# ---- block 1 ----
Figure 1. Where the registers sit (block 1).
Drawn at 6 px/um. Other sequential cells in the stronger gray, the rest of the logic in the fainter gray.
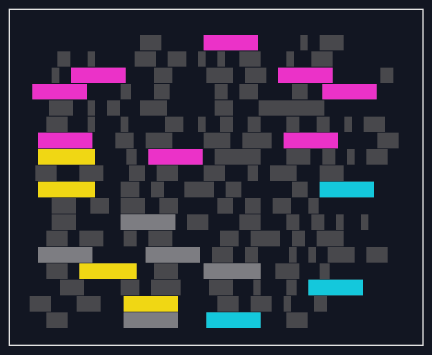

`config.mk`:
```
export PLATFORM = sky130hd
export DESIGN_NAME = seq_detect_param
export DESIGN_NICKNAME = d
export VERILOG_FILES = /design/src/rtl/seq_detect_param.sv
export SDC_FILE = /design/constraint.sdc
export NUM_CORES = 1
export LEC_CHECK = 0
export CAP_MARGIN = 10
export CELL_PAD_IN_SITES_DETAIL_PLACEMENT = 2
export CELL_PAD_IN_SITES_GLOBAL_PLACEMENT = 2
export CORE_ASPECT_RATIO = 0.8
export CORE_MARGIN = 2
export CORE_UTILIZATION = 35
export DETAILED_ROUTE_END_ITERATION = 8
export GPL_TIMING_DRIVEN = 0
export PLACE_DENSITY = 0.82
export SLEW_MARGIN = 20
export SYNTH_ARGS = -nofsm -noshare
export SYNTH_HDL_FRONTEND = slang
export SYNTH_SLANG_ARGS = --single-unit
```
`constraint.sdc`:
```
create_clock -name clk_i -period 3.6 [get_ports clk_i]
set_input_delay 0.36 -clock clk_i [delete_from_list [all_inputs] [get_ports clk_i]]
set_output_delay 0.36 -clock clk_i [all_outputs]
set_load 0.02 [all_outputs]
```
`src/rtl/seq_detect_param.sv`:
```
// seq_detect_param: serial bit-pattern detector with a runtime-loadable
// PAT_W-bit pattern, overlapping/non-overlapping detection, a sample enable
// and a saturating match counter. The pattern MSB is the first bit received.
module seq_detect_param #(
  parameter int unsigned      PAT_W       = 4,
  parameter logic [PAT_W-1:0] PAT_RST     = 4'b1011,
  parameter bit               OVERLAP_RST = 1'b1,
  parameter int unsigned      CNT_W       = 8
) (
  input  logic                         clk_i,
  input  logic                         rst_ni,
  input  logic                         en_i,
  input  logic                         in_i,
  input  logic                         pat_load_i,
  input  logic [PAT_W-1:0]             pat_in_i,
  input  logic                         ovl_in_i,
  input  logic                         clr_cnt_i,
  output logic                         out_o,
  output logic [CNT_W-1:0]             match_cnt_o,
  output logic [$clog2(PAT_W+1)-1:0]   fill_o
);

  localparam int unsigned       FILL_W   = $clog2(PAT_W + 1);
  localparam logic [FILL_W-1:0] FILL_MAX = FILL_W'(PAT_W);
  localparam logic [CNT_W-1:0]  CNT_MAX  = {CNT_W{1'b1}};

  // Architectural state
  logic [PAT_W-1:0]  pat_q,  pat_d;
  logic              ovl_q,  ovl_d;
  logic [PAT_W-1:0]  hist_q, hist_d;
  logic [FILL_W-1:0] fill_q, fill_d;
  logic              out_q,  out_d;
  logic [CNT_W-1:0]  cnt_q,  cnt_d;

  // Candidate next values for a sampling edge
  logic [PAT_W-1:0]  hist_shift;
  logic [FILL_W-1:0] fill_inc;
  logic              sample;
  logic              match;

  // Shifted history, saturating fill and the match decision on next-state values
  always_comb begin
    sample     = en_i & ~pat_load_i;
    hist_shift = {hist_q[PAT_W-2:0], in_i};
    fill_inc   = (fill_q == FILL_MAX) ? FILL_MAX : fill_q + 1'b1;
    match      = sample && (fill_inc == FILL_MAX) && (hist_shift == pat_q);
  end

  // Pattern/mode load, history shift, fill tracking and match pulse
  always_comb begin
    pat_d  = pat_q;
    ovl_d  = ovl_q;
    hist_d = hist_q;
    fill_d = fill_q;
    out_d  = match;
    if (pat_load_i) begin
      // A load restarts detection; the bit presented at this edge is dropped.
      pat_d  = pat_in_i;
      ovl_d  = ovl_in_i;
      fill_d = '0;
    end else if (en_i) begin
      hist_d = hist_shift;
      // Non-overlapping mode demands PAT_W fresh bits after every match.
      fill_d = (match && !ovl_q) ? '0 : fill_inc;
    end
  end

  // Saturating match counter; a clear coinciding with a match keeps that match
  always_comb begin
    cnt_d = cnt_q;
    if (clr_cnt_i) begin
      cnt_d = match ? CNT_W'(1) : '0;
    end else if (match && (cnt_q != CNT_MAX)) begin
      cnt_d = cnt_q + 1'b1;
    end
  end

  // State register with asynchronous active-low reset
  always_ff @(posedge clk_i or negedge rst_ni) begin
    if (!rst_ni) begin
      pat_q  <= PAT_RST;
      ovl_q  <= OVERLAP_RST;
      hist_q <= '0;
      fill_q <= '0;
      out_q  <= 1'b0;
      cnt_q  <= '0;
    end else begin
      pat_q  <= pat_d;
      ovl_q  <= ovl_d;
      hist_q <= hist_d;
      fill_q <= fill_d;
      out_q  <= out_d;
      cnt_q  <= cnt_d;
    end
  end

  assign out_o       = out_q;
  assign match_cnt_o = cnt_q;
  assign fill_o      = fill_q;

endmodule

```
# ---- block 2 ----
--- src/rtl/regfile_scoreboard.sv ---
// Architectural register file with a per-register write-pending scoreboard.
//
// Decode reads operands combinationally and issues instructions. Each issued
// write to a non-zero rd bumps a small saturating pending counter for that
// register. The writeback stage retires pending writes. A stall (hazard_o) is
// raised when an operand still has a write in flight, or when the destination
// counter is already full.
//
// Ports:
//   clk, reset                 clock, synchronous active-high reset
//   rs1_i/rs2_i, rsN_used_i    source indices and read qualifiers from decode
//   rs1_data_o/rs2_data_o      operands, with write-through bypass from writeback
//   issue_i/issue_rd_i/issue_wr_i  instruction issue from decode
//   hazard_o                   stall request, independent of issue_i
//   wb_en_i/wb_rd_i/wb_data_i  writeback port
//   underflow_o                sticky: a writeback arrived with nothing pending
module regfile_scoreboard #(
  parameter int unsigned       AWIDTH   = 32,
  parameter int unsigned       DWIDTH   = 32,
  parameter logic [AWIDTH-1:0] SP_RESET = 32'h0110_0000,
  parameter int unsigned       CWIDTH   = 2
) (
  input  logic              clk,
  input  logic              reset,
  input  logic [4:0]        rs1_i,
  input  logic [4:0]        rs2_i,
  input  logic              rs1_used_i,
  input  logic              rs2_used_i,
  output logic [DWIDTH-1:0] rs1_data_o,
  output logic [DWIDTH-1:0] rs2_data_o,
  input  logic              issue_i,
  input  logic [4:0]        issue_rd_i,
  input  logic              issue_wr_i,
  output logic              hazard_o,
  input  logic              wb_en_i,
  input  logic [4:0]        wb_rd_i,
  input  logic [DWIDTH-1:0] wb_data_i,
  output logic              underflow_o
);

  localparam int unsigned    NumRegs = 32;
  localparam logic [CWIDTH-1:0] CntMax  = '1;
  localparam logic [CWIDTH-1:0] CntOne  = CWIDTH'(1);

  logic [DWIDTH-1:0] regs_q [NumRegs];
  logic [CWIDTH-1:0] cnt_q  [NumRegs];
  logic [CWIDTH-1:0] cnt_d  [NumRegs];
  logic              underflow_q, underflow_d;

  logic wb_go;      // writeback to a real register
  logic issue_go;   // issue that actually claims a counter slot
  logic rs1_pend, rs2_pend, rd_full;

  assign wb_go = wb_en_i & (wb_rd_i != 5'd0);

  // A register is not pending if its last outstanding write retires this cycle,
  // since the bypass already delivers the value.
  assign rs1_pend = (cnt_q[rs1_i] != '0) &&
                    !(wb_en_i && (wb_rd_i == rs1_i) && (cnt_q[rs1_i] == CntOne));
  assign rs2_pend = (cnt_q[rs2_i] != '0) &&
                    !(wb_en_i && (wb_rd_i == rs2_i) && (cnt_q[rs2_i] == CntOne));
  // Saturation guard: never let a counter wrap.
  assign rd_full  = cnt_q[issue_rd_i] == CntMax;

  assign hazard_o = (rs1_used_i & (rs1_i != 5'd0) & rs1_pend) |
                    (rs2_used_i & (rs2_i != 5'd0) & rs2_pend) |
                    (issue_wr_i & (issue_rd_i != 5'd0) & rd_full);

  assign issue_go = issue_i & issue_wr_i & (issue_rd_i != 5'd0) & ~hazard_o;

  // Operand read with write-through bypass; x0 is hard-wired to zero.
  always_comb begin
    rs1_data_o = '0;
    if (rs1_i != 5'd0) begin
      if (wb_en_i && (wb_rd_i == rs1_i)) begin
        rs1_data_o = wb_data_i;
      end else begin
        rs1_data_o = regs_q[rs1_i];
      end
    end
  end

  always_comb begin
    rs2_data_o = '0;
    if (rs2_i != 5'd0) begin
      if (wb_en_i && (wb_rd_i == rs2_i)) begin
        rs2_data_o = wb_data_i;
      end else begin
        rs2_data_o = regs_q[rs2_i];
      end
    end
  end

  // Counter next state. A simultaneous issue and retire to one register cancel.
  always_comb begin
    for (int r = 0; r < NumRegs; r++) begin
      cnt_d[r] = cnt_q[r];
      if (issue_go && (issue_rd_i == 5'(r))) begin
        if (!(wb_go && (wb_rd_i == 5'(r)) && (cnt_q[r] != '0))) begin
          cnt_d[r] = cnt_q[r] + CntOne;
        end
      end else if (wb_go && (wb_rd_i == 5'(r)) && (cnt_q[r] != '0)) begin
        cnt_d[r] = cnt_q[r] - CntOne;
      end
    end
  end

  // A retire with nothing pending is a pipeline bookkeeping error; latch it.
  assign underflow_d = underflow_q | (wb_go & (cnt_q[wb_rd_i] == '0));
  assign underflow_o = underflow_q;

  always_ff @(posedge clk) begin
    if (reset) begin
      for (int r = 0; r < NumRegs; r++) begin
        regs_q[r] <= (r == 2) ? DWIDTH'(SP_RESET) : '0;
      end
    end else if (wb_go) begin
      regs_q[wb_rd_i] <= wb_data_i;
    end
  end

  always_ff @(posedge clk) begin
    if (reset) begin
      for (int r = 0; r < NumRegs; r++) begin
        cnt_q[r] <= '0;
      end
      underflow_q <= 1'b0;
    end else begin
      for (int r = 0; r < NumRegs; r++) begin
        cnt_q[r] <= cnt_d[r];
      end
      underflow_q <= underflow_d;
    end
  end

endmodule

--- config.mk ---
export PLATFORM = sky130hd
export DESIGN_NAME = regfile_scoreboard
export DESIGN_NICKNAME = d
export VERILOG_FILES = /design/src/rtl/regfile_scoreboard.sv
export SDC_FILE = /design/constraint.sdc
export NUM_CORES = 2
export LEC_CHECK = 0
export ABC_CLOCK_PERIOD_IN_PS = 8350
export CAP_MARGIN = 20
export CELL_PAD_IN_SITES_DETAIL_PLACEMENT = 0
export CELL_PAD_IN_SITES_GLOBAL_PLACEMENT = 1
export CORE_MARGIN = 1
export CORE_UTILIZATION = 55
export CTS_BUF_LIST = sky130_fd_sc_hd__clkbuf_8 sky130_fd_sc_hd__clkbuf_16
export DETAILED_ROUTE_END_ITERATION = 10
export PLACE_DENSITY = 0.85
export SETUP_SLACK_MARGIN = 0.05
export SLEW_MARGIN = 20
export SYNTH_ARGS = -nofsm -noshare
export SYNTH_HDL_FRONTEND = slang
export SYNTH_SLANG_ARGS = --single-unit
--- constraint.sdc ---
create_clock -name clk -period 8.35 [get_ports clk]
set_input_delay 1.67 -clock clk [delete_from_list [all_inputs] [get_ports clk]]
set_output_delay 1.67 -clock clk [all_outputs]
set_load 0.03 [all_outputs]
# ---- block 3 ----
$ cat config.mk
export PLATFORM = sky130hd
export DESIGN_NAME = gmii_tx_framer_flat
export DESIGN_NICKNAME = d
export VERILOG_FILES = /design/src/rtl/gmii_pkg.sv /design/src/rtl/gmii_tx_framer_if.sv /design/src/rtl/gmii_crc32_d8.sv /design/src/rtl/gmii_tx_framer.sv /design/src/flat_wrapper.sv
export SDC_FILE = /design/constraint.sdc
export NUM_CORES = 1
export LEC_CHECK = 0
export CORE_ASPECT_RATIO = 0.9
export CORE_UTILIZATION = 55
export DETAILED_ROUTE_END_ITERATION = 10
export DONT_BUFFER_PORTS = 1
export GPL_ROUTABILITY_DRIVEN = 0
export MAX_ROUTING_LAYER = met4
export PLACE_DENSITY = 0.75
export SYNTH_ARGS = -nofsm -noshare
export SYNTH_HDL_FRONTEND = slang
export SYNTH_SLANG_ARGS = --single-unit
$ cat constraint.sdc
create_clock -name clk125_i -period 5.8 [get_ports clk125_i]
set_clock_uncertainty 0.15 [all_clocks]
set_input_delay 1.74 -clock clk125_i [delete_from_list [all_inputs] [get_ports clk125_i]]
set_output_delay 1.74 -clock clk125_i [all_outputs]
set_load 0.02 [all_outputs]
$ cat src/rtl/gmii_pkg.sv
// rtl/gmii_pkg.sv - shared GMII TX types, framing constants and byte-wide CRC-32 step
package gmii_pkg;

  typedef enum logic [2:0] {
    IDLE, PRE, SFD, DATA, PAD, FCS, IFG, DRAIN
  } state_e;

  localparam logic [7:0]  PREAMBLE_BYTE = 8'h55;
  localparam logic [7:0]  SFD_BYTE      = 8'hD5;
  localparam logic [31:0] CRC32_POLY    = 32'h04C11DB7;
  localparam logic [31:0] CRC32_INIT    = 32'hFFFFFFFF;

  function automatic logic [31:0] reflect32(input logic [31:0] v);
    logic [31:0] r;
    for (int i = 0; i < 32; i++) r[i] = v[31-i];
    return r;
  endfunction

  localparam logic [31:0] CRC32_POLY_REFL = reflect32(CRC32_POLY);

  // Ethernet order: register kept reflected, data consumed LSB first.
  function automatic logic [31:0] crc32_d8(input logic [31:0] crc, input logic [7:0] data);
    logic [31:0] c;
    c = crc;
    for (int i = 0; i < 8; i++) begin
      c = (c >> 1) ^ ((c[0] ^ data[i]) ? CRC32_POLY_REFL : 32'h0);
    end
    return c;
  endfunction

endpackage

$ cat src/rtl/gmii_tx_framer_if.sv
// rtl/gmii_tx_framer_if.sv - payload byte stream handshake into the framer
interface gmii_tx_framer_if;
  logic [7:0] s_data;
  logic       s_valid;
  logic       s_last;
  logic       s_ready;

  modport master (output s_data, output s_valid, output s_last, input s_ready);
  modport slave  (input s_data, input s_valid, input s_last, output s_ready);
endinterface

$ cat src/rtl/gmii_crc32_d8.sv
// rtl/gmii_crc32_d8.sv - byte-wide CRC-32 register with sync clear and enable
module gmii_crc32_d8
  import gmii_pkg::*;
(
  input  logic        clk_i,
  input  logic        clr_i,
  input  logic        en_i,
  input  logic [7:0]  data_i,
  output logic [31:0] crc_o
);

  logic [31:0] crc_q;

  always_ff @(posedge clk_i) begin
    if (clr_i) begin
      crc_q <= CRC32_INIT;
    end else if (en_i) begin
      crc_q <= crc32_d8(crc_q, data_i);
    end
  end

  assign crc_o = crc_q;

endmodule

$ cat src/rtl/gmii_tx_framer.sv
// rtl/gmii_tx_framer.sv - GMII TX framer: preamble, SFD, payload, IFG, underrun handling
// Define GMII_TX_FCS_EN to add MIN_FRAME padding and the CRC-32 FCS.
module gmii_tx_framer
  import gmii_pkg::*;
#(
  parameter int unsigned IFG_BYTES = 12,
  parameter int unsigned MIN_FRAME = 60
) (
  input  logic            clk125_i,
  input  logic            reset_i,
  gmii_tx_framer_if.slave s_if,
  output logic [7:0]      Txd_o,
  output logic            Tx_en_o,
  output logic            Tx_er_o,
  output logic            busy_o,
  output logic            underrun_o,
  output logic [15:0]     frame_cnt_o
);

  localparam logic [7:0] IFG_LAST = 8'(IFG_BYTES - 1);

  state_e      state_q;
  logic [7:0]  aux_q;
  logic [7:0]  txd_q;
  logic        tx_en_q;
  logic        tx_er_q;
  logic        underrun_q;
  logic [15:0] frame_cnt_q;

`ifdef GMII_TX_FCS_EN
  localparam logic [10:0] MIN_CNT = 11'(MIN_FRAME);

  logic [10:0] cnt_q;
  logic [10:0] cnt_inc;
  logic [31:0] crc;
  logic        crc_clr;
  logic        crc_en;
  logic [7:0]  crc_din;

  assign cnt_inc = (cnt_q == 11'h7FF) ? cnt_q : cnt_q + 11'd1;
  assign crc_clr = reset_i || (state_q == PRE);
  assign crc_en  = ((state_q == DATA) && s_if.s_valid) || (state_q == PAD);
  assign crc_din = (state_q == PAD) ? 8'h00 : s_if.s_data;

  gmii_crc32_d8 u_crc (
    .clk_i  (clk125_i),
    .clr_i  (crc_clr),
    .en_i   (crc_en),
    .data_i (crc_din),
    .crc_o  (crc)
  );
`endif

  // Outputs lag the state by one cycle: each register holds what the previous state drove.
  always_ff @(posedge clk125_i) begin
    if (reset_i) begin
      state_q     <= IDLE;
      aux_q       <= '0;
      txd_q       <= 8'h00;
      tx_en_q     <= 1'b0;
      tx_er_q     <= 1'b0;
      underrun_q  <= 1'b0;
      frame_cnt_q <= '0;
`ifdef GMII_TX_FCS_EN
      cnt_q       <= '0;
`endif
    end else begin
      txd_q      <= 8'h00;
      tx_en_q    <= 1'b0;
      tx_er_q    <= 1'b0;
      underrun_q <= 1'b0;
      case (state_q)
        IDLE: begin
          if (s_if.s_valid) begin
            state_q <= PRE;
            aux_q   <= '0;
          end
        end
        PRE: begin
          txd_q   <= PREAMBLE_BYTE;
          tx_en_q <= 1'b1;
          aux_q   <= aux_q + 8'd1;
          if (aux_q == 8'd6) state_q <= SFD;
        end
        SFD: begin
          txd_q   <= SFD_BYTE;
          tx_en_q <= 1'b1;
          state_q <= DATA;
`ifdef GMII_TX_FCS_EN
          cnt_q   <= '0;
`endif
        end
        DATA: begin
          tx_en_q <= 1'b1;
          if (s_if.s_valid) begin
            txd_q <= s_if.s_data;
`ifdef GMII_TX_FCS_EN
            cnt_q <= cnt_inc;
            if (s_if.s_last) begin
              aux_q   <= '0;
              state_q <= (cnt_inc < MIN_CNT) ? PAD : FCS;
            end
`else
            if (s_if.s_last) begin
              aux_q       <= '0;
              state_q     <= IFG;
              frame_cnt_q <= frame_cnt_q + 16'd1;
            end
`endif
          end else begin
            tx_er_q    <= 1'b1;
            underrun_q <= 1'b1;
            state_q    <= DRAIN;
          end
        end
`ifdef GMII_TX_FCS_EN
        PAD: begin
          tx_en_q <= 1'b1;
          cnt_q   <= cnt_inc;
          if (cnt_inc >= MIN_CNT) begin
            aux_q   <= '0;
            state_q <= FCS;
          end
        end
        FCS: begin
          txd_q   <= ~crc[{aux_q[1:0], 3'b000} +: 8];
          tx_en_q <= 1'b1;
          aux_q   <= aux_q + 8'd1;
          if (aux_q[1:0] == 2'd3) begin
            aux_q       <= '0;
            state_q     <= IFG;
            frame_cnt_q <= frame_cnt_q + 16'd1;
          end
        end
`endif
        IFG: begin
          aux_q <= aux_q + 8'd1;
          if (aux_q == IFG_LAST) begin
            aux_q   <= '0;
            state_q <= s_if.s_valid ? PRE : IDLE;
          end
        end
        DRAIN: begin
          if (s_if.s_valid && s_if.s_last) begin
            aux_q   <= '0;
            state_q <= IFG;
          end
        end
        default: state_q <= IDLE;
      endcase
    end
  end

  assign s_if.s_ready = !reset_i && ((state_q == DATA) || (state_q == DRAIN));
  assign busy_o       = !reset_i && (state_q != IDLE);
  assign Txd_o        = txd_q;
  assign Tx_en_o      = tx_en_q;
  assign Tx_er_o      = tx_er_q;
  assign underrun_o   = underrun_q;
  assign frame_cnt_o  = frame_cnt_q;

endmodule

$ cat src/flat_wrapper.sv
// flat-port wrapper written by rule: the top's interface ports become plain ports
module gmii_tx_framer_flat import gmii_pkg::*;
#(
  parameter int unsigned IFG_BYTES = 12,
  parameter int unsigned MIN_FRAME = 60
)
  (clk125_i, reset_i, Txd_o, Tx_en_o, Tx_er_o, busy_o, underrun_o, frame_cnt_o, s_if_s_data, s_if_s_valid, s_if_s_last, s_if_s_ready);
  gmii_tx_framer_if s_if_i ();
  input  logic clk125_i;
  input  logic reset_i;
  output logic [7:0] Txd_o;
  output logic Tx_en_o;
  output logic Tx_er_o;
  output logic busy_o;
  output logic underrun_o;
  output logic [15:0] frame_cnt_o;
  input wire logic [$bits(s_if_i.s_data)-1:0] s_if_s_data;
  input wire logic [$bits(s_if_i.s_valid)-1:0] s_if_s_valid;
  input wire logic [$bits(s_if_i.s_last)-1:0] s_if_s_last;
  output wire logic [$bits(s_if_i.s_ready)-1:0] s_if_s_ready;
  assign s_if_i.s_data = s_if_s_data;
  assign s_if_i.s_valid = s_if_s_valid;
  assign s_if_i.s_last = s_if_s_last;
  assign s_if_s_ready = s_if_i.s_ready;
  gmii_tx_framer #(.IFG_BYTES(IFG_BYTES), .MIN_FRAME(MIN_FRAME)) u_core (.clk125_i(clk125_i), .reset_i(reset_i), .s_if(s_if_i), .Txd_o(Txd_o), .Tx_en_o(Tx_en_o), .Tx_er_o(Tx_er_o), .busy_o(busy_o), .underrun_o(underrun_o), .frame_cnt_o(frame_cnt_o));
endmodule
# ---- block 4 ----
==> src/rtl/vga_capture.sv <==
// Single-frame VGA capture engine: samples a pixel-strobed video stream and writes one
// armed frame into a linear {R,G,B} framebuffer, flagging malformed lines and frames.
module vga_capture #(
  parameter int unsigned H_ACTIVE = 200,
  parameter int unsigned V_ACTIVE = 600
) (
  input  logic        CLOCK_50,
  input  logic        reset,
  input  logic        pix_en,
  input  logic        vid_hs_n,
  input  logic        vid_vs_n,
  input  logic        vid_blank_n,
  input  logic [7:0]  vid_r,
  input  logic [7:0]  vid_g,
  input  logic [7:0]  vid_b,
  input  logic        cap_start,
  output logic [23:0] fb_d,
  output logic [16:0] fb_adr,
  output logic        fb_we,
  output logic        cap_busy,
  output logic        cap_done,
  output logic        line_err,
  output logic        frame_err
);

  localparam int unsigned XW = $clog2(H_ACTIVE + 1);
  localparam int unsigned YW = $clog2(V_ACTIVE + 1);
  localparam logic [XW-1:0] XMax    = XW'(H_ACTIVE);
  localparam logic [YW-1:0] YMax    = YW'(V_ACTIVE);
  localparam logic [16:0]   RowStep = 17'(H_ACTIVE);

  typedef enum logic [1:0] {
    StIdle,
    StArmed,
    StCapture,
    StDone
  } state_e;

  state_e        state_q, state_d;
  logic          hs_prev_q, vs_prev_q;
  logic [XW-1:0] x_q, x_d, x_cnt;
  logic [YW-1:0] y_q, y_d, y_new;
  // Base address of the current line (y*H_ACTIVE), advanced on each line close.
  logic [16:0]   row_q, row_d;
  logic          line_err_d, frame_err_d;
  logic          we_d;
  logic [23:0]   d_d;
  logic [16:0]   adr_d;
  logic          hs_fall, vs_fall, pix_active, pix_write;

  assign hs_fall    = pix_en & hs_prev_q & ~vid_hs_n;
  assign vs_fall    = pix_en & vs_prev_q & ~vid_vs_n;
  assign pix_active = pix_en & vid_blank_n & (state_q == StCapture);
  assign pix_write  = pix_active & (x_q < XMax);

  assign cap_busy = (state_q == StArmed) || (state_q == StCapture);
  assign cap_done = (state_q == StDone);

  always_comb begin
    state_d     = state_q;
    x_d         = x_q;
    y_d         = y_q;
    row_d       = row_q;
    line_err_d  = line_err;
    frame_err_d = frame_err;
    we_d        = 1'b0;
    d_d         = fb_d;
    adr_d       = fb_adr;
    x_cnt       = x_q;
    y_new       = y_q;

    unique case (state_q)
      StIdle: begin
        if (cap_start) begin
          state_d     = StArmed;
          line_err_d  = 1'b0;
          frame_err_d = 1'b0;
        end
      end

      StArmed: begin
        if (vs_fall) begin
          state_d = StCapture;
          x_d     = '0;
          y_d     = '0;
          row_d   = '0;
        end
      end

      StCapture: begin
        if (pix_write) begin
          we_d  = 1'b1;
          d_d   = {vid_r, vid_g, vid_b};
          adr_d = row_q + 17'(x_q);
          x_cnt = x_q + 1'b1;
        end else if (pix_active) begin
          line_err_d = 1'b1;
        end
        x_d = x_cnt;

        // Line close is evaluated before the vsync check so a coincident edge pair
        // still counts the final line.
        if (hs_fall && (x_cnt != '0)) begin
          if (x_cnt != XMax) line_err_d = 1'b1;
          x_d   = '0;
          y_new = y_q + 1'b1;
          row_d = row_q + RowStep;
        end
        y_d = y_new;

        if (y_new == YMax) begin
          state_d = StDone;
        end else if (vs_fall) begin
          frame_err_d = 1'b1;
          state_d     = StDone;
        end
      end

      StDone: state_d = StIdle;

      default: state_d = StIdle;
    endcase
  end

  always_ff @(posedge CLOCK_50) begin
    if (reset) begin
      state_q   <= StIdle;
      hs_prev_q <= 1'b1;
      vs_prev_q <= 1'b1;
      x_q       <= '0;
      y_q       <= '0;
      row_q     <= '0;
      fb_we     <= 1'b0;
      fb_d      <= '0;
      fb_adr    <= '0;
      line_err  <= 1'b0;
      frame_err <= 1'b0;
    end else begin
      state_q <= state_d;
      if (pix_en) begin
        hs_prev_q <= vid_hs_n;
        vs_prev_q <= vid_vs_n;
      end
      x_q       <= x_d;
      y_q       <= y_d;
      row_q     <= row_d;
      fb_we     <= we_d;
      fb_d      <= d_d;
      fb_adr    <= adr_d;
      line_err  <= line_err_d;
      frame_err <= frame_err_d;
    end
  end

endmodule

==> config.mk <==
export PLATFORM = sky130hd
export DESIGN_NAME = vga_capture
export DESIGN_NICKNAME = d
export VERILOG_FILES = /design/src/rtl/vga_capture.sv
export SDC_FILE = /design/constraint.sdc
export NUM_CORES = 1
export LEC_CHECK = 0
export ABC_AREA = 1
export CAP_MARGIN = 15
export CORE_MARGIN = 2
export CORE_UTILIZATION = 52
export DETAILED_ROUTE_END_ITERATION = 6
export PLACE_DENSITY = 0.8
export SYNTH_ARGS = -nofsm -noshare
export SYNTH_HDL_FRONTEND = slang
export SYNTH_SLANG_ARGS = --single-unit
==> constraint.sdc <==
create_clock -name CLOCK_50 -period 3.1 [get_ports CLOCK_50]
set_input_delay 0.62 -clock CLOCK_50 [delete_from_list [all_inputs] [get_ports CLOCK_50]]
set_output_delay 0.62 -clock CLOCK_50 [all_outputs]
set_load 0.05 [all_outputs]
# ---- block 5 ----
===== src/rtl/jtag_uart_receiver.sv =====
// Avalon-MM master that polls the JTAG UART data register and pops received
// characters into a small FIFO, presented downstream as an 8-bit Avalon-ST source.
module jtag_uart_receiver #(
   parameter int unsigned DEPTH    = 4,
   parameter int unsigned POLL_GAP = 16
) (
   input  logic                       clock,
   input  logic                       reset_n,
   output logic                       read,
   output logic                       write,
   output logic [2:0]                 address,
   output logic                       chipselect,
   output logic [3:0]                 byteenable,
   output logic [31:0]                writedata,
   input  logic [31:0]                readdata,
   input  logic                       waitrequest,
   output logic [7:0]                 av_src_data,
   output logic                       av_src_valid,
   input  logic                       av_src_ready,
   output logic [1:0]                 av_src_error,
   output logic [$clog2(DEPTH):0]     fill_level
);

   localparam int unsigned AW = $clog2(DEPTH);
   localparam int unsigned CW = AW + 1;
   localparam int unsigned GW = (POLL_GAP > 1) ? $clog2(POLL_GAP) : 1;

   typedef enum logic [1:0] {
      S_IDLE,
      S_READ_WAIT,
      S_GAP
   } state_t;

   state_t          state_q, state_d;
   logic [GW-1:0]   gap_q, gap_d;
   logic [AW-1:0]   wr_ptr_q, wr_ptr_d;
   logic [AW-1:0]   rd_ptr_q, rd_ptr_d;
   logic [CW-1:0]   count_q, count_d;
   logic [7:0]      mem_q [DEPTH];

   logic            accept;
   logic            push;
   logic            pop;
   logic            unused_readdata;

   // RAVAIL and the reserved data-register bits carry no control meaning here.
   assign unused_readdata = ^{readdata[31:16], readdata[14:8]};

   assign accept = (state_q == S_READ_WAIT) && !waitrequest;
   assign push   = accept && readdata[15];
   assign pop    = (count_q != '0) && av_src_ready;

   always_comb begin
      state_d = state_q;
      gap_d   = gap_q;
      case (state_q)
         S_IDLE: begin
            // Every read pops a UART character, so only poll with a free slot.
            if (count_q < CW'(DEPTH)) begin
               state_d = S_READ_WAIT;
            end
         end
         S_READ_WAIT: begin
            if (accept) begin
               if (readdata[15]) begin
                  state_d = S_IDLE;
               end else begin
                  gap_d   = GW'(POLL_GAP - 1);
                  state_d = S_GAP;
               end
            end
         end
         S_GAP: begin
            if (gap_q == '0) begin
               state_d = S_IDLE;
            end else begin
               gap_d = gap_q - GW'(1);
            end
         end
         default: state_d = S_IDLE;
      endcase
   end

   always_comb begin
      wr_ptr_d = wr_ptr_q;
      rd_ptr_d = rd_ptr_q;
      count_d  = count_q;
      if (push) begin
         wr_ptr_d = wr_ptr_q + AW'(1);
      end
      if (pop) begin
         rd_ptr_d = rd_ptr_q + AW'(1);
      end
      if (push && !pop) begin
         count_d = count_q + CW'(1);
      end else if (pop && !push) begin
         count_d = count_q - CW'(1);
      end
   end

   always_ff @(posedge clock or negedge reset_n) begin
      if (!reset_n) begin
         state_q  <= S_IDLE;
         gap_q    <= '0;
         wr_ptr_q <= '0;
         rd_ptr_q <= '0;
         count_q  <= '0;
      end else begin
         state_q  <= state_d;
         gap_q    <= gap_d;
         wr_ptr_q <= wr_ptr_d;
         rd_ptr_q <= rd_ptr_d;
         count_q  <= count_d;
      end
   end

   always_ff @(posedge clock) begin
      if (push) begin
         mem_q[wr_ptr_q] <= readdata[7:0];
      end
   end

   assign read         = (state_q == S_READ_WAIT);
   assign write        = 1'b0;
   assign address      = 3'b000;
   assign chipselect   = 1'b1;
   assign byteenable   = 4'b1111;
   assign writedata    = '0;
   assign av_src_data  = mem_q[rd_ptr_q];
   assign av_src_valid = (count_q != '0);
   assign av_src_error = 2'b00;
   assign fill_level   = count_q;

endmodule


===== config.mk =====
export PLATFORM = sky130hd
export DESIGN_NAME = jtag_uart_receiver
export DESIGN_NICKNAME = d
export VERILOG_FILES = /design/src/rtl/jtag_uart_receiver.sv
export SDC_FILE = /design/constraint.sdc
export NUM_CORES = 1
export LEC_CHECK = 0
export ABC_AREA = 0
export CAP_MARGIN = 5
export CORE_ASPECT_RATIO = 0.6
export CORE_MARGIN = 2
export CORE_UTILIZATION = 30
export CTS_CLUSTER_DIAMETER = 200
export DETAILED_ROUTE_END_ITERATION = 10
export GPL_TIMING_DRIVEN = 0
export MAX_ROUTING_LAYER = met4
export SLEW_MARGIN = 20
export SYNTH_ARGS = -nofsm -noshare
export SYNTH_HDL_FRONTEND = slang
export SYNTH_SLANG_ARGS = --single-unit

===== constraint.sdc =====
create_clock -name clock -period 2.8 [get_ports clock]
set_input_delay 0.56 -clock clock [delete_from_list [all_inputs] [get_ports clock]]
set_output_delay 0.56 -clock clock [all_outputs]
set_load 0.03 [all_outputs]

Figure 2. Layout detail (block 2).
Region (142, 209) to (192, 259) um. Cells in gray, sequential cells in the stronger gray; small squares are vias.
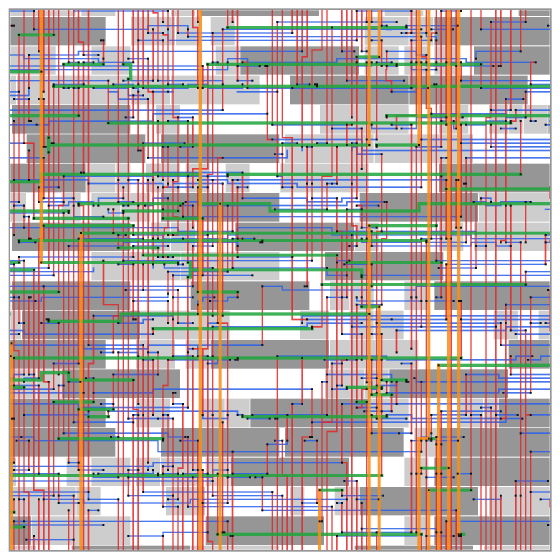
[red] M2
[green] M3
[blue] M1
[orange] M4
cells with their middle in the window: 111
most frequent: edfxtp_1 (35), and2_1 (31), mux4_2 (12)
netlist names of flops here include: regs_q (35)
sequential cells in the window: 35

==> flow_summary_export.csv, block 2 <==
group,metric,value,unit
status,status,"complete, no violations",
global_routing,grt_pass1_wl,302000,um
timing,hold_viol_final,0,
worst_setup_path,path_class,"in -> out",
flow_run,max_cap_violations,0,
worst_setup_path,reg2regPathDepth,8,
placement,place_congestion,0.924,
pwr,p_clk,5.32,mW
timing,slew_viol_final,0,
timing,timing.fmax,142,MHz
global_routing,grt_pass1_vias,41400,
pwr,clkPwrFrac,39.1,%
global_routing,grt_usage,38.5,%
global_routing,antenna_found_initial,20,
synth,synth_area,60900,um^2
flow_run,warning_count,27,
route,drt-pass1-iter-count,6,
placement,preCtsSetupSlack,1470,ps
cells_and_area,syn_to_final_growth,11.4,%
hold_path,hp-class,"reg -> reg",
cells_and_area,ff_latch_area,32100,um^2
pwr,pwr-share-seq,47.1,%
floorplanning,io_pins,125,
worst_setup_path,critPathArrivalTime,5360,ps
synth,synth_area_per_cell,13.8,um^2
placement,place_area,64000,um^2
cells_and_area,clkCellAreaFrac,5.71,%
worst_setup_path,required,6680,ps
pwr,pg_comb,1.89,mW
clocking,clk_pin_slew,60,ps
synth,xor_share,0.316,%
pwr,power_density,201,nW/um^2
synth,yosys.area.top_type_share,50.5,%
timing,fin_ws,1320,ps
-- block 2: worst max-delay path, cell delays in order --
cell and delay (ps):
buf_8 450, buf_12 410, mux4_2 350, mux2_2 290, a221oi_1 770, a211oi_1 160, a21oi_1 390, nor2_1 120
clkdlybuf4s50_1 630
-- block 2: routing by layer --
layer / wire length [um] / part of all wire, % / GRT usage [%]
met3: 30500 / 14 / 10.7
met2: 98700 / 46 / 58.7
met1: 73800 / 34 / 50.0
met5: 38 / 0.018 / 0.130
met4: 13300 / 6.2 / 21.4
-- block 2: placed cells by master, fill, tap and decap left out, drive strengths merged, types with 55 or more instances in the layout --
master / netlist / final
buf: 126 / 178
nand2: 110 / 110
o211ai: 67 / 67
a221oi: 88 / 88
nand2b: 71 / 71
and2: 1022 / 1022
mux2i: 244 / 244
clkdlybuf4s50: 0 / 106
dfxtp: 65 / 65
edfxtp: 1024 / 1024
clkbuf: 345 / 118
a211oi: 55 / 55
mux4: 497 / 497
nor2: 177 / 177
a21oi: 98 / 98
-- block 2: sequential cells by signal (all words and copies together), names as in the netlist --
name / cells
cnt_q: 64
underflow_o: 1
regs_q: 1024
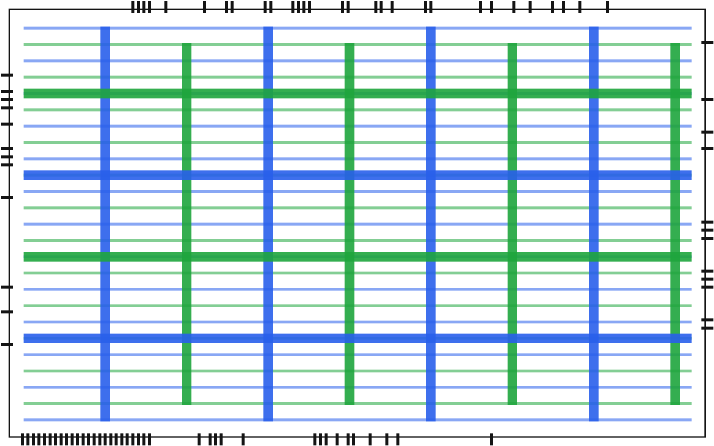
Figure 3: block 5, floorplan with the power grid.
Drawn at 6 px/um. Pins as bars on the die edge.
[green] VDD
[blue] VSS
met1 rails: 25
met4 straps: 8
Die Y: 71.0 um
Max IR drop VDD: 274 uV
Die Span X: 116 um
core box area: 7270 um^2

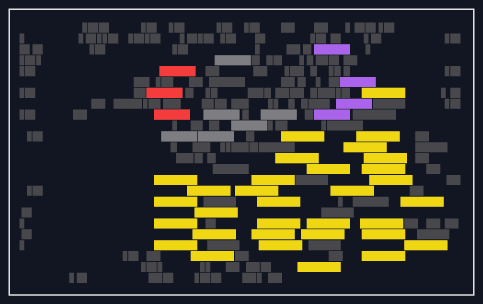
Figure 4: block 5, where the registers sit.
Drawn at 4 px/um. Other sequential cells in the stronger gray, the rest of the logic in the fainter gray.
[purple] gap_q | sequential cells: 4
[red] fill_level | sequential cells: 3
[yellow] mem_q | sequential cells: 32
register share of the cell area: 43.6%
register area: 1290 um^2

==> flow_summary_export.csv, block 5 <==
group,metric,value,unit
cells_and_area,seq_cell_count,45,
route,drc,0,
cells_and_area,lay_top_cells,"buf_4 (43), conb_1 (43), edfxtp_1 (32), clkdlybuf4s50_1 (25), dfrtp_1 (13)",
timing,period_used_share,95.4,%
timing,fin_ws,130,ps
cells_and_area,layout.nets,277,
cells_and_area,comb_share,25.0,%
synth,synth.most_common_cell,"buf_4",
floorplanning,io_pins,92,
placement,portBuffers,25,
timing,slew_headroom,59.9,%
clocking,cts_hold_buf,0,
timing,rsz0062_at_grt,"no",
status,status,"complete, no violations",
route,via_count,1243,
==> block 5: routing by layer <==
metal | track usage (%) | up-vias | share of wire (%)
met5 | - | - | 0
met4 | 3.97 | 0 | 1.6
met3 | 3.08 | 8 | 5.7
met2 | 15.2 | 31 | 48
met1 | 13.1 | 577 | 45
li1 | - | 627 | -
==> block 5: metrics by stage <==
step / instances / hold WS [ps] / power (mW)
CTS: 339 / 573 / 2.73
detailed placement: 331 / 557 / 2.08
global placement: 331 / 543 / 2.06
global route: 339 / 598 / 2.88
floorplan: 202 / 264 / 1.74
finish: 339 / 555 / 2.70
==> block 5: sequential cells by signal, summed over array words and instances, names as in the netlist <==
signal      cells
fill_level      3
rd_ptr_q        2
state_q         2
mem_q          32
wr_ptr_q        2
gap_q           4
==> block 5: path summary, 6_finish.rpt <==
kind,startpoint,end,slack [ps],depth (start not counted)
worst max-delay path,rd_ptr_q[0],av_src_data[7],130,3
worst min-delay path,fill_level[0],fill_level[0],550,1
max in group asynchronous,reset_n,rd_ptr_q[1],1780,1
min in group asynchronous,reset_n,gap_q[2],650,1
worst min register to register,fill_level[0],fill_level[0],550,1
worst max register to register,state_q[1],fill_level[2],600,9
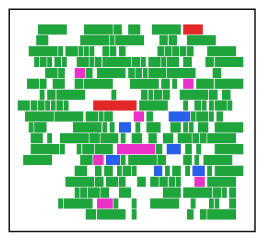
Figure 5: block 3, cells by drive strength.
Drawn at 4 px/um.
[blue] x2 | cells: 6 | share: 3.0%
[red] x6 and larger | cells: 2 | share: 0.99%
[magenta] x3 and x4 | cells: 7 | share: 3.5%
[green] x1 and smaller | cells: 187 | share: 93%
final worst slack: 1810 ps
final instance area: 1830 um^2
Layout area overhead: 5.65%

==> flow_summary_export.csv, block 3 <==
group,metric,value,unit
status,status,"complete, no violations",
clocking,clock_latency,350,ps
timing,min_period,3990,ps
worst_setup_path,crit_path_end,"busy_o",
pwr,clkPwrFrac,28.2,%
cells_and_area,bufAreaShareNonClock,0,%
worst_setup_path,r2r_start,"u_core.state_q[1]",
cells_and_area,fillCellCount,266,
timing,fin_hold_ws,411,ps
pwr,leakage,0.599,nW
cells_and_area,num-nonclk-buffers,0,
global_routing,grt_max_degree,27,
route,wl_per_cell,14.2,um
route,drt-pass1-iter-count,4,
pwr,combPwrFrac,23.3,%
route,drc,0,
cells_and_area,clkCellAreaFrac,4.66,%
hold_path,worstHoldPathCells,2,
worst_setup_path,critPathArrivalTime,2100,ps
synth,yosys_warnings,0,
worst_setup_path,start_kind,"input pin",
timing,finalSetupViolCount,0,
timing,hold_viol_final,0,
cells_and_area,lay_top_cells,"dfxtp_1 (37), nor2_1 (28), nand2_1 (17), xnor2_1 (16), a21oi_1 (15)",
cells_and_area,ff_latch_area,741,um^2
synth,fp_nets,220,
floorplanning,die_area,3370,um^2
## block 3: cell usage after synthesis (2+ instances only)
master | number | area (um^2)
nand2_1 | 17 | 63.8
o21ai_0 | 6 | 30.0
xnor2_1 | 16 | 140
a21oi_1 | 15 | 75.1
and2_1 | 4 | 25.0
dfxtp_1 | 37 | 741
nor3_1 | 8 | 40.0
or3_1 | 8 | 50.1
nand4_1 | 5 | 31.3
nor2_1 | 28 | 105
nor4_1 | 6 | 37.5
and4_1 | 2 | 17.5
nand3_1 | 7 | 35.0
ha_1 | 5 | 62.6
nor2b_1 | 2 | 12.5
clkbuf_1 | 7 | 26.3
xor2_1 | 2 | 17.5
inv_1 | 8 | 30.0
nor3b_1 | 2 | 15.0
## block 3: power by group through the flow
stage / logic (mW) / registers (mW) / clock network, mW
6_report: 0.155 / 0.322 / 0.187
5_1_grt: 0.176 / 0.326 / 0.201
4_1_cts: 0.155 / 0.321 / 0.190
3_5_place_dp: 0.153 / 0.327 / 0
3_3_place_gp: 0.145 / 0.325 / 0
2_1_floorplan: 0.150 / 0.304 / 0
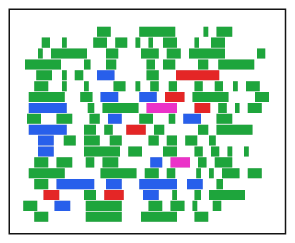
Figure 6: block 1, cells by drive strength.
Drawn at 4 px/um.
[red] x6 and larger | cells: 6 | share: 4.6%
[magenta] x3 and x4 | cells: 2 | share: 1.5%
[blue] x2 | cells: 16 | share: 12%
[green] x1 and smaller | cells: 106 | share: 82%
final instance area: 1500 um^2
Layout area overhead: 28.3%

## Picture notes: Figure 1
[cyan] fill_o | sequential cells: 3
[yellow] pat_q | sequential cells: 4
[magenta] match_cnt_o | sequential cells: 8
register share of the cell area: 33.6%
final core occ: 47.7%
P_seq: 0.256 mW
register area: 505 um^2

==> flow_summary_export.csv, block 1 <==
group,metric,value,unit
status,status,"complete, no violations",
cells_and_area,drive_above_1_share,18.5,%
synth,yosys.area_share.aoi,9.50,%
cells_and_area,lay_top_cells,"clkdlybuf4s50_1 (21), dfrtp_1 (16), nor2_1 (9), nor2b_1 (7), mux2_1 (7)",
placement,place_congestion,0.734,
synth,yosys-stat-cells,105,
synth,yosys.area.top_type_share,34.2,%
clocking,postCtsSetupRepairBufs,0,
clocking,cts_hold_buf,0,
cells_and_area,num-nonclk-buffers,24,
floorplanning,chipWidth,68.7,um
route,wirelength,3040,um
cells_and_area,comb_share,41.6,%
cells_and_area,comb_cells,78,
cells_and_area,fillCellCount,322,
cells_and_area,n_clock_buffer,3,
floorplanning,fp-utilization,37.2,%
route,wl_per_cell,17.9,um
worst_setup_path,reg2regPathDepth,7,
timing,min_period,2180,ps
synth,synth-main-ff-cell,"dfrtp_1",
-- block 1: metrics by stage --
stage	setup slack, ps	power [mW]	hold WS [ps]	std cells
2_1_floorplan	1580	0.315	64.4	105
3_3_place_gp	1220	0.346	505	166
4_1_cts	1430	0.584	286	170
6_report	1420	0.573	298	170
5_1_grt	1310	0.599	297	170
3_5_place_dp	1180	0.352	522	166
-- block 1: where the power goes --
| group | internal [mW] | leakage (nW) | total (mW) | switching [mW] |
|---|---|---|---|---|
| combinational | 0.0413 | 0.288 | 0.0897 | 0.0484 |
| sequential | 0.243 | 0.255 | 0.256 | 0.0124 |
| clock | 0.148 | 0.0357 | 0.227 | 0.0786 |
-- block 1: flip-flops by register name, summed over array words and instances (netlist names) --
signal       flops
fill_o           3
hist_q           3
match_cnt_o      8
out_o            1
ovl_q            1
pat_q            4
-- block 1: per-layer routing --
metal  vias up  GRT usage, %  wire [um]
li1        436             -          -
met2        18          27.1       1520
met3         4          3.64         91
met5         -             0          0
met1       476          25.3       1400
met4         0          5.04         31
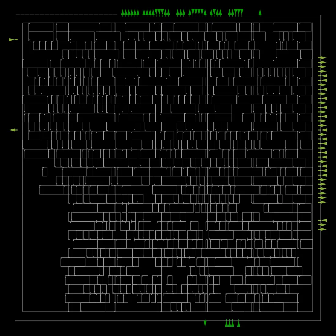
Figure 7: block 4, placed standard cells.
final core occ: 67.5%
Fillers: 688
Flops: 80
Post-Layout Cell Count: 763
register share of the cell area: 31.2%

==> flow_summary_export.csv, block 4 <==
group,metric,value,unit
status,status,"complete, no violations",
synth,yosysSeqAreaShare,39.7,%
clocking,postCtsSetupRepairBufs,0,
worst_setup_path,crit_start,"pix_en",
synth,synth_flops,80,
worst_setup_path,r2r_slack,420,ps
timing,fin_setup_tns,0,ps
synth,synth.distinct_cells,39,
hold_path,worstHoldPathCells,2,
floorplanning,die_area,8480,um^2
cells_and_area,drive_above_1_share,8.47,%
synth,xor_share,3.04,%
cells_and_area,lay_top_count,"nand2_1",
worst_setup_path,path_class,"in -> reg",
synth,synth.logic.top_family,"simple AND/OR/NAND/NOR gates",
## block 4: where the power goes
group	internal, mW	total, mW	switching, mW
combinational	0.537	1.57	1.03
sequential	1.15	1.26	0.114
clock	0.377	0.771	0.395
## block 4: layout make-up
cell class	count	area [um^2]	share of cell area, %
repair buffers	88	863	16.8
well taps	102	128	2.48
clock inverters	6	68.8	1.34
multi-input cells	418	2120	41.2
inverters	59	231	4.51
flip-flops and latches	80	1600	31.2
clock buffers	10	128	2.48
## block 4: per-layer routing
metal	part of all wire, %	vias up	global-route usage (%)
met1	48	1773	32.9
met3	4.9	9	3.12
met5	0	-	0
met4	1.1	0	7.84
li1	-	2039	-
met2	46	94	37.6
## block 4: sequential cells by signal, indices dropped and copies added, names as in the netlist, 2 cells and up
register,flops
state_q,2
y_q,10
row_q,14
fb_adr,17
fb_d,24
x_q,8
## block 4: worst reg2reg max path, stage by stage (launching register included)
cell	delay, ps
dfxtp_1	350
inv_1	100
ha_2	270
inv_4	90
nor2_8	190
nand2_8	140
nor2_1	190
nor2_1	80
nand3_1	80
nor2_1	50
nand2_2	80
nand2_4	110
nand2_1	110
nand2_2	80
inv_4	120
o211ai_2	150
nor3b_2	230
nand2_1	70
nand2_1	60
nor2_1	40

==> layout pictures side by side <==
Wiring heat map.
picture 1
Drawn at 4 px/um. 18 x 18 tiles, from dark purple (low) to yellow (high), scaled to the fullest tile. Values are wire area over tile area, all layers added.
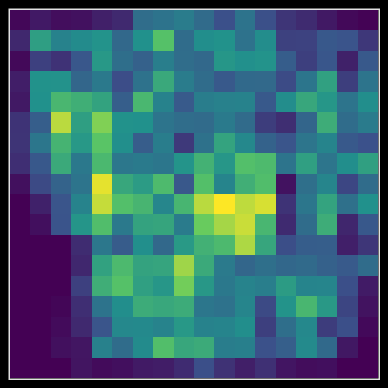
picture 2
Drawn at 6 px/um. 12 x 11 tiles, from dark purple (low) to yellow (high), scaled to the fullest tile. Values are wire area over tile area, all layers added.
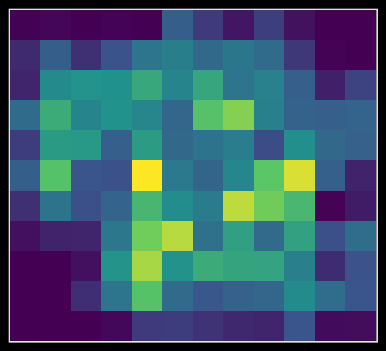
picture 3
Drawn at 6 px/um. 14 x 11 tiles, from dark purple (low) to yellow (high), scaled to the fullest tile. Values are wire area over tile area, all layers added.
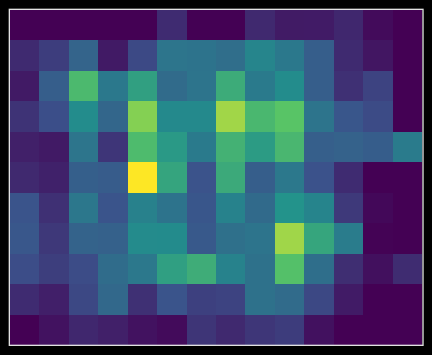
picture 4
Drawn at 1 px/um. 33 x 33 tiles, from dark purple (low) to yellow (high), scaled to the fullest tile. Values are wire area over tile area, all layers added.
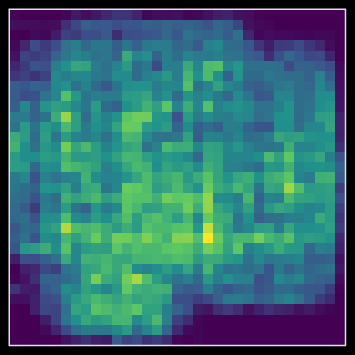
picture 5
Drawn at 4 px/um. 23 x 14 tiles, from dark purple (low) to yellow (high), scaled to the fullest tile. Values are wire area over tile area, all layers added.
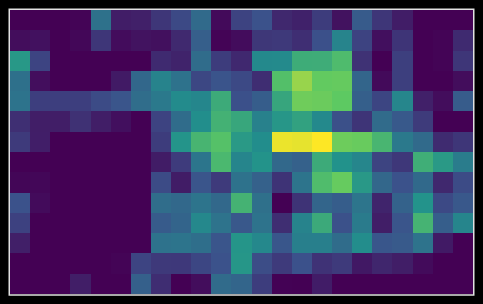
- block 3 = picture 2
- block 2 = picture 4
- block 4 = picture 1
- block 5 = picture 5
- block 1 = picture 3
- largest die: picture 4

Key to picture 3:
tiles over half the peak: 14%
densest ninth of the die: middle
fullest tile: 0.44
mean over tiles: 0.12
nearly empty tiles: 14%


# ---- block 6 ----
Figure 8. Floorplan with the power grid (block 6).
Drawn at 8 px/um. Pins as bars on the die edge.
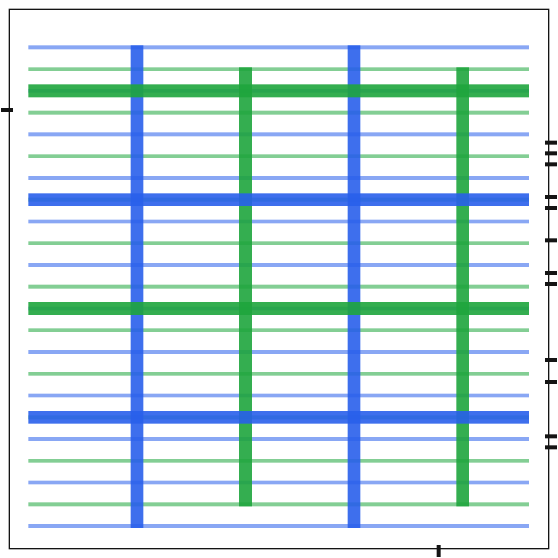

==> src/rtl/demux_scan_sequencer.sv <==
// demux_scan_sequencer: drives the 3-bit select, data bit and enable of the
// 1-to-8 LED demultiplexer. The select walks through the outputs either
// automatically at a prescaled rate (RUN), one position per step-key press
// (HOLD), or not at all with the demux disabled (IDLE).
//
// Optional build macro SEQ_PINGPONG_EN: when defined, the dir input is
// ignored and the select bounces 0..max..0 using an internal direction flag
// instead of wrapping around.
//
// Handshake: adv is a one-cycle pulse that is high in exactly the cycle in
// which sel presents a new value; there is no back-pressure.
module demux_scan_sequencer #(
    parameter int unsigned DIV_MAX = 49999999,
    parameter int unsigned DIV_W   = 26,
    parameter int unsigned SEL_W   = 3
) (
    input  logic             clk,
    input  logic             rst,
    input  logic             run,
    input  logic             dir,
    input  logic             step,
    input  logic             data_in,
    output logic [SEL_W-1:0] sel,
    output logic             d_out,
    output logic             en_out,
    output logic             adv,
    output logic [1:0]       state_o
);

    typedef enum logic [1:0] {
        IDLE = 2'd0,
        RUN  = 2'd1,
        HOLD = 2'd2
    } state_t;

    localparam logic [DIV_W-1:0] DIV_TC = DIV_W'(DIV_MAX);

    state_t             state_q, state_d;
    logic [DIV_W-1:0]   presc_q, presc_d;
    logic [SEL_W-1:0]   sel_q, sel_d, sel_step;
    logic               adv_q, adv_d;
    logic               en_q, en_d;
    logic               d_q;
    logic               step_q;
    logic               step_rise;
    logic               do_adv;
    logic               adv_down;

`ifdef SEQ_PINGPONG_EN
    logic               down_q, down_d;
    logic               unused_dir;

    assign unused_dir = dir;
    assign adv_down   = down_q;
`else
    assign adv_down   = dir;
`endif

    assign step_rise = step & ~step_q;
    assign sel_step  = adv_down ? (sel_q - SEL_W'(1)) : (sel_q + SEL_W'(1));

    // Next-state, prescaler and advance decision
    always_comb begin
        state_d = state_q;
        presc_d = '0;
        do_adv  = 1'b0;
        case (state_q)
            IDLE: begin
                if (run) begin
                    state_d = RUN;
                end else if (step_rise) begin
                    state_d = HOLD;
                end
            end
            RUN: begin
                if (!run) begin
                    state_d = HOLD;
                end else if (presc_q == DIV_TC) begin
                    do_adv = 1'b1;
                end else begin
                    presc_d = presc_q + DIV_W'(1);
                end
            end
            HOLD: begin
                // run has priority over a simultaneous step press
                if (run) begin
                    state_d = RUN;
                end else if (step_rise) begin
                    do_adv = 1'b1;
                end
            end
            default: begin
                state_d = IDLE;
            end
        endcase
        sel_d = do_adv ? sel_step : sel_q;
        adv_d = do_adv;
        en_d  = (state_d != IDLE);
    end

`ifdef SEQ_PINGPONG_EN
    // Flip the bounce direction whenever an advance lands on an end point
    always_comb begin
        down_d = down_q;
        if (do_adv) begin
            if (sel_step == '1) begin
                down_d = 1'b1;
            end else if (sel_step == '0) begin
                down_d = 1'b0;
            end
        end
    end

    // Bounce direction register, starts counting up
    always_ff @(posedge clk) begin
        if (rst) begin
            down_q <= 1'b0;
        end else begin
            down_q <= down_d;
        end
    end
`endif

    // State, prescaler and registered outputs
    always_ff @(posedge clk) begin
        if (rst) begin
            state_q <= IDLE;
            presc_q <= '0;
            sel_q   <= '0;
            adv_q   <= 1'b0;
            en_q    <= 1'b0;
            d_q     <= 1'b0;
            step_q  <= 1'b0;
        end else begin
            state_q <= state_d;
            presc_q <= presc_d;
            sel_q   <= sel_d;
            adv_q   <= adv_d;
            en_q    <= en_d;
            d_q     <= data_in;
            step_q  <= step;
        end
    end

    assign sel     = sel_q;
    assign adv     = adv_q;
    assign en_out  = en_q;
    assign d_out   = d_q;
    assign state_o = state_q;

endmodule

==> config.mk <==
export PLATFORM = sky130hd
export DESIGN_NAME = demux_scan_sequencer
export DESIGN_NICKNAME = d
export VERILOG_FILES = /design/src/rtl/demux_scan_sequencer.sv
export SDC_FILE = /design/constraint.sdc
export NUM_CORES = 1
export LEC_CHECK = 0
export CORE_MARGIN = 2
export CORE_UTILIZATION = 45
export CTS_CLUSTER_SIZE = 40
export DETAILED_ROUTE_END_ITERATION = 8
export HOLD_SLACK_MARGIN = 0.05
export PLACE_DENSITY = 0.67
export SLEW_MARGIN = 15
export SYNTH_ARGS = -nofsm -noshare
export SYNTH_HDL_FRONTEND = slang
export SYNTH_SLANG_ARGS = --single-unit
==> constraint.sdc <==
create_clock -name clk -period 1.85 [get_ports clk]
set_input_delay 0.37 -clock clk [delete_from_list [all_inputs] [get_ports clk]]
set_output_delay 0.37 -clock clk [all_outputs]
set_load 0.005 [all_outputs]
# ---- block 7 ----
`config.mk`:
```
export PLATFORM = sky130hd
export DESIGN_NAME = calc_display_flat
export DESIGN_NICKNAME = d
export VERILOG_FILES = /design/src/rtl/calc_pkg.sv /design/src/rtl/calc_display_if.sv /design/src/rtl/calc_bin2bcd.sv /design/src/rtl/calc_display.sv /design/src/flat_wrapper.sv
export SDC_FILE = /design/constraint.sdc
export NUM_CORES = 1
export LEC_CHECK = 0
export CAP_MARGIN = 15
export CORE_UTILIZATION = 51
export DETAILED_ROUTE_END_ITERATION = 8
export GPL_TIMING_DRIVEN = 0
export PLACE_DENSITY = 0.86
export SETUP_SLACK_MARGIN = 0.05
export SKIP_CTS_REPAIR_TIMING = 1
export SYNTH_ARGS = -nofsm -noshare
export SYNTH_HDL_FRONTEND = slang
export SYNTH_SLANG_ARGS = --single-unit
```
`constraint.sdc`:
```
create_clock -name clk -period 2.3 [get_ports clk]
set_input_delay 0.46 -clock clk [delete_from_list [all_inputs] [get_ports clk]]
set_output_delay 0.46 -clock clk [all_outputs]
set_load 0.01 [all_outputs]
```
`src/rtl/calc_pkg.sv`:
```
// Shared types and constants for the calculator display output stage:
// conversion FSM states, seven-segment glyphs (active-low {g,f,e,d,c,b,a}).
package calc_pkg;

   typedef enum logic {
      OCIOSO   = 1'b0,
      CONVERTE = 1'b1
   } estado_t;

   localparam int unsigned BCD_W = 12;

   localparam logic [6:0] SEG_0       = 7'b1000000;
   localparam logic [6:0] SEG_1       = 7'b1111001;
   localparam logic [6:0] SEG_2       = 7'b0100100;
   localparam logic [6:0] SEG_3       = 7'b0110000;
   localparam logic [6:0] SEG_4       = 7'b0011001;
   localparam logic [6:0] SEG_5       = 7'b0010010;
   localparam logic [6:0] SEG_6       = 7'b0000010;
   localparam logic [6:0] SEG_7       = 7'b1111000;
   localparam logic [6:0] SEG_8       = 7'b0000000;
   localparam logic [6:0] SEG_9       = 7'b0010000;
   localparam logic [6:0] SEG_APAGADO = 7'b1111111;

   function automatic logic [6:0] seg_decode(input logic [3:0] digito);
      logic [6:0] s;
      case (digito)
         4'd0:    s = SEG_0;
         4'd1:    s = SEG_1;
         4'd2:    s = SEG_2;
         4'd3:    s = SEG_3;
         4'd4:    s = SEG_4;
         4'd5:    s = SEG_5;
         4'd6:    s = SEG_6;
         4'd7:    s = SEG_7;
         4'd8:    s = SEG_8;
         4'd9:    s = SEG_9;
         default: s = SEG_APAGADO;
      endcase
      return s;
   endfunction

endpackage

```
`src/rtl/calc_display_if.sv`:
```
// Result bus between the calculator ALU (master) and the display stage (slave).
interface calc_display_if;
   import calc_pkg::*;

   logic [7:0]       resultado;
   logic             carregar;
   logic             ocupado;
   logic [BCD_W-1:0] bcd;
   logic             bcd_valido;

   modport master (
      output resultado, carregar,
      input  ocupado, bcd, bcd_valido
   );

   modport slave (
      input  resultado, carregar,
      output ocupado, bcd, bcd_valido
   );

endinterface

```
`src/rtl/calc_bin2bcd.sv`:
```
// Sequential double-dabble: one shift per clock, bcd loaded and pulsed valid
// only after the final shift so the display never sees partial results.
module calc_bin2bcd
   import calc_pkg::*;
#(
   parameter int unsigned LARGURA = 8
) (
   input  logic               clk,
   input  logic               rst_n,
   input  logic               carregar,
   input  logic [LARGURA-1:0] resultado,
   output logic               ocupado,
   output logic [BCD_W-1:0]   bcd,
   output logic               bcd_valido
);

   estado_t            estado_q, estado_d;
   logic [LARGURA-1:0] sr_q, sr_d;
   logic [BCD_W-1:0]   acc_q, acc_d, acc_aj;
   logic [BCD_W-1:0]   bcd_q, bcd_d;
   logic [3:0]         cnt_q, cnt_d;
   logic               valido_q, valido_d;

   always_comb begin
      acc_aj = acc_q;
      for (int unsigned i = 0; i < BCD_W / 4; i++) begin
         if (acc_q[4*i +: 4] >= 4'd5)
            acc_aj[4*i +: 4] = acc_q[4*i +: 4] + 4'd3;
      end
   end

   always_comb begin
      estado_d = estado_q;
      sr_d     = sr_q;
      acc_d    = acc_q;
      cnt_d    = cnt_q;
      bcd_d    = bcd_q;
      valido_d = 1'b0;
      case (estado_q)
         OCIOSO: begin
            if (carregar) begin
               sr_d     = resultado;
               acc_d    = '0;
               cnt_d    = '0;
               estado_d = CONVERTE;
            end
         end
         CONVERTE: begin
            {acc_d, sr_d} = {acc_aj, sr_q} << 1;
            cnt_d         = cnt_q + 4'd1;
            if (cnt_q == 4'(LARGURA - 1)) begin
               bcd_d    = {acc_aj[BCD_W-2:0], sr_q[LARGURA-1]};
               valido_d = 1'b1;
               estado_d = OCIOSO;
            end
         end
         default: estado_d = OCIOSO;
      endcase
   end

   always_ff @(posedge clk or negedge rst_n) begin
      if (!rst_n) begin
         estado_q <= OCIOSO;
         sr_q     <= '0;
         acc_q    <= '0;
         cnt_q    <= '0;
         bcd_q    <= '0;
         valido_q <= 1'b0;
      end else begin
         estado_q <= estado_d;
         sr_q     <= sr_d;
         acc_q    <= acc_d;
         cnt_q    <= cnt_d;
         bcd_q    <= bcd_d;
         valido_q <= valido_d;
      end
   end

   assign ocupado    = (estado_q == CONVERTE);
   assign bcd        = bcd_q;
   assign bcd_valido = valido_q;

endmodule

```
`src/rtl/calc_display.sv`:
```
// 3-digit multiplexed common-anode display fed by the calculator result bus.
// Optional leading-zero blanking: define CALC_DISPLAY_SUPRIME_ZEROS_EN.
module calc_display
   import calc_pkg::*;
#(
   parameter int unsigned DIV_VARREDURA = 50000,
   parameter int unsigned LARGURA       = 8
) (
   input  logic           clk,
   input  logic           rst_n,
   calc_display_if.slave  calc_if,
   output logic [6:0]     seg,
   output logic [2:0]     an
);

   localparam int unsigned    CNT_W   = (DIV_VARREDURA > 1) ? $clog2(DIV_VARREDURA) : 1;
   localparam logic [CNT_W-1:0] CNT_MAX = CNT_W'(DIV_VARREDURA - 1);

   logic [CNT_W-1:0] cnt_q, cnt_d;
   logic [1:0]       idx_q, idx_d;
   logic [2:0]       an_q, an_d;
   logic [6:0]       seg_q, seg_d;
   logic [3:0]       digito;

   calc_bin2bcd #(
      .LARGURA(LARGURA)
   ) u_bin2bcd (
      .clk        (clk),
      .rst_n      (rst_n),
      .carregar   (calc_if.carregar),
      .resultado  (calc_if.resultado),
      .ocupado    (calc_if.ocupado),
      .bcd        (calc_if.bcd),
      .bcd_valido (calc_if.bcd_valido)
   );

   // seg is re-decoded every cycle from the upcoming index, so a new bcd
   // appears one clock after it is latched and digit changes align with an.
   always_comb begin
      cnt_d = cnt_q + 1'b1;
      idx_d = idx_q;
      if (cnt_q == CNT_MAX) begin
         cnt_d = '0;
         idx_d = (idx_q == 2'd2) ? 2'd0 : idx_q + 2'd1;
      end

      case (idx_d)
         2'd0:    begin an_d = 3'b110; digito = calc_if.bcd[3:0];  end
         2'd1:    begin an_d = 3'b101; digito = calc_if.bcd[7:4];  end
         default: begin an_d = 3'b011; digito = calc_if.bcd[11:8]; end
      endcase

      seg_d = seg_decode(digito);
`ifdef CALC_DISPLAY_SUPRIME_ZEROS_EN
      if (idx_d == 2'd2 && calc_if.bcd[11:8] == 4'd0)
         seg_d = SEG_APAGADO;
      if (idx_d == 2'd1 && calc_if.bcd[11:4] == 8'd0)
         seg_d = SEG_APAGADO;
`endif
   end

   always_ff @(posedge clk or negedge rst_n) begin
      if (!rst_n) begin
         cnt_q <= '0;
         idx_q <= '0;
         an_q  <= 3'b110;
         seg_q <= SEG_0;
      end else begin
         cnt_q <= cnt_d;
         idx_q <= idx_d;
         an_q  <= an_d;
         seg_q <= seg_d;
      end
   end

   assign seg = seg_q;
   assign an  = an_q;

endmodule

```
`src/flat_wrapper.sv`:
```
// flat-port wrapper written by rule: the top's interface ports become plain ports
module calc_display_flat import calc_pkg::*;
#(
   parameter int unsigned DIV_VARREDURA = 50000,
   parameter int unsigned LARGURA       = 8
)
  (clk, rst_n, seg, an, calc_if_resultado, calc_if_carregar, calc_if_ocupado, calc_if_bcd, calc_if_bcd_valido);
  calc_display_if calc_if_i ();
  input  logic clk;
  input  logic rst_n;
  output logic [6:0] seg;
  output logic [2:0] an;
  input wire logic [$bits(calc_if_i.resultado)-1:0] calc_if_resultado;
  input wire logic [$bits(calc_if_i.carregar)-1:0] calc_if_carregar;
  output wire logic [$bits(calc_if_i.ocupado)-1:0] calc_if_ocupado;
  output wire logic [$bits(calc_if_i.bcd)-1:0] calc_if_bcd;
  output wire logic [$bits(calc_if_i.bcd_valido)-1:0] calc_if_bcd_valido;
  assign calc_if_i.resultado = calc_if_resultado;
  assign calc_if_i.carregar = calc_if_carregar;
  assign calc_if_ocupado = calc_if_i.ocupado;
  assign calc_if_bcd = calc_if_i.bcd;
  assign calc_if_bcd_valido = calc_if_i.bcd_valido;
  calc_display #(.DIV_VARREDURA(DIV_VARREDURA), .LARGURA(LARGURA)) u_core (.clk(clk), .rst_n(rst_n), .calc_if(calc_if_i), .seg(seg), .an(an));
endmodule
```
Figure 9. Wiring heat map (block 7).
Drawn at 4 px/um. 17 x 17 tiles, from dark purple (low) to yellow (high), scaled to the fullest tile. Values are wire area over tile area, all layers added.
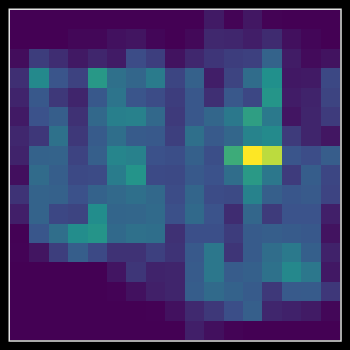
nearly empty tiles: 21%
mean over tiles: 0.16
fullest tile: 0.82
tiles over half the peak: 3.1%
final wirelength: 6900 um
wire length per cell: 14.9 um
via count: 2596

==> flow_summary_export.csv, block 7 <==
group,metric,value,unit
route,via_per_inst,5.61,
timing,hold_viol_final,0,
worst_setup_path,r2r_start,"u_core.cnt_q[0]",
status,violations,"setup timing",
synth,async_flop_share,100,%
timing,rsz0062_at_grt,"yes",
cells_and_area,largest_register,"u_core.cnt_q",
synth,synth_top_cell_by_area,"dfrtp_1",
floorplanning,io_pins,35,
timing,timing.fmax,423,MHz
worst_setup_path,reg2regPathDepth,8,
worst_setup_path,critPathArrivalTime,2600,ps
synth,synth_flops,66,
route,ant_nets,0,
floorplanning,num_rows,28,
timing,finalSetupViolCount,3,
worst_setup_path,cp.depth,8,
synth,adder_share,4.16,%
timing,fin_ws,-62.6,ps
status,status,"finished with violations",
==> block 7: power by group through the flow <==
stage          clock network [mW]  registers (mW)  logic (mW)
3_3_place_gp                    0            1.80        1.77
4_1_cts                      1.11            1.80        1.86
3_5_place_dp                    0            1.82        1.85
2_1_floorplan                   0            1.82        1.17
5_1_grt                      1.17            1.85        2.11
6_report                     1.10            1.81        1.88
==> block 7: worst reg2reg max path, delay by kind of cell (launching register included) <==
kind	cells	cell delay (ps)
AND-OR/OR-AND	2	550
adder cells (fa/ha/maj)	2	500
flip-flops	1	370
multiplexers	1	360
AND/OR/NAND/NOR	2	350
buffers and inverters	1	120
==> block 7: area by class of cell <==
type	count	area [um^2]	area share [%]
Inverter	12	45.0	1.11
Tap cell	75	93.8	2.30
Clock inverter	7	101	2.49
Timing Repair Buffer	44	413	10.1
Clock buffer	9	124	3.04
Buffer	13	70.1	1.72
Sequential cell	66	1660	40.7
Multi-Input combinational cell	237	1570	38.5
==> block 7: routing by layer <==
| layer | wire length, um | track usage, % |
|---|---|---|
| met5 | 0 | 0 |
| met3 | 364 | 7.03 |
| met4 | 118 | 8.62 |
| met2 | 3450 | 39.2 |
| met1 | 2970 | 27.5 |
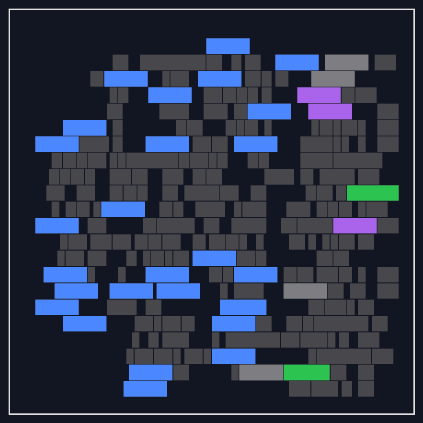
Figure 10: block 6, where the registers sit.
Drawn at 6 px/um. Other sequential cells in the stronger gray, the rest of the logic in the fainter gray.
[green] state_o | sequential cells: 2
[blue] presc_q | sequential cells: 26
[purple] sel | sequential cells: 3
not colored: 4
final core occ: 61.2%
register area: 707 um^2
register share of the cell area: 30.9%
P_seq: 0.780 mW

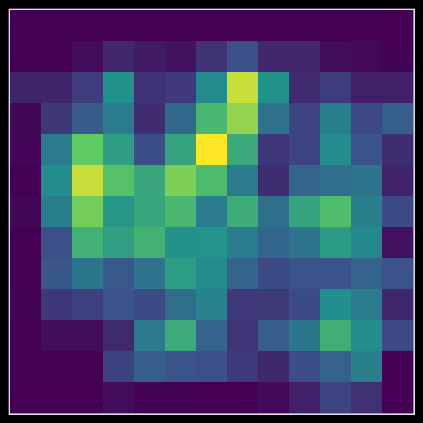
Figure 11: block 6, wiring heat map.
Drawn at 6 px/um. 13 x 13 tiles, from dark purple (low) to yellow (high), scaled to the fullest tile. Values are wire area over tile area, all layers added.
tiles over half the peak: 18%
emptiest ninth of the die: bottom left
fullest tile: 0.51
densest ninth of the die: middle
final wirelength: 3990 um
via count: 1575
global-route usage over all layers: 20.0%
wire length per cell: 14.2 um

## Picture notes: Figure 8
[green] VDD
[blue] VSS
rows: 22
met5 straps: 4
met1 rails: 23
core box area: 3740 um^2
Max IR drop VDD: 497 uV
Die Span X: 67.2 um
Die Y: 67.2 um

==> flow_summary_export.csv, block 6 <==
group,metric,value,unit
status,status,"complete, no violations",
hold_path,hp-class,"reg -> reg",
worst_setup_path,critical_path.max_fanout,4,
global_routing,grt_pass1_vias,1598,
synth,synth_flops,35,
pwr,power,1.62,mW
timing,fin_setup_tns,0,ps
clocking,root_buffer,"clkbuf_8",
clocking,numCtsBuffers,5,
cells_and_area,comb_cells,147,
cells_and_area,logic_area,1090,um^2
cells_and_area,comb_share,47.5,%
flow_run,max_cap_violations,0,
floorplanning,fp-utilization,48.1,%
synth,async_flop_share,0,%
placement,preCtsSetupSlack,-265,ps
cells_and_area,layout.nets,245,
clocking,cts_sinks,35,
floorplanning,num_rows,22,
global_routing,grt_pass1_wl,6840,um
route,met3_wirelength,185,um
cells_and_area,inv_count,8,
pwr,p_switching,0.352,mW
cells_and_area,clkCellAreaFrac,4.48,%
worst_setup_path,cp.depth,6,
timing,fin_ws,66.6,ps
worst_setup_path,start_kind,"flop",
synth,xor_share,7.30,%
timing,period_used_share,96.4,%
route,dr_wl_met2,2020,um
synth,yosys-stat-cells,199,
pwr,largestPowerGroup,"sequential cells",
pwr,clkPwrFrac,40.1,%
floorplanning,die_area,4520,um^2
worst_setup_path,path_class,"reg -> reg",
worst_setup_path,critPathTopFamily,"simple AND/OR/NAND/NOR gates",
synth,synth.distinct_cells,47,
synth,yosys.area_share.aoi,12.1,%
route,via_per_inst,5.60,
synth,common_cells,"dfxtp_1 (35), nor2_1 (20), nand2_1 (11), nand3_1 (11), a21oi_1 (10)",
block 6: final timing paths:
path	startpoint	to	slack (ps)
worst max-delay path	state_o[0]	sel[0]	70
worst min-delay path	presc_q[20]	presc_q[20]	500
worst max register to register	state_o[0]	sel[0]	70
worst min register to register	presc_q[20]	presc_q[20]	500
block 6: worst register-to-register path, delay by kind of cell, from the launching register on:
family,cells,cell delay (ps)
adders and majority gates,1,260
buffers and inverters,1,60
and+or+nand+nor,2,500
DFF,1,370
AOI/OAI and AO/OA,1,180
muxes,1,310
block 6: what timing repair did:
| action | in CTS | in global routing |
|---|---|---|
| cloned | 1 | 0 |
| setup buffers | 3 | 0 |
| hold endpoints to repair | 0 | 0 |
| pin swaps | 3 | 2 |
| resized | 10 | 8 |
| endpoints found under the setup margin | 26 | 4 |
block 6: registers in the layout, indices dropped and copies added, names as in the netlist:
| name | cells |
|---|---|
| presc_q | 26 |
| sel | 3 |
| state_o | 2 |
| adv | 1 |
| d_out | 1 |
| en_out | 1 |
| step_q | 1 |

# ---- block 8 ----
Figure 12. Wiring heat map (block 8).
Drawn at 1 px/um. 40 x 32 tiles, from dark purple (low) to yellow (high), scaled to the fullest tile. Values are wire area over tile area, all layers added.
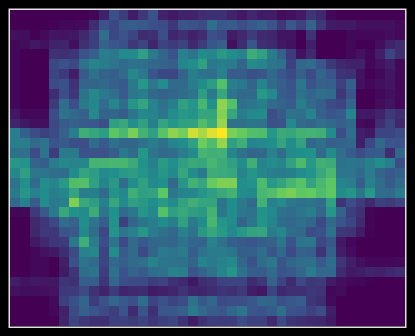

[config.mk]
export PLATFORM = sky130hd
export DESIGN_NAME = window_3x3_linebuf
export DESIGN_NICKNAME = d
export VERILOG_FILES = /design/src/rtl/window_3x3_linebuf.sv
export SDC_FILE = /design/constraint.sdc
export NUM_CORES = 1
export LEC_CHECK = 0
export CAP_MARGIN = 20
export CORE_ASPECT_RATIO = 0.8
export CORE_UTILIZATION = 40
export DETAILED_ROUTE_END_ITERATION = 16
export GPL_TIMING_DRIVEN = 0
export SYNTH_ARGS = -nofsm -noshare
export SYNTH_HDL_FRONTEND = slang
export SYNTH_SLANG_ARGS = --single-unit
[constraint.sdc]
create_clock -name clk -period 4.25 [get_ports clk]
set_input_delay 0.6375 -clock clk [delete_from_list [all_inputs] [get_ports clk]]
set_output_delay 0.6375 -clock clk [all_outputs]
set_load 0.005 [all_outputs]
[src/rtl/window_3x3_linebuf.sv]
// window_3x3_linebuf
// ------------------
// Streaming 3x3 sliding-window generator for raster-order pixel streams.
// Two internal line buffers hold the previous two rows. Each accepted pixel
// shifts a new column into a registered 3x3 window. t_out flags the windows
// that lie completely inside the current frame.
//
// Optional feature macro: LINEBUF_FRAME_DONE_EN
//   When defined, the frame_done output is added. It pulses for one cycle
//   after the last pixel of a frame is accepted.
//
// Ports:
//   clk        clock; all state updates on the rising edge
//   rst        synchronous, active-high reset
//   t          pixel-valid strobe; in_data is accepted when t=1
//   in_data    pixel in raster order (row-major, column 0 first)
//   win_data   window [row][col]; [0][*] is the oldest row, [*][2] the newest column
//   frame_done (LINEBUF_FRAME_DONE_EN only) end-of-frame pulse
//   t_out      one-cycle pulse: win_data holds a complete in-image window
module window_3x3_linebuf #(
  parameter int ELEMENT_WIDTH = 32,
  parameter int IMG_WIDTH     = 16,
  parameter int IMG_HEIGHT    = 16
) (
  input  logic                     clk,
  input  logic                     rst,
  input  logic                     t,
  input  logic [ELEMENT_WIDTH-1:0] in_data,
  output logic [ELEMENT_WIDTH-1:0] win_data [3][3],
`ifdef LINEBUF_FRAME_DONE_EN
  output logic                     frame_done,
`endif
  output logic                     t_out
);

  localparam int CW = $clog2(IMG_WIDTH);
  localparam int RW = $clog2(IMG_HEIGHT);
  localparam logic [CW-1:0] COL_LAST = CW'(IMG_WIDTH - 1);
  localparam logic [RW-1:0] ROW_LAST = RW'(IMG_HEIGHT - 1);

  logic [CW-1:0]            colCnt_q, colCnt_d;
  logic [RW-1:0]            rowCnt_q, rowCnt_d;
  logic [ELEMENT_WIDTH-1:0] lb0_q [IMG_WIDTH];
  logic [ELEMENT_WIDTH-1:0] lb1_q [IMG_WIDTH];
  logic [ELEMENT_WIDTH-1:0] win_q [3][3];
  logic [ELEMENT_WIDTH-1:0] win_d [3][3];
  logic [ELEMENT_WIDTH-1:0] newCol [3];
  logic                     tOut_q, tOut_d;
  logic                     colLast, rowLast;

  assign colLast = (colCnt_q == COL_LAST);
  assign rowLast = (rowCnt_q == ROW_LAST);

  // Next-state logic. The new column is read from both line buffers at the
  // current column before they are written, so row r-2 comes from lb0 and row
  // r-1 comes from lb1. The window only moves on accepted pixels. t_out is
  // raised only when the three columns and three rows all belong to the
  // current frame: at least two earlier rows and two earlier columns.
  always_comb begin
    colCnt_d  = colCnt_q;
    rowCnt_d  = rowCnt_q;
    win_d     = win_q;
    tOut_d    = 1'b0;
    newCol[0] = lb0_q[colCnt_q];
    newCol[1] = lb1_q[colCnt_q];
    newCol[2] = in_data;
    if (t) begin
      for (int i = 0; i < 3; i++) begin
        win_d[i][0] = win_q[i][1];
        win_d[i][1] = win_q[i][2];
        win_d[i][2] = newCol[i];
      end
      tOut_d = (rowCnt_q >= RW'(2)) && (colCnt_q >= CW'(2));
      if (colLast) begin
        colCnt_d = '0;
        rowCnt_d = rowLast ? '0 : rowCnt_q + RW'(1);
      end else begin
        colCnt_d = colCnt_q + CW'(1);
      end
    end
  end

  // Position counters, window registers and the valid pulse. A reset always
  // wins over a coincident pixel, which drops that pixel.
  always_ff @(posedge clk) begin
    if (rst) begin
      colCnt_q <= '0;
      rowCnt_q <= '0;
      tOut_q   <= 1'b0;
      for (int i = 0; i < 3; i++) begin
        for (int j = 0; j < 3; j++) begin
          win_q[i][j] <= '0;
        end
      end
    end else begin
      colCnt_q <= colCnt_d;
      rowCnt_q <= rowCnt_d;
      tOut_q   <= tOut_d;
      win_q    <= win_d;
    end
  end

  // Line buffers are plain storage with no reset. Stale contents after reset
  // or from a previous frame only ever reach windows that t_out masks. Each
  // accepted pixel ages one column: the old row r-1 moves to lb0, and the
  // new pixel becomes row r-1 for the next row.
  always_ff @(posedge clk) begin
    if (t && !rst) begin
      lb0_q[colCnt_q] <= lb1_q[colCnt_q];
      lb1_q[colCnt_q] <= in_data;
    end
  end

  assign win_data = win_q;
  assign t_out    = tOut_q;

`ifdef LINEBUF_FRAME_DONE_EN
  logic frameDone_q, frameDone_d;

  // The end of a frame is the last column of the last row. The pulse is
  // registered, so it lines up with the final t_out of the frame.
  always_comb begin
    frameDone_d = t && colLast && rowLast;
  end

  // End-of-frame pulse register. A reset on the last pixel suppresses it.
  always_ff @(posedge clk) begin
    if (rst) begin
      frameDone_q <= 1'b0;
    end else begin
      frameDone_q <= frameDone_d;
    end
  end

  assign frame_done = frameDone_q;
`endif

endmodule

# ---- block 9 ----
==> src/rtl/spectrum_ram_reader.sv <==
// spectrum_ram_reader: scans a bin window of the FFT-magnitude RAM once per
// start pulse. It finds the two largest bins and counts the bins at or
// above thr, then publishes the results with a one-cycle done pulse.
// Ports: clk, rst (sync, active-high), start, thr | rd_addr -> RAM,
//   rd_data <- RAM (RD_LAT clocks later) | busy, done, peak_addr/mag,
//   peak2_addr/mag, bins_above, sum_mag.
// Option: define SPEC_SUM_EN to build the magnitude-sum accumulator.
//   Without it, sum_mag is tied to 0.
module spectrum_ram_reader #(
  parameter int ADDR_W    = 8,
  parameter int DATA_W    = 16,
  parameter int BIN_START = 1,
  parameter int BIN_END   = 127,
  parameter int RD_LAT    = 1
) (
  input  logic                     clk,
  input  logic                     rst,
  input  logic                     start,
  input  logic [DATA_W-1:0]        thr,
  output logic [ADDR_W-1:0]        rd_addr,
  input  logic [DATA_W-1:0]        rd_data,
  output logic                     busy,
  output logic                     done,
  output logic [ADDR_W-1:0]        peak_addr,
  output logic [DATA_W-1:0]        peak_mag,
  output logic [ADDR_W-1:0]        peak2_addr,
  output logic [DATA_W-1:0]        peak2_mag,
  output logic [ADDR_W:0]          bins_above,
  output logic [DATA_W+ADDR_W-1:0] sum_mag
);

  localparam logic [ADDR_W-1:0] A_START = ADDR_W'(BIN_START);
  localparam logic [ADDR_W-1:0] A_END   = ADDR_W'(BIN_END);
  localparam logic [1:0]        D_LAST  = 2'(RD_LAT - 1);

  typedef enum logic [1:0] {
    IDLE,
    READ,
    DRAIN,
    DONE
  } state_t;

  state_t              state;
  logic [1:0]          dcnt;
  logic [DATA_W-1:0]   thr_q;
  logic [DATA_W-1:0]   max_m, max2_m;
  logic [ADDR_W-1:0]   max_a, max2_a;
  logic [ADDR_W:0]     cnt;

  // Valid/address tag travels alongside the RAM read pipeline.
  logic [RD_LAT-1:0]   tv;
  logic [ADDR_W-1:0]   ta [RD_LAT];

  logic                sv;
  logic [ADDR_W-1:0]   sa;
  logic [DATA_W-1:0]   n_max_m, n_max2_m;
  logic [ADDR_W-1:0]   n_max_a, n_max2_a;
  logic [ADDR_W:0]     n_cnt;
  logic                last;

  assign sv   = tv[RD_LAT-1];
  assign sa   = ta[RD_LAT-1];
  assign last = (state == DRAIN) && (dcnt == D_LAST);

  // Working values including the sample arriving this cycle, so the
  // final sample can be folded into the results on the DONE entry edge.
  always_comb begin
    n_max_m  = max_m;
    n_max_a  = max_a;
    n_max2_m = max2_m;
    n_max2_a = max2_a;
    n_cnt    = cnt;
    if (sv) begin
      if (rd_data > max_m) begin
        n_max2_m = max_m;
        n_max2_a = max_a;
        n_max_m  = rd_data;
        n_max_a  = sa;
      end else if (rd_data > max2_m) begin
        n_max2_m = rd_data;
        n_max2_a = sa;
      end
      if (rd_data >= thr_q)
        n_cnt = cnt + (ADDR_W+1)'(1);
    end
  end

  always_ff @(posedge clk) begin
    if (rst) begin
      state      <= IDLE;
      dcnt       <= '0;
      thr_q      <= '0;
      max_m      <= '0;
      max_a      <= '0;
      max2_m     <= '0;
      max2_a     <= '0;
      cnt        <= '0;
      tv         <= '0;
      for (int i = 0; i < RD_LAT; i++)
        ta[i] <= '0;
      rd_addr    <= '0;
      busy       <= 1'b0;
      done       <= 1'b0;
      peak_addr  <= '0;
      peak_mag   <= '0;
      peak2_addr <= '0;
      peak2_mag  <= '0;
      bins_above <= '0;
    end else begin
      tv[0] <= (state == READ);
      ta[0] <= rd_addr;
      for (int i = 1; i < RD_LAT; i++) begin
        tv[i] <= tv[i-1];
        ta[i] <= ta[i-1];
      end
      max_m  <= n_max_m;
      max_a  <= n_max_a;
      max2_m <= n_max2_m;
      max2_a <= n_max2_a;
      cnt    <= n_cnt;
      done   <= 1'b0;
      unique case (state)
        IDLE: begin
          if (start) begin
            state   <= READ;
            busy    <= 1'b1;
            rd_addr <= A_START;
            thr_q   <= thr;
            max_m   <= '0;
            max_a   <= A_START;
            max2_m  <= '0;
            max2_a  <= A_START;
            cnt     <= '0;
          end
        end
        READ: begin
          if (rd_addr == A_END) begin
            state <= DRAIN;
            dcnt  <= '0;
          end else begin
            rd_addr <= rd_addr + ADDR_W'(1);
          end
        end
        DRAIN: begin
          if (dcnt == D_LAST) begin
            state      <= DONE;
            done       <= 1'b1;
            peak_addr  <= n_max_a;
            peak_mag   <= n_max_m;
            peak2_addr <= n_max2_a;
            peak2_mag  <= n_max2_m;
            bins_above <= n_cnt;
          end else begin
            dcnt <= dcnt + 2'd1;
          end
        end
        DONE: begin
          state   <= IDLE;
          busy    <= 1'b0;
          rd_addr <= '0;
        end
        default: state <= IDLE;
      endcase
    end
  end

`ifdef SPEC_SUM_EN
  logic [DATA_W+ADDR_W-1:0] acc, n_acc;

  assign n_acc = sv ? acc + (DATA_W+ADDR_W)'(rd_data) : acc;

  always_ff @(posedge clk) begin
    if (rst) begin
      acc     <= '0;
      sum_mag <= '0;
    end else begin
      if (state == IDLE && start)
        acc <= '0;
      else
        acc <= n_acc;
      if (last)
        sum_mag <= n_acc;
    end
  end
`else
  assign sum_mag = '0;
`endif

endmodule

==> config.mk <==
export PLATFORM = sky130hd
export DESIGN_NAME = spectrum_ram_reader
export DESIGN_NICKNAME = d
export VERILOG_FILES = /design/src/rtl/spectrum_ram_reader.sv
export SDC_FILE = /design/constraint.sdc
export NUM_CORES = 1
export LEC_CHECK = 0
export CAP_MARGIN = 20
export CORE_AREA = 2 2 131 120
export DETAILED_ROUTE_END_ITERATION = 16
export DIE_AREA = 0 0 133 122
export GPL_ROUTABILITY_DRIVEN = 0
export GPL_TIMING_DRIVEN = 1
export HOLD_SLACK_MARGIN = 0.08
export PLACE_DENSITY = 0.75
export SKIP_CTS_REPAIR_TIMING = 1
export SLEW_MARGIN = 0
export SYNTH_ARGS = -nofsm -noshare
export SYNTH_HDL_FRONTEND = slang
export SYNTH_SLANG_ARGS = --single-unit
==> constraint.sdc <==
create_clock -name clk -period 5.2 [get_ports clk]
set_input_delay 1.04 -clock clk [delete_from_list [all_inputs] [get_ports clk]]
set_output_delay 1.04 -clock clk [all_outputs]
set_load 0.02 [all_outputs]
# ---- block 10 ----
[config.mk]
export PLATFORM = sky130hd
export DESIGN_NAME = seg7_word_decoder
export DESIGN_NICKNAME = d
export VERILOG_FILES = /design/src/rtl/seg7_word_decoder.sv
export SDC_FILE = /design/constraint.sdc
export NUM_CORES = 1
export LEC_CHECK = 0
export CAP_MARGIN = 20
export CORE_MARGIN = 2
export CORE_UTILIZATION = 43
export CTS_BUF_LIST = sky130_fd_sc_hd__clkbuf_16
export CTS_CLUSTER_SIZE = 20
export DETAILED_ROUTE_END_ITERATION = 6
export PLACE_DENSITY = 0.74
export RECOVER_POWER = 25
export SLEW_MARGIN = 20
export SYNTH_ARGS = -nofsm -noshare
export SYNTH_HDL_FRONTEND = slang
export SYNTH_SLANG_ARGS = --single-unit
[constraint.sdc]
create_clock -name clock -period 2.4 [get_ports clock]
set_clock_uncertainty 0.1 [all_clocks]
set_input_delay 0.72 -clock clock [delete_from_list [all_inputs] [get_ports clock]]
set_output_delay 0.72 -clock clock [all_outputs]
set_load 0.005 [all_outputs]
[src/rtl/seg7_word_decoder.sv]
`default_nettype none
// ============================================================================
// Module      : seg7_word_decoder
// Description : Converts a stream of active-low 7-segment patterns back into
//               4-bit hex values and packs DIGITS of them into one word.
//               The first digit received lands in the most significant nibble.
//               Illegal patterns load nibble 0, flag the word, and bump a
//               saturating error counter.
// Ports       :
//   clock      in   system clock, rising-edge
//   resetn     in   synchronous active-low reset
//   seg_in     in   [6:0] active-low segments, bit0=a ... bit6=g
//   seg_valid  in   seg_in carries a digit
//   seg_ready  out  digit can be accepted this cycle
//   clear      in   drop the partially collected word
//   word_out   out  [4*DIGITS-1:0] packed hex word
//   word_valid out  word_out holds a complete word
//   word_ready in   consumer takes word_out
//   word_err   out  presented word contains at least one illegal digit
//   err_count  out  [7:0] saturating illegal-pattern count since reset
// Revision    : 1.0 - initial release
// ============================================================================
module seg7_word_decoder #(
    parameter int DIGITS = 4
) (
    input  logic                  clock,
    input  logic                  resetn,
    input  logic [6:0]            seg_in,
    input  logic                  seg_valid,
    output logic                  seg_ready,
    input  logic                  clear,
    output logic [4*DIGITS-1:0]   word_out,
    output logic                  word_valid,
    input  logic                  word_ready,
    output logic                  word_err,
    output logic [7:0]            err_count
);

    localparam int CNT_W = $clog2(DIGITS + 1);

    localparam logic [0:0] S_COLLECT = 1'b0;
    localparam logic [0:0] S_PRESENT = 1'b1;

    localparam logic [CNT_W-1:0] c_last_idx = CNT_W'(DIGITS - 1);
    localparam logic [7:0]       c_err_max  = 8'hFF;

    logic [0:0]          r_state;
    logic [0:0]          w_state_nxt;
    logic [CNT_W-1:0]    r_count;
    logic [4*DIGITS-1:0] r_word;
    logic [4*DIGITS-1:0] w_shifted;
    logic                r_word_err;
    logic [7:0]          r_err_count;

    logic [3:0]          w_nib;
    logic                w_illegal;
    logic                w_seg_ready;
    logic                w_accept;
    logic                w_handshake;

    // Pattern-to-nibble lookup; anything not in the table is illegal.
    always_comb begin
        w_nib     = 4'h0;
        w_illegal = 1'b0;
        case (seg_in)
            7'h40:   w_nib = 4'h0;
            7'h79:   w_nib = 4'h1;
            7'h24:   w_nib = 4'h2;
            7'h30:   w_nib = 4'h3;
            7'h19:   w_nib = 4'h4;
            7'h12:   w_nib = 4'h5;
            7'h02:   w_nib = 4'h6;
            7'h78:   w_nib = 4'h7;
            7'h00:   w_nib = 4'h8;
            7'h10:   w_nib = 4'h9;
            7'h08:   w_nib = 4'hA;
            7'h03:   w_nib = 4'hB;
            7'h46:   w_nib = 4'hC;
            7'h21:   w_nib = 4'hD;
            7'h06:   w_nib = 4'hE;
            7'h0E:   w_nib = 4'hF;
            default: w_illegal = 1'b1;
        endcase
    end

    // A single-digit word has nothing to shift out, so the new nibble is the word.
    generate
        if (DIGITS == 1) begin : g_shift_single
            assign w_shifted = w_nib;
        end else begin : g_shift_multi
            assign w_shifted = {r_word[4*DIGITS-5:0], w_nib};
        end
    endgenerate

    // clear takes priority over a digit in the same cycle by withholding ready.
    assign w_seg_ready = resetn && (r_state == S_COLLECT) && !clear;
    assign w_accept    = seg_valid && w_seg_ready;
    assign w_handshake = (r_state == S_PRESENT) && word_ready;

    always_ff @(posedge clock) begin
        if (!resetn) begin
            r_state <= S_COLLECT;
        end else begin
            r_state <= w_state_nxt;
        end
    end

    always_comb begin
        w_state_nxt = r_state;
        case (r_state)
            S_COLLECT: begin
                if (w_accept && (r_count == c_last_idx)) begin
                    w_state_nxt = S_PRESENT;
                end
            end
            S_PRESENT: begin
                if (word_ready) begin
                    w_state_nxt = S_COLLECT;
                end
            end
            default: w_state_nxt = S_COLLECT;
        endcase
    end

    always_ff @(posedge clock) begin
        if (!resetn) begin
            r_count    <= '0;
            r_word     <= '0;
            r_word_err <= 1'b0;
        end else if (r_state == S_COLLECT) begin
            if (clear) begin
                r_count    <= '0;
                r_word     <= '0;
                r_word_err <= 1'b0;
            end else if (w_accept) begin
                r_count <= r_count + CNT_W'(1);
                r_word  <= w_shifted;
                if (w_illegal) begin
                    r_word_err <= 1'b1;
                end
            end
        end else if (w_handshake) begin
            // The presented word stays on word_out until the next digit shifts it.
            r_count    <= '0;
            r_word_err <= 1'b0;
        end
    end

    always_ff @(posedge clock) begin
        if (!resetn) begin
            r_err_count <= 8'h00;
        end else if (w_accept && w_illegal && (r_err_count != c_err_max)) begin
            r_err_count <= r_err_count + 8'h01;
        end
    end

    assign seg_ready  = w_seg_ready;
    assign word_out   = r_word;
    assign word_valid = (r_state == S_PRESENT);
    assign word_err   = r_word_err;
    assign err_count  = r_err_count;

endmodule
`default_nettype wire

# ---- block 11 ----
**config.mk**
```make
export PLATFORM = sky130hd
export DESIGN_NAME = fp_issue_ctrl
export DESIGN_NICKNAME = d
export VERILOG_FILES = /design/src/rtl/fp_unit_pkg.sv /design/src/rtl/fp_lat_lut.sv /design/src/rtl/fp_issue_ctrl.sv
export SDC_FILE = /design/constraint.sdc
export NUM_CORES = 1
export LEC_CHECK = 0
export CAP_MARGIN = 10
export CORE_AREA = 2 2 160 162
export DETAILED_ROUTE_END_ITERATION = 10
export DIE_AREA = 0 0 162 164
export GPL_ROUTABILITY_DRIVEN = 0
export PLACE_DENSITY = 0.65
export SYNTH_ARGS = -nofsm -noshare
export SYNTH_HDL_FRONTEND = slang
export SYNTH_SLANG_ARGS = --single-unit
```
**constraint.sdc**
```tcl
create_clock -name in_clk -period 4.1 [get_ports in_clk]
set_input_delay 0.615 -clock in_clk [delete_from_list [all_inputs] [get_ports in_clk]]
set_output_delay 0.615 -clock in_clk [all_outputs]
set_load 0.005 [all_outputs]
```
**src/rtl/fp_unit_pkg.sv**
```systemverilog
// rtl/fp_unit_pkg.sv - shared FP op codes, issue states and latency table
package fp_unit_pkg;

    localparam logic [3:0] OP_ADDSUB      = 4'd0;
    localparam logic [3:0] OP_MUL         = 4'd1;
    localparam logic [3:0] OP_DIV         = 4'd2;
    localparam logic [3:0] OP_MINMAX      = 4'd3;
    localparam logic [3:0] OP_CMP         = 4'd4;
    localparam logic [3:0] OP_SGNJ        = 4'd5;
    localparam logic [3:0] OP_CONVERT     = 4'd6;
    localparam logic [3:0] OP_INT_CONVERT = 4'd7;

    typedef enum logic [1:0] {
        ST_IDLE = 2'd0,
        ST_EXEC = 2'd1,
        ST_DONE = 2'd2
    } state_e;

    // Settling cycles the FPU needs for each op; 0 marks an undefined op code
    function automatic int unsigned op_latency(input logic [3:0] op, input int unsigned div_cycles);
        case (op)
            OP_ADDSUB:                   return 32'd2;
            OP_MUL:                      return 32'd3;
            OP_DIV:                      return div_cycles;
            OP_MINMAX, OP_CMP, OP_SGNJ:  return 32'd1;
            OP_CONVERT, OP_INT_CONVERT:  return 32'd2;
            default:                     return 32'd0;
        endcase
    endfunction

endpackage

```
**src/rtl/fp_lat_lut.sv**
```systemverilog
// rtl/fp_lat_lut.sv - op code to (latency-1, illegal) lookup
module fp_lat_lut
    import fp_unit_pkg::*;
#(
    parameter int unsigned DIV_CYCLES = 12,
    parameter int unsigned CNT_W      = 4
) (
    input  logic [3:0]       op_i,
    output logic [CNT_W-1:0] lat_m1_o,
    output logic             illegal_o
);

    // Op codes 8..15 are undefined; they bypass execution entirely
    always_comb begin
        illegal_o = op_i[3];
        lat_m1_o  = '0;
        if (!op_i[3]) begin
            lat_m1_o = CNT_W'(op_latency(op_i, DIV_CYCLES) - 32'd1);
        end
    end

endmodule

```
**src/rtl/fp_issue_ctrl.sv**
```systemverilog
// rtl/fp_issue_ctrl.sv - single-issue sequencer around a combinational FPU
module fp_issue_ctrl
    import fp_unit_pkg::*;
#(
    parameter int unsigned DATA_WIDTH = 64,
    parameter int unsigned TAG_WIDTH  = 5,
    parameter int unsigned DIV_CYCLES = 12
) (
    input  logic                  in_clk,
    input  logic                  in_rst_n,
    input  logic                  in_req_valid,
    output logic                  out_req_ready,
    input  logic [3:0]            in_req_op,
    input  logic                  in_req_fmt,
    input  logic [DATA_WIDTH-1:0] in_req_rs1,
    input  logic [DATA_WIDTH-1:0] in_req_rs2,
    input  logic [TAG_WIDTH-1:0]  in_req_tag,
    output logic [DATA_WIDTH-1:0] out_fpu_rs1,
    output logic [DATA_WIDTH-1:0] out_fpu_rs2,
    output logic [3:0]            out_fpu_op,
    output logic                  out_fpu_fmt,
    input  logic [DATA_WIDTH-1:0] in_fpu_result,
    output logic                  out_resp_valid,
    input  logic                  in_resp_ready,
    output logic [DATA_WIDTH-1:0] out_resp_data,
    output logic [TAG_WIDTH-1:0]  out_resp_tag,
    output logic                  out_resp_illegal,
    input  logic                  in_flush,
    output logic                  out_busy
);

    localparam int unsigned CNT_MAX = (DIV_CYCLES > 3) ? DIV_CYCLES : 3;
    localparam int unsigned CNT_W   = $clog2(CNT_MAX);

    state_e                  state_q;
    logic [CNT_W-1:0]        cnt_q;
    logic [DATA_WIDTH-1:0]   rs1_q;
    logic [DATA_WIDTH-1:0]   rs2_q;
    logic [3:0]              op_q;
    logic                    fmt_q;
    logic [TAG_WIDTH-1:0]    tag_q;
    logic [DATA_WIDTH-1:0]   resp_data_q;
    logic                    illegal_q;

    logic [CNT_W-1:0]        lut_lat_m1;
    logic                    lut_illegal;

    fp_lat_lut #(
        .DIV_CYCLES (DIV_CYCLES),
        .CNT_W      (CNT_W)
    ) u_lat_lut (
        .op_i      (in_req_op),
        .lat_m1_o  (lut_lat_m1),
        .illegal_o (lut_illegal)
    );

    // Issue FSM: accept in IDLE, hold operands through EXEC, present result in DONE
    always_ff @(posedge in_clk or negedge in_rst_n) begin
        if (!in_rst_n) begin
            state_q     <= ST_IDLE;
            cnt_q       <= '0;
            rs1_q       <= '0;
            rs2_q       <= '0;
            op_q        <= '0;
            fmt_q       <= 1'b0;
            tag_q       <= '0;
            resp_data_q <= '0;
            illegal_q   <= 1'b0;
        end else if (in_flush) begin
            state_q <= ST_IDLE;
            cnt_q   <= '0;
        end else begin
            case (state_q)
                ST_IDLE: begin
                    if (in_req_valid) begin
                        rs1_q     <= in_req_rs1;
                        rs2_q     <= in_req_rs2;
                        op_q      <= in_req_op;
                        fmt_q     <= in_req_fmt;
                        tag_q     <= in_req_tag;
                        illegal_q <= lut_illegal;
                        if (lut_illegal) begin
                            resp_data_q <= '0;
                            cnt_q       <= '0;
                            state_q     <= ST_DONE;
                        end else begin
                            cnt_q   <= lut_lat_m1;
                            state_q <= ST_EXEC;
                        end
                    end
                end
                ST_EXEC: begin
                    if (cnt_q == '0) begin
                        resp_data_q <= in_fpu_result;
                        state_q     <= ST_DONE;
                    end else begin
                        cnt_q <= cnt_q - CNT_W'(1);
                    end
                end
                ST_DONE: begin
                    if (in_resp_ready) begin
                        state_q <= ST_IDLE;
                    end
                end
                default: begin
                    state_q <= ST_IDLE;
                    cnt_q   <= '0;
                end
            endcase
        end
    end

    // Handshake flags decode registered state only, never the inputs
    always_comb begin
        out_req_ready  = (state_q == ST_IDLE);
        out_resp_valid = (state_q == ST_DONE);
        out_busy       = (state_q != ST_IDLE);
    end

    assign out_fpu_rs1      = rs1_q;
    assign out_fpu_rs2      = rs2_q;
    assign out_fpu_op       = op_q;
    assign out_fpu_fmt      = fmt_q;
    assign out_resp_data    = resp_data_q;
    assign out_resp_tag     = tag_q;
    assign out_resp_illegal = illegal_q;

endmodule

```
Figure 13. Layout detail (block 11).
Region (56, 90) to (106, 140) um. Cells in gray, sequential cells in the stronger gray; small squares are vias.
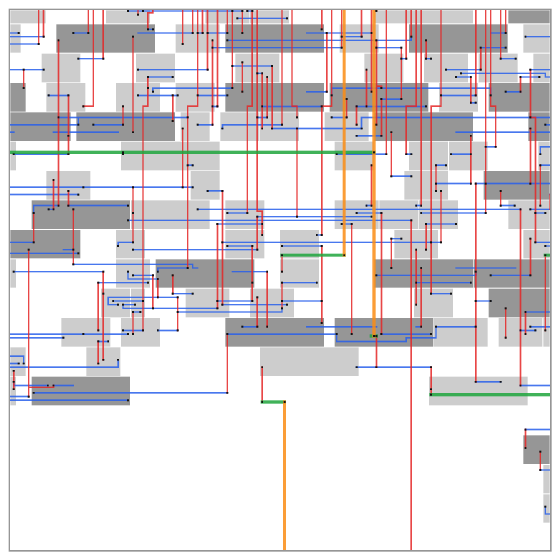
[green] M3
[orange] M4
[blue] M1
[red] M2
cells with their middle in the window: 69
netlist names of flops here include: out_fpu_rs2 (5), out_fpu_rs1 (4), out_fpu_op (3)
sequential cells in the window: 19
most frequent: clkdlybuf4s50_1 (21), dfrtp_1 (19), mux2_2 (14)

==> flow_summary_export.csv, block 11 <==
group,metric,value,unit
status,status,"complete, no violations",
clocking,clock_latency,500,ps
cells_and_area,logic_area,2700,um^2
pwr,p_sw_share,24.0,%
clocking,clk_pin_slew,60,ps
timing,worstMarginPinSlew,840,ps
synth,synth-main-ff-cell,"dfrtp_1",
worst_setup_path,crit_start,"state_q[1]",
worst_setup_path,reg2regPathDepth,6,
synth,synth_area,8200,um^2
route,ant_nets,0,
floorplanning,core,24800,um^2
flow_run,max_cap_violations,0,
timing,fin_worst_skew,5.55,ps
synth,yosys_warnings,0,
route,wl_per_cell,17.5,um
worst_setup_path,critical_path.max_fanout,8,
worst_setup_path,end_kind,"primary output",
global_routing,grt_pass1_wl,36600,um
placement,portBuffers,412,
flow_run,warning_count,29,
floorplanning,fp-utilization,33.1,%
pwr,p_int,5.01,mW
timing,timing.fmax,387,MHz
timing,slew_headroom,44.0,%
synth,synth.distinct_cells,36,
worst_setup_path,r2r-end,"out_resp_data[24]",
floorplanning,die_height,164,um
cells_and_area,n_clock_buffer,36,
placement,hpwl,18100,um
worst_setup_path,crit_path_end,"out_req_ready",
route,detail_route.iter0.violations,331,
cells_and_area,seq_cell_count,208,
clocking,numCtsBuffers,24,
pwr,ir_drop,314,uV
==> block 11: cells by family (layout without fill, tap and decap cells) <==
| logic type | count (synthesis) | in the layout | share of synthesized area (%) |
|---|---|---|---|
| and+or+nand+nor | 154 | 154 | 7.95 |
| AOI/OAI and AO/OA | 77 | 77 | 5.08 |
| DFF | 208 | 208 | 63.4 |
| muxes | 139 | 139 | 19.1 |
| xor gates and xnor gates | 2 | 2 | 0.214 |
| buffers and inverters | 44 | 473 | 3.80 |
| adders and majority gates | 3 | 3 | 0.458 |
==> block 11: critical path, stage by stage, from the launching register on <==
cell             delay (ps)
dfrtp_1                 500
or2_2                   410
inv_1                    70
clkdlybuf4s50_1         490
==> block 11: cell usage after synthesis (all sizes together) (2+ instances only) <==
master,count,share of area (%)
ha,3,0.46
nor3b,4,0.37
dfrtp,208,63
inv,6,0.27
a21oi,2,0.12
xor2,2,0.21
buf,31,3.2
nand2,131,6.0
nand3,2,0.12
o21ai,66,4.1
clkbuf,7,0.37
a211oi,2,0.18
mux2,138,19
nor2,7,0.32
==> block 11: per-layer routing <==
layer	share of wire [%]	global-route usage, %
met2	48	30.0
met4	2.4	5.19
met3	10	6.54
met5	0.053	0
met1	39	21.2
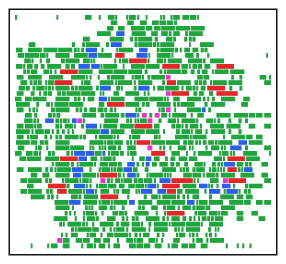
Figure 14: block 9, cells by drive strength.
Drawn at 2 px/um.
[blue] x2 | cells: 45 | share: 4.9%
[magenta] x3 and x4 | cells: 11 | share: 1.2%
[red] x6 and larger | cells: 26 | share: 2.8%
[green] x1 and smaller | cells: 836 | share: 91%
final instance area: 8940 um^2
Layout area overhead: 22.8%
Non-CTS buffers: 111

==> flow_summary_export.csv, block 9 <==
group,metric,value,unit
worst_setup_path,cp_slowest_cell,"nand2b_1",
clocking,clock_latency,420,ps
floorplanning,die_height,122,um
route,wl_per_cell,15.2,um
timing,min_period,3820,ps
status,status,"complete, no violations",
route,wl_met1,8560,um
global_routing,grtUsageMet1,29.9,%
clocking,cts_buffer_depth,2,
route,met3_wirelength,890,um
floorplanning,core,15000,um^2
timing,hold_viol_final,0,
worst_setup_path,crit_chain,"clkdlybuf4s50_1 -> ha_1 -> a21oi_1 -> o21ai_0 -> a221o_1 -> o311ai_1 -> nand2b_1 -> buf_12 -> nor2_1 -> o41ai_1",
synth,synth_area,7280,um^2
route,drt-pass1-iter-count,5,
route,dr.max_layer_used,"met4",
pwr,pwr-share-seq,36.2,%
global_routing,grt_max_degree,68,
clocking,clk_pin_slew,60,ps
worst_setup_path,start_kind,"input pin",
worst_setup_path,crit_path_end,"peak2_addr[6]",
worst_setup_path,r2r-end,"peak2_addr[6]",
clocking,numCtsBuffers,17,
cells_and_area,lay_top_count,"dfxtp_1",
synth,synth.distinct_cells,52,
clocking,root_buffer,"clkbuf_16",
pwr,clkPwrFrac,29.2,%
floorplanning,io_pins,126,
cells_and_area,clkCellAreaFrac,6.64,%
worst_setup_path,reg2regPathDepth,10,
cells_and_area,n_clock_buffer,25,
placement,portBuffers,101,
route,wirelength,17000,um
placement,hpwl,11900,um
timing,slew_viol_final,0,
==> block 9: synth_stat cells, drive strengths merged <==
cell type / count
a21oi: 71
xor2: 4
or4: 2
or2: 2
nor2: 115
a21boi: 2
a31oi: 2
nor3b: 1
o31ai: 2
clkbuf: 30
nand2b: 5
nand3: 30
buf: 35
or3: 2
nor4b: 1
nor3: 5
o221ai: 2
nand4: 12
mux2i: 26
o211ai: 3
o311ai: 1
o22ai: 2
a221o: 1
and2: 2
a21o: 1
nor4: 26
o21ai: 51
nand2: 57
o41ai: 24
ha: 55
a211o: 3
xnor2: 7
nor2b: 15
a2111oi: 2
o21a: 1
inv: 56
a22oi: 2
conb: 1
dfxtp: 153
a211oi: 5
clkinv: 1
==> block 9: cell families after synthesis <==
family	count (synthesis)	share of synthesized area (%)
buffers and inverters	122	8.25
flip-flops	153	42.1
adder cells (fa/ha/maj)	55	9.46
multiplexers	26	3.58
AND-OR/OR-AND	175	16.6
XOR/XNOR	11	1.32
other	1	0.0515
AND/OR/NAND/NOR	275	18.7
==> block 9: worst min-delay path, cell delays in order, from the launching register on <==
cell	delay (ps)
dfxtp_1	310
nand2_1	50
a21oi_1	50
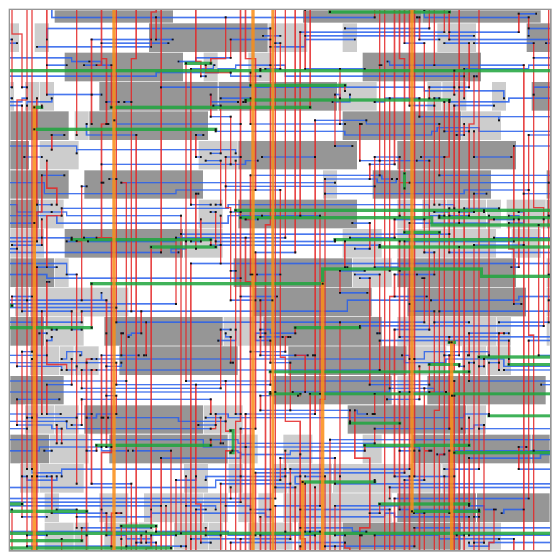
Figure 15: block 8, layout detail.
Region (173, 196) to (223, 246) um. Cells in gray, sequential cells in the stronger gray; small squares are vias.
[orange] M4
[green] M3
[blue] M1
[red] M2
most frequent: edfxtp_1 (29), mux2i_1 (18), clkbuf_1 (17)
cells with their middle in the window: 106
sequential cells in the window: 30
netlist names of flops here include: lb0_q (29), win_data (1)

## Picture notes: Figure 12
mean over tiles: 0.18
tiles over half the peak: 15%
densest ninth of the die: middle
nearly empty tiles: 11%
via count: 28300
wire length per cell: 27.2 um
global-route usage over all layers: 22.0%
final wirelength: 139000 um

==> flow_summary_export.csv, block 8 <==
group,metric,value,unit
status,status,"complete, no violations",
synth,yosys-stat-cells,2898,
placement,place_area,55300,um^2
placement,preCtsSetupSlack,768,ps
cells_and_area,final_cells,5117,
timing,fin_setup_tns,0,ps
placement,hpwl,88000,um
synth,synth_area,49400,um^2
clocking,cts-resized-gates,0,
worst_setup_path,r2r_slack,860,ps
timing,fin_ws,862,ps
route,detail_route.iter0.violations,3222,
worst_setup_path,slowest_delay,840,ps
worst_setup_path,crit_start,"colCnt_q[2]",
cells_and_area,drive_above_1_share,12.1,%
clocking,cts_hold_buf,0,
clocking,cts_tree,"built",
## block 8: cell type report
cell class                      count  area (um^2)  area share (%)
Sequential cell                  1325        36800            61.6
Multi-Input combinational cell   1387        11800            19.7
Antenna cell                        1         2.50         0.00419
Tap cell                         1624         2030            3.40
Inverter                            3         11.3          0.0189
Clock inverter                     74          751            1.26
Buffer                            183          956            1.60
Clock buffer                      177         3680            6.16
Timing Repair Buffer              343         3740            6.26
## block 8: how the worst min path moves through the flow
stage | end | from | slack (ps) | cells after the start
2_1_floorplan | rowCnt_q[3] | rowCnt_q[3] | 470 | 2
3_3_place_gp | win_data[166] | win_data[166] | 470 | 2
4_1_cts | win_data[71] | win_data[71] | 490 | 2
6_report | win_data[263] | win_data[263] | 490 | 2
3_5_place_dp | win_data[71] | win_data[71] | 480 | 2
5_1_grt | win_data[277] | win_data[277] | 510 | 2
## block 8: layer usage
metal	share of wire [%]	global-route usage (%)
met1	46	33.0
met2	43	31.9
met3	9.5	5.63
met4	1.7	5.32
met5	0.033	0
## block 8: where the power goes
part | total, mW | internal [mW] | switching [mW]
sequential | 14.5 | 14.3 | 0.183
combinational | 2.04 | 0.809 | 1.23
clock | 11.9 | 6.79 | 5.10
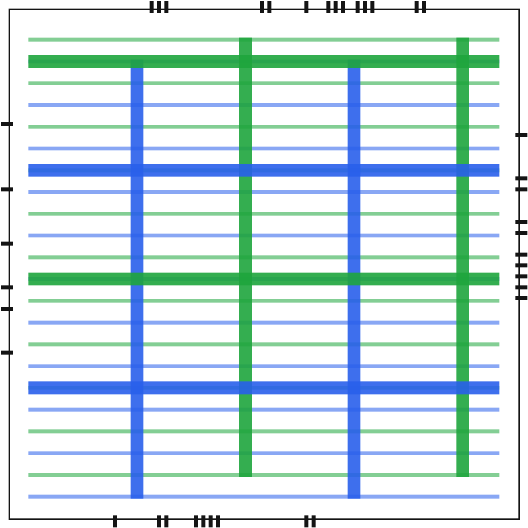
Figure 16: block 10, floorplan with the power grid.
Drawn at 8 px/um. Pins as bars on the die edge.
[green] VDD
[blue] VSS
signal pins: 39
rows: 21
met5 straps: 4
Die Span X: 63.6 um
core box area: 3360 um^2
Die Y: 63.6 um

==> flow_summary_export.csv, block 10 <==
group,metric,value,unit
status,status,"complete, no violations",
cells_and_area,antenna_cells,0,
clocking,cts-resized-gates,55,
synth,yosys.area.top_type_share,38.1,%
timing,fin_setup_tns,0,ps
timing,slew_viol_final,0,
clocking,htreeDepth,2,
worst_setup_path,critPathArrivalTime,2450,ps
cells_and_area,final_core_util,68.3,%
pwr,pg_seq,0.500,mW
route,via_count,1633,
floorplanning,io_pins,39,
clocking,clock_latency,270,ps
cells_and_area,syn_to_final_growth,50.6,%
synth,yosys_warnings,0,
synth,synth_top_cell_by_area,"dfxtp_1",
pwr,combPwrFrac,14.0,%
synth,fp_nets,195,
route,detail_route.iter0.violations,118,
placement,preCtsSetupSlack,-853,ps
synth,yosysSeqAreaShare,38.1,%
clocking,numCtsBuffers,5,
global_routing,antenna_found_initial,0,
synth,async_flop_share,0,%
route,wl_per_cell,14.6,um
cells_and_area,lay_top_count,"buf_4",
pwr,p_int,0.958,mW
synth,synth.distinct_cells,48,
cells_and_area,lay_top_cells,"buf_4 (30), nor2_1 (29), dfxtp_1 (29), clkdlybuf4s50_1 (26)",
worst_setup_path,reg2regPathDepth,7,
synth,simple_gate_area_share,30.1,%
placement,portBuffers,38,
synth,synth_area,1530,um^2
global_routing,grt_pass1_wl,7000,um
timing,fin_ws,57.5,ps
synth,adder_share,2.46,%
block 10: cells by family after synthesis:
group                      after synthesis
and+or+nand+nor                         83
AOI/OAI and AO/OA                       41
DFF                                     29
buffers and inverters                   17
muxes                                    4
xor gates and xnor gates                 3
adders and majority gates                3
block 10: state kept, by name, summed over array words and instances (netlist names):
name and flops:
word_out 16, err_count 8, r_count 3, word_err 1
word_valid 1
block 10: layer usage:
metal / vias up / GRT usage [%] / share of wire [%]
li1: 786 / - / -
met1: 776 / 25.3 / 41
met2: 59 / 38.6 / 51
met3: 12 / 5.54 / 5.3
met4: 0 / 8.15 / 2.8
met5: - / 0 / 0
block 10: path summary, 6_finish.rpt:
kind	start	to
max	seg_in[3]	err_count[7]
max reg2reg	word_valid	err_count[7]
min	word_out[0]	word_out[0]
min reg2reg	word_out[0]	word_out[0]
block 10: critical path: stages:
cell     delay, ps
buf_8          110
and4b_4        190
a32o_1         210
or4b_4         560
nor3_4         250
buf_4          170
nand4_1         80
a21oi_1        160
block 10: cell type report:
cell class	instances	area, um^2
clock buffer	5	125
clock inverter	3	13.8
inverter	4	15.0
sequential	29	581
multi-input combinational	134	880
tap	46	57.6
fill	289	1070
timing repair buffer	70	626

==> gallery <==
Placed standard cells.
panel A
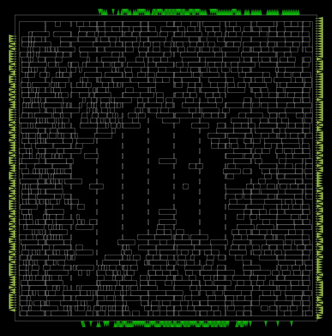
panel B
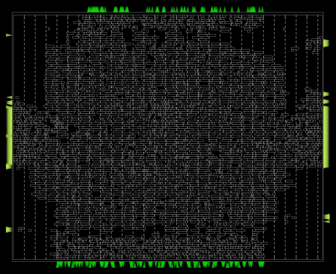
panel C
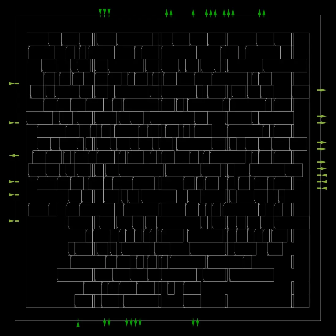
panel D
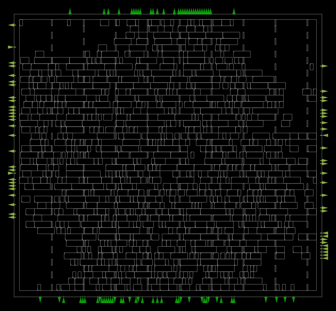
panel B: block 8
panel C: block 10
panel D: block 9
panel A: block 11


# ---- block 12 ----
--- src/rtl/toy_lsu_req_arb_pkg.sv ---
// Shared types for the LSU request arbiter: AGU request payload and arbitration mode.
package toy_lsu_req_arb_pkg;

  typedef enum logic [0:0] {
    ARB_FIXED = 1'b0,
    ARB_RR    = 1'b1
  } arb_mode_e;

  typedef struct packed {
    logic [31:0] addr;
    logic        we;
    logic [3:0]  be;
    logic [5:0]  tag;
  } agu_pkg_t;

endpackage

--- src/rtl/toy_lsu_req_fifo2.sv ---
// Two-entry request buffer holding {payload, source id}; head is stable until popped.
module toy_lsu_req_fifo2
  import toy_lsu_req_arb_pkg::*;
#(
  parameter int unsigned SrcW = 2
) (
  input  logic            clk_i,
  input  logic            rst_ni,
  input  logic            push_i,
  input  agu_pkg_t        pld_i,
  input  logic [SrcW-1:0] src_i,
  input  logic            pop_i,
  output logic [1:0]      cnt_o,
  output logic            can_acc_o,
  output agu_pkg_t        pld_o,
  output logic [SrcW-1:0] src_o
);

  logic [1:0]      cnt_q, cnt_d;
  logic            wr_ptr_q, rd_ptr_q;
  logic            push_en, pop_en;
  agu_pkg_t        pld_q [2];
  logic [SrcW-1:0] src_q [2];

  assign can_acc_o = (cnt_q != 2'd2);
  assign push_en   = push_i & can_acc_o;
  assign pop_en    = pop_i & (cnt_q != 2'd0);

  always_comb begin
    cnt_d = cnt_q;
    case ({push_en, pop_en})
      2'b10:   cnt_d = cnt_q + 2'd1;
      2'b01:   cnt_d = cnt_q - 2'd1;
      default: cnt_d = cnt_q;
    endcase
  end

  always_ff @(posedge clk_i) begin
    if (!rst_ni) begin
      cnt_q    <= 2'd0;
      wr_ptr_q <= 1'b0;
      rd_ptr_q <= 1'b0;
      src_q[0] <= '0;
      src_q[1] <= '0;
    end else begin
      cnt_q    <= cnt_d;
      wr_ptr_q <= wr_ptr_q ^ push_en;
      rd_ptr_q <= rd_ptr_q ^ pop_en;
      if (push_en) src_q[wr_ptr_q] <= src_i;
    end
  end

  // Payload storage is deliberately left out of reset; it is only observed while cnt != 0.
  always_ff @(posedge clk_i) begin
    if (push_en) pld_q[wr_ptr_q] <= pld_i;
  end

  assign cnt_o = cnt_q;
  assign pld_o = pld_q[rd_ptr_q];
  assign src_o = src_q[rd_ptr_q];

endmodule

--- src/rtl/toy_lsu_req_arb.sv ---
// N-channel LSU request arbiter: fixed priority with starvation aging, or round robin,
// feeding a 2-entry registered buffer so m_rdy_i never reaches v_s_rdy_o combinationally.
module toy_lsu_req_arb
  import toy_lsu_req_arb_pkg::*;
#(
  parameter int unsigned NUM_CH       = 3,
  parameter arb_mode_e   ARB_MODE     = ARB_FIXED,
  parameter int unsigned STARVE_LIMIT = 8,
  parameter int unsigned SRC_W        = $clog2(NUM_CH)
) (
  input  logic              clk_i,
  input  logic              rst_ni,
  input  logic [NUM_CH-1:0] v_s_vld_i,
  output logic [NUM_CH-1:0] v_s_rdy_o,
  input  agu_pkg_t          v_s_pld_i [NUM_CH],
  output logic              m_vld_o,
  input  logic              m_rdy_i,
  output agu_pkg_t          m_pld_o,
  output logic [SRC_W-1:0]  m_src_o
);

  localparam int unsigned CntW = (STARVE_LIMIT == 0) ? 1 : $clog2(STARVE_LIMIT + 1);
  localparam logic [CntW-1:0] Limit = CntW'(STARVE_LIMIT);

  logic [NUM_CH-1:0] urgent, pref, grant, acc;
  logic [SRC_W-1:0]  grant_idx, rr_ptr_q, rr_ptr_d;
  logic [CntW-1:0]   starve_q [NUM_CH];
  logic [CntW-1:0]   starve_d [NUM_CH];
  logic              grant_found, can_acc, push;
  logic [1:0]        fifo_cnt;
  agu_pkg_t          push_pld;

  always_comb begin
    urgent = '0;
    for (int unsigned i = 0; i < NUM_CH; i++) begin
      urgent[i] = (STARVE_LIMIT != 0) && (starve_q[i] == Limit);
    end
  end

  // First pass searches the preferred set (urgent, or at/after rr_ptr); second pass wraps.
  always_comb begin
    pref        = '0;
    grant       = '0;
    grant_idx   = '0;
    grant_found = 1'b0;
    for (int unsigned i = 0; i < NUM_CH; i++) begin
      if (ARB_MODE == ARB_RR) pref[i] = v_s_vld_i[i] && (i >= 32'(rr_ptr_q));
      else                    pref[i] = v_s_vld_i[i] && urgent[i];
    end
    for (int unsigned i = 0; i < NUM_CH; i++) begin
      if (!grant_found && pref[i]) begin
        grant_found = 1'b1;
        grant[i]    = 1'b1;
        grant_idx   = SRC_W'(i);
      end
    end
    for (int unsigned i = 0; i < NUM_CH; i++) begin
      if (!grant_found && v_s_vld_i[i]) begin
        grant_found = 1'b1;
        grant[i]    = 1'b1;
        grant_idx   = SRC_W'(i);
      end
    end
  end

  assign acc       = grant & {NUM_CH{can_acc & rst_ni}};
  assign push      = |acc;
  assign v_s_rdy_o = acc;

  always_comb begin
    push_pld = '0;
    for (int unsigned i = 0; i < NUM_CH; i++) begin
      if (grant[i]) push_pld = v_s_pld_i[i];
    end
  end

  always_comb begin
    rr_ptr_d = rr_ptr_q;
    if (ARB_MODE == ARB_RR && push) begin
      rr_ptr_d = (grant_idx == SRC_W'(NUM_CH - 1)) ? '0 : grant_idx + SRC_W'(1);
    end
  end

  // Aging only counts cycles where another channel actually won the buffer slot.
  always_comb begin
    for (int unsigned i = 0; i < NUM_CH; i++) begin
      starve_d[i] = starve_q[i];
      if (ARB_MODE == ARB_RR || !v_s_vld_i[i] || acc[i]) begin
        starve_d[i] = '0;
      end else if (push && starve_q[i] != Limit) begin
        starve_d[i] = starve_q[i] + CntW'(1);
      end
    end
  end

  always_ff @(posedge clk_i) begin
    if (!rst_ni) begin
      rr_ptr_q <= '0;
      for (int unsigned i = 0; i < NUM_CH; i++) starve_q[i] <= '0;
    end else begin
      rr_ptr_q <= rr_ptr_d;
      for (int unsigned i = 0; i < NUM_CH; i++) starve_q[i] <= starve_d[i];
    end
  end

  toy_lsu_req_fifo2 #(
    .SrcW(SRC_W)
  ) u_fifo (
    .clk_i    (clk_i),
    .rst_ni   (rst_ni),
    .push_i   (push),
    .pld_i    (push_pld),
    .src_i    (grant_idx),
    .pop_i    (m_rdy_i),
    .cnt_o    (fifo_cnt),
    .can_acc_o(can_acc),
    .pld_o    (m_pld_o),
    .src_o    (m_src_o)
  );

  assign m_vld_o = (fifo_cnt != 2'd0);

endmodule

--- config.mk ---
export PLATFORM = sky130hd
export DESIGN_NAME = toy_lsu_req_arb
export DESIGN_NICKNAME = d
export VERILOG_FILES = /design/src/rtl/toy_lsu_req_arb_pkg.sv /design/src/rtl/toy_lsu_req_fifo2.sv /design/src/rtl/toy_lsu_req_arb.sv
export SDC_FILE = /design/constraint.sdc
export NUM_CORES = 1
export LEC_CHECK = 0
export CAP_MARGIN = 40
export CORE_MARGIN = 3
export CORE_UTILIZATION = 41
export CTS_BUF_LIST = sky130_fd_sc_hd__clkbuf_2 sky130_fd_sc_hd__clkbuf_4 sky130_fd_sc_hd__clkbuf_8
export DETAILED_ROUTE_END_ITERATION = 10
export MAX_ROUTING_LAYER = met4
export PLACE_DENSITY = 0.85
export SLEW_MARGIN = 20
export SYNTH_ARGS = -nofsm -noshare
export SYNTH_HDL_FRONTEND = slang
export SYNTH_HIERARCHICAL = 1
export SYNTH_SLANG_ARGS = --single-unit
--- constraint.sdc ---
create_clock -name clk_i -period 6.24 [get_ports clk_i]
set_input_delay 0.624 -clock clk_i [delete_from_list [all_inputs] [get_ports clk_i]]
set_output_delay 0.624 -clock clk_i [all_outputs]
set_load 0.005 [all_outputs]
# ---- block 13 ----
<file path="src/rtl/musb_fetch_unit_pkg.sv">
// Shared types and constants for the MUSB instruction-fetch stage.
package musb_fetch_unit_pkg;

    // Instruction word used for pipeline bubbles.
    localparam logic [31:0] MUSB_NOP = 32'h0000_0000;

    // Fetch FSM encodings.
    typedef enum logic [1:0] {
        MUSB_IF_FETCH   = 2'd0,
        MUSB_IF_DISCARD = 2'd1,
        MUSB_IF_HOLD    = 2'd2
    } if_state_e;

    // One IF/ID entry; the skid buffer uses the same layout.
    typedef struct packed {
        logic [31:0] instruction;
        logic [31:0] pc;
        logic [31:0] pc_add4;
        logic        valid;
        logic        exc_if_addr;
        logic        exc_if_bus;
    } ifid_t;

    // Sequential PC; wraps modulo 2^32.
    function automatic logic [31:0] pc_add4(input logic [31:0] pc);
        return pc + 32'd4;
    endfunction

endpackage

</file>
<file path="src/rtl/musb_fetch_unit_ifid_register.sv">
// IF/ID pipeline register: holds while stalled, loads an entry or a bubble otherwise.
module musb_ifid_register
    import musb_fetch_unit_pkg::*;
#(
    parameter logic [31:0] NOP_INSTR = MUSB_NOP
) (
    input  logic  clk,
    input  logic  rst,
    input  logic  stall,
    input  logic  load,
    input  ifid_t d,
    output ifid_t q
);

    // Stall wins over everything; a cycle with no delivery becomes a bubble.
    // The bubble keeps the last PC fields so debug views stay meaningful.
    always_ff @(posedge clk or negedge rst) begin
        if (!rst) begin
            q <= '{instruction: NOP_INSTR, default: '0};
        end else if (!stall) begin
            if (load) begin
                q <= d;
            end else begin
                q.instruction <= NOP_INSTR;
                q.valid       <= 1'b0;
                q.exc_if_addr <= 1'b0;
                q.exc_if_bus  <= 1'b0;
            end
        end
    end

endmodule

</file>
<file path="src/rtl/musb_fetch_unit.sv">
// Instruction-fetch control: memory handshake, PC stall, skid buffer, IF/ID.
module musb_fetch_unit
    import musb_fetch_unit_pkg::*;
#(
    parameter logic [31:0] NOP_INSTR = MUSB_NOP
) (
    input  logic        clk,
    input  logic        rst,
    input  logic [31:0] if_pc,
    input  logic        if_flush,
    input  logic        id_stall,
    output logic        if_stall,
    output logic [31:0] imem_addr,
    output logic        imem_rd,
    input  logic [31:0] imem_data,
    input  logic        imem_ready,
    input  logic        imem_error,
    output logic [31:0] id_instruction,
    output logic [31:0] id_pc,
    output logic [31:0] id_pc_add4,
    output logic        id_valid,
    output logic        id_exc_if_addr,
    output logic        id_exc_if_bus
);

    if_state_e   state, next_state;
    logic [31:0] req_addr;
    ifid_t       buf_q;
    ifid_t       fetch_entry;
    ifid_t       ifid_d;
    ifid_t       ifid_q;
    logic        misaligned;
    logic        resp;
    logic        ifid_load;
    logic        buf_load;

    assign misaligned = |if_pc[1:0];

    // Entry built from the current fetch; a misaligned PC stands in for a response.
    always_comb begin
        fetch_entry.instruction = misaligned ? NOP_INSTR : imem_data;
        fetch_entry.pc          = if_pc;
        fetch_entry.pc_add4     = pc_add4(if_pc);
        fetch_entry.valid       = !misaligned && !imem_error;
        fetch_entry.exc_if_addr = misaligned;
        fetch_entry.exc_if_bus  = !misaligned && imem_error;
    end

    // Fetch FSM next-state and handshake outputs.
    always_comb begin
        next_state = state;
        imem_rd    = 1'b0;
        imem_addr  = if_pc;
        if_stall   = 1'b1;
        resp       = 1'b0;
        ifid_load  = 1'b0;
        buf_load   = 1'b0;
        ifid_d     = fetch_entry;
        case (state)
            MUSB_IF_FETCH: begin
                imem_rd = !misaligned;
                resp    = misaligned || imem_ready;
                if (if_flush) begin
                    // Let the PC take the target; an in-flight request must still drain.
                    if_stall = 1'b0;
                    if (!resp) next_state = MUSB_IF_DISCARD;
                end else if (resp) begin
                    if (id_stall) begin
                        buf_load   = 1'b1;
                        next_state = MUSB_IF_HOLD;
                    end else begin
                        ifid_load = 1'b1;
                        if_stall  = 1'b0;
                    end
                end
            end
            MUSB_IF_DISCARD: begin
                // Bus requests are never aborted: keep the old address until ready.
                imem_rd   = 1'b1;
                imem_addr = req_addr;
                if_stall  = !if_flush;
                if (imem_ready) next_state = MUSB_IF_FETCH;
            end
            MUSB_IF_HOLD: begin
                imem_addr = req_addr;
                if (if_flush) begin
                    if_stall   = 1'b0;
                    next_state = MUSB_IF_FETCH;
                end else if (!id_stall) begin
                    ifid_load  = 1'b1;
                    ifid_d     = buf_q;
                    if_stall   = 1'b0;
                    next_state = MUSB_IF_FETCH;
                end
            end
            default: next_state = MUSB_IF_FETCH;
        endcase
        // Quiet the bus and freeze the PC for as long as reset is held.
        if (!rst) begin
            imem_rd  = 1'b0;
            if_stall = 1'b1;
        end
    end

    // FSM state register.
    always_ff @(posedge clk or negedge rst) begin
        if (!rst) state <= MUSB_IF_FETCH;
        else      state <= next_state;
    end

    // Request address tracking and skid-buffer capture.
    always_ff @(posedge clk or negedge rst) begin
        if (!rst) begin
            req_addr <= '0;
            buf_q    <= '0;
        end else begin
            if (state == MUSB_IF_FETCH) req_addr <= if_pc;
            if (buf_load)               buf_q    <= fetch_entry;
        end
    end

    musb_ifid_register #(.NOP_INSTR(NOP_INSTR)) u_ifid (
        .clk   (clk),
        .rst   (rst),
        .stall (id_stall),
        .load  (ifid_load),
        .d     (ifid_d),
        .q     (ifid_q)
    );

    assign id_instruction = ifid_q.instruction;
    assign id_pc          = ifid_q.pc;
    assign id_pc_add4     = ifid_q.pc_add4;
    assign id_valid       = ifid_q.valid;
    assign id_exc_if_addr = ifid_q.exc_if_addr;
    assign id_exc_if_bus  = ifid_q.exc_if_bus;

endmodule

</file>
<file path="config.mk">
export PLATFORM = sky130hd
export DESIGN_NAME = musb_fetch_unit
export DESIGN_NICKNAME = d
export VERILOG_FILES = /design/src/rtl/musb_fetch_unit_pkg.sv /design/src/rtl/musb_fetch_unit_ifid_register.sv /design/src/rtl/musb_fetch_unit.sv
export SDC_FILE = /design/constraint.sdc
export NUM_CORES = 1
export LEC_CHECK = 0
export CAP_MARGIN = 20
export CELL_PAD_IN_SITES_DETAIL_PLACEMENT = 0
export CELL_PAD_IN_SITES_GLOBAL_PLACEMENT = 1
export CORE_MARGIN = 1
export CORE_UTILIZATION = 33
export CTS_CLUSTER_DIAMETER = 120
export DETAILED_ROUTE_END_ITERATION = 10
export HOLD_SLACK_MARGIN = 0.03
export PLACE_DENSITY_LB_ADDON = 0.05
export SETUP_SLACK_MARGIN = 0.1
export SLEW_MARGIN = 15
export SYNTH_ARGS = -nofsm -noshare
export SYNTH_HDL_FRONTEND = slang
export SYNTH_SLANG_ARGS = --single-unit
</file>
<file path="constraint.sdc">
create_clock -name clk -period 4.75 [get_ports clk]
set_clock_uncertainty 0.2 [all_clocks]
set_input_delay 0.7125 -clock clk [delete_from_list [all_inputs] [get_ports clk]]
set_output_delay 0.7125 -clock clk [all_outputs]
set_load 0.01 [all_outputs]
</file>
# ---- block 14 ----
[src/rtl/fib_sched.sv]
// Round-robin front end that shares one Fibonacci compute unit between N_REQ
// requesters, sequences its start/done handshake and aborts stalled runs.
module fib_sched #(
  parameter int N_REQ   = 4,
  parameter int IDX_W   = 5,
  parameter int RES_W   = 32,
  parameter int TIMEOUT = 64
) (
  input  logic                   clk,
  input  logic                   rst,
  input  logic [N_REQ-1:0]       req,
  input  logic [N_REQ*IDX_W-1:0] req_idx,
  output logic [N_REQ-1:0]       gnt,
  output logic [N_REQ-1:0]       rsp_valid,
  output logic [RES_W-1:0]       rsp_data,
  output logic                   rsp_err,
  output logic                   fib_start,
  output logic [IDX_W-1:0]       fib_i,
  input  logic                   fib_done,
  input  logic [RES_W-1:0]       fib_result,
  output logic                   busy,
  output logic                   timeout_flag
);

  localparam int PTR_W = $clog2(N_REQ);
  localparam int CNT_W = $clog2(TIMEOUT);
  localparam logic [CNT_W-1:0] CNT_LAST = CNT_W'(TIMEOUT - 1);
  localparam logic [PTR_W-1:0] PTR_INIT = PTR_W'(N_REQ - 1);

  typedef enum logic [1:0] {
    IDLE,
    ISSUE,
    WAIT,
    RESP
  } state_t;

  state_t           state;
  state_t           state_next;
  logic [PTR_W-1:0] ptr;
  logic [PTR_W-1:0] gnt_idx;
  logic [PTR_W-1:0] win_idx;
  logic             win_found;
  logic [CNT_W-1:0] cnt;
  logic             timeout_hit;

  assign timeout_hit = (cnt == CNT_LAST);

  // Search starts one past the last served requester so service rotates.
  always_comb begin
    int               cand;
    logic [PTR_W-1:0] cand_idx;
    win_found = 1'b0;
    win_idx   = '0;
    cand      = 0;
    cand_idx  = '0;
    for (int k = 1; k <= N_REQ; k++) begin
      cand = int'(ptr) + k;
      if (cand >= N_REQ) cand = cand - N_REQ;
      cand_idx = PTR_W'(cand);
      if (!win_found && req[cand_idx]) begin
        win_found = 1'b1;
        win_idx   = cand_idx;
      end
    end
  end

  always_ff @(posedge clk or negedge rst) begin
    if (!rst) state <= IDLE;
    else      state <= state_next;
  end

  always_comb begin
    state_next = state;
    case (state)
      IDLE:    if (win_found) state_next = ISSUE;
      ISSUE:   state_next = WAIT;
      WAIT:    if (fib_done || timeout_hit) state_next = RESP;
      RESP:    state_next = IDLE;
      default: state_next = IDLE;
    endcase
  end

  // A completion arriving on the last allowed cycle still wins over the abort.
  always_ff @(posedge clk or negedge rst) begin
    if (!rst) begin
      ptr          <= PTR_INIT;
      gnt_idx      <= '0;
      gnt          <= '0;
      fib_i        <= '0;
      cnt          <= '0;
      rsp_data     <= '0;
      rsp_err      <= 1'b0;
      timeout_flag <= 1'b0;
    end else begin
      case (state)
        IDLE: begin
          if (win_found) begin
            gnt     <= N_REQ'(1) << win_idx;
            gnt_idx <= win_idx;
            fib_i   <= req_idx[int'(win_idx)*IDX_W +: IDX_W];
          end
        end
        ISSUE: cnt <= '0;
        WAIT: begin
          if (fib_done) begin
            rsp_data <= fib_result;
            rsp_err  <= 1'b0;
          end else if (timeout_hit) begin
            rsp_data     <= '0;
            rsp_err      <= 1'b1;
            timeout_flag <= 1'b1;
          end else begin
            cnt <= cnt + 1'b1;
          end
        end
        RESP: begin
          ptr <= gnt_idx;
          gnt <= '0;
        end
        default: ;
      endcase
    end
  end

  assign rsp_valid = (state == RESP) ? gnt : '0;
  assign fib_start = (state == ISSUE);
  assign busy      = (state != IDLE);

endmodule
[config.mk]
export PLATFORM = sky130hd
export DESIGN_NAME = fib_sched
export DESIGN_NICKNAME = d
export VERILOG_FILES = /design/src/rtl/fib_sched.sv
export SDC_FILE = /design/constraint.sdc
export NUM_CORES = 1
export LEC_CHECK = 0
export CORE_AREA = 3 3 78 80
export CTS_BUF_LIST = sky130_fd_sc_hd__clkbuf_8
export CTS_CLUSTER_DIAMETER = 150
export DETAILED_ROUTE_END_ITERATION = 6
export DIE_AREA = 0 0 81 83
export GPL_TIMING_DRIVEN = 1
export PLACE_DENSITY = 0.87
export SLEW_MARGIN = 20
export SYNTH_ARGS = -nofsm -noshare
export SYNTH_HDL_FRONTEND = slang
export SYNTH_SLANG_ARGS = --single-unit
[constraint.sdc]
create_clock -name clk -period 4.95 [get_ports clk]
set_input_delay 0.7425 -clock clk [delete_from_list [all_inputs] [get_ports clk]]
set_output_delay 0.7425 -clock clk [all_outputs]
set_load 0.005 [all_outputs]
# ---- block 15 ----
--- config.mk ---
export PLATFORM = sky130hd
export DESIGN_NAME = usb_packet_rx
export DESIGN_NICKNAME = d
export VERILOG_FILES = /design/src/rtl/usb_pkg.sv /design/src/rtl/usb_crc_serial.sv /design/src/rtl/usb_packet_rx.sv
export SDC_FILE = /design/constraint.sdc
export NUM_CORES = 1
export LEC_CHECK = 0
export ABC_AREA = 1
export CORE_MARGIN = 2
export CORE_UTILIZATION = 45
export DETAILED_ROUTE_END_ITERATION = 7
export PLACE_DENSITY_LB_ADDON = 0.08
export SKIP_LAST_GASP = 1
export SYNTH_ARGS = -nofsm -noshare
export SYNTH_HDL_FRONTEND = slang
export SYNTH_SLANG_ARGS = --single-unit
--- constraint.sdc ---
create_clock -name clk_i -period 2.1 [get_ports clk_i]
set_clock_uncertainty 0.2 [all_clocks]
set_input_delay 0.42 -clock clk_i [delete_from_list [all_inputs] [get_ports clk_i]]
set_output_delay 0.42 -clock clk_i [all_outputs]
set_load 0.02 [all_outputs]
--- src/rtl/usb_pkg.sv ---
// Shared USB constants: PID values, CRC polynomials/residuals, receiver states.
package usb_pkg;

  localparam logic [3:0] PID_OUT   = 4'h1;
  localparam logic [3:0] PID_IN    = 4'h9;
  localparam logic [3:0] PID_SOF   = 4'h5;
  localparam logic [3:0] PID_SETUP = 4'hD;
  localparam logic [3:0] PID_DATA0 = 4'h3;
  localparam logic [3:0] PID_DATA1 = 4'hB;
  localparam logic [3:0] PID_ACK   = 4'h2;
  localparam logic [3:0] PID_NAK   = 4'hA;
  localparam logic [3:0] PID_STALL = 4'hE;

  localparam logic [4:0]  CRC5_POLY      = 5'h05;
  localparam logic [4:0]  CRC5_RESIDUAL  = 5'h0C;
  localparam logic [15:0] CRC16_POLY     = 16'h8005;
  localparam logic [15:0] CRC16_RESIDUAL = 16'h800D;

  // Consecutive zeros that must precede the closing 1 of SYNC
  localparam logic [2:0] SYNC_ZEROS = 3'd6;

  typedef enum logic [2:0] {
    ST_HUNT    = 3'd0,
    ST_PID     = 3'd1,
    ST_TOKEN   = 3'd2,
    ST_DATA    = 3'd3,
    ST_WAITEOP = 3'd4
  } rx_state_e;

  // PID byte is good when the check nibble is the complement and it is not a special PID
  function automatic logic pid_byte_ok(input logic [7:0] b);
    return (b[7:4] == ~b[3:0]) && (b[1:0] != 2'b00);
  endfunction

endpackage

--- src/rtl/usb_crc_serial.sv ---
// Bit-serial CRC register, MSB-first shift with feedback polynomial POLY.
module usb_crc_serial #(
  parameter int               WIDTH = 5,
  parameter logic [WIDTH-1:0] POLY  = '0,
  parameter logic [WIDTH-1:0] INIT  = '1
) (
  input  logic             clk_i,
  input  logic             rst_ni,
  input  logic             clear_i,
  input  logic             shift_i,
  input  logic             bit_i,
  output logic [WIDTH-1:0] crc_o
);
  logic [WIDTH-1:0] crc_q;
  logic             fb;

  assign fb    = crc_q[WIDTH-1] ^ bit_i;
  assign crc_o = crc_q;

  // Reload on clear, otherwise fold one bit in per shift strobe
  always_ff @(posedge clk_i or negedge rst_ni) begin
    if (!rst_ni) begin
      crc_q <= INIT;
    end else if (clear_i) begin
      crc_q <= INIT;
    end else if (shift_i) begin
      crc_q <= {crc_q[WIDTH-2:0], 1'b0} ^ (fb ? POLY : '0);
    end
  end
endmodule

--- src/rtl/usb_packet_rx.sv ---
// Full-speed USB receive packet parser: SYNC hunt, PID check, token/data field
// extraction with CRC5/CRC16, and a one-cycle summary after each EOP.
//
// state      | meaning
// -----------+-----------------------------------------------------------
// ST_HUNT    | counting zeros, waiting for the SYNC-closing 1
// ST_PID     | shifting the 8 PID bits
// ST_TOKEN   | shifting 16 token bits through CRC5
// ST_DATA    | shifting payload + CRC16, two-byte holdoff before emit
// ST_WAITEOP | discarding bits until EOP (handshake, bad PID, overflow)
module usb_packet_rx
  import usb_pkg::*;
#(
  parameter int MAX_BYTES = 64
) (
  input  logic       clk_i,
  input  logic       rst_ni,
  input  logic       check_data_i,
  input  logic       rx_bit_i,
  input  logic       rx_eop_i,
  output logic [7:0] byte_data_o,
  output logic       byte_valid_o,
  output logic       pkt_done_o,
  output logic [3:0] pkt_pid_o,
  output logic       pkt_ok_o,
  output logic       pid_err_o,
  output logic       crc_err_o,
  output logic       len_err_o,
  output logic [6:0] tok_addr_o,
  output logic [3:0] tok_endp_o,
  output logic [6:0] byte_count_o
);
  // Bytes allowed on the wire after the PID: payload plus the two CRC16 bytes
  localparam logic [7:0] BYTE_LIMIT = 8'(MAX_BYTES + 2);

  rx_state_e   state_q;
  logic [2:0]  zero_cnt_q;
  logic [4:0]  bit_cnt_q;
  logic [7:0]  shift_q;
  logic [10:0] tok_q;
  logic [7:0]  byte_cnt_q;
  logic [6:0]  emit_cnt_q;
  logic [7:0]  hold0_q;
  logic [7:0]  hold1_q;
  logic [1:0]  hold_cnt_q;
  logic [3:0]  pid_q;
  logic        hand_q;
  logic        pid_acc_q;
  logic        len_acc_q;

  logic        bit_ev;
  logic [7:0]  byte_d;
  logic        crc_clear;
  logic        crc5_shift;
  logic        crc16_shift;
  logic [4:0]  crc5;
  logic [15:0] crc16;
  logic        eop_pid_err;
  logic        eop_crc_err;
  logic        eop_len_err;

  // EOP wins over a coincident bit strobe
  assign bit_ev      = check_data_i & ~rx_eop_i;
  assign byte_d      = {rx_bit_i, shift_q[7:1]};
  assign crc_clear   = (state_q == ST_HUNT);
  assign crc5_shift  = bit_ev && (state_q == ST_TOKEN) && (bit_cnt_q != 5'd16);
  assign crc16_shift = bit_ev && (state_q == ST_DATA);

  usb_crc_serial #(.WIDTH(5), .POLY(CRC5_POLY), .INIT(5'h1F)) u_crc5 (
    .clk_i  (clk_i),
    .rst_ni (rst_ni),
    .clear_i(crc_clear),
    .shift_i(crc5_shift),
    .bit_i  (rx_bit_i),
    .crc_o  (crc5)
  );

  usb_crc_serial #(.WIDTH(16), .POLY(CRC16_POLY), .INIT(16'hFFFF)) u_crc16 (
    .clk_i  (clk_i),
    .rst_ni (rst_ni),
    .clear_i(crc_clear),
    .shift_i(crc16_shift),
    .bit_i  (rx_bit_i),
    .crc_o  (crc16)
  );

  // Error verdict for a packet whose EOP arrives in the current state
  always_comb begin
    eop_pid_err = pid_acc_q;
    eop_crc_err = 1'b0;
    eop_len_err = len_acc_q;
    case (state_q)
      ST_PID:   eop_pid_err = 1'b1;
      ST_TOKEN: begin
        eop_len_err = (bit_cnt_q != 5'd16);
        eop_crc_err = (crc5 != CRC5_RESIDUAL);
      end
      ST_DATA:  begin
        eop_len_err = (bit_cnt_q[2:0] != 3'd0) || (byte_cnt_q < 8'd2);
        eop_crc_err = (crc16 != CRC16_RESIDUAL);
      end
      default: ;
    endcase
  end

  // Receive FSM with registered summary and byte outputs
  always_ff @(posedge clk_i or negedge rst_ni) begin
    if (!rst_ni) begin
      state_q      <= ST_HUNT;
      zero_cnt_q   <= '0;
      bit_cnt_q    <= '0;
      shift_q      <= '0;
      tok_q        <= '0;
      byte_cnt_q   <= '0;
      emit_cnt_q   <= '0;
      hold0_q      <= '0;
      hold1_q      <= '0;
      hold_cnt_q   <= '0;
      pid_q        <= '0;
      hand_q       <= 1'b0;
      pid_acc_q    <= 1'b0;
      len_acc_q    <= 1'b0;
      byte_data_o  <= '0;
      byte_valid_o <= 1'b0;
      pkt_done_o   <= 1'b0;
      pkt_pid_o    <= '0;
      pkt_ok_o     <= 1'b0;
      pid_err_o    <= 1'b0;
      crc_err_o    <= 1'b0;
      len_err_o    <= 1'b0;
      tok_addr_o   <= '0;
      tok_endp_o   <= '0;
      byte_count_o <= '0;
    end else begin
      byte_valid_o <= 1'b0;
      pkt_done_o   <= 1'b0;
      if (rx_eop_i) begin
        // EOP while hunting is line noise; anywhere else it closes a packet
        if (state_q != ST_HUNT) begin
          pkt_done_o   <= 1'b1;
          pkt_pid_o    <= (state_q == ST_PID) ? 4'h0 : pid_q;
          pid_err_o    <= eop_pid_err;
          crc_err_o    <= eop_crc_err;
          len_err_o    <= eop_len_err;
          pkt_ok_o     <= ~(eop_pid_err | eop_crc_err | eop_len_err);
          byte_count_o <= emit_cnt_q;
          if (state_q == ST_TOKEN) begin
            tok_addr_o <= tok_q[6:0];
            tok_endp_o <= tok_q[10:7];
          end
          hold_cnt_q <= '0;
          state_q    <= ST_HUNT;
        end
      end else if (bit_ev) begin
        case (state_q)
          ST_HUNT: begin
            if (!rx_bit_i) begin
              if (zero_cnt_q != SYNC_ZEROS) zero_cnt_q <= zero_cnt_q + 3'd1;
            end else if (zero_cnt_q == SYNC_ZEROS) begin
              state_q    <= ST_PID;
              zero_cnt_q <= '0;
              bit_cnt_q  <= '0;
              byte_cnt_q <= '0;
              emit_cnt_q <= '0;
              hold_cnt_q <= '0;
              hand_q     <= 1'b0;
              pid_acc_q  <= 1'b0;
              len_acc_q  <= 1'b0;
            end else begin
              zero_cnt_q <= '0;
            end
          end
          ST_PID: begin
            shift_q   <= byte_d;
            bit_cnt_q <= bit_cnt_q + 5'd1;
            if (bit_cnt_q == 5'd7) begin
              pid_q     <= byte_d[3:0];
              bit_cnt_q <= '0;
              if (!pid_byte_ok(byte_d)) begin
                pid_acc_q <= 1'b1;
                state_q   <= ST_WAITEOP;
              end else if (byte_d[1:0] == 2'b01) begin
                state_q <= ST_TOKEN;
              end else if (byte_d[1:0] == 2'b11) begin
                state_q <= ST_DATA;
              end else begin
                hand_q  <= 1'b1;
                state_q <= ST_WAITEOP;
              end
            end
          end
          ST_TOKEN: begin
            if (bit_cnt_q == 5'd16) begin
              len_acc_q <= 1'b1;
              state_q   <= ST_WAITEOP;
            end else begin
              bit_cnt_q <= bit_cnt_q + 5'd1;
              if (bit_cnt_q < 5'd11) tok_q <= {rx_bit_i, tok_q[10:1]};
            end
          end
          ST_DATA: begin
            shift_q   <= byte_d;
            bit_cnt_q <= bit_cnt_q + 5'd1;
            if (bit_cnt_q[2:0] == 3'd7) begin
              byte_cnt_q <= byte_cnt_q + 8'd1;
              if (byte_cnt_q == BYTE_LIMIT) begin
                len_acc_q <= 1'b1;
                state_q   <= ST_WAITEOP;
              end else begin
                // The two newest bytes may be the CRC, so only the third-newest leaves
                hold0_q <= byte_d;
                hold1_q <= hold0_q;
                if (hold_cnt_q == 2'd2) begin
                  byte_data_o  <= hold1_q;
                  byte_valid_o <= 1'b1;
                  emit_cnt_q   <= emit_cnt_q + 7'd1;
                end else begin
                  hold_cnt_q <= hold_cnt_q + 2'd1;
                end
              end
            end
          end
          ST_WAITEOP: begin
            if (hand_q) len_acc_q <= 1'b1;
          end
          default: state_q <= ST_HUNT;
        endcase
      end
    end
  end
endmodule

Figure 17. Floorplan with the power grid (block 14).
Drawn at 6 px/um. Pins as bars on the die edge.
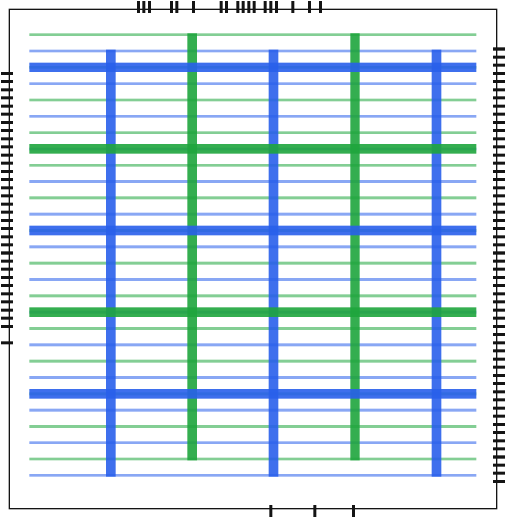
[green] VDD
[blue] VSS
signal pins: 108
met1 rails: 28
met5 straps: 5
rows: 27
Die Y: 83 um
core box area: 5470 um^2
Max IR drop VDD: 225 uV
Die Span X: 81 um

==> flow_summary_export.csv, block 14 <==
group,metric,value,unit
status,status,"complete, no violations",
cells_and_area,n_clock_buffer,6,
hold_path,hp-class,"reg -> reg",
worst_setup_path,path_class,"in -> reg",
worst_setup_path,r2r-end,"cnt[3]",
cells_and_area,layout.nets,452,
cells_and_area,largestRegisters,"rsp_data: 32 flops, cnt: 6 flops, fib_i: 5 flops",
floorplanning,fp-utilization,47.7,%
synth,synth_area_per_cell,9.12,um^2
cells_and_area,seq_cell_count,55,
pwr,p_clk,0.258,mW
timing,finalSetupViolCount,0,
synth,synth.distinct_cells,36,
global_routing,grt_max_degree,56,
worst_setup_path,slowest_delay,790,ps
cells_and_area,syn_to_final_growth,46.5,%
synth,common_cells,"nand2_1 (81), dfrtp_1 (53), nand3_1 (35)",
pwr,pg_comb,0.935,mW
cells_and_area,bufAreaShareNonClock,28.1,%
synth,synth.logic.top_family,"simple AND/OR/NAND/NOR gates",
-- block 14: layout by cell type (no fill, tap or decap), types with 2 or more instances in the layout --
master / count
clkbuf_8: 6
nor2_1: 9
a22o_1: 2
a211oi_1: 15
or3_1: 2
a22oi_1: 2
a31oi_1: 2
a21oi_1: 5
and3_1: 2
inv_1: 14
nor2b_1: 2
o21ai_0: 12
a2bb2oi_1: 2
and2_1: 4
clkdlybuf4s50_1: 106
ha_1: 5
dfrtp_1: 53
nand3_1: 35
dfstp_2: 2
nand2_1: 81
o22a_1: 2
mux2i_1: 7
-- block 14: layer usage --
layer	wire, um	track usage, %	part of all wire [%]
met4	32	2.46	0.49
met5	0	0	0
met2	2870	30.5	44
met3	718	5.86	11
met1	2920	28.1	45
-- block 14: worst max-delay path by stage --
stage / start / endpoint / slack, ps / cells past startpoint
after global placement: fib_done / cnt[3] / 1910 / 5
after detailed placement: fib_done / cnt[3] / 1860 / 5
after global routing: state[0] / cnt[3] / 1960 / 6
after CTS: fib_done / cnt[3] / 2200 / 5
final: fib_done / cnt[3] / 2170 / 5
after floorplan: req[2] / fib_i[0] / 3170 / 5
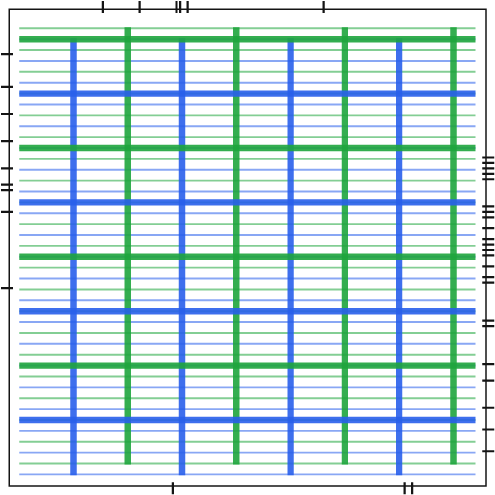
Figure 18: block 15, floorplan with the power grid.
Drawn at 4 px/um. Pins as bars on the die edge.
[blue] VSS
[green] VDD
met1 rails: 42
signal pins: 41
met4 straps: 8
met5 straps: 8
Max IR drop VDD: 520 uV
Die Y: 119 um
core box area: 12700 um^2
Die Span X: 119 um

==> flow_summary_export.csv, block 15 <==
group,metric,value,unit
worst_setup_path,crit_start,"len_err_o",
route,wl_per_cell,13.0,um
clocking,clock_latency,410,ps
synth,synth_area,5930,um^2
clocking,cts_buffer_depth,2,
clocking,cts_tree,"built",
synth,synth-main-ff-cell,"dfrtp_1",
status,status,"complete, no violations",
synth,synth.distinct_cells,34,
timing,period_used_share,95.1,%
route,detail_route.iter0.violations,261,
placement,place_area,6740,um^2
route,via_count,4736,
pwr,p_int,5.30,mW
clocking,cts_hold_buf,1,
worst_setup_path,r2r_start,"state_q[2]",
cells_and_area,largest_reg_flops,16,
timing,fin_ws,103,ps
pwr,pwr-share-seq,40.2,%
floorplanning,io_pins,41,
cells_and_area,lay_top_cells,"nand2_1 (184), dfrtp_1 (104), inv_1 (82), o21ai_0 (73), nor2_1 (67)",
synth,synth.most_common_cell,"nand2_1",
synth,synth_top_cell_by_area,"dfrtp_1",
synth,yosys.area.top_type_share,44.3,%
synth,syn-instance-count,715,
route,dr_wl_met2,5850,um
placement,hpwl,8900,um
flow_run,max_cap_violations,0,
global_routing,antenna_found_initial,0,
[block 15: worst min-delay path by stage]
stage	endpoint	slack (ps)	depth (start not counted)
after CTS	byte_count_o[0]	280	2
final	pkt_pid_o[3]	280	2
after global placement	hold0_q[6]	190	1
after detailed placement	shift_q[5]	190	1
after global routing	byte_count_o[0]	290	2
after floorplan	bit_cnt_q[0]	-80	0
[block 15: power by group through the flow]
stage / sequential, mW / combinational, mW / clock [mW]
6_report: 2.95 / 1.32 / 3.07
5_1_grt: 3.00 / 1.49 / 3.25
4_1_cts: 2.95 / 1.32 / 3.15
3_5_place_dp: 2.99 / 1.30 / 0
3_3_place_gp: 2.97 / 1.26 / 0
2_1_floorplan: 3.05 / 0.753 / 0
[block 15: area by class of cell]
cell class / count / area (um^2)
well taps: 172 / 215
inverters: 91 / 343
fillers: 1180 / 5320
flip-flops and latches: 126 / 3180
multi-input cells: 478 / 2320
clock inverters: 10 / 161
clock buffers: 22 / 464
repair buffers: 70 / 713
[block 15: logic make-up after synthesis]
kind of cell	share of synthesized area [%]
AND-OR/OR-AND	12.4
XOR/XNOR	1.77
AND/OR/NAND/NOR	22.5
buffers and inverters	7.66
adder cells (fa/ha/maj)	1.90
flip-flops	53.6
multiplexers	0.190
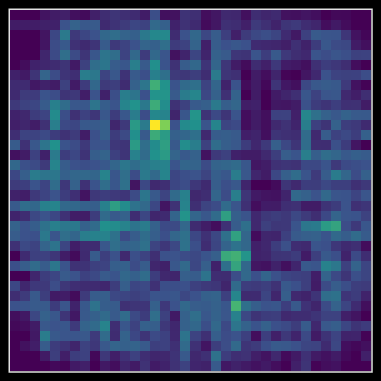
Figure 19: block 13, wiring heat map.
Drawn at 2 px/um. 36 x 36 tiles, from dark purple (low) to yellow (high), scaled to the fullest tile. Values are wire area over tile area, all layers added.
emptiest ninth of the die: top right
mean over tiles: 0.15
fullest tile: 0.68
nearly empty tiles: 4.1%
tiles over half the peak: 2.0%
global-route usage over all layers: 19.0%
wire length per cell: 17.9 um
final wirelength: 30400 um
via count: 8437

==> flow_summary_export.csv, block 13 <==
group,metric,value,unit
cells_and_area,drive_above_1_share,13.0,%
synth,ys_area,10500,um^2
route,via_per_inst,4.97,
floorplanning,die_height,181,um
cells_and_area,ff_latch_area,5710,um^2
cells_and_area,n_clock_buffer,44,
hold_path,hp-class,"reg -> reg",
clocking,clk_pin_slew,60,ps
hold_path,worstHoldPathCells,2,
clocking,numCtsBuffers,28,
clocking,cts_hold_buf,1,
synth,simple_gate_area_share,16.8,%
synth,yosys.area.top_type_share,54.2,%
synth,fp_nets,1185,
synth,synth_top_cell_by_area,"dfrtp_1",
worst_setup_path,end_kind,"primary output",
worst_setup_path,required,3840,ps
placement,place_area,12900,um^2
pwr,ir_drop,308,uV
worst_setup_path,start_kind,"flop",
timing,slew_viol_final,0,
synth,yosys-stat-cells,1110,
floorplanning,chipWidth,181,um
status,status,"complete, no violations",
clocking,cts_sinks,228,
route,dr_wl_met2,13400,um
cells_and_area,layout.nets,1352,
route,detail_route.iter0.violations,501,
route,wl_met1,14900,um
synth,adder_share,0.594,%
pwr,power_density,602,nW/um^2
global_routing,grt_pass1_vias,8443,
global_routing,grt_pass1_wl,49400,um
[block 13: stage by stage]
step	instances	hold WS, ps	util [%]	power, mW
after floorplan	1110	217	-	4.77
after global placement	1648	254	41.0	6.31
after detailed placement	1648	262	41.0	6.35
after CTS	1697	275	43.8	8.44
after global routing	1697	302	43.8	8.90
final	1697	272	43.8	8.30
[block 13: where the power goes]
part           internal, mW  total, mW  switching, mW  leakage, nW
Combinational          1.62       3.14           1.52         2.49
Sequential             2.72       3.12          0.404         2.82
Clock                  1.22       2.04          0.826        0.433
[block 13: cells in the final DEF, fill, tap and decap left out, types with 3 or more instances in the layout]
master,netlist,routed
dfrtp_1,228,228
clkinv_2,0,4
and4_1,4,4
nor3_1,26,26
o21ai_0,138,138
nand4_1,4,4
nand3_1,8,8
o31ai_1,4,4
nor4_1,12,11
xnor2_1,13,13
and3_1,11,11
xor2_1,3,3
clkbuf_1,64,8
buf_12,0,3
a31oi_1,38,38
buf_4,4,20
a21oi_1,63,63
inv_1,9,9
or3_1,3,3
o31a_1,6,6
ha_1,5,4
clkbuf_16,0,29
a22o_1,4,4
clkbuf_8,2,7
a21o_1,5,5
mux2_2,84,84
nor2_1,94,93
nand2_1,230,229
clkdlybuf4s50_1,0,200
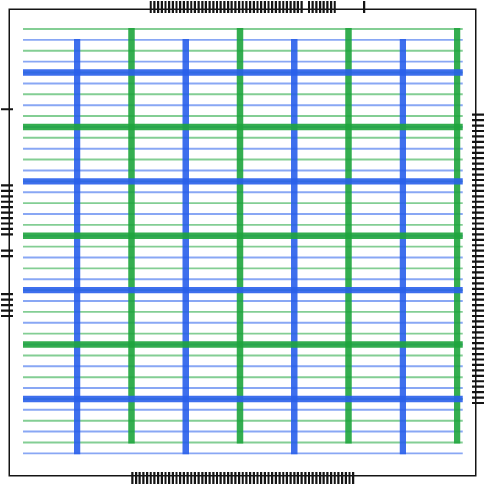
Figure 20: block 12, floorplan with the power grid.
Drawn at 4 px/um. Pins as bars on the die edge.
[blue] VSS
[green] VDD
met4 straps: 8
met5 straps: 7
met1 rails: 40
rows: 39
Die Span X: 116 um
Die Y: 116 um

==> flow_summary_export.csv, block 12 <==
group,metric,value,unit
floorplanning,fp-utilization,42.8,%
worst_setup_path,crit_chain,"clkdlybuf4s50_1 -> and4b_1 -> a21oi_1 -> or2_2 -> buf_16 -> and3_2 -> clkdlybuf4s50_1",
cells_and_area,seq_area_share,42.3,%
timing,slew_headroom,63.6,%
route,wirelength,12700,um
status,status,"complete, no violations",
cells_and_area,bufAreaShareNonClock,27.4,%
route,drc,0,
flow_run,max_cap_violations,0,
cells_and_area,lay_top_cells,"clkdlybuf4s50_1 (183), edfxtp_1 (90), inv_1 (51), mux2_2 (45), a222oi_1 (43)",
hold_path,hp-class,"reg -> reg",
synth,synth.distinct_cells,39,
synth,synth_area_per_cell,13.5,um^2
worst_setup_path,crit_start,"v_s_vld_i[2]",
synth,adder_share,2.26,%
cells_and_area,largest_register,"u_fifo/pld_q",
cells_and_area,dominant_cells,"flip-flops and latches",
global_routing,antenna_found_initial,0,
worst_setup_path,end_kind,"primary output",
synth,xor_share,1.41,%
route,via_per_inst,5.48,
clocking,cts_sinks,107,
route,via_count,3806,
route,wl_per_cell,18.3,um
timing,fin_worst_skew,13.4,ps
cells_and_area,antenna_cells,0,
clocking,cts_hold_buf,0,
route,drt-pass1-iter-count,9,
timing,rsz0062_at_grt,"no",
worst_setup_path,start_kind,"input pin",
[block 12: cell families after synthesis]
kind of cell    after synthesis
simple gates                 63
compound gates               60
fa+ha+maj                     9
buf+inv                      73
mux                          48
flops                       107
xor+xnor                      8
[block 12: cell usage after synthesis, drive strengths merged]
cell type,instances
clkbuf,2
a21o,1
nand3,5
or3,1
and2,2
nor2,11
mux2i,3
o311a,1
mux2,45
nor2b,3
a21oi,5
nand2,12
xor2,2
nand3b,4
and3b,3
or3b,1
or2,2
a31oi,1
o21ai,6
nand4,3
buf,20
dfxtp,17
and4b,2
ha,9
o21a,1
a222oi,43
o2111ai,1
edfxtp,90
a21boi,1
inv,51
and3,10
nand2b,3
xnor2,6
nor3,1
[block 12: worst min-delay path by stage]
stage | start | to | slack (ps) | cells past startpoint
after floorplan | starve_q[0][5] | starve_q[0][5] | 460 | 2
after global placement | starve_q[0][1] | starve_q[0][1] | 470 | 2
after detailed placement | starve_q[0][5] | starve_q[0][5] | 490 | 2
after CTS | starve_q[0][5] | starve_q[0][5] | 510 | 2
after global routing | starve_q[0][9] | starve_q[0][9] | 530 | 2
final | starve_q[0][5] | starve_q[0][5] | 510 | 2

# ---- block 16 ----
Figure 21. Floorplan with the power grid (block 16).
Drawn at 8 px/um. Pins as bars on the die edge.
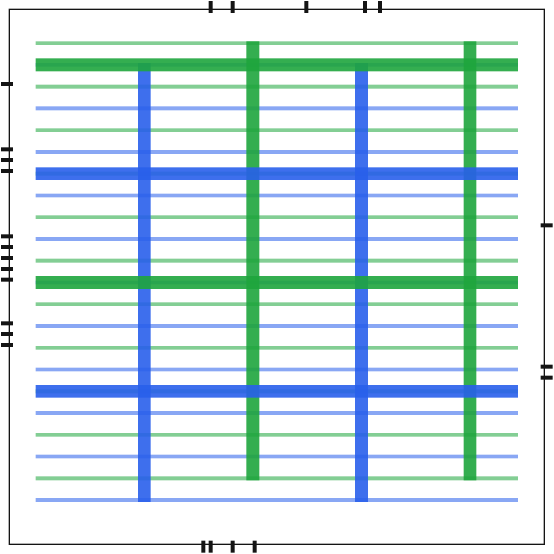

### config.mk
export PLATFORM = sky130hd
export DESIGN_NAME = sdrd_deserializer
export DESIGN_NICKNAME = d
export VERILOG_FILES = /design/src/rtl/sdrd_deserializer.sv
export SDC_FILE = /design/constraint.sdc
export NUM_CORES = 1
export LEC_CHECK = 0
export CORE_MARGIN = 3
export CORE_UTILIZATION = 40
export CTS_CLUSTER_SIZE = 24
export DETAILED_ROUTE_END_ITERATION = 10
export PLACE_DENSITY = 0.7
export REMOVE_ABC_BUFFERS = 1
export SYNTH_ARGS = -nofsm -noshare
export SYNTH_HDL_FRONTEND = slang
export SYNTH_SLANG_ARGS = --single-unit
### constraint.sdc
create_clock -name clk -period 4.4 [get_ports clk]
set_input_delay 1.1 -clock clk [delete_from_list [all_inputs] [get_ports clk]]
set_output_delay 1.1 -clock clk [all_outputs]
set_load 0.005 [all_outputs]
### src/rtl/sdrd_deserializer.sv
// sdrd_deserializer
// Collects the serial bit the CLE109 key-sequencer GAL drives onto SDRD,
// one sample per qualified read of the $1xxx window. WIDTH samples are
// assembled into a parallel word, which is offered to a host-side consumer
// on a valid/ack handshake.
//
// Ports
//   clk, rst_n          : clock (rising edge), asynchronous active-low reset
//   sser, ba13, ba12    : window decode (sser active low, $1xxx = ~ba13 & ba12)
//   br_w                : 1 = read, 0 = write
//   sdrd                : serial data, captured on the first edge of a read
//   word_data/valid/ack : completed word and its handshake
//   overrun             : sticky, a completed word was dropped while one was pending
//   bit_count           : bits held in the current partial word
//   timeout_pulse       : one-cycle pulse when a stalled partial word is discarded
module sdrd_deserializer #(
  parameter int WIDTH     = 8,
  parameter int TIMEOUT   = 255,
  parameter int MSB_FIRST = 0
) (
  input  logic             clk,
  input  logic             rst_n,
  input  logic             sser,
  input  logic             ba13,
  input  logic             ba12,
  input  logic             br_w,
  input  logic             sdrd,
  output logic [WIDTH-1:0] word_data,
  output logic             word_valid,
  input  logic             word_ack,
  output logic             overrun,
  output logic [4:0]       bit_count,
  output logic             timeout_pulse
);

  localparam int             CW        = $clog2(TIMEOUT + 1);
  localparam logic [CW-1:0]  IDLE_LAST = CW'(TIMEOUT - 1);
  localparam logic [4:0]     CNT_LAST  = 5'(WIDTH - 1);

  typedef enum logic {S_IDLE, S_SHIFT} state_e;

  state_e           state_q, state_d;
  logic [4:0]       bit_cnt_q, bit_cnt_d;
  logic [WIDTH-1:0] sh_q, sh_d;
  logic [CW-1:0]    idle_q, idle_d;
  logic             rd_q;
  logic [WIDTH-1:0] wd_q, wd_d;
  logic             wv_q, wv_d;
  logic             ov_q, ov_d;
  logic             tp_q, tp_d;

  logic             sel, rd_acc, wr_acc, sample, complete;
  logic [WIDTH-1:0] shift_in;

  // Window decode. Only the first edge of a read access is a sample, so a
  // long access contributes exactly one bit.
  assign sel      = ~sser & ~ba13 & ba12;
  assign rd_acc   = sel & br_w;
  assign wr_acc   = sel & ~br_w;
  assign sample   = rd_acc & ~rd_q;
  assign complete = sample & (bit_cnt_q == CNT_LAST);

  // Either direction leaves the first-sampled bit at its final position after
  // WIDTH shifts: bit 0 when shifting right, bit WIDTH-1 when shifting left.
  always_comb begin
    if (MSB_FIRST != 0) shift_in = {sh_q[WIDTH-2:0], sdrd};
    else                shift_in = {sdrd, sh_q[WIDTH-1:1]};
  end

  // State register (all sequential state)
  always_ff @(posedge clk or negedge rst_n) begin
    if (!rst_n) begin
      state_q   <= S_IDLE;
      bit_cnt_q <= '0;
      sh_q      <= '0;
      idle_q    <= '0;
      rd_q      <= 1'b0;
      wd_q      <= '0;
      wv_q      <= 1'b0;
      ov_q      <= 1'b0;
      tp_q      <= 1'b0;
    end else begin
      state_q   <= state_d;
      bit_cnt_q <= bit_cnt_d;
      sh_q      <= sh_d;
      idle_q    <= idle_d;
      rd_q      <= rd_acc;
      wd_q      <= wd_d;
      wv_q      <= wv_d;
      ov_q      <= ov_d;
      tp_q      <= tp_d;
    end
  end

  // Next-state logic; priority is write > sample > timeout
  always_comb begin
    state_d = state_q;
    if (wr_acc) begin
      state_d = S_IDLE;
    end else if (sample) begin
      state_d = complete ? S_IDLE : S_SHIFT;
    end else if ((state_q == S_SHIFT) && (idle_q == IDLE_LAST)) begin
      state_d = S_IDLE;
    end
  end

  // Datapath / output logic
  always_comb begin
    bit_cnt_d = bit_cnt_q;
    sh_d      = sh_q;
    idle_d    = idle_q;
    tp_d      = 1'b0;
    wd_d      = wd_q;
    wv_d      = wv_q;
    ov_d      = ov_q;

    if (wr_acc) begin
      bit_cnt_d = '0;
      sh_d      = '0;
      idle_d    = '0;
    end else if (sample) begin
      idle_d = '0;
      if (complete) begin
        bit_cnt_d = '0;
        sh_d      = '0;
      end else begin
        bit_cnt_d = bit_cnt_q + 5'd1;
        sh_d      = shift_in;
      end
    end else if (state_q == S_SHIFT) begin
      // The edge on which the counter would reach TIMEOUT discards the word
      if (idle_q == IDLE_LAST) begin
        bit_cnt_d = '0;
        sh_d      = '0;
        idle_d    = '0;
        tp_d      = 1'b1;
      end else begin
        idle_d = idle_q + CW'(1);
      end
    end else begin
      idle_d = '0;
    end

    // An ack on the completion edge frees the slot for the new word
    if (complete) begin
      if (!wv_q || word_ack) begin
        wd_d = shift_in;
        wv_d = 1'b1;
        ov_d = 1'b0;
        if (!wv_q) ov_d = ov_q;
      end else begin
        ov_d = 1'b1;
      end
    end else if (wv_q && word_ack) begin
      wv_d = 1'b0;
      ov_d = 1'b0;
    end
  end

  assign word_data     = wd_q;
  assign word_valid    = wv_q;
  assign overrun       = ov_q;
  assign bit_count     = bit_cnt_q;
  assign timeout_pulse = tp_q;

endmodule
# ---- block 17 ----
==> config.mk <==
export PLATFORM = sky130hd
export DESIGN_NAME = vga_timing
export DESIGN_NICKNAME = d
export VERILOG_FILES = /design/src/rtl/vga_pkg.sv /design/src/rtl/vga_delay_line.sv /design/src/rtl/vga_timing.sv
export SDC_FILE = /design/constraint.sdc
export NUM_CORES = 1
export LEC_CHECK = 0
export CAP_MARGIN = 30
export CORE_ASPECT_RATIO = 1.5
export CORE_MARGIN = 2
export CORE_UTILIZATION = 33
export CTS_CLUSTER_SIZE = 8
export DETAILED_ROUTE_END_ITERATION = 7
export PLACE_DENSITY = 0.58
export SLEW_MARGIN = 20
export SYNTH_ARGS = -nofsm -noshare
export SYNTH_HDL_FRONTEND = slang
export SYNTH_SLANG_ARGS = --single-unit
==> constraint.sdc <==
create_clock -name clock -period 1.7 [get_ports clock]
set_clock_uncertainty 0.15 [all_clocks]
set_input_delay 0.34 -clock clock [delete_from_list [all_inputs] [get_ports clock]]
set_output_delay 0.34 -clock clock [all_outputs]
set_load 0.03 [all_outputs]
==> src/rtl/vga_pkg.sv <==
// Shared constants and types for the VGA timing generator.
// Defaults describe 800x600@60 with a 40 MHz pixel clock.
package vga_pkg;

    // Counter widths.
    localparam int unsigned X_W = 11;
    localparam int unsigned Y_W = 10;

    // Default horizontal timing in pixel clocks.
    localparam int unsigned H_VISIBLE_DEF = 800;
    localparam int unsigned H_FRONT_DEF   = 40;
    localparam int unsigned H_SYNC_DEF    = 128;
    localparam int unsigned H_BACK_DEF    = 88;

    // Default vertical timing in lines.
    localparam int unsigned V_VISIBLE_DEF = 600;
    localparam int unsigned V_FRONT_DEF   = 1;
    localparam int unsigned V_SYNC_DEF    = 4;
    localparam int unsigned V_BACK_DEF    = 23;

    localparam int unsigned H_TOTAL = H_VISIBLE_DEF + H_FRONT_DEF + H_SYNC_DEF + H_BACK_DEF;
    localparam int unsigned V_TOTAL = V_VISIBLE_DEF + V_FRONT_DEF + V_SYNC_DEF + V_BACK_DEF;

    // One registered sample of every timing output.
    typedef struct packed {
        logic           hsync;
        logic           vsync;
        logic           active;
        logic           frame_start;
        logic           line_start;
        logic [X_W-1:0] x;
        logic [Y_W-1:0] y;
    } vga_out_t;

    localparam int unsigned VGA_OUT_W = $bits(vga_out_t);

    // Output bundle while held in reset or cleared: syncs at their inactive level.
    function automatic vga_out_t vga_idle(input logic h_pol, input logic v_pol);
        vga_out_t o;
        o       = '0;
        o.hsync = ~h_pol;
        o.vsync = ~v_pol;
        return o;
    endfunction

endpackage

==> src/rtl/vga_delay_line.sv <==
// Fixed-depth register pipeline with async active-low reset and synchronous clear.
// Every stage returns to RST_VAL on reset or clear so no stale data survives a restart.
module vga_delay_line #(
    parameter int unsigned       WIDTH   = 1,
    parameter int unsigned       DEPTH   = 1,
    parameter logic [WIDTH-1:0]  RST_VAL = '0
) (
    input  logic             clk_i,
    input  logic             rst_ni,
    input  logic             clr_i,
    input  logic [WIDTH-1:0] d_i,
    output logic [WIDTH-1:0] q_o
);

    if (DEPTH == 0) begin : gen_bypass
        assign q_o = d_i;
    end else begin : gen_pipe
        logic [WIDTH-1:0] stage_q [DEPTH];
        logic [WIDTH-1:0] stage_d [DEPTH];

        // Shift one stage per clock, or load the idle value on clear.
        always_comb begin
            stage_d[0] = clr_i ? RST_VAL : d_i;
            for (int unsigned i = 1; i < DEPTH; i++) begin
                stage_d[i] = clr_i ? RST_VAL : stage_q[i-1];
            end
        end

        // Pipeline state.
        always_ff @(posedge clk_i or negedge rst_ni) begin
            if (!rst_ni) begin
                for (int unsigned i = 0; i < DEPTH; i++) begin
                    stage_q[i] <= RST_VAL;
                end
            end else begin
                for (int unsigned i = 0; i < DEPTH; i++) begin
                    stage_q[i] <= stage_d[i];
                end
            end
        end

        assign q_o = stage_q[DEPTH-1];
    end

endmodule

==> src/rtl/vga_timing.sv <==
// VGA raster timing generator: free-running pixel/line counters with registered
// sync, active, position and start-of-line/frame decodes.
// Optional feature macro VGA_TIMING_LOOKAHEAD_EN adds fetch_* ports that lead the
// display outputs by LOOKAHEAD clocks (display outputs are delayed to match).
module vga_timing
    import vga_pkg::*;
#(
    parameter int unsigned H_VISIBLE  = H_VISIBLE_DEF,
    parameter int unsigned H_FRONT    = H_FRONT_DEF,
    parameter int unsigned H_SYNC     = H_SYNC_DEF,
    parameter int unsigned H_BACK     = H_BACK_DEF,
    parameter int unsigned V_VISIBLE  = V_VISIBLE_DEF,
    parameter int unsigned V_FRONT    = V_FRONT_DEF,
    parameter int unsigned V_SYNC     = V_SYNC_DEF,
    parameter int unsigned V_BACK     = V_BACK_DEF,
    parameter logic        H_SYNC_POL = 1'b1,
    parameter logic        V_SYNC_POL = 1'b1,
    parameter int unsigned LOOKAHEAD  = 2
) (
    input  logic           clock,
    input  logic           reset_n,
    input  logic           enable,
    output logic           hsync,
    output logic           vsync,
    output logic           active,
    output logic [X_W-1:0] x,
    output logic [Y_W-1:0] y,
    output logic           frame_start,
`ifdef VGA_TIMING_LOOKAHEAD_EN
    output logic           line_start,
    output logic [X_W-1:0] fetch_x,
    output logic [Y_W-1:0] fetch_y,
    output logic           fetch_active
`else
    output logic           line_start
`endif
);

    localparam int unsigned H_TOT = H_VISIBLE + H_FRONT + H_SYNC + H_BACK;
    localparam int unsigned V_TOT = V_VISIBLE + V_FRONT + V_SYNC + V_BACK;

    localparam logic [X_W-1:0] H_LAST     = X_W'(H_TOT - 1);
    localparam logic [X_W-1:0] H_VIS_END  = X_W'(H_VISIBLE);
    localparam logic [X_W-1:0] H_SYNC_BEG = X_W'(H_VISIBLE + H_FRONT);
    localparam logic [X_W-1:0] H_SYNC_END = X_W'(H_VISIBLE + H_FRONT + H_SYNC);

    localparam logic [Y_W-1:0] V_LAST     = Y_W'(V_TOT - 1);
    localparam logic [Y_W-1:0] V_VIS_END  = Y_W'(V_VISIBLE);
    localparam logic [Y_W-1:0] V_SYNC_BEG = Y_W'(V_VISIBLE + V_FRONT);
    localparam logic [Y_W-1:0] V_SYNC_END = Y_W'(V_VISIBLE + V_FRONT + V_SYNC);

    localparam vga_out_t IDLE = vga_idle(H_SYNC_POL, V_SYNC_POL);

    // Elaboration-time sanity checks on the configuration.
    if (H_TOT > 2 ** X_W) begin : gen_h_range_err
        $error("horizontal total does not fit the x counter");
    end
    if (V_TOT > 2 ** Y_W) begin : gen_v_range_err
        $error("vertical total does not fit the y counter");
    end
    if (LOOKAHEAD > H_TOT) begin : gen_lookahead_err
        $error("LOOKAHEAD longer than one line");
    end

    logic           run_q, run_d;
    logic [X_W-1:0] hc_q, hc_d;
    logic [Y_W-1:0] vc_q, vc_d;
    vga_out_t       dec_q, dec_d;
    vga_out_t       out_s;

    // Counter next state. run_q marks that the previous edge was also enabled, so the
    // first enabled edge after a clear only primes the pipeline and leaves (0,0) in place.
    always_comb begin
        run_d = enable;
        hc_d  = hc_q;
        vc_d  = vc_q;
        if (!enable) begin
            hc_d = '0;
            vc_d = '0;
        end else if (run_q) begin
            if (hc_q == H_LAST) begin
                hc_d = '0;
                vc_d = (vc_q == V_LAST) ? '0 : vc_q + 1'b1;
            end else begin
                hc_d = hc_q + 1'b1;
            end
        end
    end

    // Registered decode of the current counter state; idle until the counters are live.
    always_comb begin
        dec_d = IDLE;
        if (enable && run_q) begin
            dec_d.hsync       = ((hc_q >= H_SYNC_BEG) && (hc_q < H_SYNC_END)) ?
                                H_SYNC_POL : ~H_SYNC_POL;
            dec_d.vsync       = ((vc_q >= V_SYNC_BEG) && (vc_q < V_SYNC_END)) ?
                                V_SYNC_POL : ~V_SYNC_POL;
            dec_d.active      = (hc_q < H_VIS_END) && (vc_q < V_VIS_END);
            dec_d.frame_start = (hc_q == '0) && (vc_q == '0);
            dec_d.line_start  = (hc_q == '0);
            dec_d.x           = hc_q;
            dec_d.y           = vc_q;
        end
    end

    // Counter and decode registers.
    always_ff @(posedge clock or negedge reset_n) begin
        if (!reset_n) begin
            run_q <= 1'b0;
            hc_q  <= '0;
            vc_q  <= '0;
            dec_q <= IDLE;
        end else begin
            run_q <= run_d;
            hc_q  <= hc_d;
            vc_q  <= vc_d;
            dec_q <= dec_d;
        end
    end

`ifdef VGA_TIMING_LOOKAHEAD_EN
    logic [VGA_OUT_W-1:0] dly_s;

    vga_delay_line #(
        .WIDTH   (VGA_OUT_W),
        .DEPTH   (LOOKAHEAD),
        .RST_VAL (IDLE)
    ) u_delay_line (
        .clk_i  (clock),
        .rst_ni (reset_n),
        .clr_i  (~enable),
        .d_i    (dec_q),
        .q_o    (dly_s)
    );

    assign fetch_x      = dec_q.x;
    assign fetch_y      = dec_q.y;
    assign fetch_active = dec_q.active;
    assign out_s        = dly_s;
`else
    assign out_s        = dec_q;
`endif

    assign hsync       = out_s.hsync;
    assign vsync       = out_s.vsync;
    assign active      = out_s.active;
    assign x           = out_s.x;
    assign y           = out_s.y;
    assign frame_start = out_s.frame_start;
    assign line_start  = out_s.line_start;

endmodule

# ---- block 18 ----
## src/rtl/csi_pkt_builder.sv

```systemverilog
// csi_pkt_builder: packs a RAW14 pixel stream into CSI-2 FS / line / FE packets; optional macro CSI_PKT_CRC_EN enables the CRC-16 footer
module csi_pkt_builder #(
  parameter int         IMAGE_LINE_PIXELS = 16,
  parameter int         IMAGE_LINES       = 4,
  parameter logic [1:0] VIRTUAL_CHANNEL   = 2'h0,
  parameter logic [5:0] PIXEL_DATA_TYPE   = 6'h2D
) (
  input  logic        clk,
  input  logic        rst,
  input  logic        pix_valid,
  output logic        pix_ready,
  input  logic [13:0] pix_data,
  input  logic        pix_sof,
  input  logic        pix_eol,
  input  logic        pix_eof,
  output logic        byte_valid,
  input  logic        byte_ready,
  output logic [7:0]  byte_data,
  output logic        byte_sop,
  output logic        byte_eop,
  output logic [15:0] frame_num,
  output logic        err
);
  localparam int PW = $clog2(IMAGE_LINE_PIXELS + 1);
  localparam int LW = $clog2(IMAGE_LINES + 1);
  localparam logic [PW-1:0] NPIX = PW'(IMAGE_LINE_PIXELS);
  localparam logic [PW-1:0] PLAST = PW'(IMAGE_LINE_PIXELS - 1);
  localparam logic [LW-1:0] LLAST = LW'(IMAGE_LINES - 1);
  localparam logic [15:0] WC = 16'(IMAGE_LINE_PIXELS * 14 / 8);
  typedef enum logic [2:0] {IDLE, FS, LH, PAYLOAD, FOOTER, LWAIT, FE} state_t;
  state_t state, state_nxt;
  logic [2:0] bidx, gcnt;
  logic [PW-1:0] pcnt;
  logic [LW-1:0] lcnt;
  logic [13:0] p [4];
  logic eof_l, slot, emit, grp_end, pix_acc, last_pix, pix_err, nxt_sop, nxt_eop;
  logic [7:0] hdr_di, pay, nxt_data;
  logic [15:0] hdr_wc, crc;
  // state register
  always_ff @(posedge clk or posedge rst)
    if (rst) state <= IDLE;
    else state <= state_nxt;
  // packet sequencing: short/header packets advance as their last byte is loaded, FE waits for its final handshake
  always_comb begin
    state_nxt = state;
    case (state)
      IDLE:    if (pix_valid && pix_sof) state_nxt = FS;
      FS:      if (emit && bidx == 3'd3) state_nxt = LH;
      LH:      if (emit && bidx == 3'd3) state_nxt = PAYLOAD;
      PAYLOAD: if (grp_end && pcnt == NPIX) state_nxt = FOOTER;
      FOOTER:  if (emit && bidx == 3'd1) state_nxt = eof_l ? FE : LWAIT;
      LWAIT:   if (pix_valid) state_nxt = LH;
      FE:      if (bidx == 3'd4 && byte_ready) state_nxt = IDLE;
      default: state_nxt = IDLE;
    endcase
  end
  // per-state outputs: pixel acceptance, next byte to load and framing error detection
  always_comb begin
    slot = !byte_valid || byte_ready;
    pix_ready = !rst && ((state == IDLE && !pix_sof) || (state == PAYLOAD && gcnt != 3'd4));
    pix_acc = pix_valid && pix_ready;
    last_pix = pcnt == PLAST;
    emit = slot && ((state inside {FS, LH, FE} && bidx < 3'd4) || (state == PAYLOAD && gcnt == 3'd4) || state == FOOTER);
    grp_end = state == PAYLOAD && emit && bidx == 3'd6;
    hdr_di = {VIRTUAL_CHANNEL, state == LH ? PIXEL_DATA_TYPE : state == FE ? 6'h01 : 6'h00};
    hdr_wc = state == LH ? WC : frame_num;
    pay = bidx == 3'd0 ? p[0][13:6] : bidx == 3'd1 ? p[1][13:6] : bidx == 3'd2 ? p[2][13:6] :
          bidx == 3'd3 ? p[3][13:6] : bidx == 3'd4 ? {p[1][1:0], p[0][5:0]} :
          bidx == 3'd5 ? {p[2][3:0], p[1][5:2]} : {p[3][5:0], p[2][5:4]};
    nxt_data = state == PAYLOAD ? pay : state == FOOTER ? (bidx[0] ? crc[15:8] : crc[7:0]) :
               bidx == 3'd0 ? hdr_di : bidx == 3'd1 ? hdr_wc[7:0] : bidx == 3'd2 ? hdr_wc[15:8] : 8'hCC;
    nxt_sop = state inside {FS, LH, FE} && bidx == 3'd0;
    nxt_eop = (state inside {FS, FE} && bidx == 3'd3) || (state == FOOTER && bidx == 3'd1);
    pix_err = (state == IDLE && pix_valid && !pix_sof) ||
              (state == PAYLOAD && pix_acc && (pix_eol != last_pix || (pix_eof && lcnt != LLAST) ||
               (pix_sof && (lcnt != '0 || pcnt != '0))));
  end
  // output byte register, byte/group/pixel/line counters and frame number
  always_ff @(posedge clk or posedge rst)
    if (rst) begin
      byte_valid <= 1'b0;
      byte_data <= 8'h00;
      byte_sop <= 1'b0;
      byte_eop <= 1'b0;
      frame_num <= 16'd1;
      err <= 1'b0;
      bidx <= 3'd0;
      gcnt <= 3'd0;
      pcnt <= '0;
      lcnt <= '0;
      eof_l <= 1'b0;
    end else begin
      err <= pix_err;
      bidx <= (state_nxt != state || grp_end) ? 3'd0 : bidx + 3'(emit);
      if (emit) begin
        byte_valid <= 1'b1;
        byte_data <= nxt_data;
        byte_sop <= nxt_sop;
        byte_eop <= nxt_eop;
      end else if (byte_ready) byte_valid <= 1'b0;
      if (state == PAYLOAD && pix_acc) gcnt <= gcnt + 3'd1;
      else if (grp_end) gcnt <= 3'd0;
      if (state == LH) pcnt <= '0;
      else if (state == PAYLOAD && pix_acc) pcnt <= pcnt + PW'(1);
      if (state == FS) lcnt <= '0;
      else if (state == FOOTER && state_nxt != FOOTER) lcnt <= lcnt + LW'(1);
      if (state == FS) eof_l <= 1'b0;
      else if (state == PAYLOAD && pix_acc && last_pix) eof_l <= pix_eof;
      if (state == FE && state_nxt == IDLE) frame_num <= frame_num == 16'hFFFF ? 16'd1 : frame_num + 16'd1;
    end
  // pixel group capture
  always_ff @(posedge clk)
    if (state == PAYLOAD && pix_acc) p[gcnt[1:0]] <= pix_data;
`ifdef CSI_PKT_CRC_EN
  function automatic logic [15:0] crc_upd(input logic [15:0] c, input logic [7:0] d);
    logic [15:0] r;
    r = c ^ {8'h00, d};
    for (int i = 0; i < 8; i++) r = r[0] ? (r >> 1) ^ 16'h8408 : r >> 1;
    return r;
  endfunction
  // CRC restarts at every line header and absorbs each payload byte as it is loaded
  always_ff @(posedge clk or posedge rst)
    if (rst) crc <= 16'hFFFF;
    else if (state == LH) crc <= 16'hFFFF;
    else if (state == PAYLOAD && emit) crc <= crc_upd(crc, nxt_data);
`else
  assign crc = 16'h0000;
`endif
endmodule
```

## config.mk

```make
export PLATFORM = sky130hd
export DESIGN_NAME = csi_pkt_builder
export DESIGN_NICKNAME = d
export VERILOG_FILES = /design/src/rtl/csi_pkt_builder.sv
export SDC_FILE = /design/constraint.sdc
export NUM_CORES = 1
export LEC_CHECK = 0
export ABC_AREA = 1
export CAP_MARGIN = 10
export CORE_ASPECT_RATIO = 2
export CORE_UTILIZATION = 25
export DETAILED_ROUTE_END_ITERATION = 8
export PLACE_DENSITY = 0.48
export SYNTH_ARGS = -nofsm -noshare
export SYNTH_HDL_FRONTEND = slang
export SYNTH_SLANG_ARGS = --single-unit
```

## constraint.sdc

```tcl
create_clock -name clk -period 2.6 [get_ports clk]
set_input_delay 0.39 -clock clk [delete_from_list [all_inputs] [get_ports clk]]
set_output_delay 0.39 -clock clk [all_outputs]
set_load 0.01 [all_outputs]
```

# ---- block 19 ----
## src/rtl/spi_frame_controller.sv

```systemverilog
// SPI mode-0 frame decoder: command word (address + R/W) then one data word.
// Writes produce a one-cycle strobe; reads fetch a word from memory and shift it out on MISO.
module spi_frame_controller #(
   parameter int unsigned ADDR_WIDTH = 7,
   parameter int unsigned DATA_WIDTH = 8
) (
   input  logic                  clk,
   input  logic                  reset,
   input  logic                  cs_cond,
   input  logic                  sclk_posedge,
   input  logic                  sclk_negedge,
   input  logic                  mosi_cond,
   input  logic [DATA_WIDTH-1:0] rd_data,
   output logic                  miso,
   output logic                  miso_oe,
   output logic [ADDR_WIDTH-1:0] addr,
   output logic [DATA_WIDTH-1:0] wr_data,
   output logic                  wr_en,
   output logic                  rd_req
);

   // The final bit of each word is taken straight from mosi_cond / rd_data, so the
   // shift register only has to hold the bits that precede it.
   localparam int unsigned ShiftWidth =
      (ADDR_WIDTH > DATA_WIDTH - 1) ? ADDR_WIDTH : DATA_WIDTH - 1;
   localparam int unsigned MaxBits =
      (ADDR_WIDTH + 1 > DATA_WIDTH) ? ADDR_WIDTH + 1 : DATA_WIDTH;
   localparam int unsigned CntWidth = $clog2(MaxBits + 1);
   localparam logic [CntWidth-1:0] CmdLast  = CntWidth'(ADDR_WIDTH);
   localparam logic [CntWidth-1:0] DataLast = CntWidth'(DATA_WIDTH - 1);

   typedef enum logic [2:0] {
      StIdle,
      StGetCmd,
      StReadReq,
      StReadLoad,
      StReadShift,
      StGetData,
      StWrite,
      StDone
   } state_e;

   state_e                  state_q;
   logic [ShiftWidth-1:0]   shift_q;
   logic [CntWidth-1:0]     cnt_q;
   logic [ADDR_WIDTH-1:0]   addr_q;
   logic [DATA_WIDTH-1:0]   wr_data_q;
   logic                    wr_en_q;
   logic                    rd_req_q;
   logic                    miso_q;
   logic                    miso_oe_q;

   always_ff @(posedge clk) begin
      if (reset) begin
         state_q   <= StIdle;
         shift_q   <= '0;
         cnt_q     <= '0;
         addr_q    <= '0;
         wr_data_q <= '0;
         wr_en_q   <= 1'b0;
         rd_req_q  <= 1'b0;
         miso_q    <= 1'b0;
         miso_oe_q <= 1'b0;
      end else begin
         wr_en_q  <= 1'b0;
         rd_req_q <= 1'b0;
         if (cs_cond) begin
            state_q   <= StIdle;
            miso_q    <= 1'b0;
            miso_oe_q <= 1'b0;
         end else begin
            unique case (state_q)
               StIdle: begin
                  state_q <= StGetCmd;
                  cnt_q   <= '0;
               end
               StGetCmd: begin
                  if (sclk_posedge) begin
                     shift_q <= {shift_q[ShiftWidth-2:0], mosi_cond};
                     cnt_q   <= cnt_q + 1'b1;
                     if (cnt_q == CmdLast) begin
                        addr_q <= shift_q[ADDR_WIDTH-1:0];
                        cnt_q  <= '0;
                        if (mosi_cond) begin
                           state_q  <= StReadReq;
                           rd_req_q <= 1'b1;
                        end else begin
                           state_q <= StGetData;
                        end
                     end
                  end
               end
               StReadReq: state_q <= StReadLoad;
               StReadLoad: begin
                  shift_q   <= ShiftWidth'(rd_data[DATA_WIDTH-2:0]);
                  miso_q    <= rd_data[DATA_WIDTH-1];
                  miso_oe_q <= 1'b1;
                  cnt_q     <= '0;
                  state_q   <= StReadShift;
               end
               StReadShift: begin
                  if (sclk_negedge) begin
                     shift_q <= shift_q << 1;
                     cnt_q   <= cnt_q + 1'b1;
                     if (cnt_q == DataLast) begin
                        state_q   <= StDone;
                        miso_q    <= 1'b0;
                        miso_oe_q <= 1'b0;
                     end else begin
                        miso_q <= shift_q[DATA_WIDTH-2];
                     end
                  end
               end
               StGetData: begin
                  if (sclk_posedge) begin
                     shift_q <= {shift_q[ShiftWidth-2:0], mosi_cond};
                     cnt_q   <= cnt_q + 1'b1;
                     if (cnt_q == DataLast) begin
                        wr_data_q <= {shift_q[DATA_WIDTH-2:0], mosi_cond};
                        wr_en_q   <= 1'b1;
                        state_q   <= StWrite;
                     end
                  end
               end
               StWrite: state_q <= StDone;
               StDone:  state_q <= StDone;
               default: state_q <= StIdle;
            endcase
         end
      end
   end

   assign miso    = miso_q;
   assign miso_oe = miso_oe_q;
   assign addr    = addr_q;
   assign wr_data = wr_data_q;
   assign wr_en   = wr_en_q;
   assign rd_req  = rd_req_q;

endmodule

```

## config.mk

```make
export PLATFORM = sky130hd
export DESIGN_NAME = spi_frame_controller
export DESIGN_NICKNAME = d
export VERILOG_FILES = /design/src/rtl/spi_frame_controller.sv
export SDC_FILE = /design/constraint.sdc
export NUM_CORES = 1
export LEC_CHECK = 0
export ABC_AREA = 1
export ABC_CLOCK_PERIOD_IN_PS = 1500
export CORE_MARGIN = 4
export CORE_UTILIZATION = 50
export DETAILED_ROUTE_END_ITERATION = 6
export PLACE_DENSITY_LB_ADDON = 0.12
export SETUP_SLACK_MARGIN = 0.15
export SLEW_MARGIN = 5
export SYNTH_ARGS = -nofsm -noshare
export SYNTH_HDL_FRONTEND = slang
export SYNTH_SLANG_ARGS = --single-unit
```

## constraint.sdc

```tcl
create_clock -name clk -period 1.5 [get_ports clk]
set_input_delay 0.15 -clock clk [delete_from_list [all_inputs] [get_ports clk]]
set_output_delay 0.15 -clock clk [all_outputs]
set_load 0.1 [all_outputs]
```

Figure 22. Wiring heat map (block 16).
Drawn at 6 px/um. 13 x 13 tiles, from dark purple (low) to yellow (high), scaled to the fullest tile. Values are wire area over tile area, all layers added.
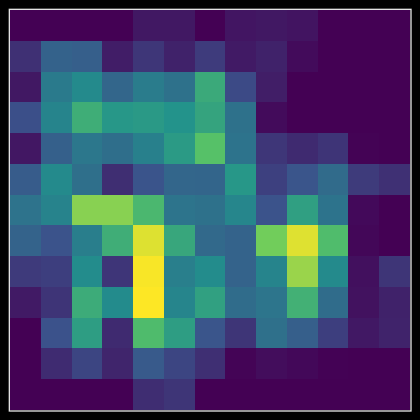
emptiest ninth of the die: top right
fullest tile: 0.38
mean over tiles: 0.098
via count: 1014
global-route usage over all layers: 15.2%
final wirelength: 2810 um

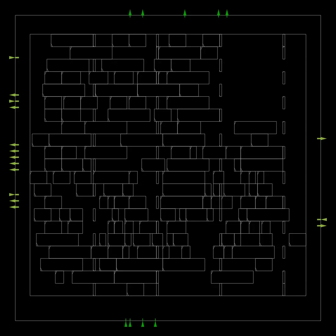
Figure 23: block 16, placed standard cells.
Post-Layout Cell Count: 191
core box area: 3440 um^2
n_taps: 46
Flops: 33
Fillers: 308

## Picture notes: Figure 21
[blue] VSS
[green] VDD
met1 rails: 22
met4 straps: 4
met5 straps: 4
Die Y: 66.7 um
Die Span X: 66.7 um
Max IR drop VDD: 285 uV

==> flow_summary_export.csv, block 16 <==
group,metric,value,unit
cells_and_area,drive_above_1_share,22.1,%
pwr,combPwrFrac,9.6,%
placement,place_congestion,0.797,
synth,syn-instance-count,115,
timing,fin_worst_skew,8.41,ps
route,drc,0,
synth,yosys-mux-area-fraction,6.79,%
clocking,numCtsBuffers,5,
clocking,clock_latency,280,ps
floorplanning,die_area,4450,um^2
synth,async_flop_share,100,%
timing,slew_headroom,51.0,%
cells_and_area,layout.nets,155,
placement,dp.cells,183,
global_routing,overflow,0,
timing,finalSetupViolCount,0,
timing,timing.fmax,375,MHz
timing,fin_setup_tns,0,ps
global_routing,grt_pass1_wl,5000,um
floorplanning,num_rows,21,
route,detail_route.iter0.violations,55,
worst_setup_path,r2r-end,"sh_q[6]",
global_routing,antenna_found_initial,0,
status,status,"complete, no violations",
global_routing,grt_max_degree,34,
timing,worstMarginPinSlew,729,ps
worst_setup_path,r2r_start,"bit_count[0]",
synth,adder_share,2.55,%
block 16: critical path, stage by stage:
cell             delay [ps]
clkdlybuf4s50_1         440
nand4bb_4               300
nor4_4                  580
mux2_2                  400
block 16: cell type report:
type                       count  area, um^2  share of cell area [%]
inverter                       5        18.8                    1.02
tap                           46        57.6                    3.13
clock inverter                 2        10.0                   0.545
multi-input combinational     75         614                    33.4
sequential                    33         826                    45.0
clock buffer                   6        72.6                    3.95
timing repair buffer          24         238                    12.9
block 16: per-layer routing:
layer	global-route usage [%]	up-vias
met3	5.73	2
met4	5.33	0
met1	20.3	495
met2	22.3	25
met5	0	-
li1	-	492
block 16: synth_stat cells (all sizes together), types with 3 or more instances:
library cell | count | area, um^2
nand2 | 4 | 15.0
a22o | 9 | 90.1
dfrtp | 33 | 826
nand3 | 7 | 40.0
o21ai | 3 | 15.0
mux2 | 8 | 90.1
inv | 5 | 18.8
a21oi | 3 | 15.0
ha | 3 | 37.5
nor2 | 7 | 26.3
block 16: metrics by stage:
step	setup WS (ps)	utilization, %	area (um^2)
after floorplan	2080	-	1460
after global placement	1480	51.0	1750
after detailed placement	1440	51.0	1750
after CTS	1730	53.4	1840
after global routing	1680	53.4	1840
final	1730	53.4	1840
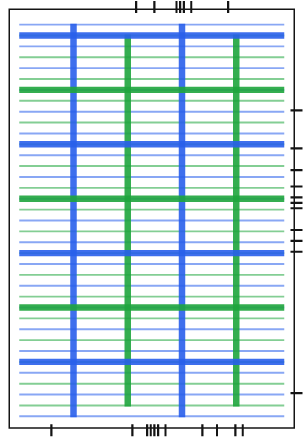
Figure 24: block 17, floorplan with the power grid.
Drawn at 4 px/um. Pins as bars on the die edge.
[blue] VSS
[green] VDD
met4 straps: 4
met5 straps: 7
signal pins: 29
met1 rails: 37
core box area: 6490 um^2
Die Span X: 70.9 um

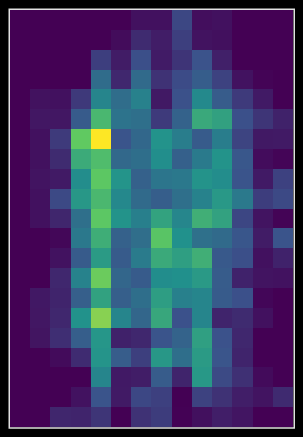
Figure 25: block 17, wiring heat map.
Drawn at 4 px/um. 14 x 21 tiles, from dark purple (low) to yellow (high), scaled to the fullest tile. Values are wire area over tile area, all layers added.
tiles over half the peak: 13%
emptiest ninth of the die: top left
densest ninth of the die: middle
via count: 1854
final wirelength: 5660 um
wire length per cell: 15.6 um
global-route usage over all layers: 16.4%

==> flow_summary_export.csv, block 17 <==
group,metric,value,unit
global_routing,overflow,0,
status,status,"finished with violations",
global_routing,grt_pass1_vias,1946,
route,dr.max_layer_used,"met4",
route,wl_met1,2080,um
synth,syn-instance-count,205,
flow_run,warning_count,31,
timing,finalSetupViolCount,7,
pwr,p_sw_share,22.9,%
cells_and_area,num-nonclk-buffers,84,
cells_and_area,logic_area,1050,um^2
timing,fin_ws,-62.9,ps
synth,yosys.area.top_type_share,54.3,%
worst_setup_path,r2r-end,"vc_q[8]",
status,violations,"setup timing",
hold_path,hp-class,"in -> reg",
hold_path,hp-start,"enable",
[block 17: power groups by stage]
stage | logic, mW | clock network (mW) | registers [mW]
floorplan | 0.0474 | 0 | 1.19
detailed placement | 0.150 | 0 | 1.18
finish | 0.167 | 0.824 | 1.16
global placement | 0.149 | 0 | 1.18
global route | 0.184 | 0.894 | 1.16
CTS | 0.161 | 0.847 | 1.16
[block 17: metrics by stage]
step | hold WS, ps | setup WS, ps | instances | total power, mW | setup TNS [ps]
floorplan | -106 | 5.25 | 205 | 1.24 | 0
global placement | 138 | -192 | 351 | 1.33 | -2230
detailed placement | 143 | -224 | 351 | 1.33 | -2480
CTS | 358 | -35.8 | 363 | 2.16 | -101
global route | 315 | -120 | 362 | 2.23 | -781
finish | 299 | -62.9 | 362 | 2.15 | -262
[block 17: critical path, cell delays in order, from the launching register on]
cell,delay [ps]
dfrtp_1,380
ha_2,220
and3_4,190
nand4_1,200
buf_4,230
o211ai_1,180
o31ai_2,100
[block 17: repair_timing]
action	in CTS	in global routing
gates cloned	0	0
setup endpoints to repair	44	17
endpoints found under the hold margin	15	0
pin swaps	8	12
hold buffers	1	0
resized	40	21
setup buffers	3	0
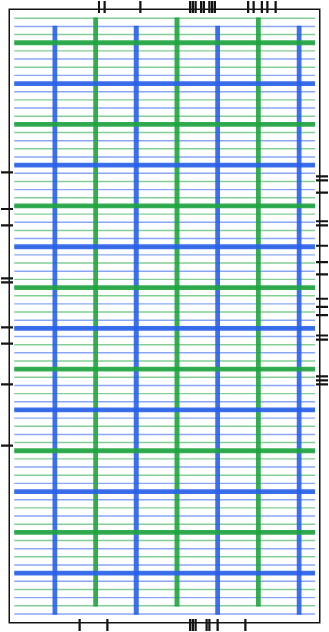
Figure 26: block 18, floorplan with the power grid.
Drawn at 3 px/um. Pins as bars on the die edge.
[blue] VSS
[green] VDD
rows: 73
met1 rails: 74
signal pins: 50
Max IR drop VDD: 343 uV
core box area: 19900 um^2

==> flow_summary_export.csv, block 18 <==
group,metric,value,unit
status,status,"complete, no violations",
worst_setup_path,slowest_delay,560,ps
floorplanning,tapCellCount,262,
timing,fin_setup_tns,0,ps
route,ant_nets,0,
cells_and_area,design_area,6250,um^2
synth,async_flop_share,45.1,%
pwr,leakage,2.69,nW
worst_setup_path,start_kind,"flop",
timing,fin_hold_ws,479,ps
timing,finalSetupViolCount,0,
global_routing,busiest_layer,"met2",
synth,synth-main-ff-cell,"edfxtp_1",
cells_and_area,drive_above_1_share,11.4,%
route,drc,0,
global_routing,grt.met2_usage,27.6,%
global_routing,grtUsageMet3,1.85,%
clocking,cts_hold_buf,0,
synth,synth_area,5100,um^2
placement,preCtsSetupSlack,337,ps
timing,period_used_share,96.4,%
cells_and_area,num-nonclk-buffers,65,
cells_and_area,comb_cells,368,
cells_and_area,n_clock_buffer,9,
cells_and_area,final_cells,892,
synth,yosys.area.top_type_share,33.0,%
synth,synth_flops,102,
timing,fin_worst_skew,7.98,ps
==> block 18: power breakdown <==
group	internal, mW	switching (mW)	total (mW)
registers	1.90	0.199	2.09
logic	0.744	1.17	1.91
clock network	0.648	0.608	1.26
total	3.29	1.97	5.26
==> block 18: logic make-up after synthesis <==
family | Yosys count | share of synthesized area, %
compound gates | 83 | 8.98
fa+ha+maj | 13 | 3.19
xor+xnor | 5 | 0.858
flops | 102 | 55.5
buf+inv | 91 | 7.11
simple gates | 267 | 24.3
==> block 18: path summary, 6_finish.rpt <==
check                           endpoint  slack, ps  cells after the start
min reg2reg                      gcnt[2]        480                      1
max reg2reg                 frame_num[7]        400                      8
min                              gcnt[2]        480                      1
max in group asynchronous  frame_num[12]       1430                      3
max                            pix_ready         90                      4
min in group asynchronous            err        520                      2
==> block 18: state kept, by name (all words and copies together) (netlist names), 3 cells and up <==
name / flops
gcnt: 3
pcnt: 5
state: 3
p: 56
frame_num: 16
byte_data: 8
lcnt: 3
bidx: 3
==> block 18: metal layers <==
metal  vias to the layer above  share of wire (%)
met4                         0                2.9
met3                        18                2.5
met2                        73                 59
li1                       1976                  -
met5                         -                  0
met1                      1931                 35
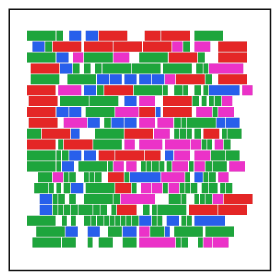
Figure 27: block 19, cells by drive strength.
Drawn at 4 px/um.
[red] x6 and larger | cells: 35 | share: 14%
[magenta] x3 and x4 | cells: 41 | share: 16%
[green] x1 and smaller | cells: 143 | share: 56%
[blue] x2 | cells: 38 | share: 15%
final instance area: 2630 um^2
Layout area overhead: 62.5%
final worst slack: 46.2 ps
Non-CTS buffers: 55

==> flow_summary_export.csv, block 19 <==
group,metric,value,unit
cells_and_area,dominant_cells,"logic gates",
worst_setup_path,cp_slowest_cell,"dfxtp_4",
pwr,p_int,1.25,mW
clocking,numCtsBuffers,5,
pwr,pwr-share-seq,52.2,%
hold_path,hp-class,"reg -> reg",
synth,xor_share,0.541,%
cells_and_area,n_clock_buffer,7,
status,status,"complete, no violations",
synth,yosysSeqAreaShare,40.8,%
hold_path,worstHoldPathCells,2,
worst_setup_path,reg2regPathDepth,8,
synth,ys_area,1620,um^2
worst_setup_path,critical_path.max_fanout,5,
floorplanning,num_rows,20,
route,wirelength,5120,um
route,drc,0,
synth,synth-main-ff-cell,"dfxtp_1",
pwr,clkPwrFrac,29.5,%
cells_and_area,antenna_cells,0,
pwr,p_switching,0.495,mW
placement,place_congestion,0.919,
worst_setup_path,critPathArrivalTime,1740,ps
floorplanning,die_area,4220,um^2
global_routing,grtUsageMet3,6.41,%
route,wl_met1,1950,um
pwr,power,1.74,mW
worst_setup_path,crit_start,"cnt_q[0]",
worst_setup_path,critical_path_buf_inv_count,1,
timing,hold_viol_final,0,
floorplanning,die_height,64.9,um
placement,preCtsSetupSlack,48.4,ps
cells_and_area,fillCellCount,168,
cells_and_area,clkCellAreaFrac,2.09,%
route,dr_wl_met2,2750,um
global_routing,overflow,0,
synth,yosys-mux-area-fraction,0,%
synth,fp_nets,216,
global_routing,grt_pass1_wl,7800,um
clocking,cts_hold_buf,0,
pwr,leakage,1.04,nW
worst_setup_path,crit_path_end,"wr_data[5]",
cells_and_area,drive_above_1_share,44.4,%
pwr,power_density,662,nW/um^2
cells_and_area,seq_cell_count,33,
-- block 19: placed cells by master, fill, tap and decap left out, types with 3 or more instances in the layout --
cell type	n
nand2_1	32
dfxtp_1	28
buf_12	24
a21oi_2	19
inv_1	18
nand3_1	14
clkdlybuf4s50_1	13
buf_4	12
o21ai_0	9
nor2_4	8
a21oi_1	8
o21ai_2	8
nor2_1	7
o21ai_1	6
buf_6	6
nand2_4	5
clkbuf_4	5
nor3_1	4
nand2_2	3
a21oi_4	3
dfxtp_2	3
-- block 19: flip-flops by register name (all words and copies together) (netlist names) --
signal   flops
wr_data      8
addr         7
shift_q      7
cnt_q        4
state_q      3
miso         1
miso_oe      1
rd_req       1
wr_en        1
-- block 19: per-stage QoR --
stage          TNS [ps]  util, %
2_1_floorplan         0        -
3_3_place_gp          0     73.2
3_5_place_dp          0     73.2
4_1_cts               0     77.8
5_1_grt           -78.6     85.6
6_report              0     85.6
-- block 19: power groups by stage --
stage	clock, mW	sequential, mW	combinational [mW]
floorplan	0	0.926	0.158
global placement	0	0.928	0.243
detailed placement	0	0.929	0.251
CTS	0.515	0.908	0.260
global route	0.557	0.914	0.346
finish	0.514	0.911	0.319

## Gallery

Where the registers sit.
shot_01.png
Drawn at 4 px/um. Other sequential cells in the stronger gray, the rest of the logic in the fainter gray.
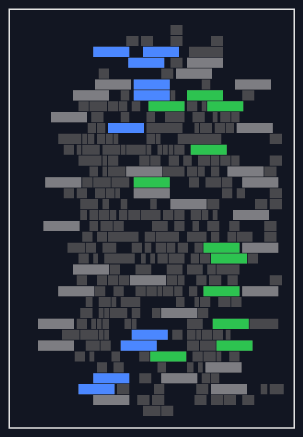
shot_02.png
Drawn at 6 px/um. Other sequential cells in the stronger gray, the rest of the logic in the fainter gray.
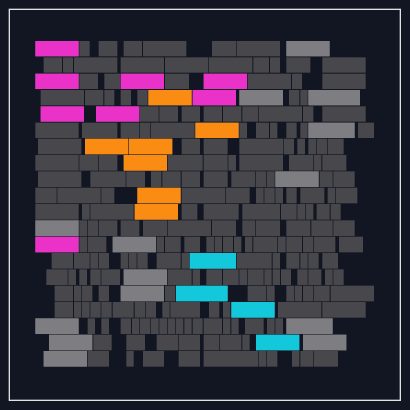
shot_03.png
Drawn at 6 px/um. Other sequential cells in the stronger gray, the rest of the logic in the fainter gray.
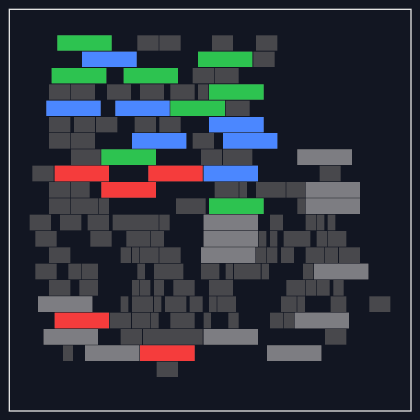
- block 16 = shot_03.png
- block 19 = shot_02.png
- block 17 = shot_01.png
The one with the fewest cells is shot_03.png.

Key to shot_02.png:
[magenta] wr_data | sequential cells: 8
[orange] addr | sequential cells: 7
[cyan] cnt_q | sequential cells: 4 | where: bottom middle


# ---- block 20 ----
Figure 28. Wiring heat map (block 20).
Drawn at 3 px/um. 23 x 23 tiles, from dark purple (low) to yellow (high), scaled to the fullest tile. Values are wire area over tile area, all layers added.
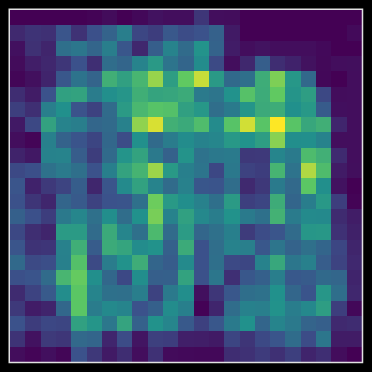

`src/rtl/db_meter_multich.sv`:
```
// rtl/db_meter_multich.sv - multi-channel windowed |x| average to fixed-point dB meter (optional peak hold: DBCALC_PEAK_HOLD_EN)
module db_meter_multich #(
  parameter int DATA_W   = 16,
  parameter int NUM_CH   = 2,
  parameter int WIN_LOG2 = 10,
  parameter int FRAC_W   = 4
) (
  input  logic                     clk,
  input  logic                     rst,
  input  logic                     clr,
  input  logic                     in_valid,
  input  logic [2:0]               in_ch,
  input  logic signed [DATA_W-1:0] in_data,
  output logic                     out_valid,
  output logic [2:0]               out_ch,
  output logic [15:0]              out_db,
`ifdef DBCALC_PEAK_HOLD_EN
  output logic [15:0]              out_peak_db,
`endif
  output logic                     ch_err
);

  localparam int ACC_W = DATA_W + WIN_LOG2;
  // log2 value: 5-bit integer part (leading-one position) plus FRAC_W fraction bits
  localparam int LW    = 5 + FRAC_W;
  localparam logic [3:0] NUM_CH_W = 4'(NUM_CH);

  logic [ACC_W-1:0]    acc [NUM_CH];
  logic [WIN_LOG2-1:0] cnt [NUM_CH];

  logic [DATA_W-1:0]   mag;
  logic [ACC_W-1:0]    sel_acc;
  logic [WIN_LOG2-1:0] sel_cnt;
  logic [ACC_W-1:0]    sum;
  logic [DATA_W-1:0]   avg;
  logic                ch_ok;
  logic                accept;
  logic                close;

  // S0 / S1 pipeline registers
  logic                v0, v1;
  logic [2:0]          ch0_r, ch1_r;
  logic [DATA_W-1:0]   avg0;
  logic [LW-1:0]       l1;
  logic                z1;

`ifdef DBCALC_PEAK_HOLD_EN
  logic [DATA_W-1:0]   pk [NUM_CH];
  logic [DATA_W-1:0]   sel_pk;
  logic [DATA_W-1:0]   pk_new;
  logic [DATA_W-1:0]   pk0;
  logic [LW-1:0]       pl1;
  logic                pz1;
`endif

  // Leading-one log2: {p, FRAC_W bits below the leading one}, zero-padded for small p
  function automatic logic [LW-1:0] log2_fx(input logic [DATA_W-1:0] v);
    logic [4:0]               p;
    logic [DATA_W+FRAC_W-1:0] ext;
    logic [FRAC_W-1:0]        f;
    p = '0;
    for (int i = 0; i < DATA_W; i++) begin
      if (v[i]) p = i[4:0];
    end
    ext = {v, {FRAC_W{1'b0}}};
    f   = FRAC_W'(ext >> p);
    return {p, f};
  endfunction

  // dB scale: L * 1541 / 256 approximates L * 20*log10(2)
  function automatic logic [15:0] scale_db(input logic [LW-1:0] l);
    logic [31:0] prod;
    prod = 32'(l) * 32'd1541;
    return 16'(prod >> 8);
  endfunction

  // Magnitude, channel select and window-close decode for the incoming sample
  always_comb begin
    mag     = '0;
    sel_acc = '0;
    sel_cnt = '0;
    if (in_data[DATA_W-1]) begin
      if (in_data == {1'b1, {(DATA_W-1){1'b0}}})
        mag = {1'b0, {(DATA_W-1){1'b1}}};
      else
        mag = ~in_data + 1'b1;
    end else begin
      mag = in_data;
    end
    for (int c = 0; c < NUM_CH; c++) begin
      if (in_ch == c[2:0]) begin
        sel_acc = acc[c];
        sel_cnt = cnt[c];
      end
    end
    ch_ok  = ({1'b0, in_ch} < NUM_CH_W);
    accept = in_valid && ch_ok && !clr;
    sum    = sel_acc + ACC_W'(mag);
    avg    = DATA_W'(sum >> WIN_LOG2);
    close  = accept && (sel_cnt == {WIN_LOG2{1'b1}});
  end

`ifdef DBCALC_PEAK_HOLD_EN
  // Peak of the current window including the incoming sample
  always_comb begin
    sel_pk = '0;
    for (int c = 0; c < NUM_CH; c++) begin
      if (in_ch == c[2:0]) sel_pk = pk[c];
    end
    pk_new = (mag > sel_pk) ? mag : sel_pk;
  end
`endif

  // Per-channel accumulate / count, cleared on window close
  always_ff @(posedge clk) begin
    for (int c = 0; c < NUM_CH; c++) begin
      if (rst || clr) begin
        acc[c] <= '0;
        cnt[c] <= '0;
`ifdef DBCALC_PEAK_HOLD_EN
        pk[c]  <= '0;
`endif
      end else if (accept && (in_ch == c[2:0])) begin
        if (close) begin
          acc[c] <= '0;
          cnt[c] <= '0;
`ifdef DBCALC_PEAK_HOLD_EN
          pk[c]  <= '0;
`endif
        end else begin
          acc[c] <= sum;
          cnt[c] <= cnt[c] + 1'b1;
`ifdef DBCALC_PEAK_HOLD_EN
          pk[c]  <= pk_new;
`endif
        end
      end
    end
  end

  // Sticky bad-channel flag, cleared only by rst
  always_ff @(posedge clk) begin
    if (rst)
      ch_err <= 1'b0;
    else if (in_valid && !ch_ok && !clr)
      ch_err <= 1'b1;
  end

  // S0: capture window average on the close cycle
  always_ff @(posedge clk) begin
    if (rst || clr) begin
      v0    <= 1'b0;
      ch0_r <= '0;
      avg0  <= '0;
`ifdef DBCALC_PEAK_HOLD_EN
      pk0   <= '0;
`endif
    end else begin
      v0 <= close;
      if (close) begin
        ch0_r <= in_ch;
        avg0  <= avg;
`ifdef DBCALC_PEAK_HOLD_EN
        pk0   <= pk_new;
`endif
      end
    end
  end

  // S1: log2 conversion with zero detect
  always_ff @(posedge clk) begin
    if (rst || clr) begin
      v1    <= 1'b0;
      ch1_r <= '0;
      l1    <= '0;
      z1    <= 1'b0;
`ifdef DBCALC_PEAK_HOLD_EN
      pl1   <= '0;
      pz1   <= 1'b0;
`endif
    end else begin
      v1 <= v0;
      if (v0) begin
        ch1_r <= ch0_r;
        l1    <= log2_fx(avg0);
        z1    <= (avg0 == '0);
`ifdef DBCALC_PEAK_HOLD_EN
        pl1   <= log2_fx(pk0);
        pz1   <= (pk0 == '0);
`endif
      end
    end
  end

  // S2: dB scaling; result outputs hold between pulses
  always_ff @(posedge clk) begin
    if (rst || clr) begin
      out_valid   <= 1'b0;
      out_ch      <= '0;
      out_db      <= '0;
`ifdef DBCALC_PEAK_HOLD_EN
      out_peak_db <= '0;
`endif
    end else begin
      out_valid <= v1;
      if (v1) begin
        out_ch      <= ch1_r;
        out_db      <= z1 ? 16'd0 : scale_db(l1);
`ifdef DBCALC_PEAK_HOLD_EN
        out_peak_db <= pz1 ? 16'd0 : scale_db(pl1);
`endif
      end
    end
  end

endmodule

```
`config.mk`:
```
export PLATFORM = sky130hd
export DESIGN_NAME = db_meter_multich
export DESIGN_NICKNAME = d
export VERILOG_FILES = /design/src/rtl/db_meter_multich.sv
export SDC_FILE = /design/constraint.sdc
export NUM_CORES = 1
export LEC_CHECK = 0
export ABC_AREA = 0
export CORE_UTILIZATION = 60
export CTS_BUF_LIST = sky130_fd_sc_hd__clkbuf_2 sky130_fd_sc_hd__clkbuf_4 sky130_fd_sc_hd__clkbuf_8
export CTS_CLUSTER_DIAMETER = 150
export DETAILED_ROUTE_END_ITERATION = 7
export PLACE_DENSITY = 0.8
export SLEW_MARGIN = 20
export SYNTH_ARGS = -nofsm -noshare
export SYNTH_HDL_FRONTEND = slang
export SYNTH_SLANG_ARGS = --single-unit
```
`constraint.sdc`:
```
create_clock -name clk -period 5.2 [get_ports clk]
set_input_delay 0.52 -clock clk [delete_from_list [all_inputs] [get_ports clk]]
set_output_delay 0.52 -clock clk [all_outputs]
set_load 0.005 [all_outputs]
```
# ---- block 21 ----
--- config.mk ---
export PLATFORM = sky130hd
export DESIGN_NAME = lcd_bus_sequencer
export DESIGN_NICKNAME = d
export VERILOG_FILES = /design/src/rtl/lcd_bus_sequencer.sv
export SDC_FILE = /design/constraint.sdc
export NUM_CORES = 1
export LEC_CHECK = 0
export CORE_ASPECT_RATIO = 2
export CORE_MARGIN = 1.5
export CORE_UTILIZATION = 43
export DETAILED_ROUTE_END_ITERATION = 7
export PLACE_DENSITY = 0.77
export SETUP_SLACK_MARGIN = 0.05
export SLEW_MARGIN = 5
export SYNTH_ARGS = -nofsm -noshare
export SYNTH_HDL_FRONTEND = slang
export SYNTH_SLANG_ARGS = --single-unit
export TNS_END_PERCENT = 10
--- constraint.sdc ---
create_clock -name clk_in -period 2.62 [get_ports clk_in]
set_clock_uncertainty 0.15 [all_clocks]
set_input_delay 0.655 -clock clk_in [delete_from_list [all_inputs] [get_ports clk_in]]
set_output_delay 0.655 -clock clk_in [all_outputs]
set_load 0.005 [all_outputs]
--- src/rtl/lcd_bus_sequencer.sv ---
// 8080-style LCD write-bus owner: panel reset sequence, then cfg/pixel arbitration
// with command-sequence locking and two-byte RGB565 pixel transfers.
module lcd_bus_sequencer #(
    parameter int RST_LOW_CYC  = 120,
    parameter int RST_WAIT_CYC = 1440000,
    parameter int WR_LOW_CYC   = 1,
    parameter int WR_HIGH_CYC  = 1
) (
    input  logic        clk_in,
    input  logic        rst_n,
    input  logic        cfg_valid,
    output logic        cfg_ready,
    input  logic        cfg_rs,
    input  logic [7:0]  cfg_data,
    input  logic        cfg_last,
    input  logic        pix_valid,
    output logic        pix_ready,
    input  logic [15:0] pix_data,
    output logic        init_done,
    output logic [7:0]  lcd_d,
    output logic        lcd_rst_n,
    output logic        lcd_cs_n,
    output logic        lcd_rs,
    output logic        lcd_wr_n,
    output logic [2:0]  dbg_state
);

    localparam int RST_MAX = (RST_LOW_CYC > RST_WAIT_CYC) ? RST_LOW_CYC : RST_WAIT_CYC;
    localparam int CNT_MAX = (RST_MAX > 15) ? RST_MAX : 15;
    localparam int CW      = $clog2(CNT_MAX + 1);

    localparam logic [CW-1:0] RST_LOW_LD  = CW'(RST_LOW_CYC - 1);
    localparam logic [CW-1:0] RST_WAIT_LD = CW'(RST_WAIT_CYC - 1);
    localparam logic [CW-1:0] WR_LOW_LD   = CW'(WR_LOW_CYC - 1);
    localparam logic [CW-1:0] WR_HIGH_LD  = CW'(WR_HIGH_CYC - 1);

    typedef enum logic [2:0] {
        S_RST_LOW  = 3'd0,
        S_RST_WAIT = 3'd1,
        S_IDLE     = 3'd2,
        S_WR_LOW   = 3'd3,
        S_WR_HIGH  = 3'd4
    } state_t;

    state_t        state_q;
    logic [CW-1:0] cnt_q;
    logic          lock_q;
    logic          pend_q;
    logic [7:0]    byte2_q;
    logic          init_done_q;
    logic [7:0]    lcd_d_q;
    logic          lcd_rst_n_q;
    logic          cs_n_q;
    logic          rs_q;
    logic          wr_n_q;

    logic idle_rdy;
    logic cfg_fire;
    logic pix_fire;
    logic cnt_zero;

    // Handshake: a byte/pixel moves on the rising edge where valid and ready are both high.
    // Ready is combinational, only in IDLE after init; cfg wins, and a held lock starves pixels.
    assign idle_rdy  = (state_q == S_IDLE) && init_done_q;
    assign cfg_ready = idle_rdy;
    assign pix_ready = idle_rdy && !cfg_valid && !lock_q;
    assign cfg_fire  = cfg_valid && cfg_ready;
    assign pix_fire  = pix_valid && pix_ready;
    assign cnt_zero  = (cnt_q == '0);

    always_ff @(posedge clk_in or negedge rst_n) begin
        if (!rst_n) begin
            state_q     <= S_RST_LOW;
            cnt_q       <= RST_LOW_LD;
            lock_q      <= 1'b0;
            pend_q      <= 1'b0;
            byte2_q     <= 8'h00;
            init_done_q <= 1'b0;
            lcd_d_q     <= 8'h00;
            lcd_rst_n_q <= 1'b0;
            cs_n_q      <= 1'b1;
            rs_q        <= 1'b0;
            wr_n_q      <= 1'b1;
        end else begin
            case (state_q)
                S_RST_LOW: begin
                    if (cnt_zero) begin
                        state_q     <= S_RST_WAIT;
                        cnt_q       <= RST_WAIT_LD;
                        lcd_rst_n_q <= 1'b1;
                    end else begin
                        cnt_q <= cnt_q - CW'(1);
                    end
                end
                S_RST_WAIT: begin
                    if (cnt_zero) begin
                        state_q     <= S_IDLE;
                        init_done_q <= 1'b1;
                    end else begin
                        cnt_q <= cnt_q - CW'(1);
                    end
                end
                S_IDLE: begin
                    if (cfg_fire) begin
                        state_q <= S_WR_LOW;
                        cnt_q   <= WR_LOW_LD;
                        lock_q  <= !cfg_last;
                        pend_q  <= 1'b0;
                        lcd_d_q <= cfg_data;
                        rs_q    <= cfg_rs;
                        cs_n_q  <= 1'b0;
                        wr_n_q  <= 1'b0;
                    end else if (pix_fire) begin
                        state_q <= S_WR_LOW;
                        cnt_q   <= WR_LOW_LD;
                        pend_q  <= 1'b1;
                        byte2_q <= pix_data[7:0];
                        lcd_d_q <= pix_data[15:8];
                        rs_q    <= 1'b1;
                        cs_n_q  <= 1'b0;
                        wr_n_q  <= 1'b0;
                    end
                end
                S_WR_LOW: begin
                    if (cnt_zero) begin
                        state_q <= S_WR_HIGH;
                        cnt_q   <= WR_HIGH_LD;
                        wr_n_q  <= 1'b1;
                    end else begin
                        cnt_q <= cnt_q - CW'(1);
                    end
                end
                S_WR_HIGH: begin
                    if (!cnt_zero) begin
                        cnt_q <= cnt_q - CW'(1);
                    end else if (pend_q) begin
                        // Low pixel byte follows directly, chip select stays asserted.
                        state_q <= S_WR_LOW;
                        cnt_q   <= WR_LOW_LD;
                        pend_q  <= 1'b0;
                        lcd_d_q <= byte2_q;
                        wr_n_q  <= 1'b0;
                    end else begin
                        state_q <= S_IDLE;
                        cs_n_q  <= 1'b1;
                    end
                end
                default: begin
                    state_q <= S_RST_LOW;
                    cnt_q   <= RST_LOW_LD;
                end
            endcase
        end
    end

    assign init_done = init_done_q;
    assign lcd_d     = lcd_d_q;
    assign lcd_rst_n = lcd_rst_n_q;
    assign lcd_cs_n  = cs_n_q;
    assign lcd_rs    = rs_q;
    assign lcd_wr_n  = wr_n_q;
    assign dbg_state = state_q;

endmodule

# ---- block 22 ----
--- src/rtl/multicycle_sequencer.sv ---
// Multi-cycle FETCH/DECODE/EXEC/MEM/WB control sequencer for an RV32I datapath on a shared memory.
// Optional performance counters (CycleCnt, InstRet) are built when SEQ_PERF_CNT_EN is defined.
module multicycle_sequencer #(
    parameter int MEM_TIMEOUT = 16,
    parameter int CNT_W       = 32
) (
    input  logic             CLK,
    input  logic             RST,
    input  logic             Run,
    input  logic [6:0]       Op,
    input  logic             MemReady,
    output logic             MemReq,
    output logic             MemData,
    output logic             IRWr,
    output logic             PCWr,
    output logic             RUWrEn,
    output logic             DMWrEn,
    output logic             Busy,
    output logic             Halted,
    output logic             Fault,
    output logic [2:0]       State
`ifdef SEQ_PERF_CNT_EN
    ,
    output logic [CNT_W-1:0] CycleCnt,
    output logic [CNT_W-1:0] InstRet
`endif
);

    typedef enum logic [2:0] {
        S_IDLE   = 3'd0,
        S_FETCH  = 3'd1,
        S_DECODE = 3'd2,
        S_EXEC   = 3'd3,
        S_MEM    = 3'd4,
        S_WB     = 3'd5,
        S_HALT   = 3'd6,
        S_FAULT  = 3'd7
    } state_t;

    typedef enum logic [2:0] {
        C_NONE,
        C_ALU,
        C_LOAD,
        C_STORE,
        C_BRANCH
    } iclass_t;

    // Counter only has to reach MEM_TIMEOUT-1; a zero timeout still gets a 1-bit counter.
    localparam int                WAIT_LIMIT = (MEM_TIMEOUT > 0) ? MEM_TIMEOUT : 1;
    localparam int                WAIT_W     = $clog2(WAIT_LIMIT + 1);
    localparam logic [WAIT_W-1:0] WAIT_LAST  = WAIT_W'(WAIT_LIMIT - 1);

    state_t            state, state_next;
    iclass_t           iclass, iclass_next;
    logic [WAIT_W-1:0] wait_cnt;
    logic              timed_out;

    logic mem_req_raw;
    logic ir_wr_raw;
    logic pc_wr_raw;
    logic ru_wr_raw;
    logic dm_wr_raw;

    assign timed_out = (MEM_TIMEOUT != 0) && !MemReady && (wait_cnt == WAIT_LAST);

    // NOTE: every output of this block gets a default first so no path leaves it unassigned (no latches).
    always_comb begin
        state_next  = state;
        iclass_next = iclass;
        mem_req_raw = 1'b0;
        MemData     = 1'b0;
        ir_wr_raw   = 1'b0;
        pc_wr_raw   = 1'b0;
        ru_wr_raw   = 1'b0;
        dm_wr_raw   = 1'b0;

        case (state)
            S_IDLE: begin
                if (Run) state_next = S_FETCH;
            end
            S_FETCH: begin
                mem_req_raw = 1'b1;
                if (MemReady) begin
                    ir_wr_raw  = 1'b1;
                    state_next = S_DECODE;
                end else if (timed_out) begin
                    state_next = S_FAULT;
                end
            end
            S_DECODE: begin
                state_next  = S_EXEC;
                iclass_next = C_NONE;
                case (Op)
                    7'b0110011, 7'b0010011, 7'b0110111,
                    7'b0010111, 7'b1101111, 7'b1100111: iclass_next = C_ALU;
                    7'b0000011:                         iclass_next = C_LOAD;
                    7'b0100011:                         iclass_next = C_STORE;
                    7'b1100011:                         iclass_next = C_BRANCH;
                    7'b1110011:                         state_next  = S_HALT;
                    default:                            state_next  = S_FAULT;
                endcase
            end
            S_EXEC: begin
                case (iclass)
                    C_BRANCH: begin
                        pc_wr_raw  = 1'b1;
                        state_next = S_FETCH;
                    end
                    C_LOAD, C_STORE: state_next = S_MEM;
                    C_ALU:           state_next = S_WB;
                    default:         state_next = S_FAULT;
                endcase
            end
            S_MEM: begin
                mem_req_raw = 1'b1;
                MemData     = 1'b1;
                if (MemReady) begin
                    if (iclass == C_STORE) begin
                        dm_wr_raw  = 1'b1;
                        pc_wr_raw  = 1'b1;
                        state_next = S_FETCH;
                    end else begin
                        state_next = S_WB;
                    end
                end else if (timed_out) begin
                    state_next = S_FAULT;
                end
            end
            S_WB: begin
                ru_wr_raw  = 1'b1;
                pc_wr_raw  = 1'b1;
                state_next = S_FETCH;
            end
            default: ;  // HALT and FAULT hold until reset
        endcase
    end

    // NOTE: sequential state uses non-blocking assignments so every register samples pre-edge values.
    always_ff @(posedge CLK) begin
        if (RST) begin
            state    <= S_IDLE;
            iclass   <= C_NONE;
            wait_cnt <= '0;
        end else begin
            state  <= state_next;
            iclass <= iclass_next;
            if (state_next != state || (mem_req_raw && MemReady))
                wait_cnt <= '0;
            else if (mem_req_raw && wait_cnt != '1)
                wait_cnt <= wait_cnt + 1'b1;
        end
    end

    // Reset overrides strobes combinationally so an in-flight access is dropped immediately.
    assign MemReq = mem_req_raw & ~RST;
    assign IRWr   = ir_wr_raw   & ~RST;
    assign PCWr   = pc_wr_raw   & ~RST;
    assign RUWrEn = ru_wr_raw   & ~RST;
    assign DMWrEn = dm_wr_raw   & ~RST;

    assign State  = state;
    assign Busy   = (state == S_FETCH) || (state == S_DECODE) || (state == S_EXEC) ||
                    (state == S_MEM)   || (state == S_WB);
    assign Halted = (state == S_HALT);
    assign Fault  = (state == S_FAULT);

`ifdef SEQ_PERF_CNT_EN
    always_ff @(posedge CLK) begin
        if (RST) begin
            CycleCnt <= '0;
            InstRet  <= '0;
        end else begin
            if (Busy) CycleCnt <= CycleCnt + 1'b1;
            if (PCWr) InstRet  <= InstRet + 1'b1;
        end
    end
`else
    localparam int unused_cnt_w = CNT_W;
`endif

endmodule

--- config.mk ---
export PLATFORM = sky130hd
export DESIGN_NAME = multicycle_sequencer
export DESIGN_NICKNAME = d
export VERILOG_FILES = /design/src/rtl/multicycle_sequencer.sv
export SDC_FILE = /design/constraint.sdc
export NUM_CORES = 1
export LEC_CHECK = 0
export ABC_AREA = 1
export CORE_AREA = 2 2 49 51
export CTS_CLUSTER_DIAMETER = 80
export DETAILED_ROUTE_END_ITERATION = 7
export DIE_AREA = 0 0 51 53
export GPL_TIMING_DRIVEN = 0
export HOLD_SLACK_MARGIN = 0.02
export PLACE_DENSITY = 0.79
export SLEW_MARGIN = 20
export SYNTH_ARGS = -nofsm -noshare
export SYNTH_HDL_FRONTEND = slang
export SYNTH_SLANG_ARGS = --single-unit
--- constraint.sdc ---
create_clock -name CLK -period 1.5 [get_ports CLK]
set_input_delay 0.225 -clock CLK [delete_from_list [all_inputs] [get_ports CLK]]
set_output_delay 0.225 -clock CLK [all_outputs]
set_load 0.01 [all_outputs]
# ---- block 23 ----
**src/rtl/clk_cfg_seq.sv**
```systemverilog
// Configuration sequencer for the I2S clock divider: accepts a new OP over req/ack,
// drains the current frame, holds clk_div in reset while OP changes, then waits for sclk.
package clk_cfg_pkg;
  typedef enum logic [1:0] {MT, MR, ST, SR} mode_t;
  typedef enum logic [1:0] {k8, k16, k32, k64} sys_freq_t;
  typedef enum logic [1:0] {hz32, hz44, hz48, hz96} fs_t;
  typedef enum logic {stereo, mono} chan_t;
  typedef enum logic [1:0] {f16bits, f24bits, f32bits, f8bits} fmt_t;

  typedef struct packed {
    mode_t     mode;
    logic      mclk_en;
    sys_freq_t sys_freq;
    fs_t       fs;
    chan_t     chan;
    fmt_t      fmt;
  } OP_t;
endpackage

module clk_cfg_seq
  import clk_cfg_pkg::*;
#(
  parameter int HOLD_CYC     = 4,
  parameter int SETTLE_EDGES = 2,
  parameter int TIMEOUT      = 1024,
  parameter int DRAIN_MAX    = 4096
) (
  input  logic pclk,
  input  logic rst,
  input  logic cfg_req,
  input  OP_t  cfg_in,
  input  logic cfg_stop,
  input  logic sclk,
  input  logic ws,
  output OP_t  op_out,
  output logic div_rst_,
  output logic clk_ready,
  output logic cfg_ack,
  output logic cfg_busy,
  output logic cfg_err
);

  // One shared cycle timer sized for the longest wait; it is cleared on every state entry.
  localparam int T1   = (HOLD_CYC > TIMEOUT) ? HOLD_CYC : TIMEOUT;
  localparam int TMAX = (T1 > DRAIN_MAX) ? T1 : DRAIN_MAX;
  localparam int CW   = $clog2(TMAX + 1);
  localparam int EW   = $clog2(SETTLE_EDGES + 1);

  typedef enum logic [2:0] {IDLE, RUN, DRAIN, HOLD, SETTLE, ERR} state_t;

  state_t        state_reg, state_next;
  logic [CW-1:0] cnt_reg;
  logic [EW-1:0] edge_reg;
  logic          stop_reg, stop_next;
  OP_t           pend_reg;
  logic          ack_reg;
  logic          accept;
  logic [1:0]    sclk_sync_reg, ws_sync_reg;
  logic          sclk_prev_reg, ws_prev_reg;
  logic          sclk_rise, ws_edge, edge_done;

  assign sclk_rise = sclk_sync_reg[1] & ~sclk_prev_reg;
  assign ws_edge   = ws_sync_reg[1] ^ ws_prev_reg;
  assign edge_done = sclk_rise && (edge_reg == EW'(SETTLE_EDGES - 1));
  assign cfg_ack   = ack_reg;

  always_comb begin
    state_next = state_reg;
    stop_next  = stop_reg;
    accept     = 1'b0;
    clk_ready  = 1'b0;
    div_rst_   = 1'b0;
    cfg_busy   = 1'b0;
    cfg_err    = 1'b0;
    case (state_reg)
      IDLE: begin
        if (!cfg_stop && cfg_req) begin
          accept     = 1'b1;
          state_next = HOLD;
        end
      end
      RUN: begin
        clk_ready = 1'b1;
        div_rst_  = 1'b1;
        if (cfg_stop) begin
          state_next = DRAIN;
          stop_next  = 1'b1;
        end else if (cfg_req) begin
          accept     = 1'b1;
          state_next = DRAIN;
          stop_next  = 1'b0;
        end
      end
      DRAIN: begin
        cfg_busy = 1'b1;
        div_rst_ = 1'b1;
        if (ws_edge || cnt_reg == CW'(DRAIN_MAX - 1))
          state_next = stop_reg ? IDLE : HOLD;
      end
      HOLD: begin
        cfg_busy = 1'b1;
        if (cnt_reg == CW'(HOLD_CYC - 1))
          state_next = SETTLE;
      end
      SETTLE: begin
        cfg_busy = 1'b1;
        div_rst_ = 1'b1;
        // Edge completion is checked before the timeout so a last-cycle edge still wins.
        if (cfg_stop)
          state_next = IDLE;
        else if (edge_done)
          state_next = RUN;
        else if (cnt_reg == CW'(TIMEOUT - 1))
          state_next = ERR;
      end
      ERR: begin
        cfg_err = 1'b1;
        if (cfg_stop) begin
          state_next = IDLE;
        end else if (cfg_req) begin
          accept     = 1'b1;
          state_next = HOLD;
        end
      end
      default: state_next = IDLE;
    endcase
  end

  always_ff @(posedge pclk or posedge rst) begin
    if (rst) begin
      state_reg     <= IDLE;
      cnt_reg       <= '0;
      edge_reg      <= '0;
      stop_reg      <= 1'b0;
      pend_reg      <= '0;
      op_out        <= '0;
      ack_reg       <= 1'b0;
      sclk_sync_reg <= '0;
      ws_sync_reg   <= '0;
      sclk_prev_reg <= 1'b0;
      ws_prev_reg   <= 1'b0;
    end else begin
      state_reg     <= state_next;
      stop_reg      <= stop_next;
      ack_reg       <= accept;
      sclk_sync_reg <= {sclk_sync_reg[0], sclk};
      ws_sync_reg   <= {ws_sync_reg[0], ws};
      sclk_prev_reg <= sclk_sync_reg[1];
      ws_prev_reg   <= ws_sync_reg[1];
      if (accept)
        pend_reg <= cfg_in;
      if (state_next != state_reg)
        cnt_reg <= '0;
      else if (cnt_reg != '1)
        cnt_reg <= cnt_reg + 1'b1;
      if (state_next != state_reg)
        edge_reg <= '0;
      else if (sclk_rise && edge_reg != '1)
        edge_reg <= edge_reg + 1'b1;
      // OP only changes on the first HOLD cycle, while clk_div is held in reset.
      if (state_reg == HOLD && cnt_reg == '0)
        op_out <= pend_reg;
    end
  end

endmodule

```
**config.mk**
```make
export PLATFORM = sky130hd
export DESIGN_NAME = clk_cfg_seq
export DESIGN_NICKNAME = d
export VERILOG_FILES = /design/src/rtl/clk_cfg_seq.sv
export SDC_FILE = /design/constraint.sdc
export NUM_CORES = 1
export LEC_CHECK = 0
export CORE_MARGIN = 5
export CORE_UTILIZATION = 40
export CTS_BUF_LIST = sky130_fd_sc_hd__clkbuf_8
export DETAILED_ROUTE_END_ITERATION = 10
export GPL_ROUTABILITY_DRIVEN = 0
export MAX_ROUTING_LAYER = met4
export REMOVE_ABC_BUFFERS = 1
export SYNTH_ARGS = -nofsm -noshare
export SYNTH_HDL_FRONTEND = slang
export SYNTH_SLANG_ARGS = --single-unit
```
**constraint.sdc**
```tcl
create_clock -name pclk -period 6.15 [get_ports pclk]
set_input_delay 0.9225 -clock pclk [delete_from_list [all_inputs] [get_ports pclk]]
set_output_delay 0.9225 -clock pclk [all_outputs]
set_load 0.03 [all_outputs]
```

==> notes/layouts.md <==
Pictures saved along the way, in no particular order.

Wiring heat map.
image #1
Drawn at 4 px/um. 17 x 17 tiles, from dark purple (low) to yellow (high), scaled to the fullest tile. Values are wire area over tile area, all layers added.
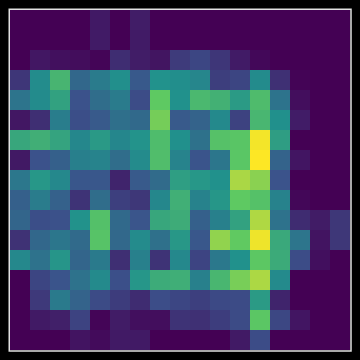
image #2
Drawn at 4 px/um. 12 x 23 tiles, from dark purple (low) to yellow (high), scaled to the fullest tile. Values are wire area over tile area, all layers added.
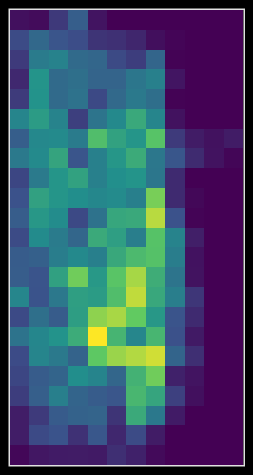
image #3
Drawn at 8 px/um. 10 x 11 tiles, from dark purple (low) to yellow (high), scaled to the fullest tile. Values are wire area over tile area, all layers added.
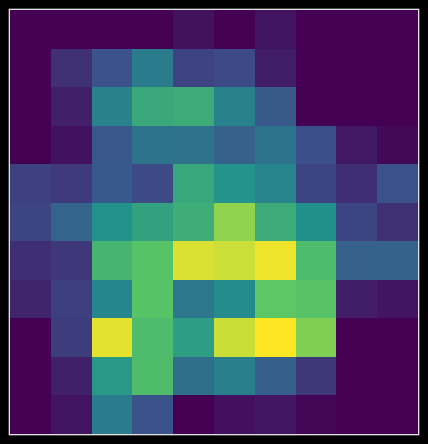
- image #3 = block 22
- image #2 = block 21
- image #1 = block 23

Figure 29. Cells by drive strength (block 20).
Drawn at 2 px/um.
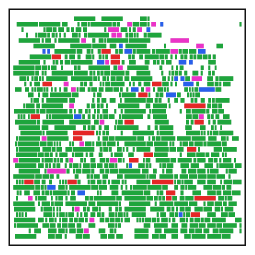
[green] x1 and smaller | cells: 842 | share: 92%
[magenta] x3 and x4 | cells: 29 | share: 3.2%
[blue] x2 | cells: 21 | share: 2.3%
[red] x6 and larger | cells: 23 | share: 2.5%
Layout area overhead: 12.5%
final instance area: 8970 um^2
Non-CTS buffers: 55

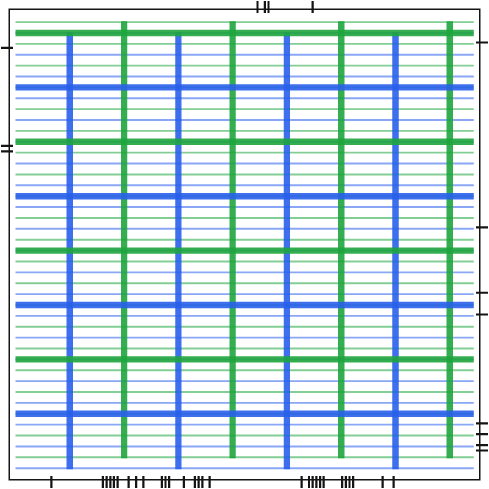
Figure 30: block 20, floorplan with the power grid.
Drawn at 4 px/um. Pins as bars on the die edge.
[green] VDD
[blue] VSS
met1 rails: 42
signal pins: 44
met4 straps: 8
met5 straps: 8
rows: 41
core box area: 12800 um^2
Die Span X: 117 um
Max IR drop VDD: 226 uV

## Picture notes: Figure 28
fullest tile: 0.71
mean over tiles: 0.23
emptiest ninth of the die: top right
densest ninth of the die: middle
via count: 6766
global-route usage over all layers: 29.7%
final wirelength: 19300 um

==> flow_summary_export.csv, block 20 <==
group,metric,value,unit
route,dr_wl_met2,9750,um
synth,async_flop_share,0,%
cells_and_area,lay_top_count,"nor2_1",
floorplanning,num_rows,41,
global_routing,busiest_layer,"met2",
cells_and_area,seq_area_share,35.3,%
timing,min_period,4680,ps
synth,synth_area,7970,um^2
hold_path,hold_end,"ch0_r[0]",
hold_path,hp-class,"reg -> reg",
status,status,"complete, no violations",
timing,timing.fmax,214,MHz
cells_and_area,comb_share,50.5,%
timing,slew_headroom,40.5,%
cells_and_area,fillCellCount,949,
global_routing,grt_pass1_vias,6546,
route,met3_wirelength,1130,um
timing,hold_viol_final,0,
worst_setup_path,r2r-end,"out_db[10]",
worst_setup_path,critical_path.max_fanout,8,
placement,preCtsSetupSlack,96.2,ps
synth,common_cells,"nor2_1 (153), edfxtp_1 (72), ha_1 (61)",
pwr,power,2.21,mW
synth,synth_area_per_cell,9.23,um^2
[block 20: flip-flops by register name (all words and copies together), names as in the netlist]
| name | count |
|---|---|
| l1 | 8 |
| ch0_r | 3 |
| v1 | 1 |
| ch_err | 1 |
| cnt | 20 |
| out_db | 12 |
| out_valid | 1 |
| ch1_r | 3 |
| avg0 | 16 |
| v0 | 1 |
| out_ch | 3 |
| acc | 52 |
| z1 | 1 |
[block 20: how the worst max path moves through the flow]
stage                       endpoint  slack (ps)  depth (start not counted)
final                        avg0[4]         520                         17
after global routing      acc[1][22]         200                         17
after CTS                    avg0[4]         580                         17
after detailed placement     avg0[4]         100                         17
after global placement       avg0[4]         390                         17
after floorplan              avg0[4]         840                         18
[block 20: cells by family (layout without fill, tap and decap cells)]
group	Yosys count	in the layout	share of synthesized area [%]
and+or+nand+nor	337	337	19.7
AOI/OAI and AO/OA	181	181	16.0
DFF	122	122	39.7
buffers and inverters	71	119	3.78
adders and majority gates	63	63	10.1
xor gates and xnor gates	51	51	5.60
muxes	38	38	5.09
other	1	4	0.0470
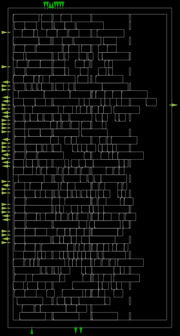
Figure 31: block 21, placed standard cells.
Std-Cell Rows: 40
final core occ: 58.3%
core box area: 5960 um^2

==> flow_summary_export.csv, block 21 <==
group,metric,value,unit
placement,preCtsSetupSlack,-126,ps
synth,synth-edff-count,0,
global_routing,grt_max_degree,26,
synth,yosys.area.top_type_share,37.0,%
synth,fp_nets,309,
clocking,postCtsSetupRepairBufs,1,
cells_and_area,seq_area_share,34.1,%
status,status,"complete, no violations",
worst_setup_path,crit_start,"dbg_state[2]",
pwr,pg_seq,0.726,mW
timing,fin_setup_tns,0,ps
pwr,p_sw_share,20.4,%
route,wirelength,7040,um
synth,common_cells,"dfrtp_1 (39), nand2_1 (33), o21ai_0 (23)",
worst_setup_path,r2r_slack,120,ps
pwr,p_switching,0.287,mW
pwr,power_density,406,nW/um^2
==> block 21: per-stage QoR <==
step                      utilization, %  power [mW]  hold WS (ps)  instance area [um^2]
after floorplan                        -       0.746           209                  2640
after global placement              55.8       0.806           309                  3320
after detailed placement            55.8       0.808           325                  3320
after CTS                           58.2        1.42           216                  3470
after global routing                58.3        1.45           237                  3470
final                               58.3        1.41           202                  3470
==> block 21: logic make-up after synthesis <==
| family | count (synthesis) |
|---|---|
| buf+inv | 20 |
| compound gates | 81 |
| xor+xnor | 3 |
| mux | 24 |
| flops | 47 |
| simple gates | 102 |
| fa+ha+maj | 1 |
==> block 21: worst max-delay path, delay by kind of cell, from the launching register on <==
| family | cells | cell delay (ps) |
|---|---|---|
| and+or+nand+nor | 3 | 550 |
| DFF | 1 | 370 |
| buffers and inverters | 1 | 510 |
==> block 21: state kept, by name (all words and copies together) (netlist names), 3 cells and up <==
register and flops:
byte2_q 8, cnt_q 21, dbg_state 3, lcd_d 8
==> block 21: layer usage <==
metal  track usage [%]  part of all wire (%)  up-vias
met5                 0                     0        -
met1              21.3                    33     1186
met4              14.0                   4.8        0
met3              3.29                   3.6       25
li1                  -                     -     1143
met2              44.0                    58       95
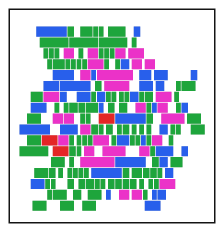
Figure 32: block 22, cells by drive strength.
Drawn at 4 px/um.
[red] x6 and larger | cells: 3 | share: 1.7%
[green] x1 and smaller | cells: 113 | share: 62%
[blue] x2 | cells: 37 | share: 20%
[magenta] x3 and x4 | cells: 28 | share: 15%
final instance area: 1360 um^2
final worst slack: -116 ps
Non-CTS buffers: 39
Layout area overhead: 51.0%

==> flow_summary_export.csv, block 22 <==
group,metric,value,unit
global_routing,overflow,0,
cells_and_area,seq_area_share,17.0,%
cells_and_area,comb_share,48.3,%
timing,finalSetupViolCount,7,
route,wirelength,2470,um
cells_and_area,fillCellCount,188,
cells_and_area,drive_above_1_share,37.6,%
timing,fin_ws,-116,ps
timing,period_used_share,108,%
route,dr_wl_met2,1180,um
synth,topCellsByArea,"dfxtp_1 (24%), nand2_1 (13%), nor2_1 (8.8%), inv_1 (7.9%), o21ai_0 (5.0%)",
cells_and_area,bufAreaShareNonClock,24.1,%
status,violations,"setup timing",
cells_and_area,lay_top_count,"nand2_1",
flow_run,max_cap_violations,0,
global_routing,grt_pass1_vias,1035,
worst_setup_path,path_class,"reg -> out",
cells_and_area,seq_cell_count,11,
synth,yosys-stat-cells,141,
route,detail_route.iter0.violations,41,
cells_and_area,dominant_cells,"logic gates",
status,status,"finished with violations",
route,drt-pass1-iter-count,4,
block 22: worst max-delay path: stages (launching register included):
cell and delay (ps):
dfxtp_2 340, buf_6 130, nand2_1 90, inv_2 70
nand2_1 70, o21ai_1 120, nand2_1 60, inv_1 50
clkdlybuf4s15_2 210
block 22: sequential cells by signal, indices dropped and copies added, names as in the netlist:
| signal | count |
|---|---|
| State | 3 |
| wait_cnt | 5 |
| iclass | 3 |
block 22: cells in the mapped netlist (2+ instances only):
cell type and n:
nand4_1 3, nand3_2 2, o21ai_0 9, nand3_1 5, inv_1 19, nor3_1 3, nand2_2 3, inv_2 2
dfxtp_1 11, nor2_1 21, buf_6 2, ha_1 3, nor2_2 3, nand2_1 32, xor2_1 2, a21oi_1 7
nor4_1 2
block 22: stage by stage:
step / hold slack (ps) / cells / power [mW] / setup TNS [ps] / worst slack (ps)
2_1_floorplan: 398 / 141 / 1.25 / 0 / 3.13
3_3_place_gp: 512 / 190 / 1.57 / -3370 / -634
3_5_place_dp: 528 / 190 / 1.59 / -3550 / -669
4_1_cts: 409 / 204 / 1.94 / -934 / -149
5_1_grt: 463 / 209 / 2.24 / -1640 / -244
6_report: 405 / 209 / 2.07 / -478 / -116
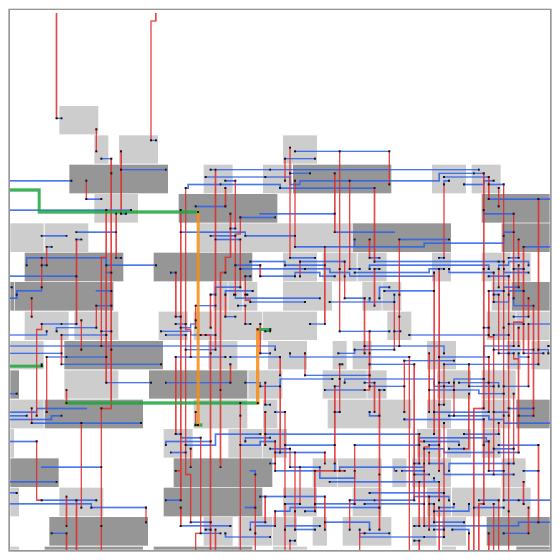
Figure 33: block 23, layout detail.
Region (18, 35) to (68, 85) um. Cells in gray, sequential cells in the stronger gray; small squares are vias.
[orange] M4
[red] M2
[green] M3
[blue] M1
most frequent: dfrtp_1 (15), a211oi_1 (13)
netlist names of flops here include: cnt_reg (9), op_out (3), pend_reg (3)
sequential cells in the window: 15
cells with their middle in the window: 94

==> flow_summary_export.csv, block 23 <==
group,metric,value,unit
synth,yosys.area.top_type_share,51.1,%
timing,fin_setup_tns,0,ps
worst_setup_path,r2r-end,"cnt_reg[9]",
timing,hold_viol_final,0,
status,status,"complete, no violations",
synth,common_cells,"dfrtp_1 (46), mux2_2 (20), a211oi_1 (17)",
clocking,cts-resized-gates,0,
timing,min_period,3050,ps
timing,period_used_share,49.6,%
cells_and_area,final_core_util,49.2,%
synth,synth-main-ff-cell,"dfrtp_1",
flow_run,max_cap_violations,0,
worst_setup_path,required,5230,ps
pwr,combPwrFrac,42.4,%
clocking,clock_latency,290,ps
pwr,largestPowerGroup,"combinational logic",
synth,async_flop_share,100,%
pwr,leakage,1.10,nW
timing,finalSetupViolCount,0,
synth,yosys_warnings,0,
pwr,pg_seq,0.466,mW
[block 23: cell families after synthesis]
kind of cell / Yosys count / synth area share [%]
AOI/OAI and AO/OA: 39 / 13.3
buffers and inverters: 18 / 3.61
muxes: 21 / 10.4
xor gates and xnor gates: 11 / 4.27
DFF: 46 / 51.1
adders and majority gates: 4 / 2.22
and+or+nand+nor: 53 / 15.1
[block 23: layout by cell type (no fill, tap or decap), types with 5 or more instances in the layout]
master,n
dfrtp_1,46
clkdlybuf4s50_1,30
mux2_2,20
a211oi_1,17
inv_1,12
nand2_1,9
nand3_1,8
nand4_1,6
o21ai_0,6
xnor2_1,6
xor2_1,5
clkbuf_8,5
[block 23: area by class of cell]
class / instances / area (um^2) / area share, %
multi-input cells: 128 / 1020 / 37.7
flip-flops and latches: 46 / 1150 / 42.5
repair buffers: 30 / 300 / 11.1
clock inverters: 3 / 37.5 / 1.38
clock buffers: 5 / 68.8 / 2.54
inverters: 11 / 41.3 / 1.52
well taps: 72 / 90.1 / 3.32
[block 23: worst max-delay path, stage by stage (launching register included)]
cell	delay [ps]
dfrtp_1	610
inv_1	170
nor3_1	310
clkdlybuf4s50_1	740


==> screenshots <==
Floorplan with the power grid.
(a)
Drawn at 10 px/um. Pins as bars on the die edge.
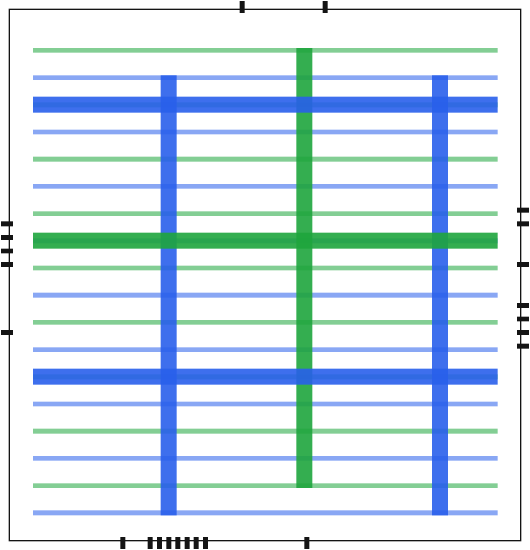
(b)
Drawn at 6 px/um. Pins as bars on the die edge.
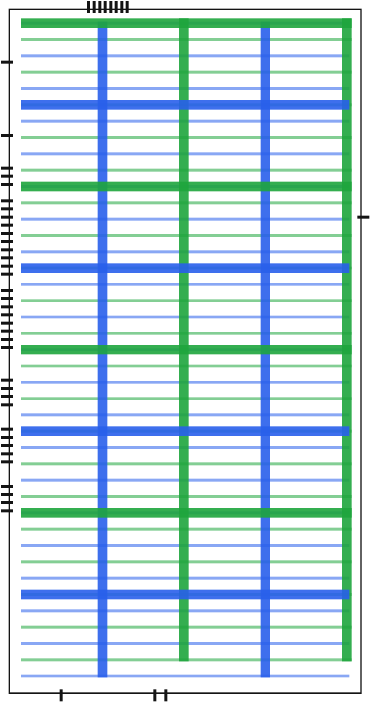
(c)
Drawn at 1 px/um. Pins as bars on the die edge.
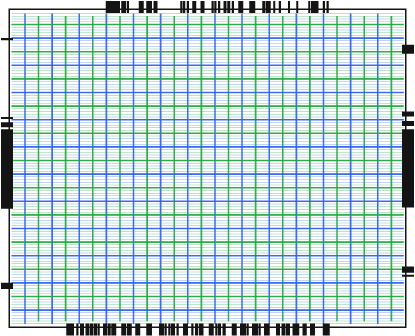
(d)
Drawn at 3 px/um. Pins as bars on the die edge.
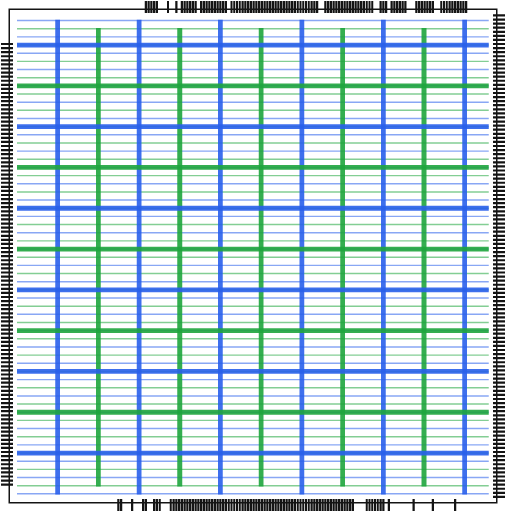
(e)
Drawn at 6 px/um. Pins as bars on the die edge.
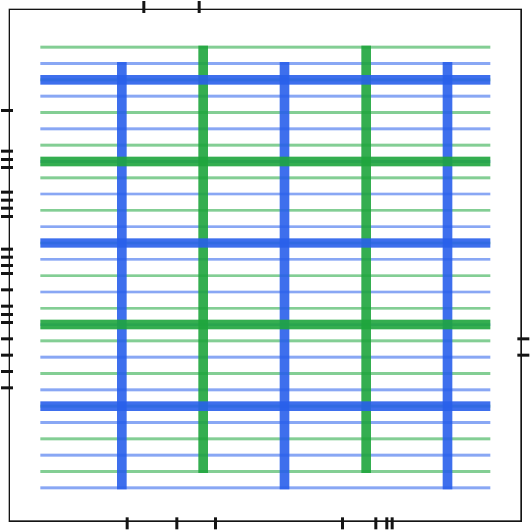
(f)
Drawn at 6 px/um. Pins as bars on the die edge.
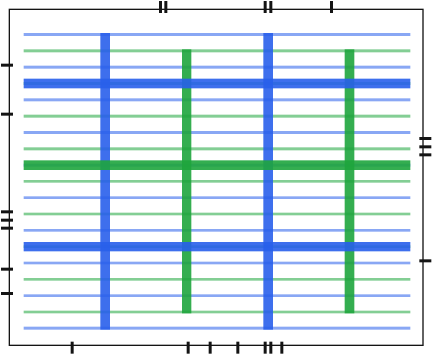
block 11 -> (d)
block 23 -> (e)
block 8 -> (c)
block 22 -> (a)
block 21 -> (b)
block 1 -> (f)
The one with the largest die is (c).

Key to (f):
[green] VDD
[blue] VSS
met1 rails: 19
signal pins: 23
met4 straps: 4
met5 straps: 3


==> gallery <==
Wiring heat map.
Plate I
Drawn at 4 px/um. 16 x 17 tiles, from dark purple (low) to yellow (high), scaled to the fullest tile. Values are wire area over tile area, all layers added.
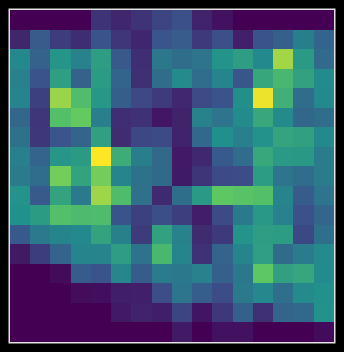
Plate II
Drawn at 6 px/um. 13 x 13 tiles, from dark purple (low) to yellow (high), scaled to the fullest tile. Values are wire area over tile area, all layers added.
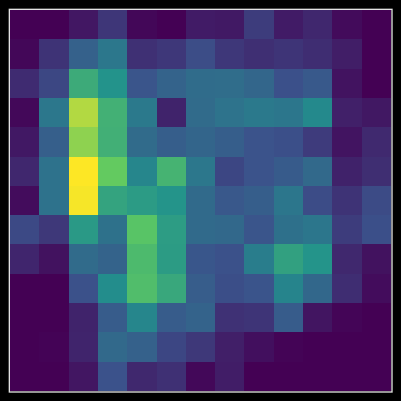
Plate III
Drawn at 3 px/um. 24 x 24 tiles, from dark purple (low) to yellow (high), scaled to the fullest tile. Values are wire area over tile area, all layers added.
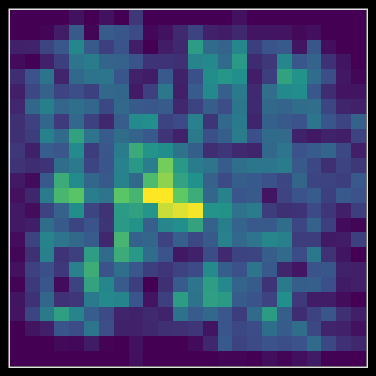
Plate IV
Drawn at 3 px/um. 23 x 23 tiles, from dark purple (low) to yellow (high), scaled to the fullest tile. Values are wire area over tile area, all layers added.
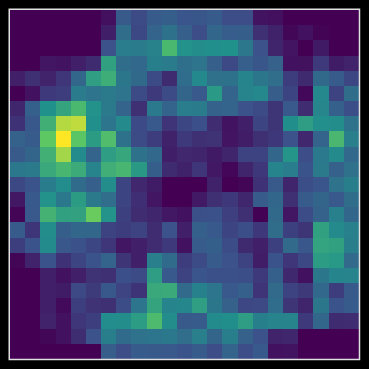
Plate V
Drawn at 6 px/um. 13 x 13 tiles, from dark purple (low) to yellow (high), scaled to the fullest tile. Values are wire area over tile area, all layers added.
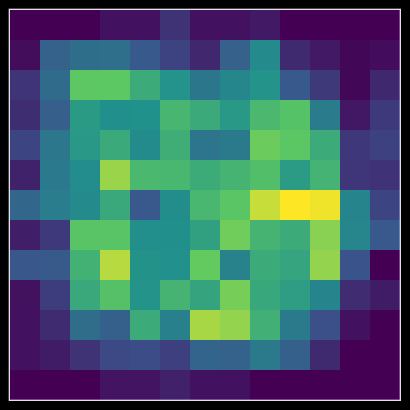
Plate VI
Drawn at 2 px/um. 10 x 20 tiles, from dark purple (low) to yellow (high), scaled to the fullest tile. Values are wire area over tile area, all layers added.
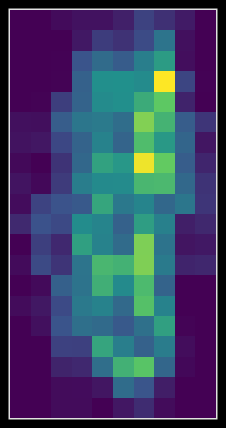
block 14 -> Plate I
block 19 -> Plate V
block 18 -> Plate VI
block 12 -> Plate IV
block 15 -> Plate III
block 10 -> Plate II
- largest die: Plate VI

Key to Plate IV:
nearly empty tiles: 13%
fullest tile: 0.58
densest ninth of the die: left middle
tiles over half the peak: 9.6%

No activity file was given, so power comes from the tool's default toggle rates.
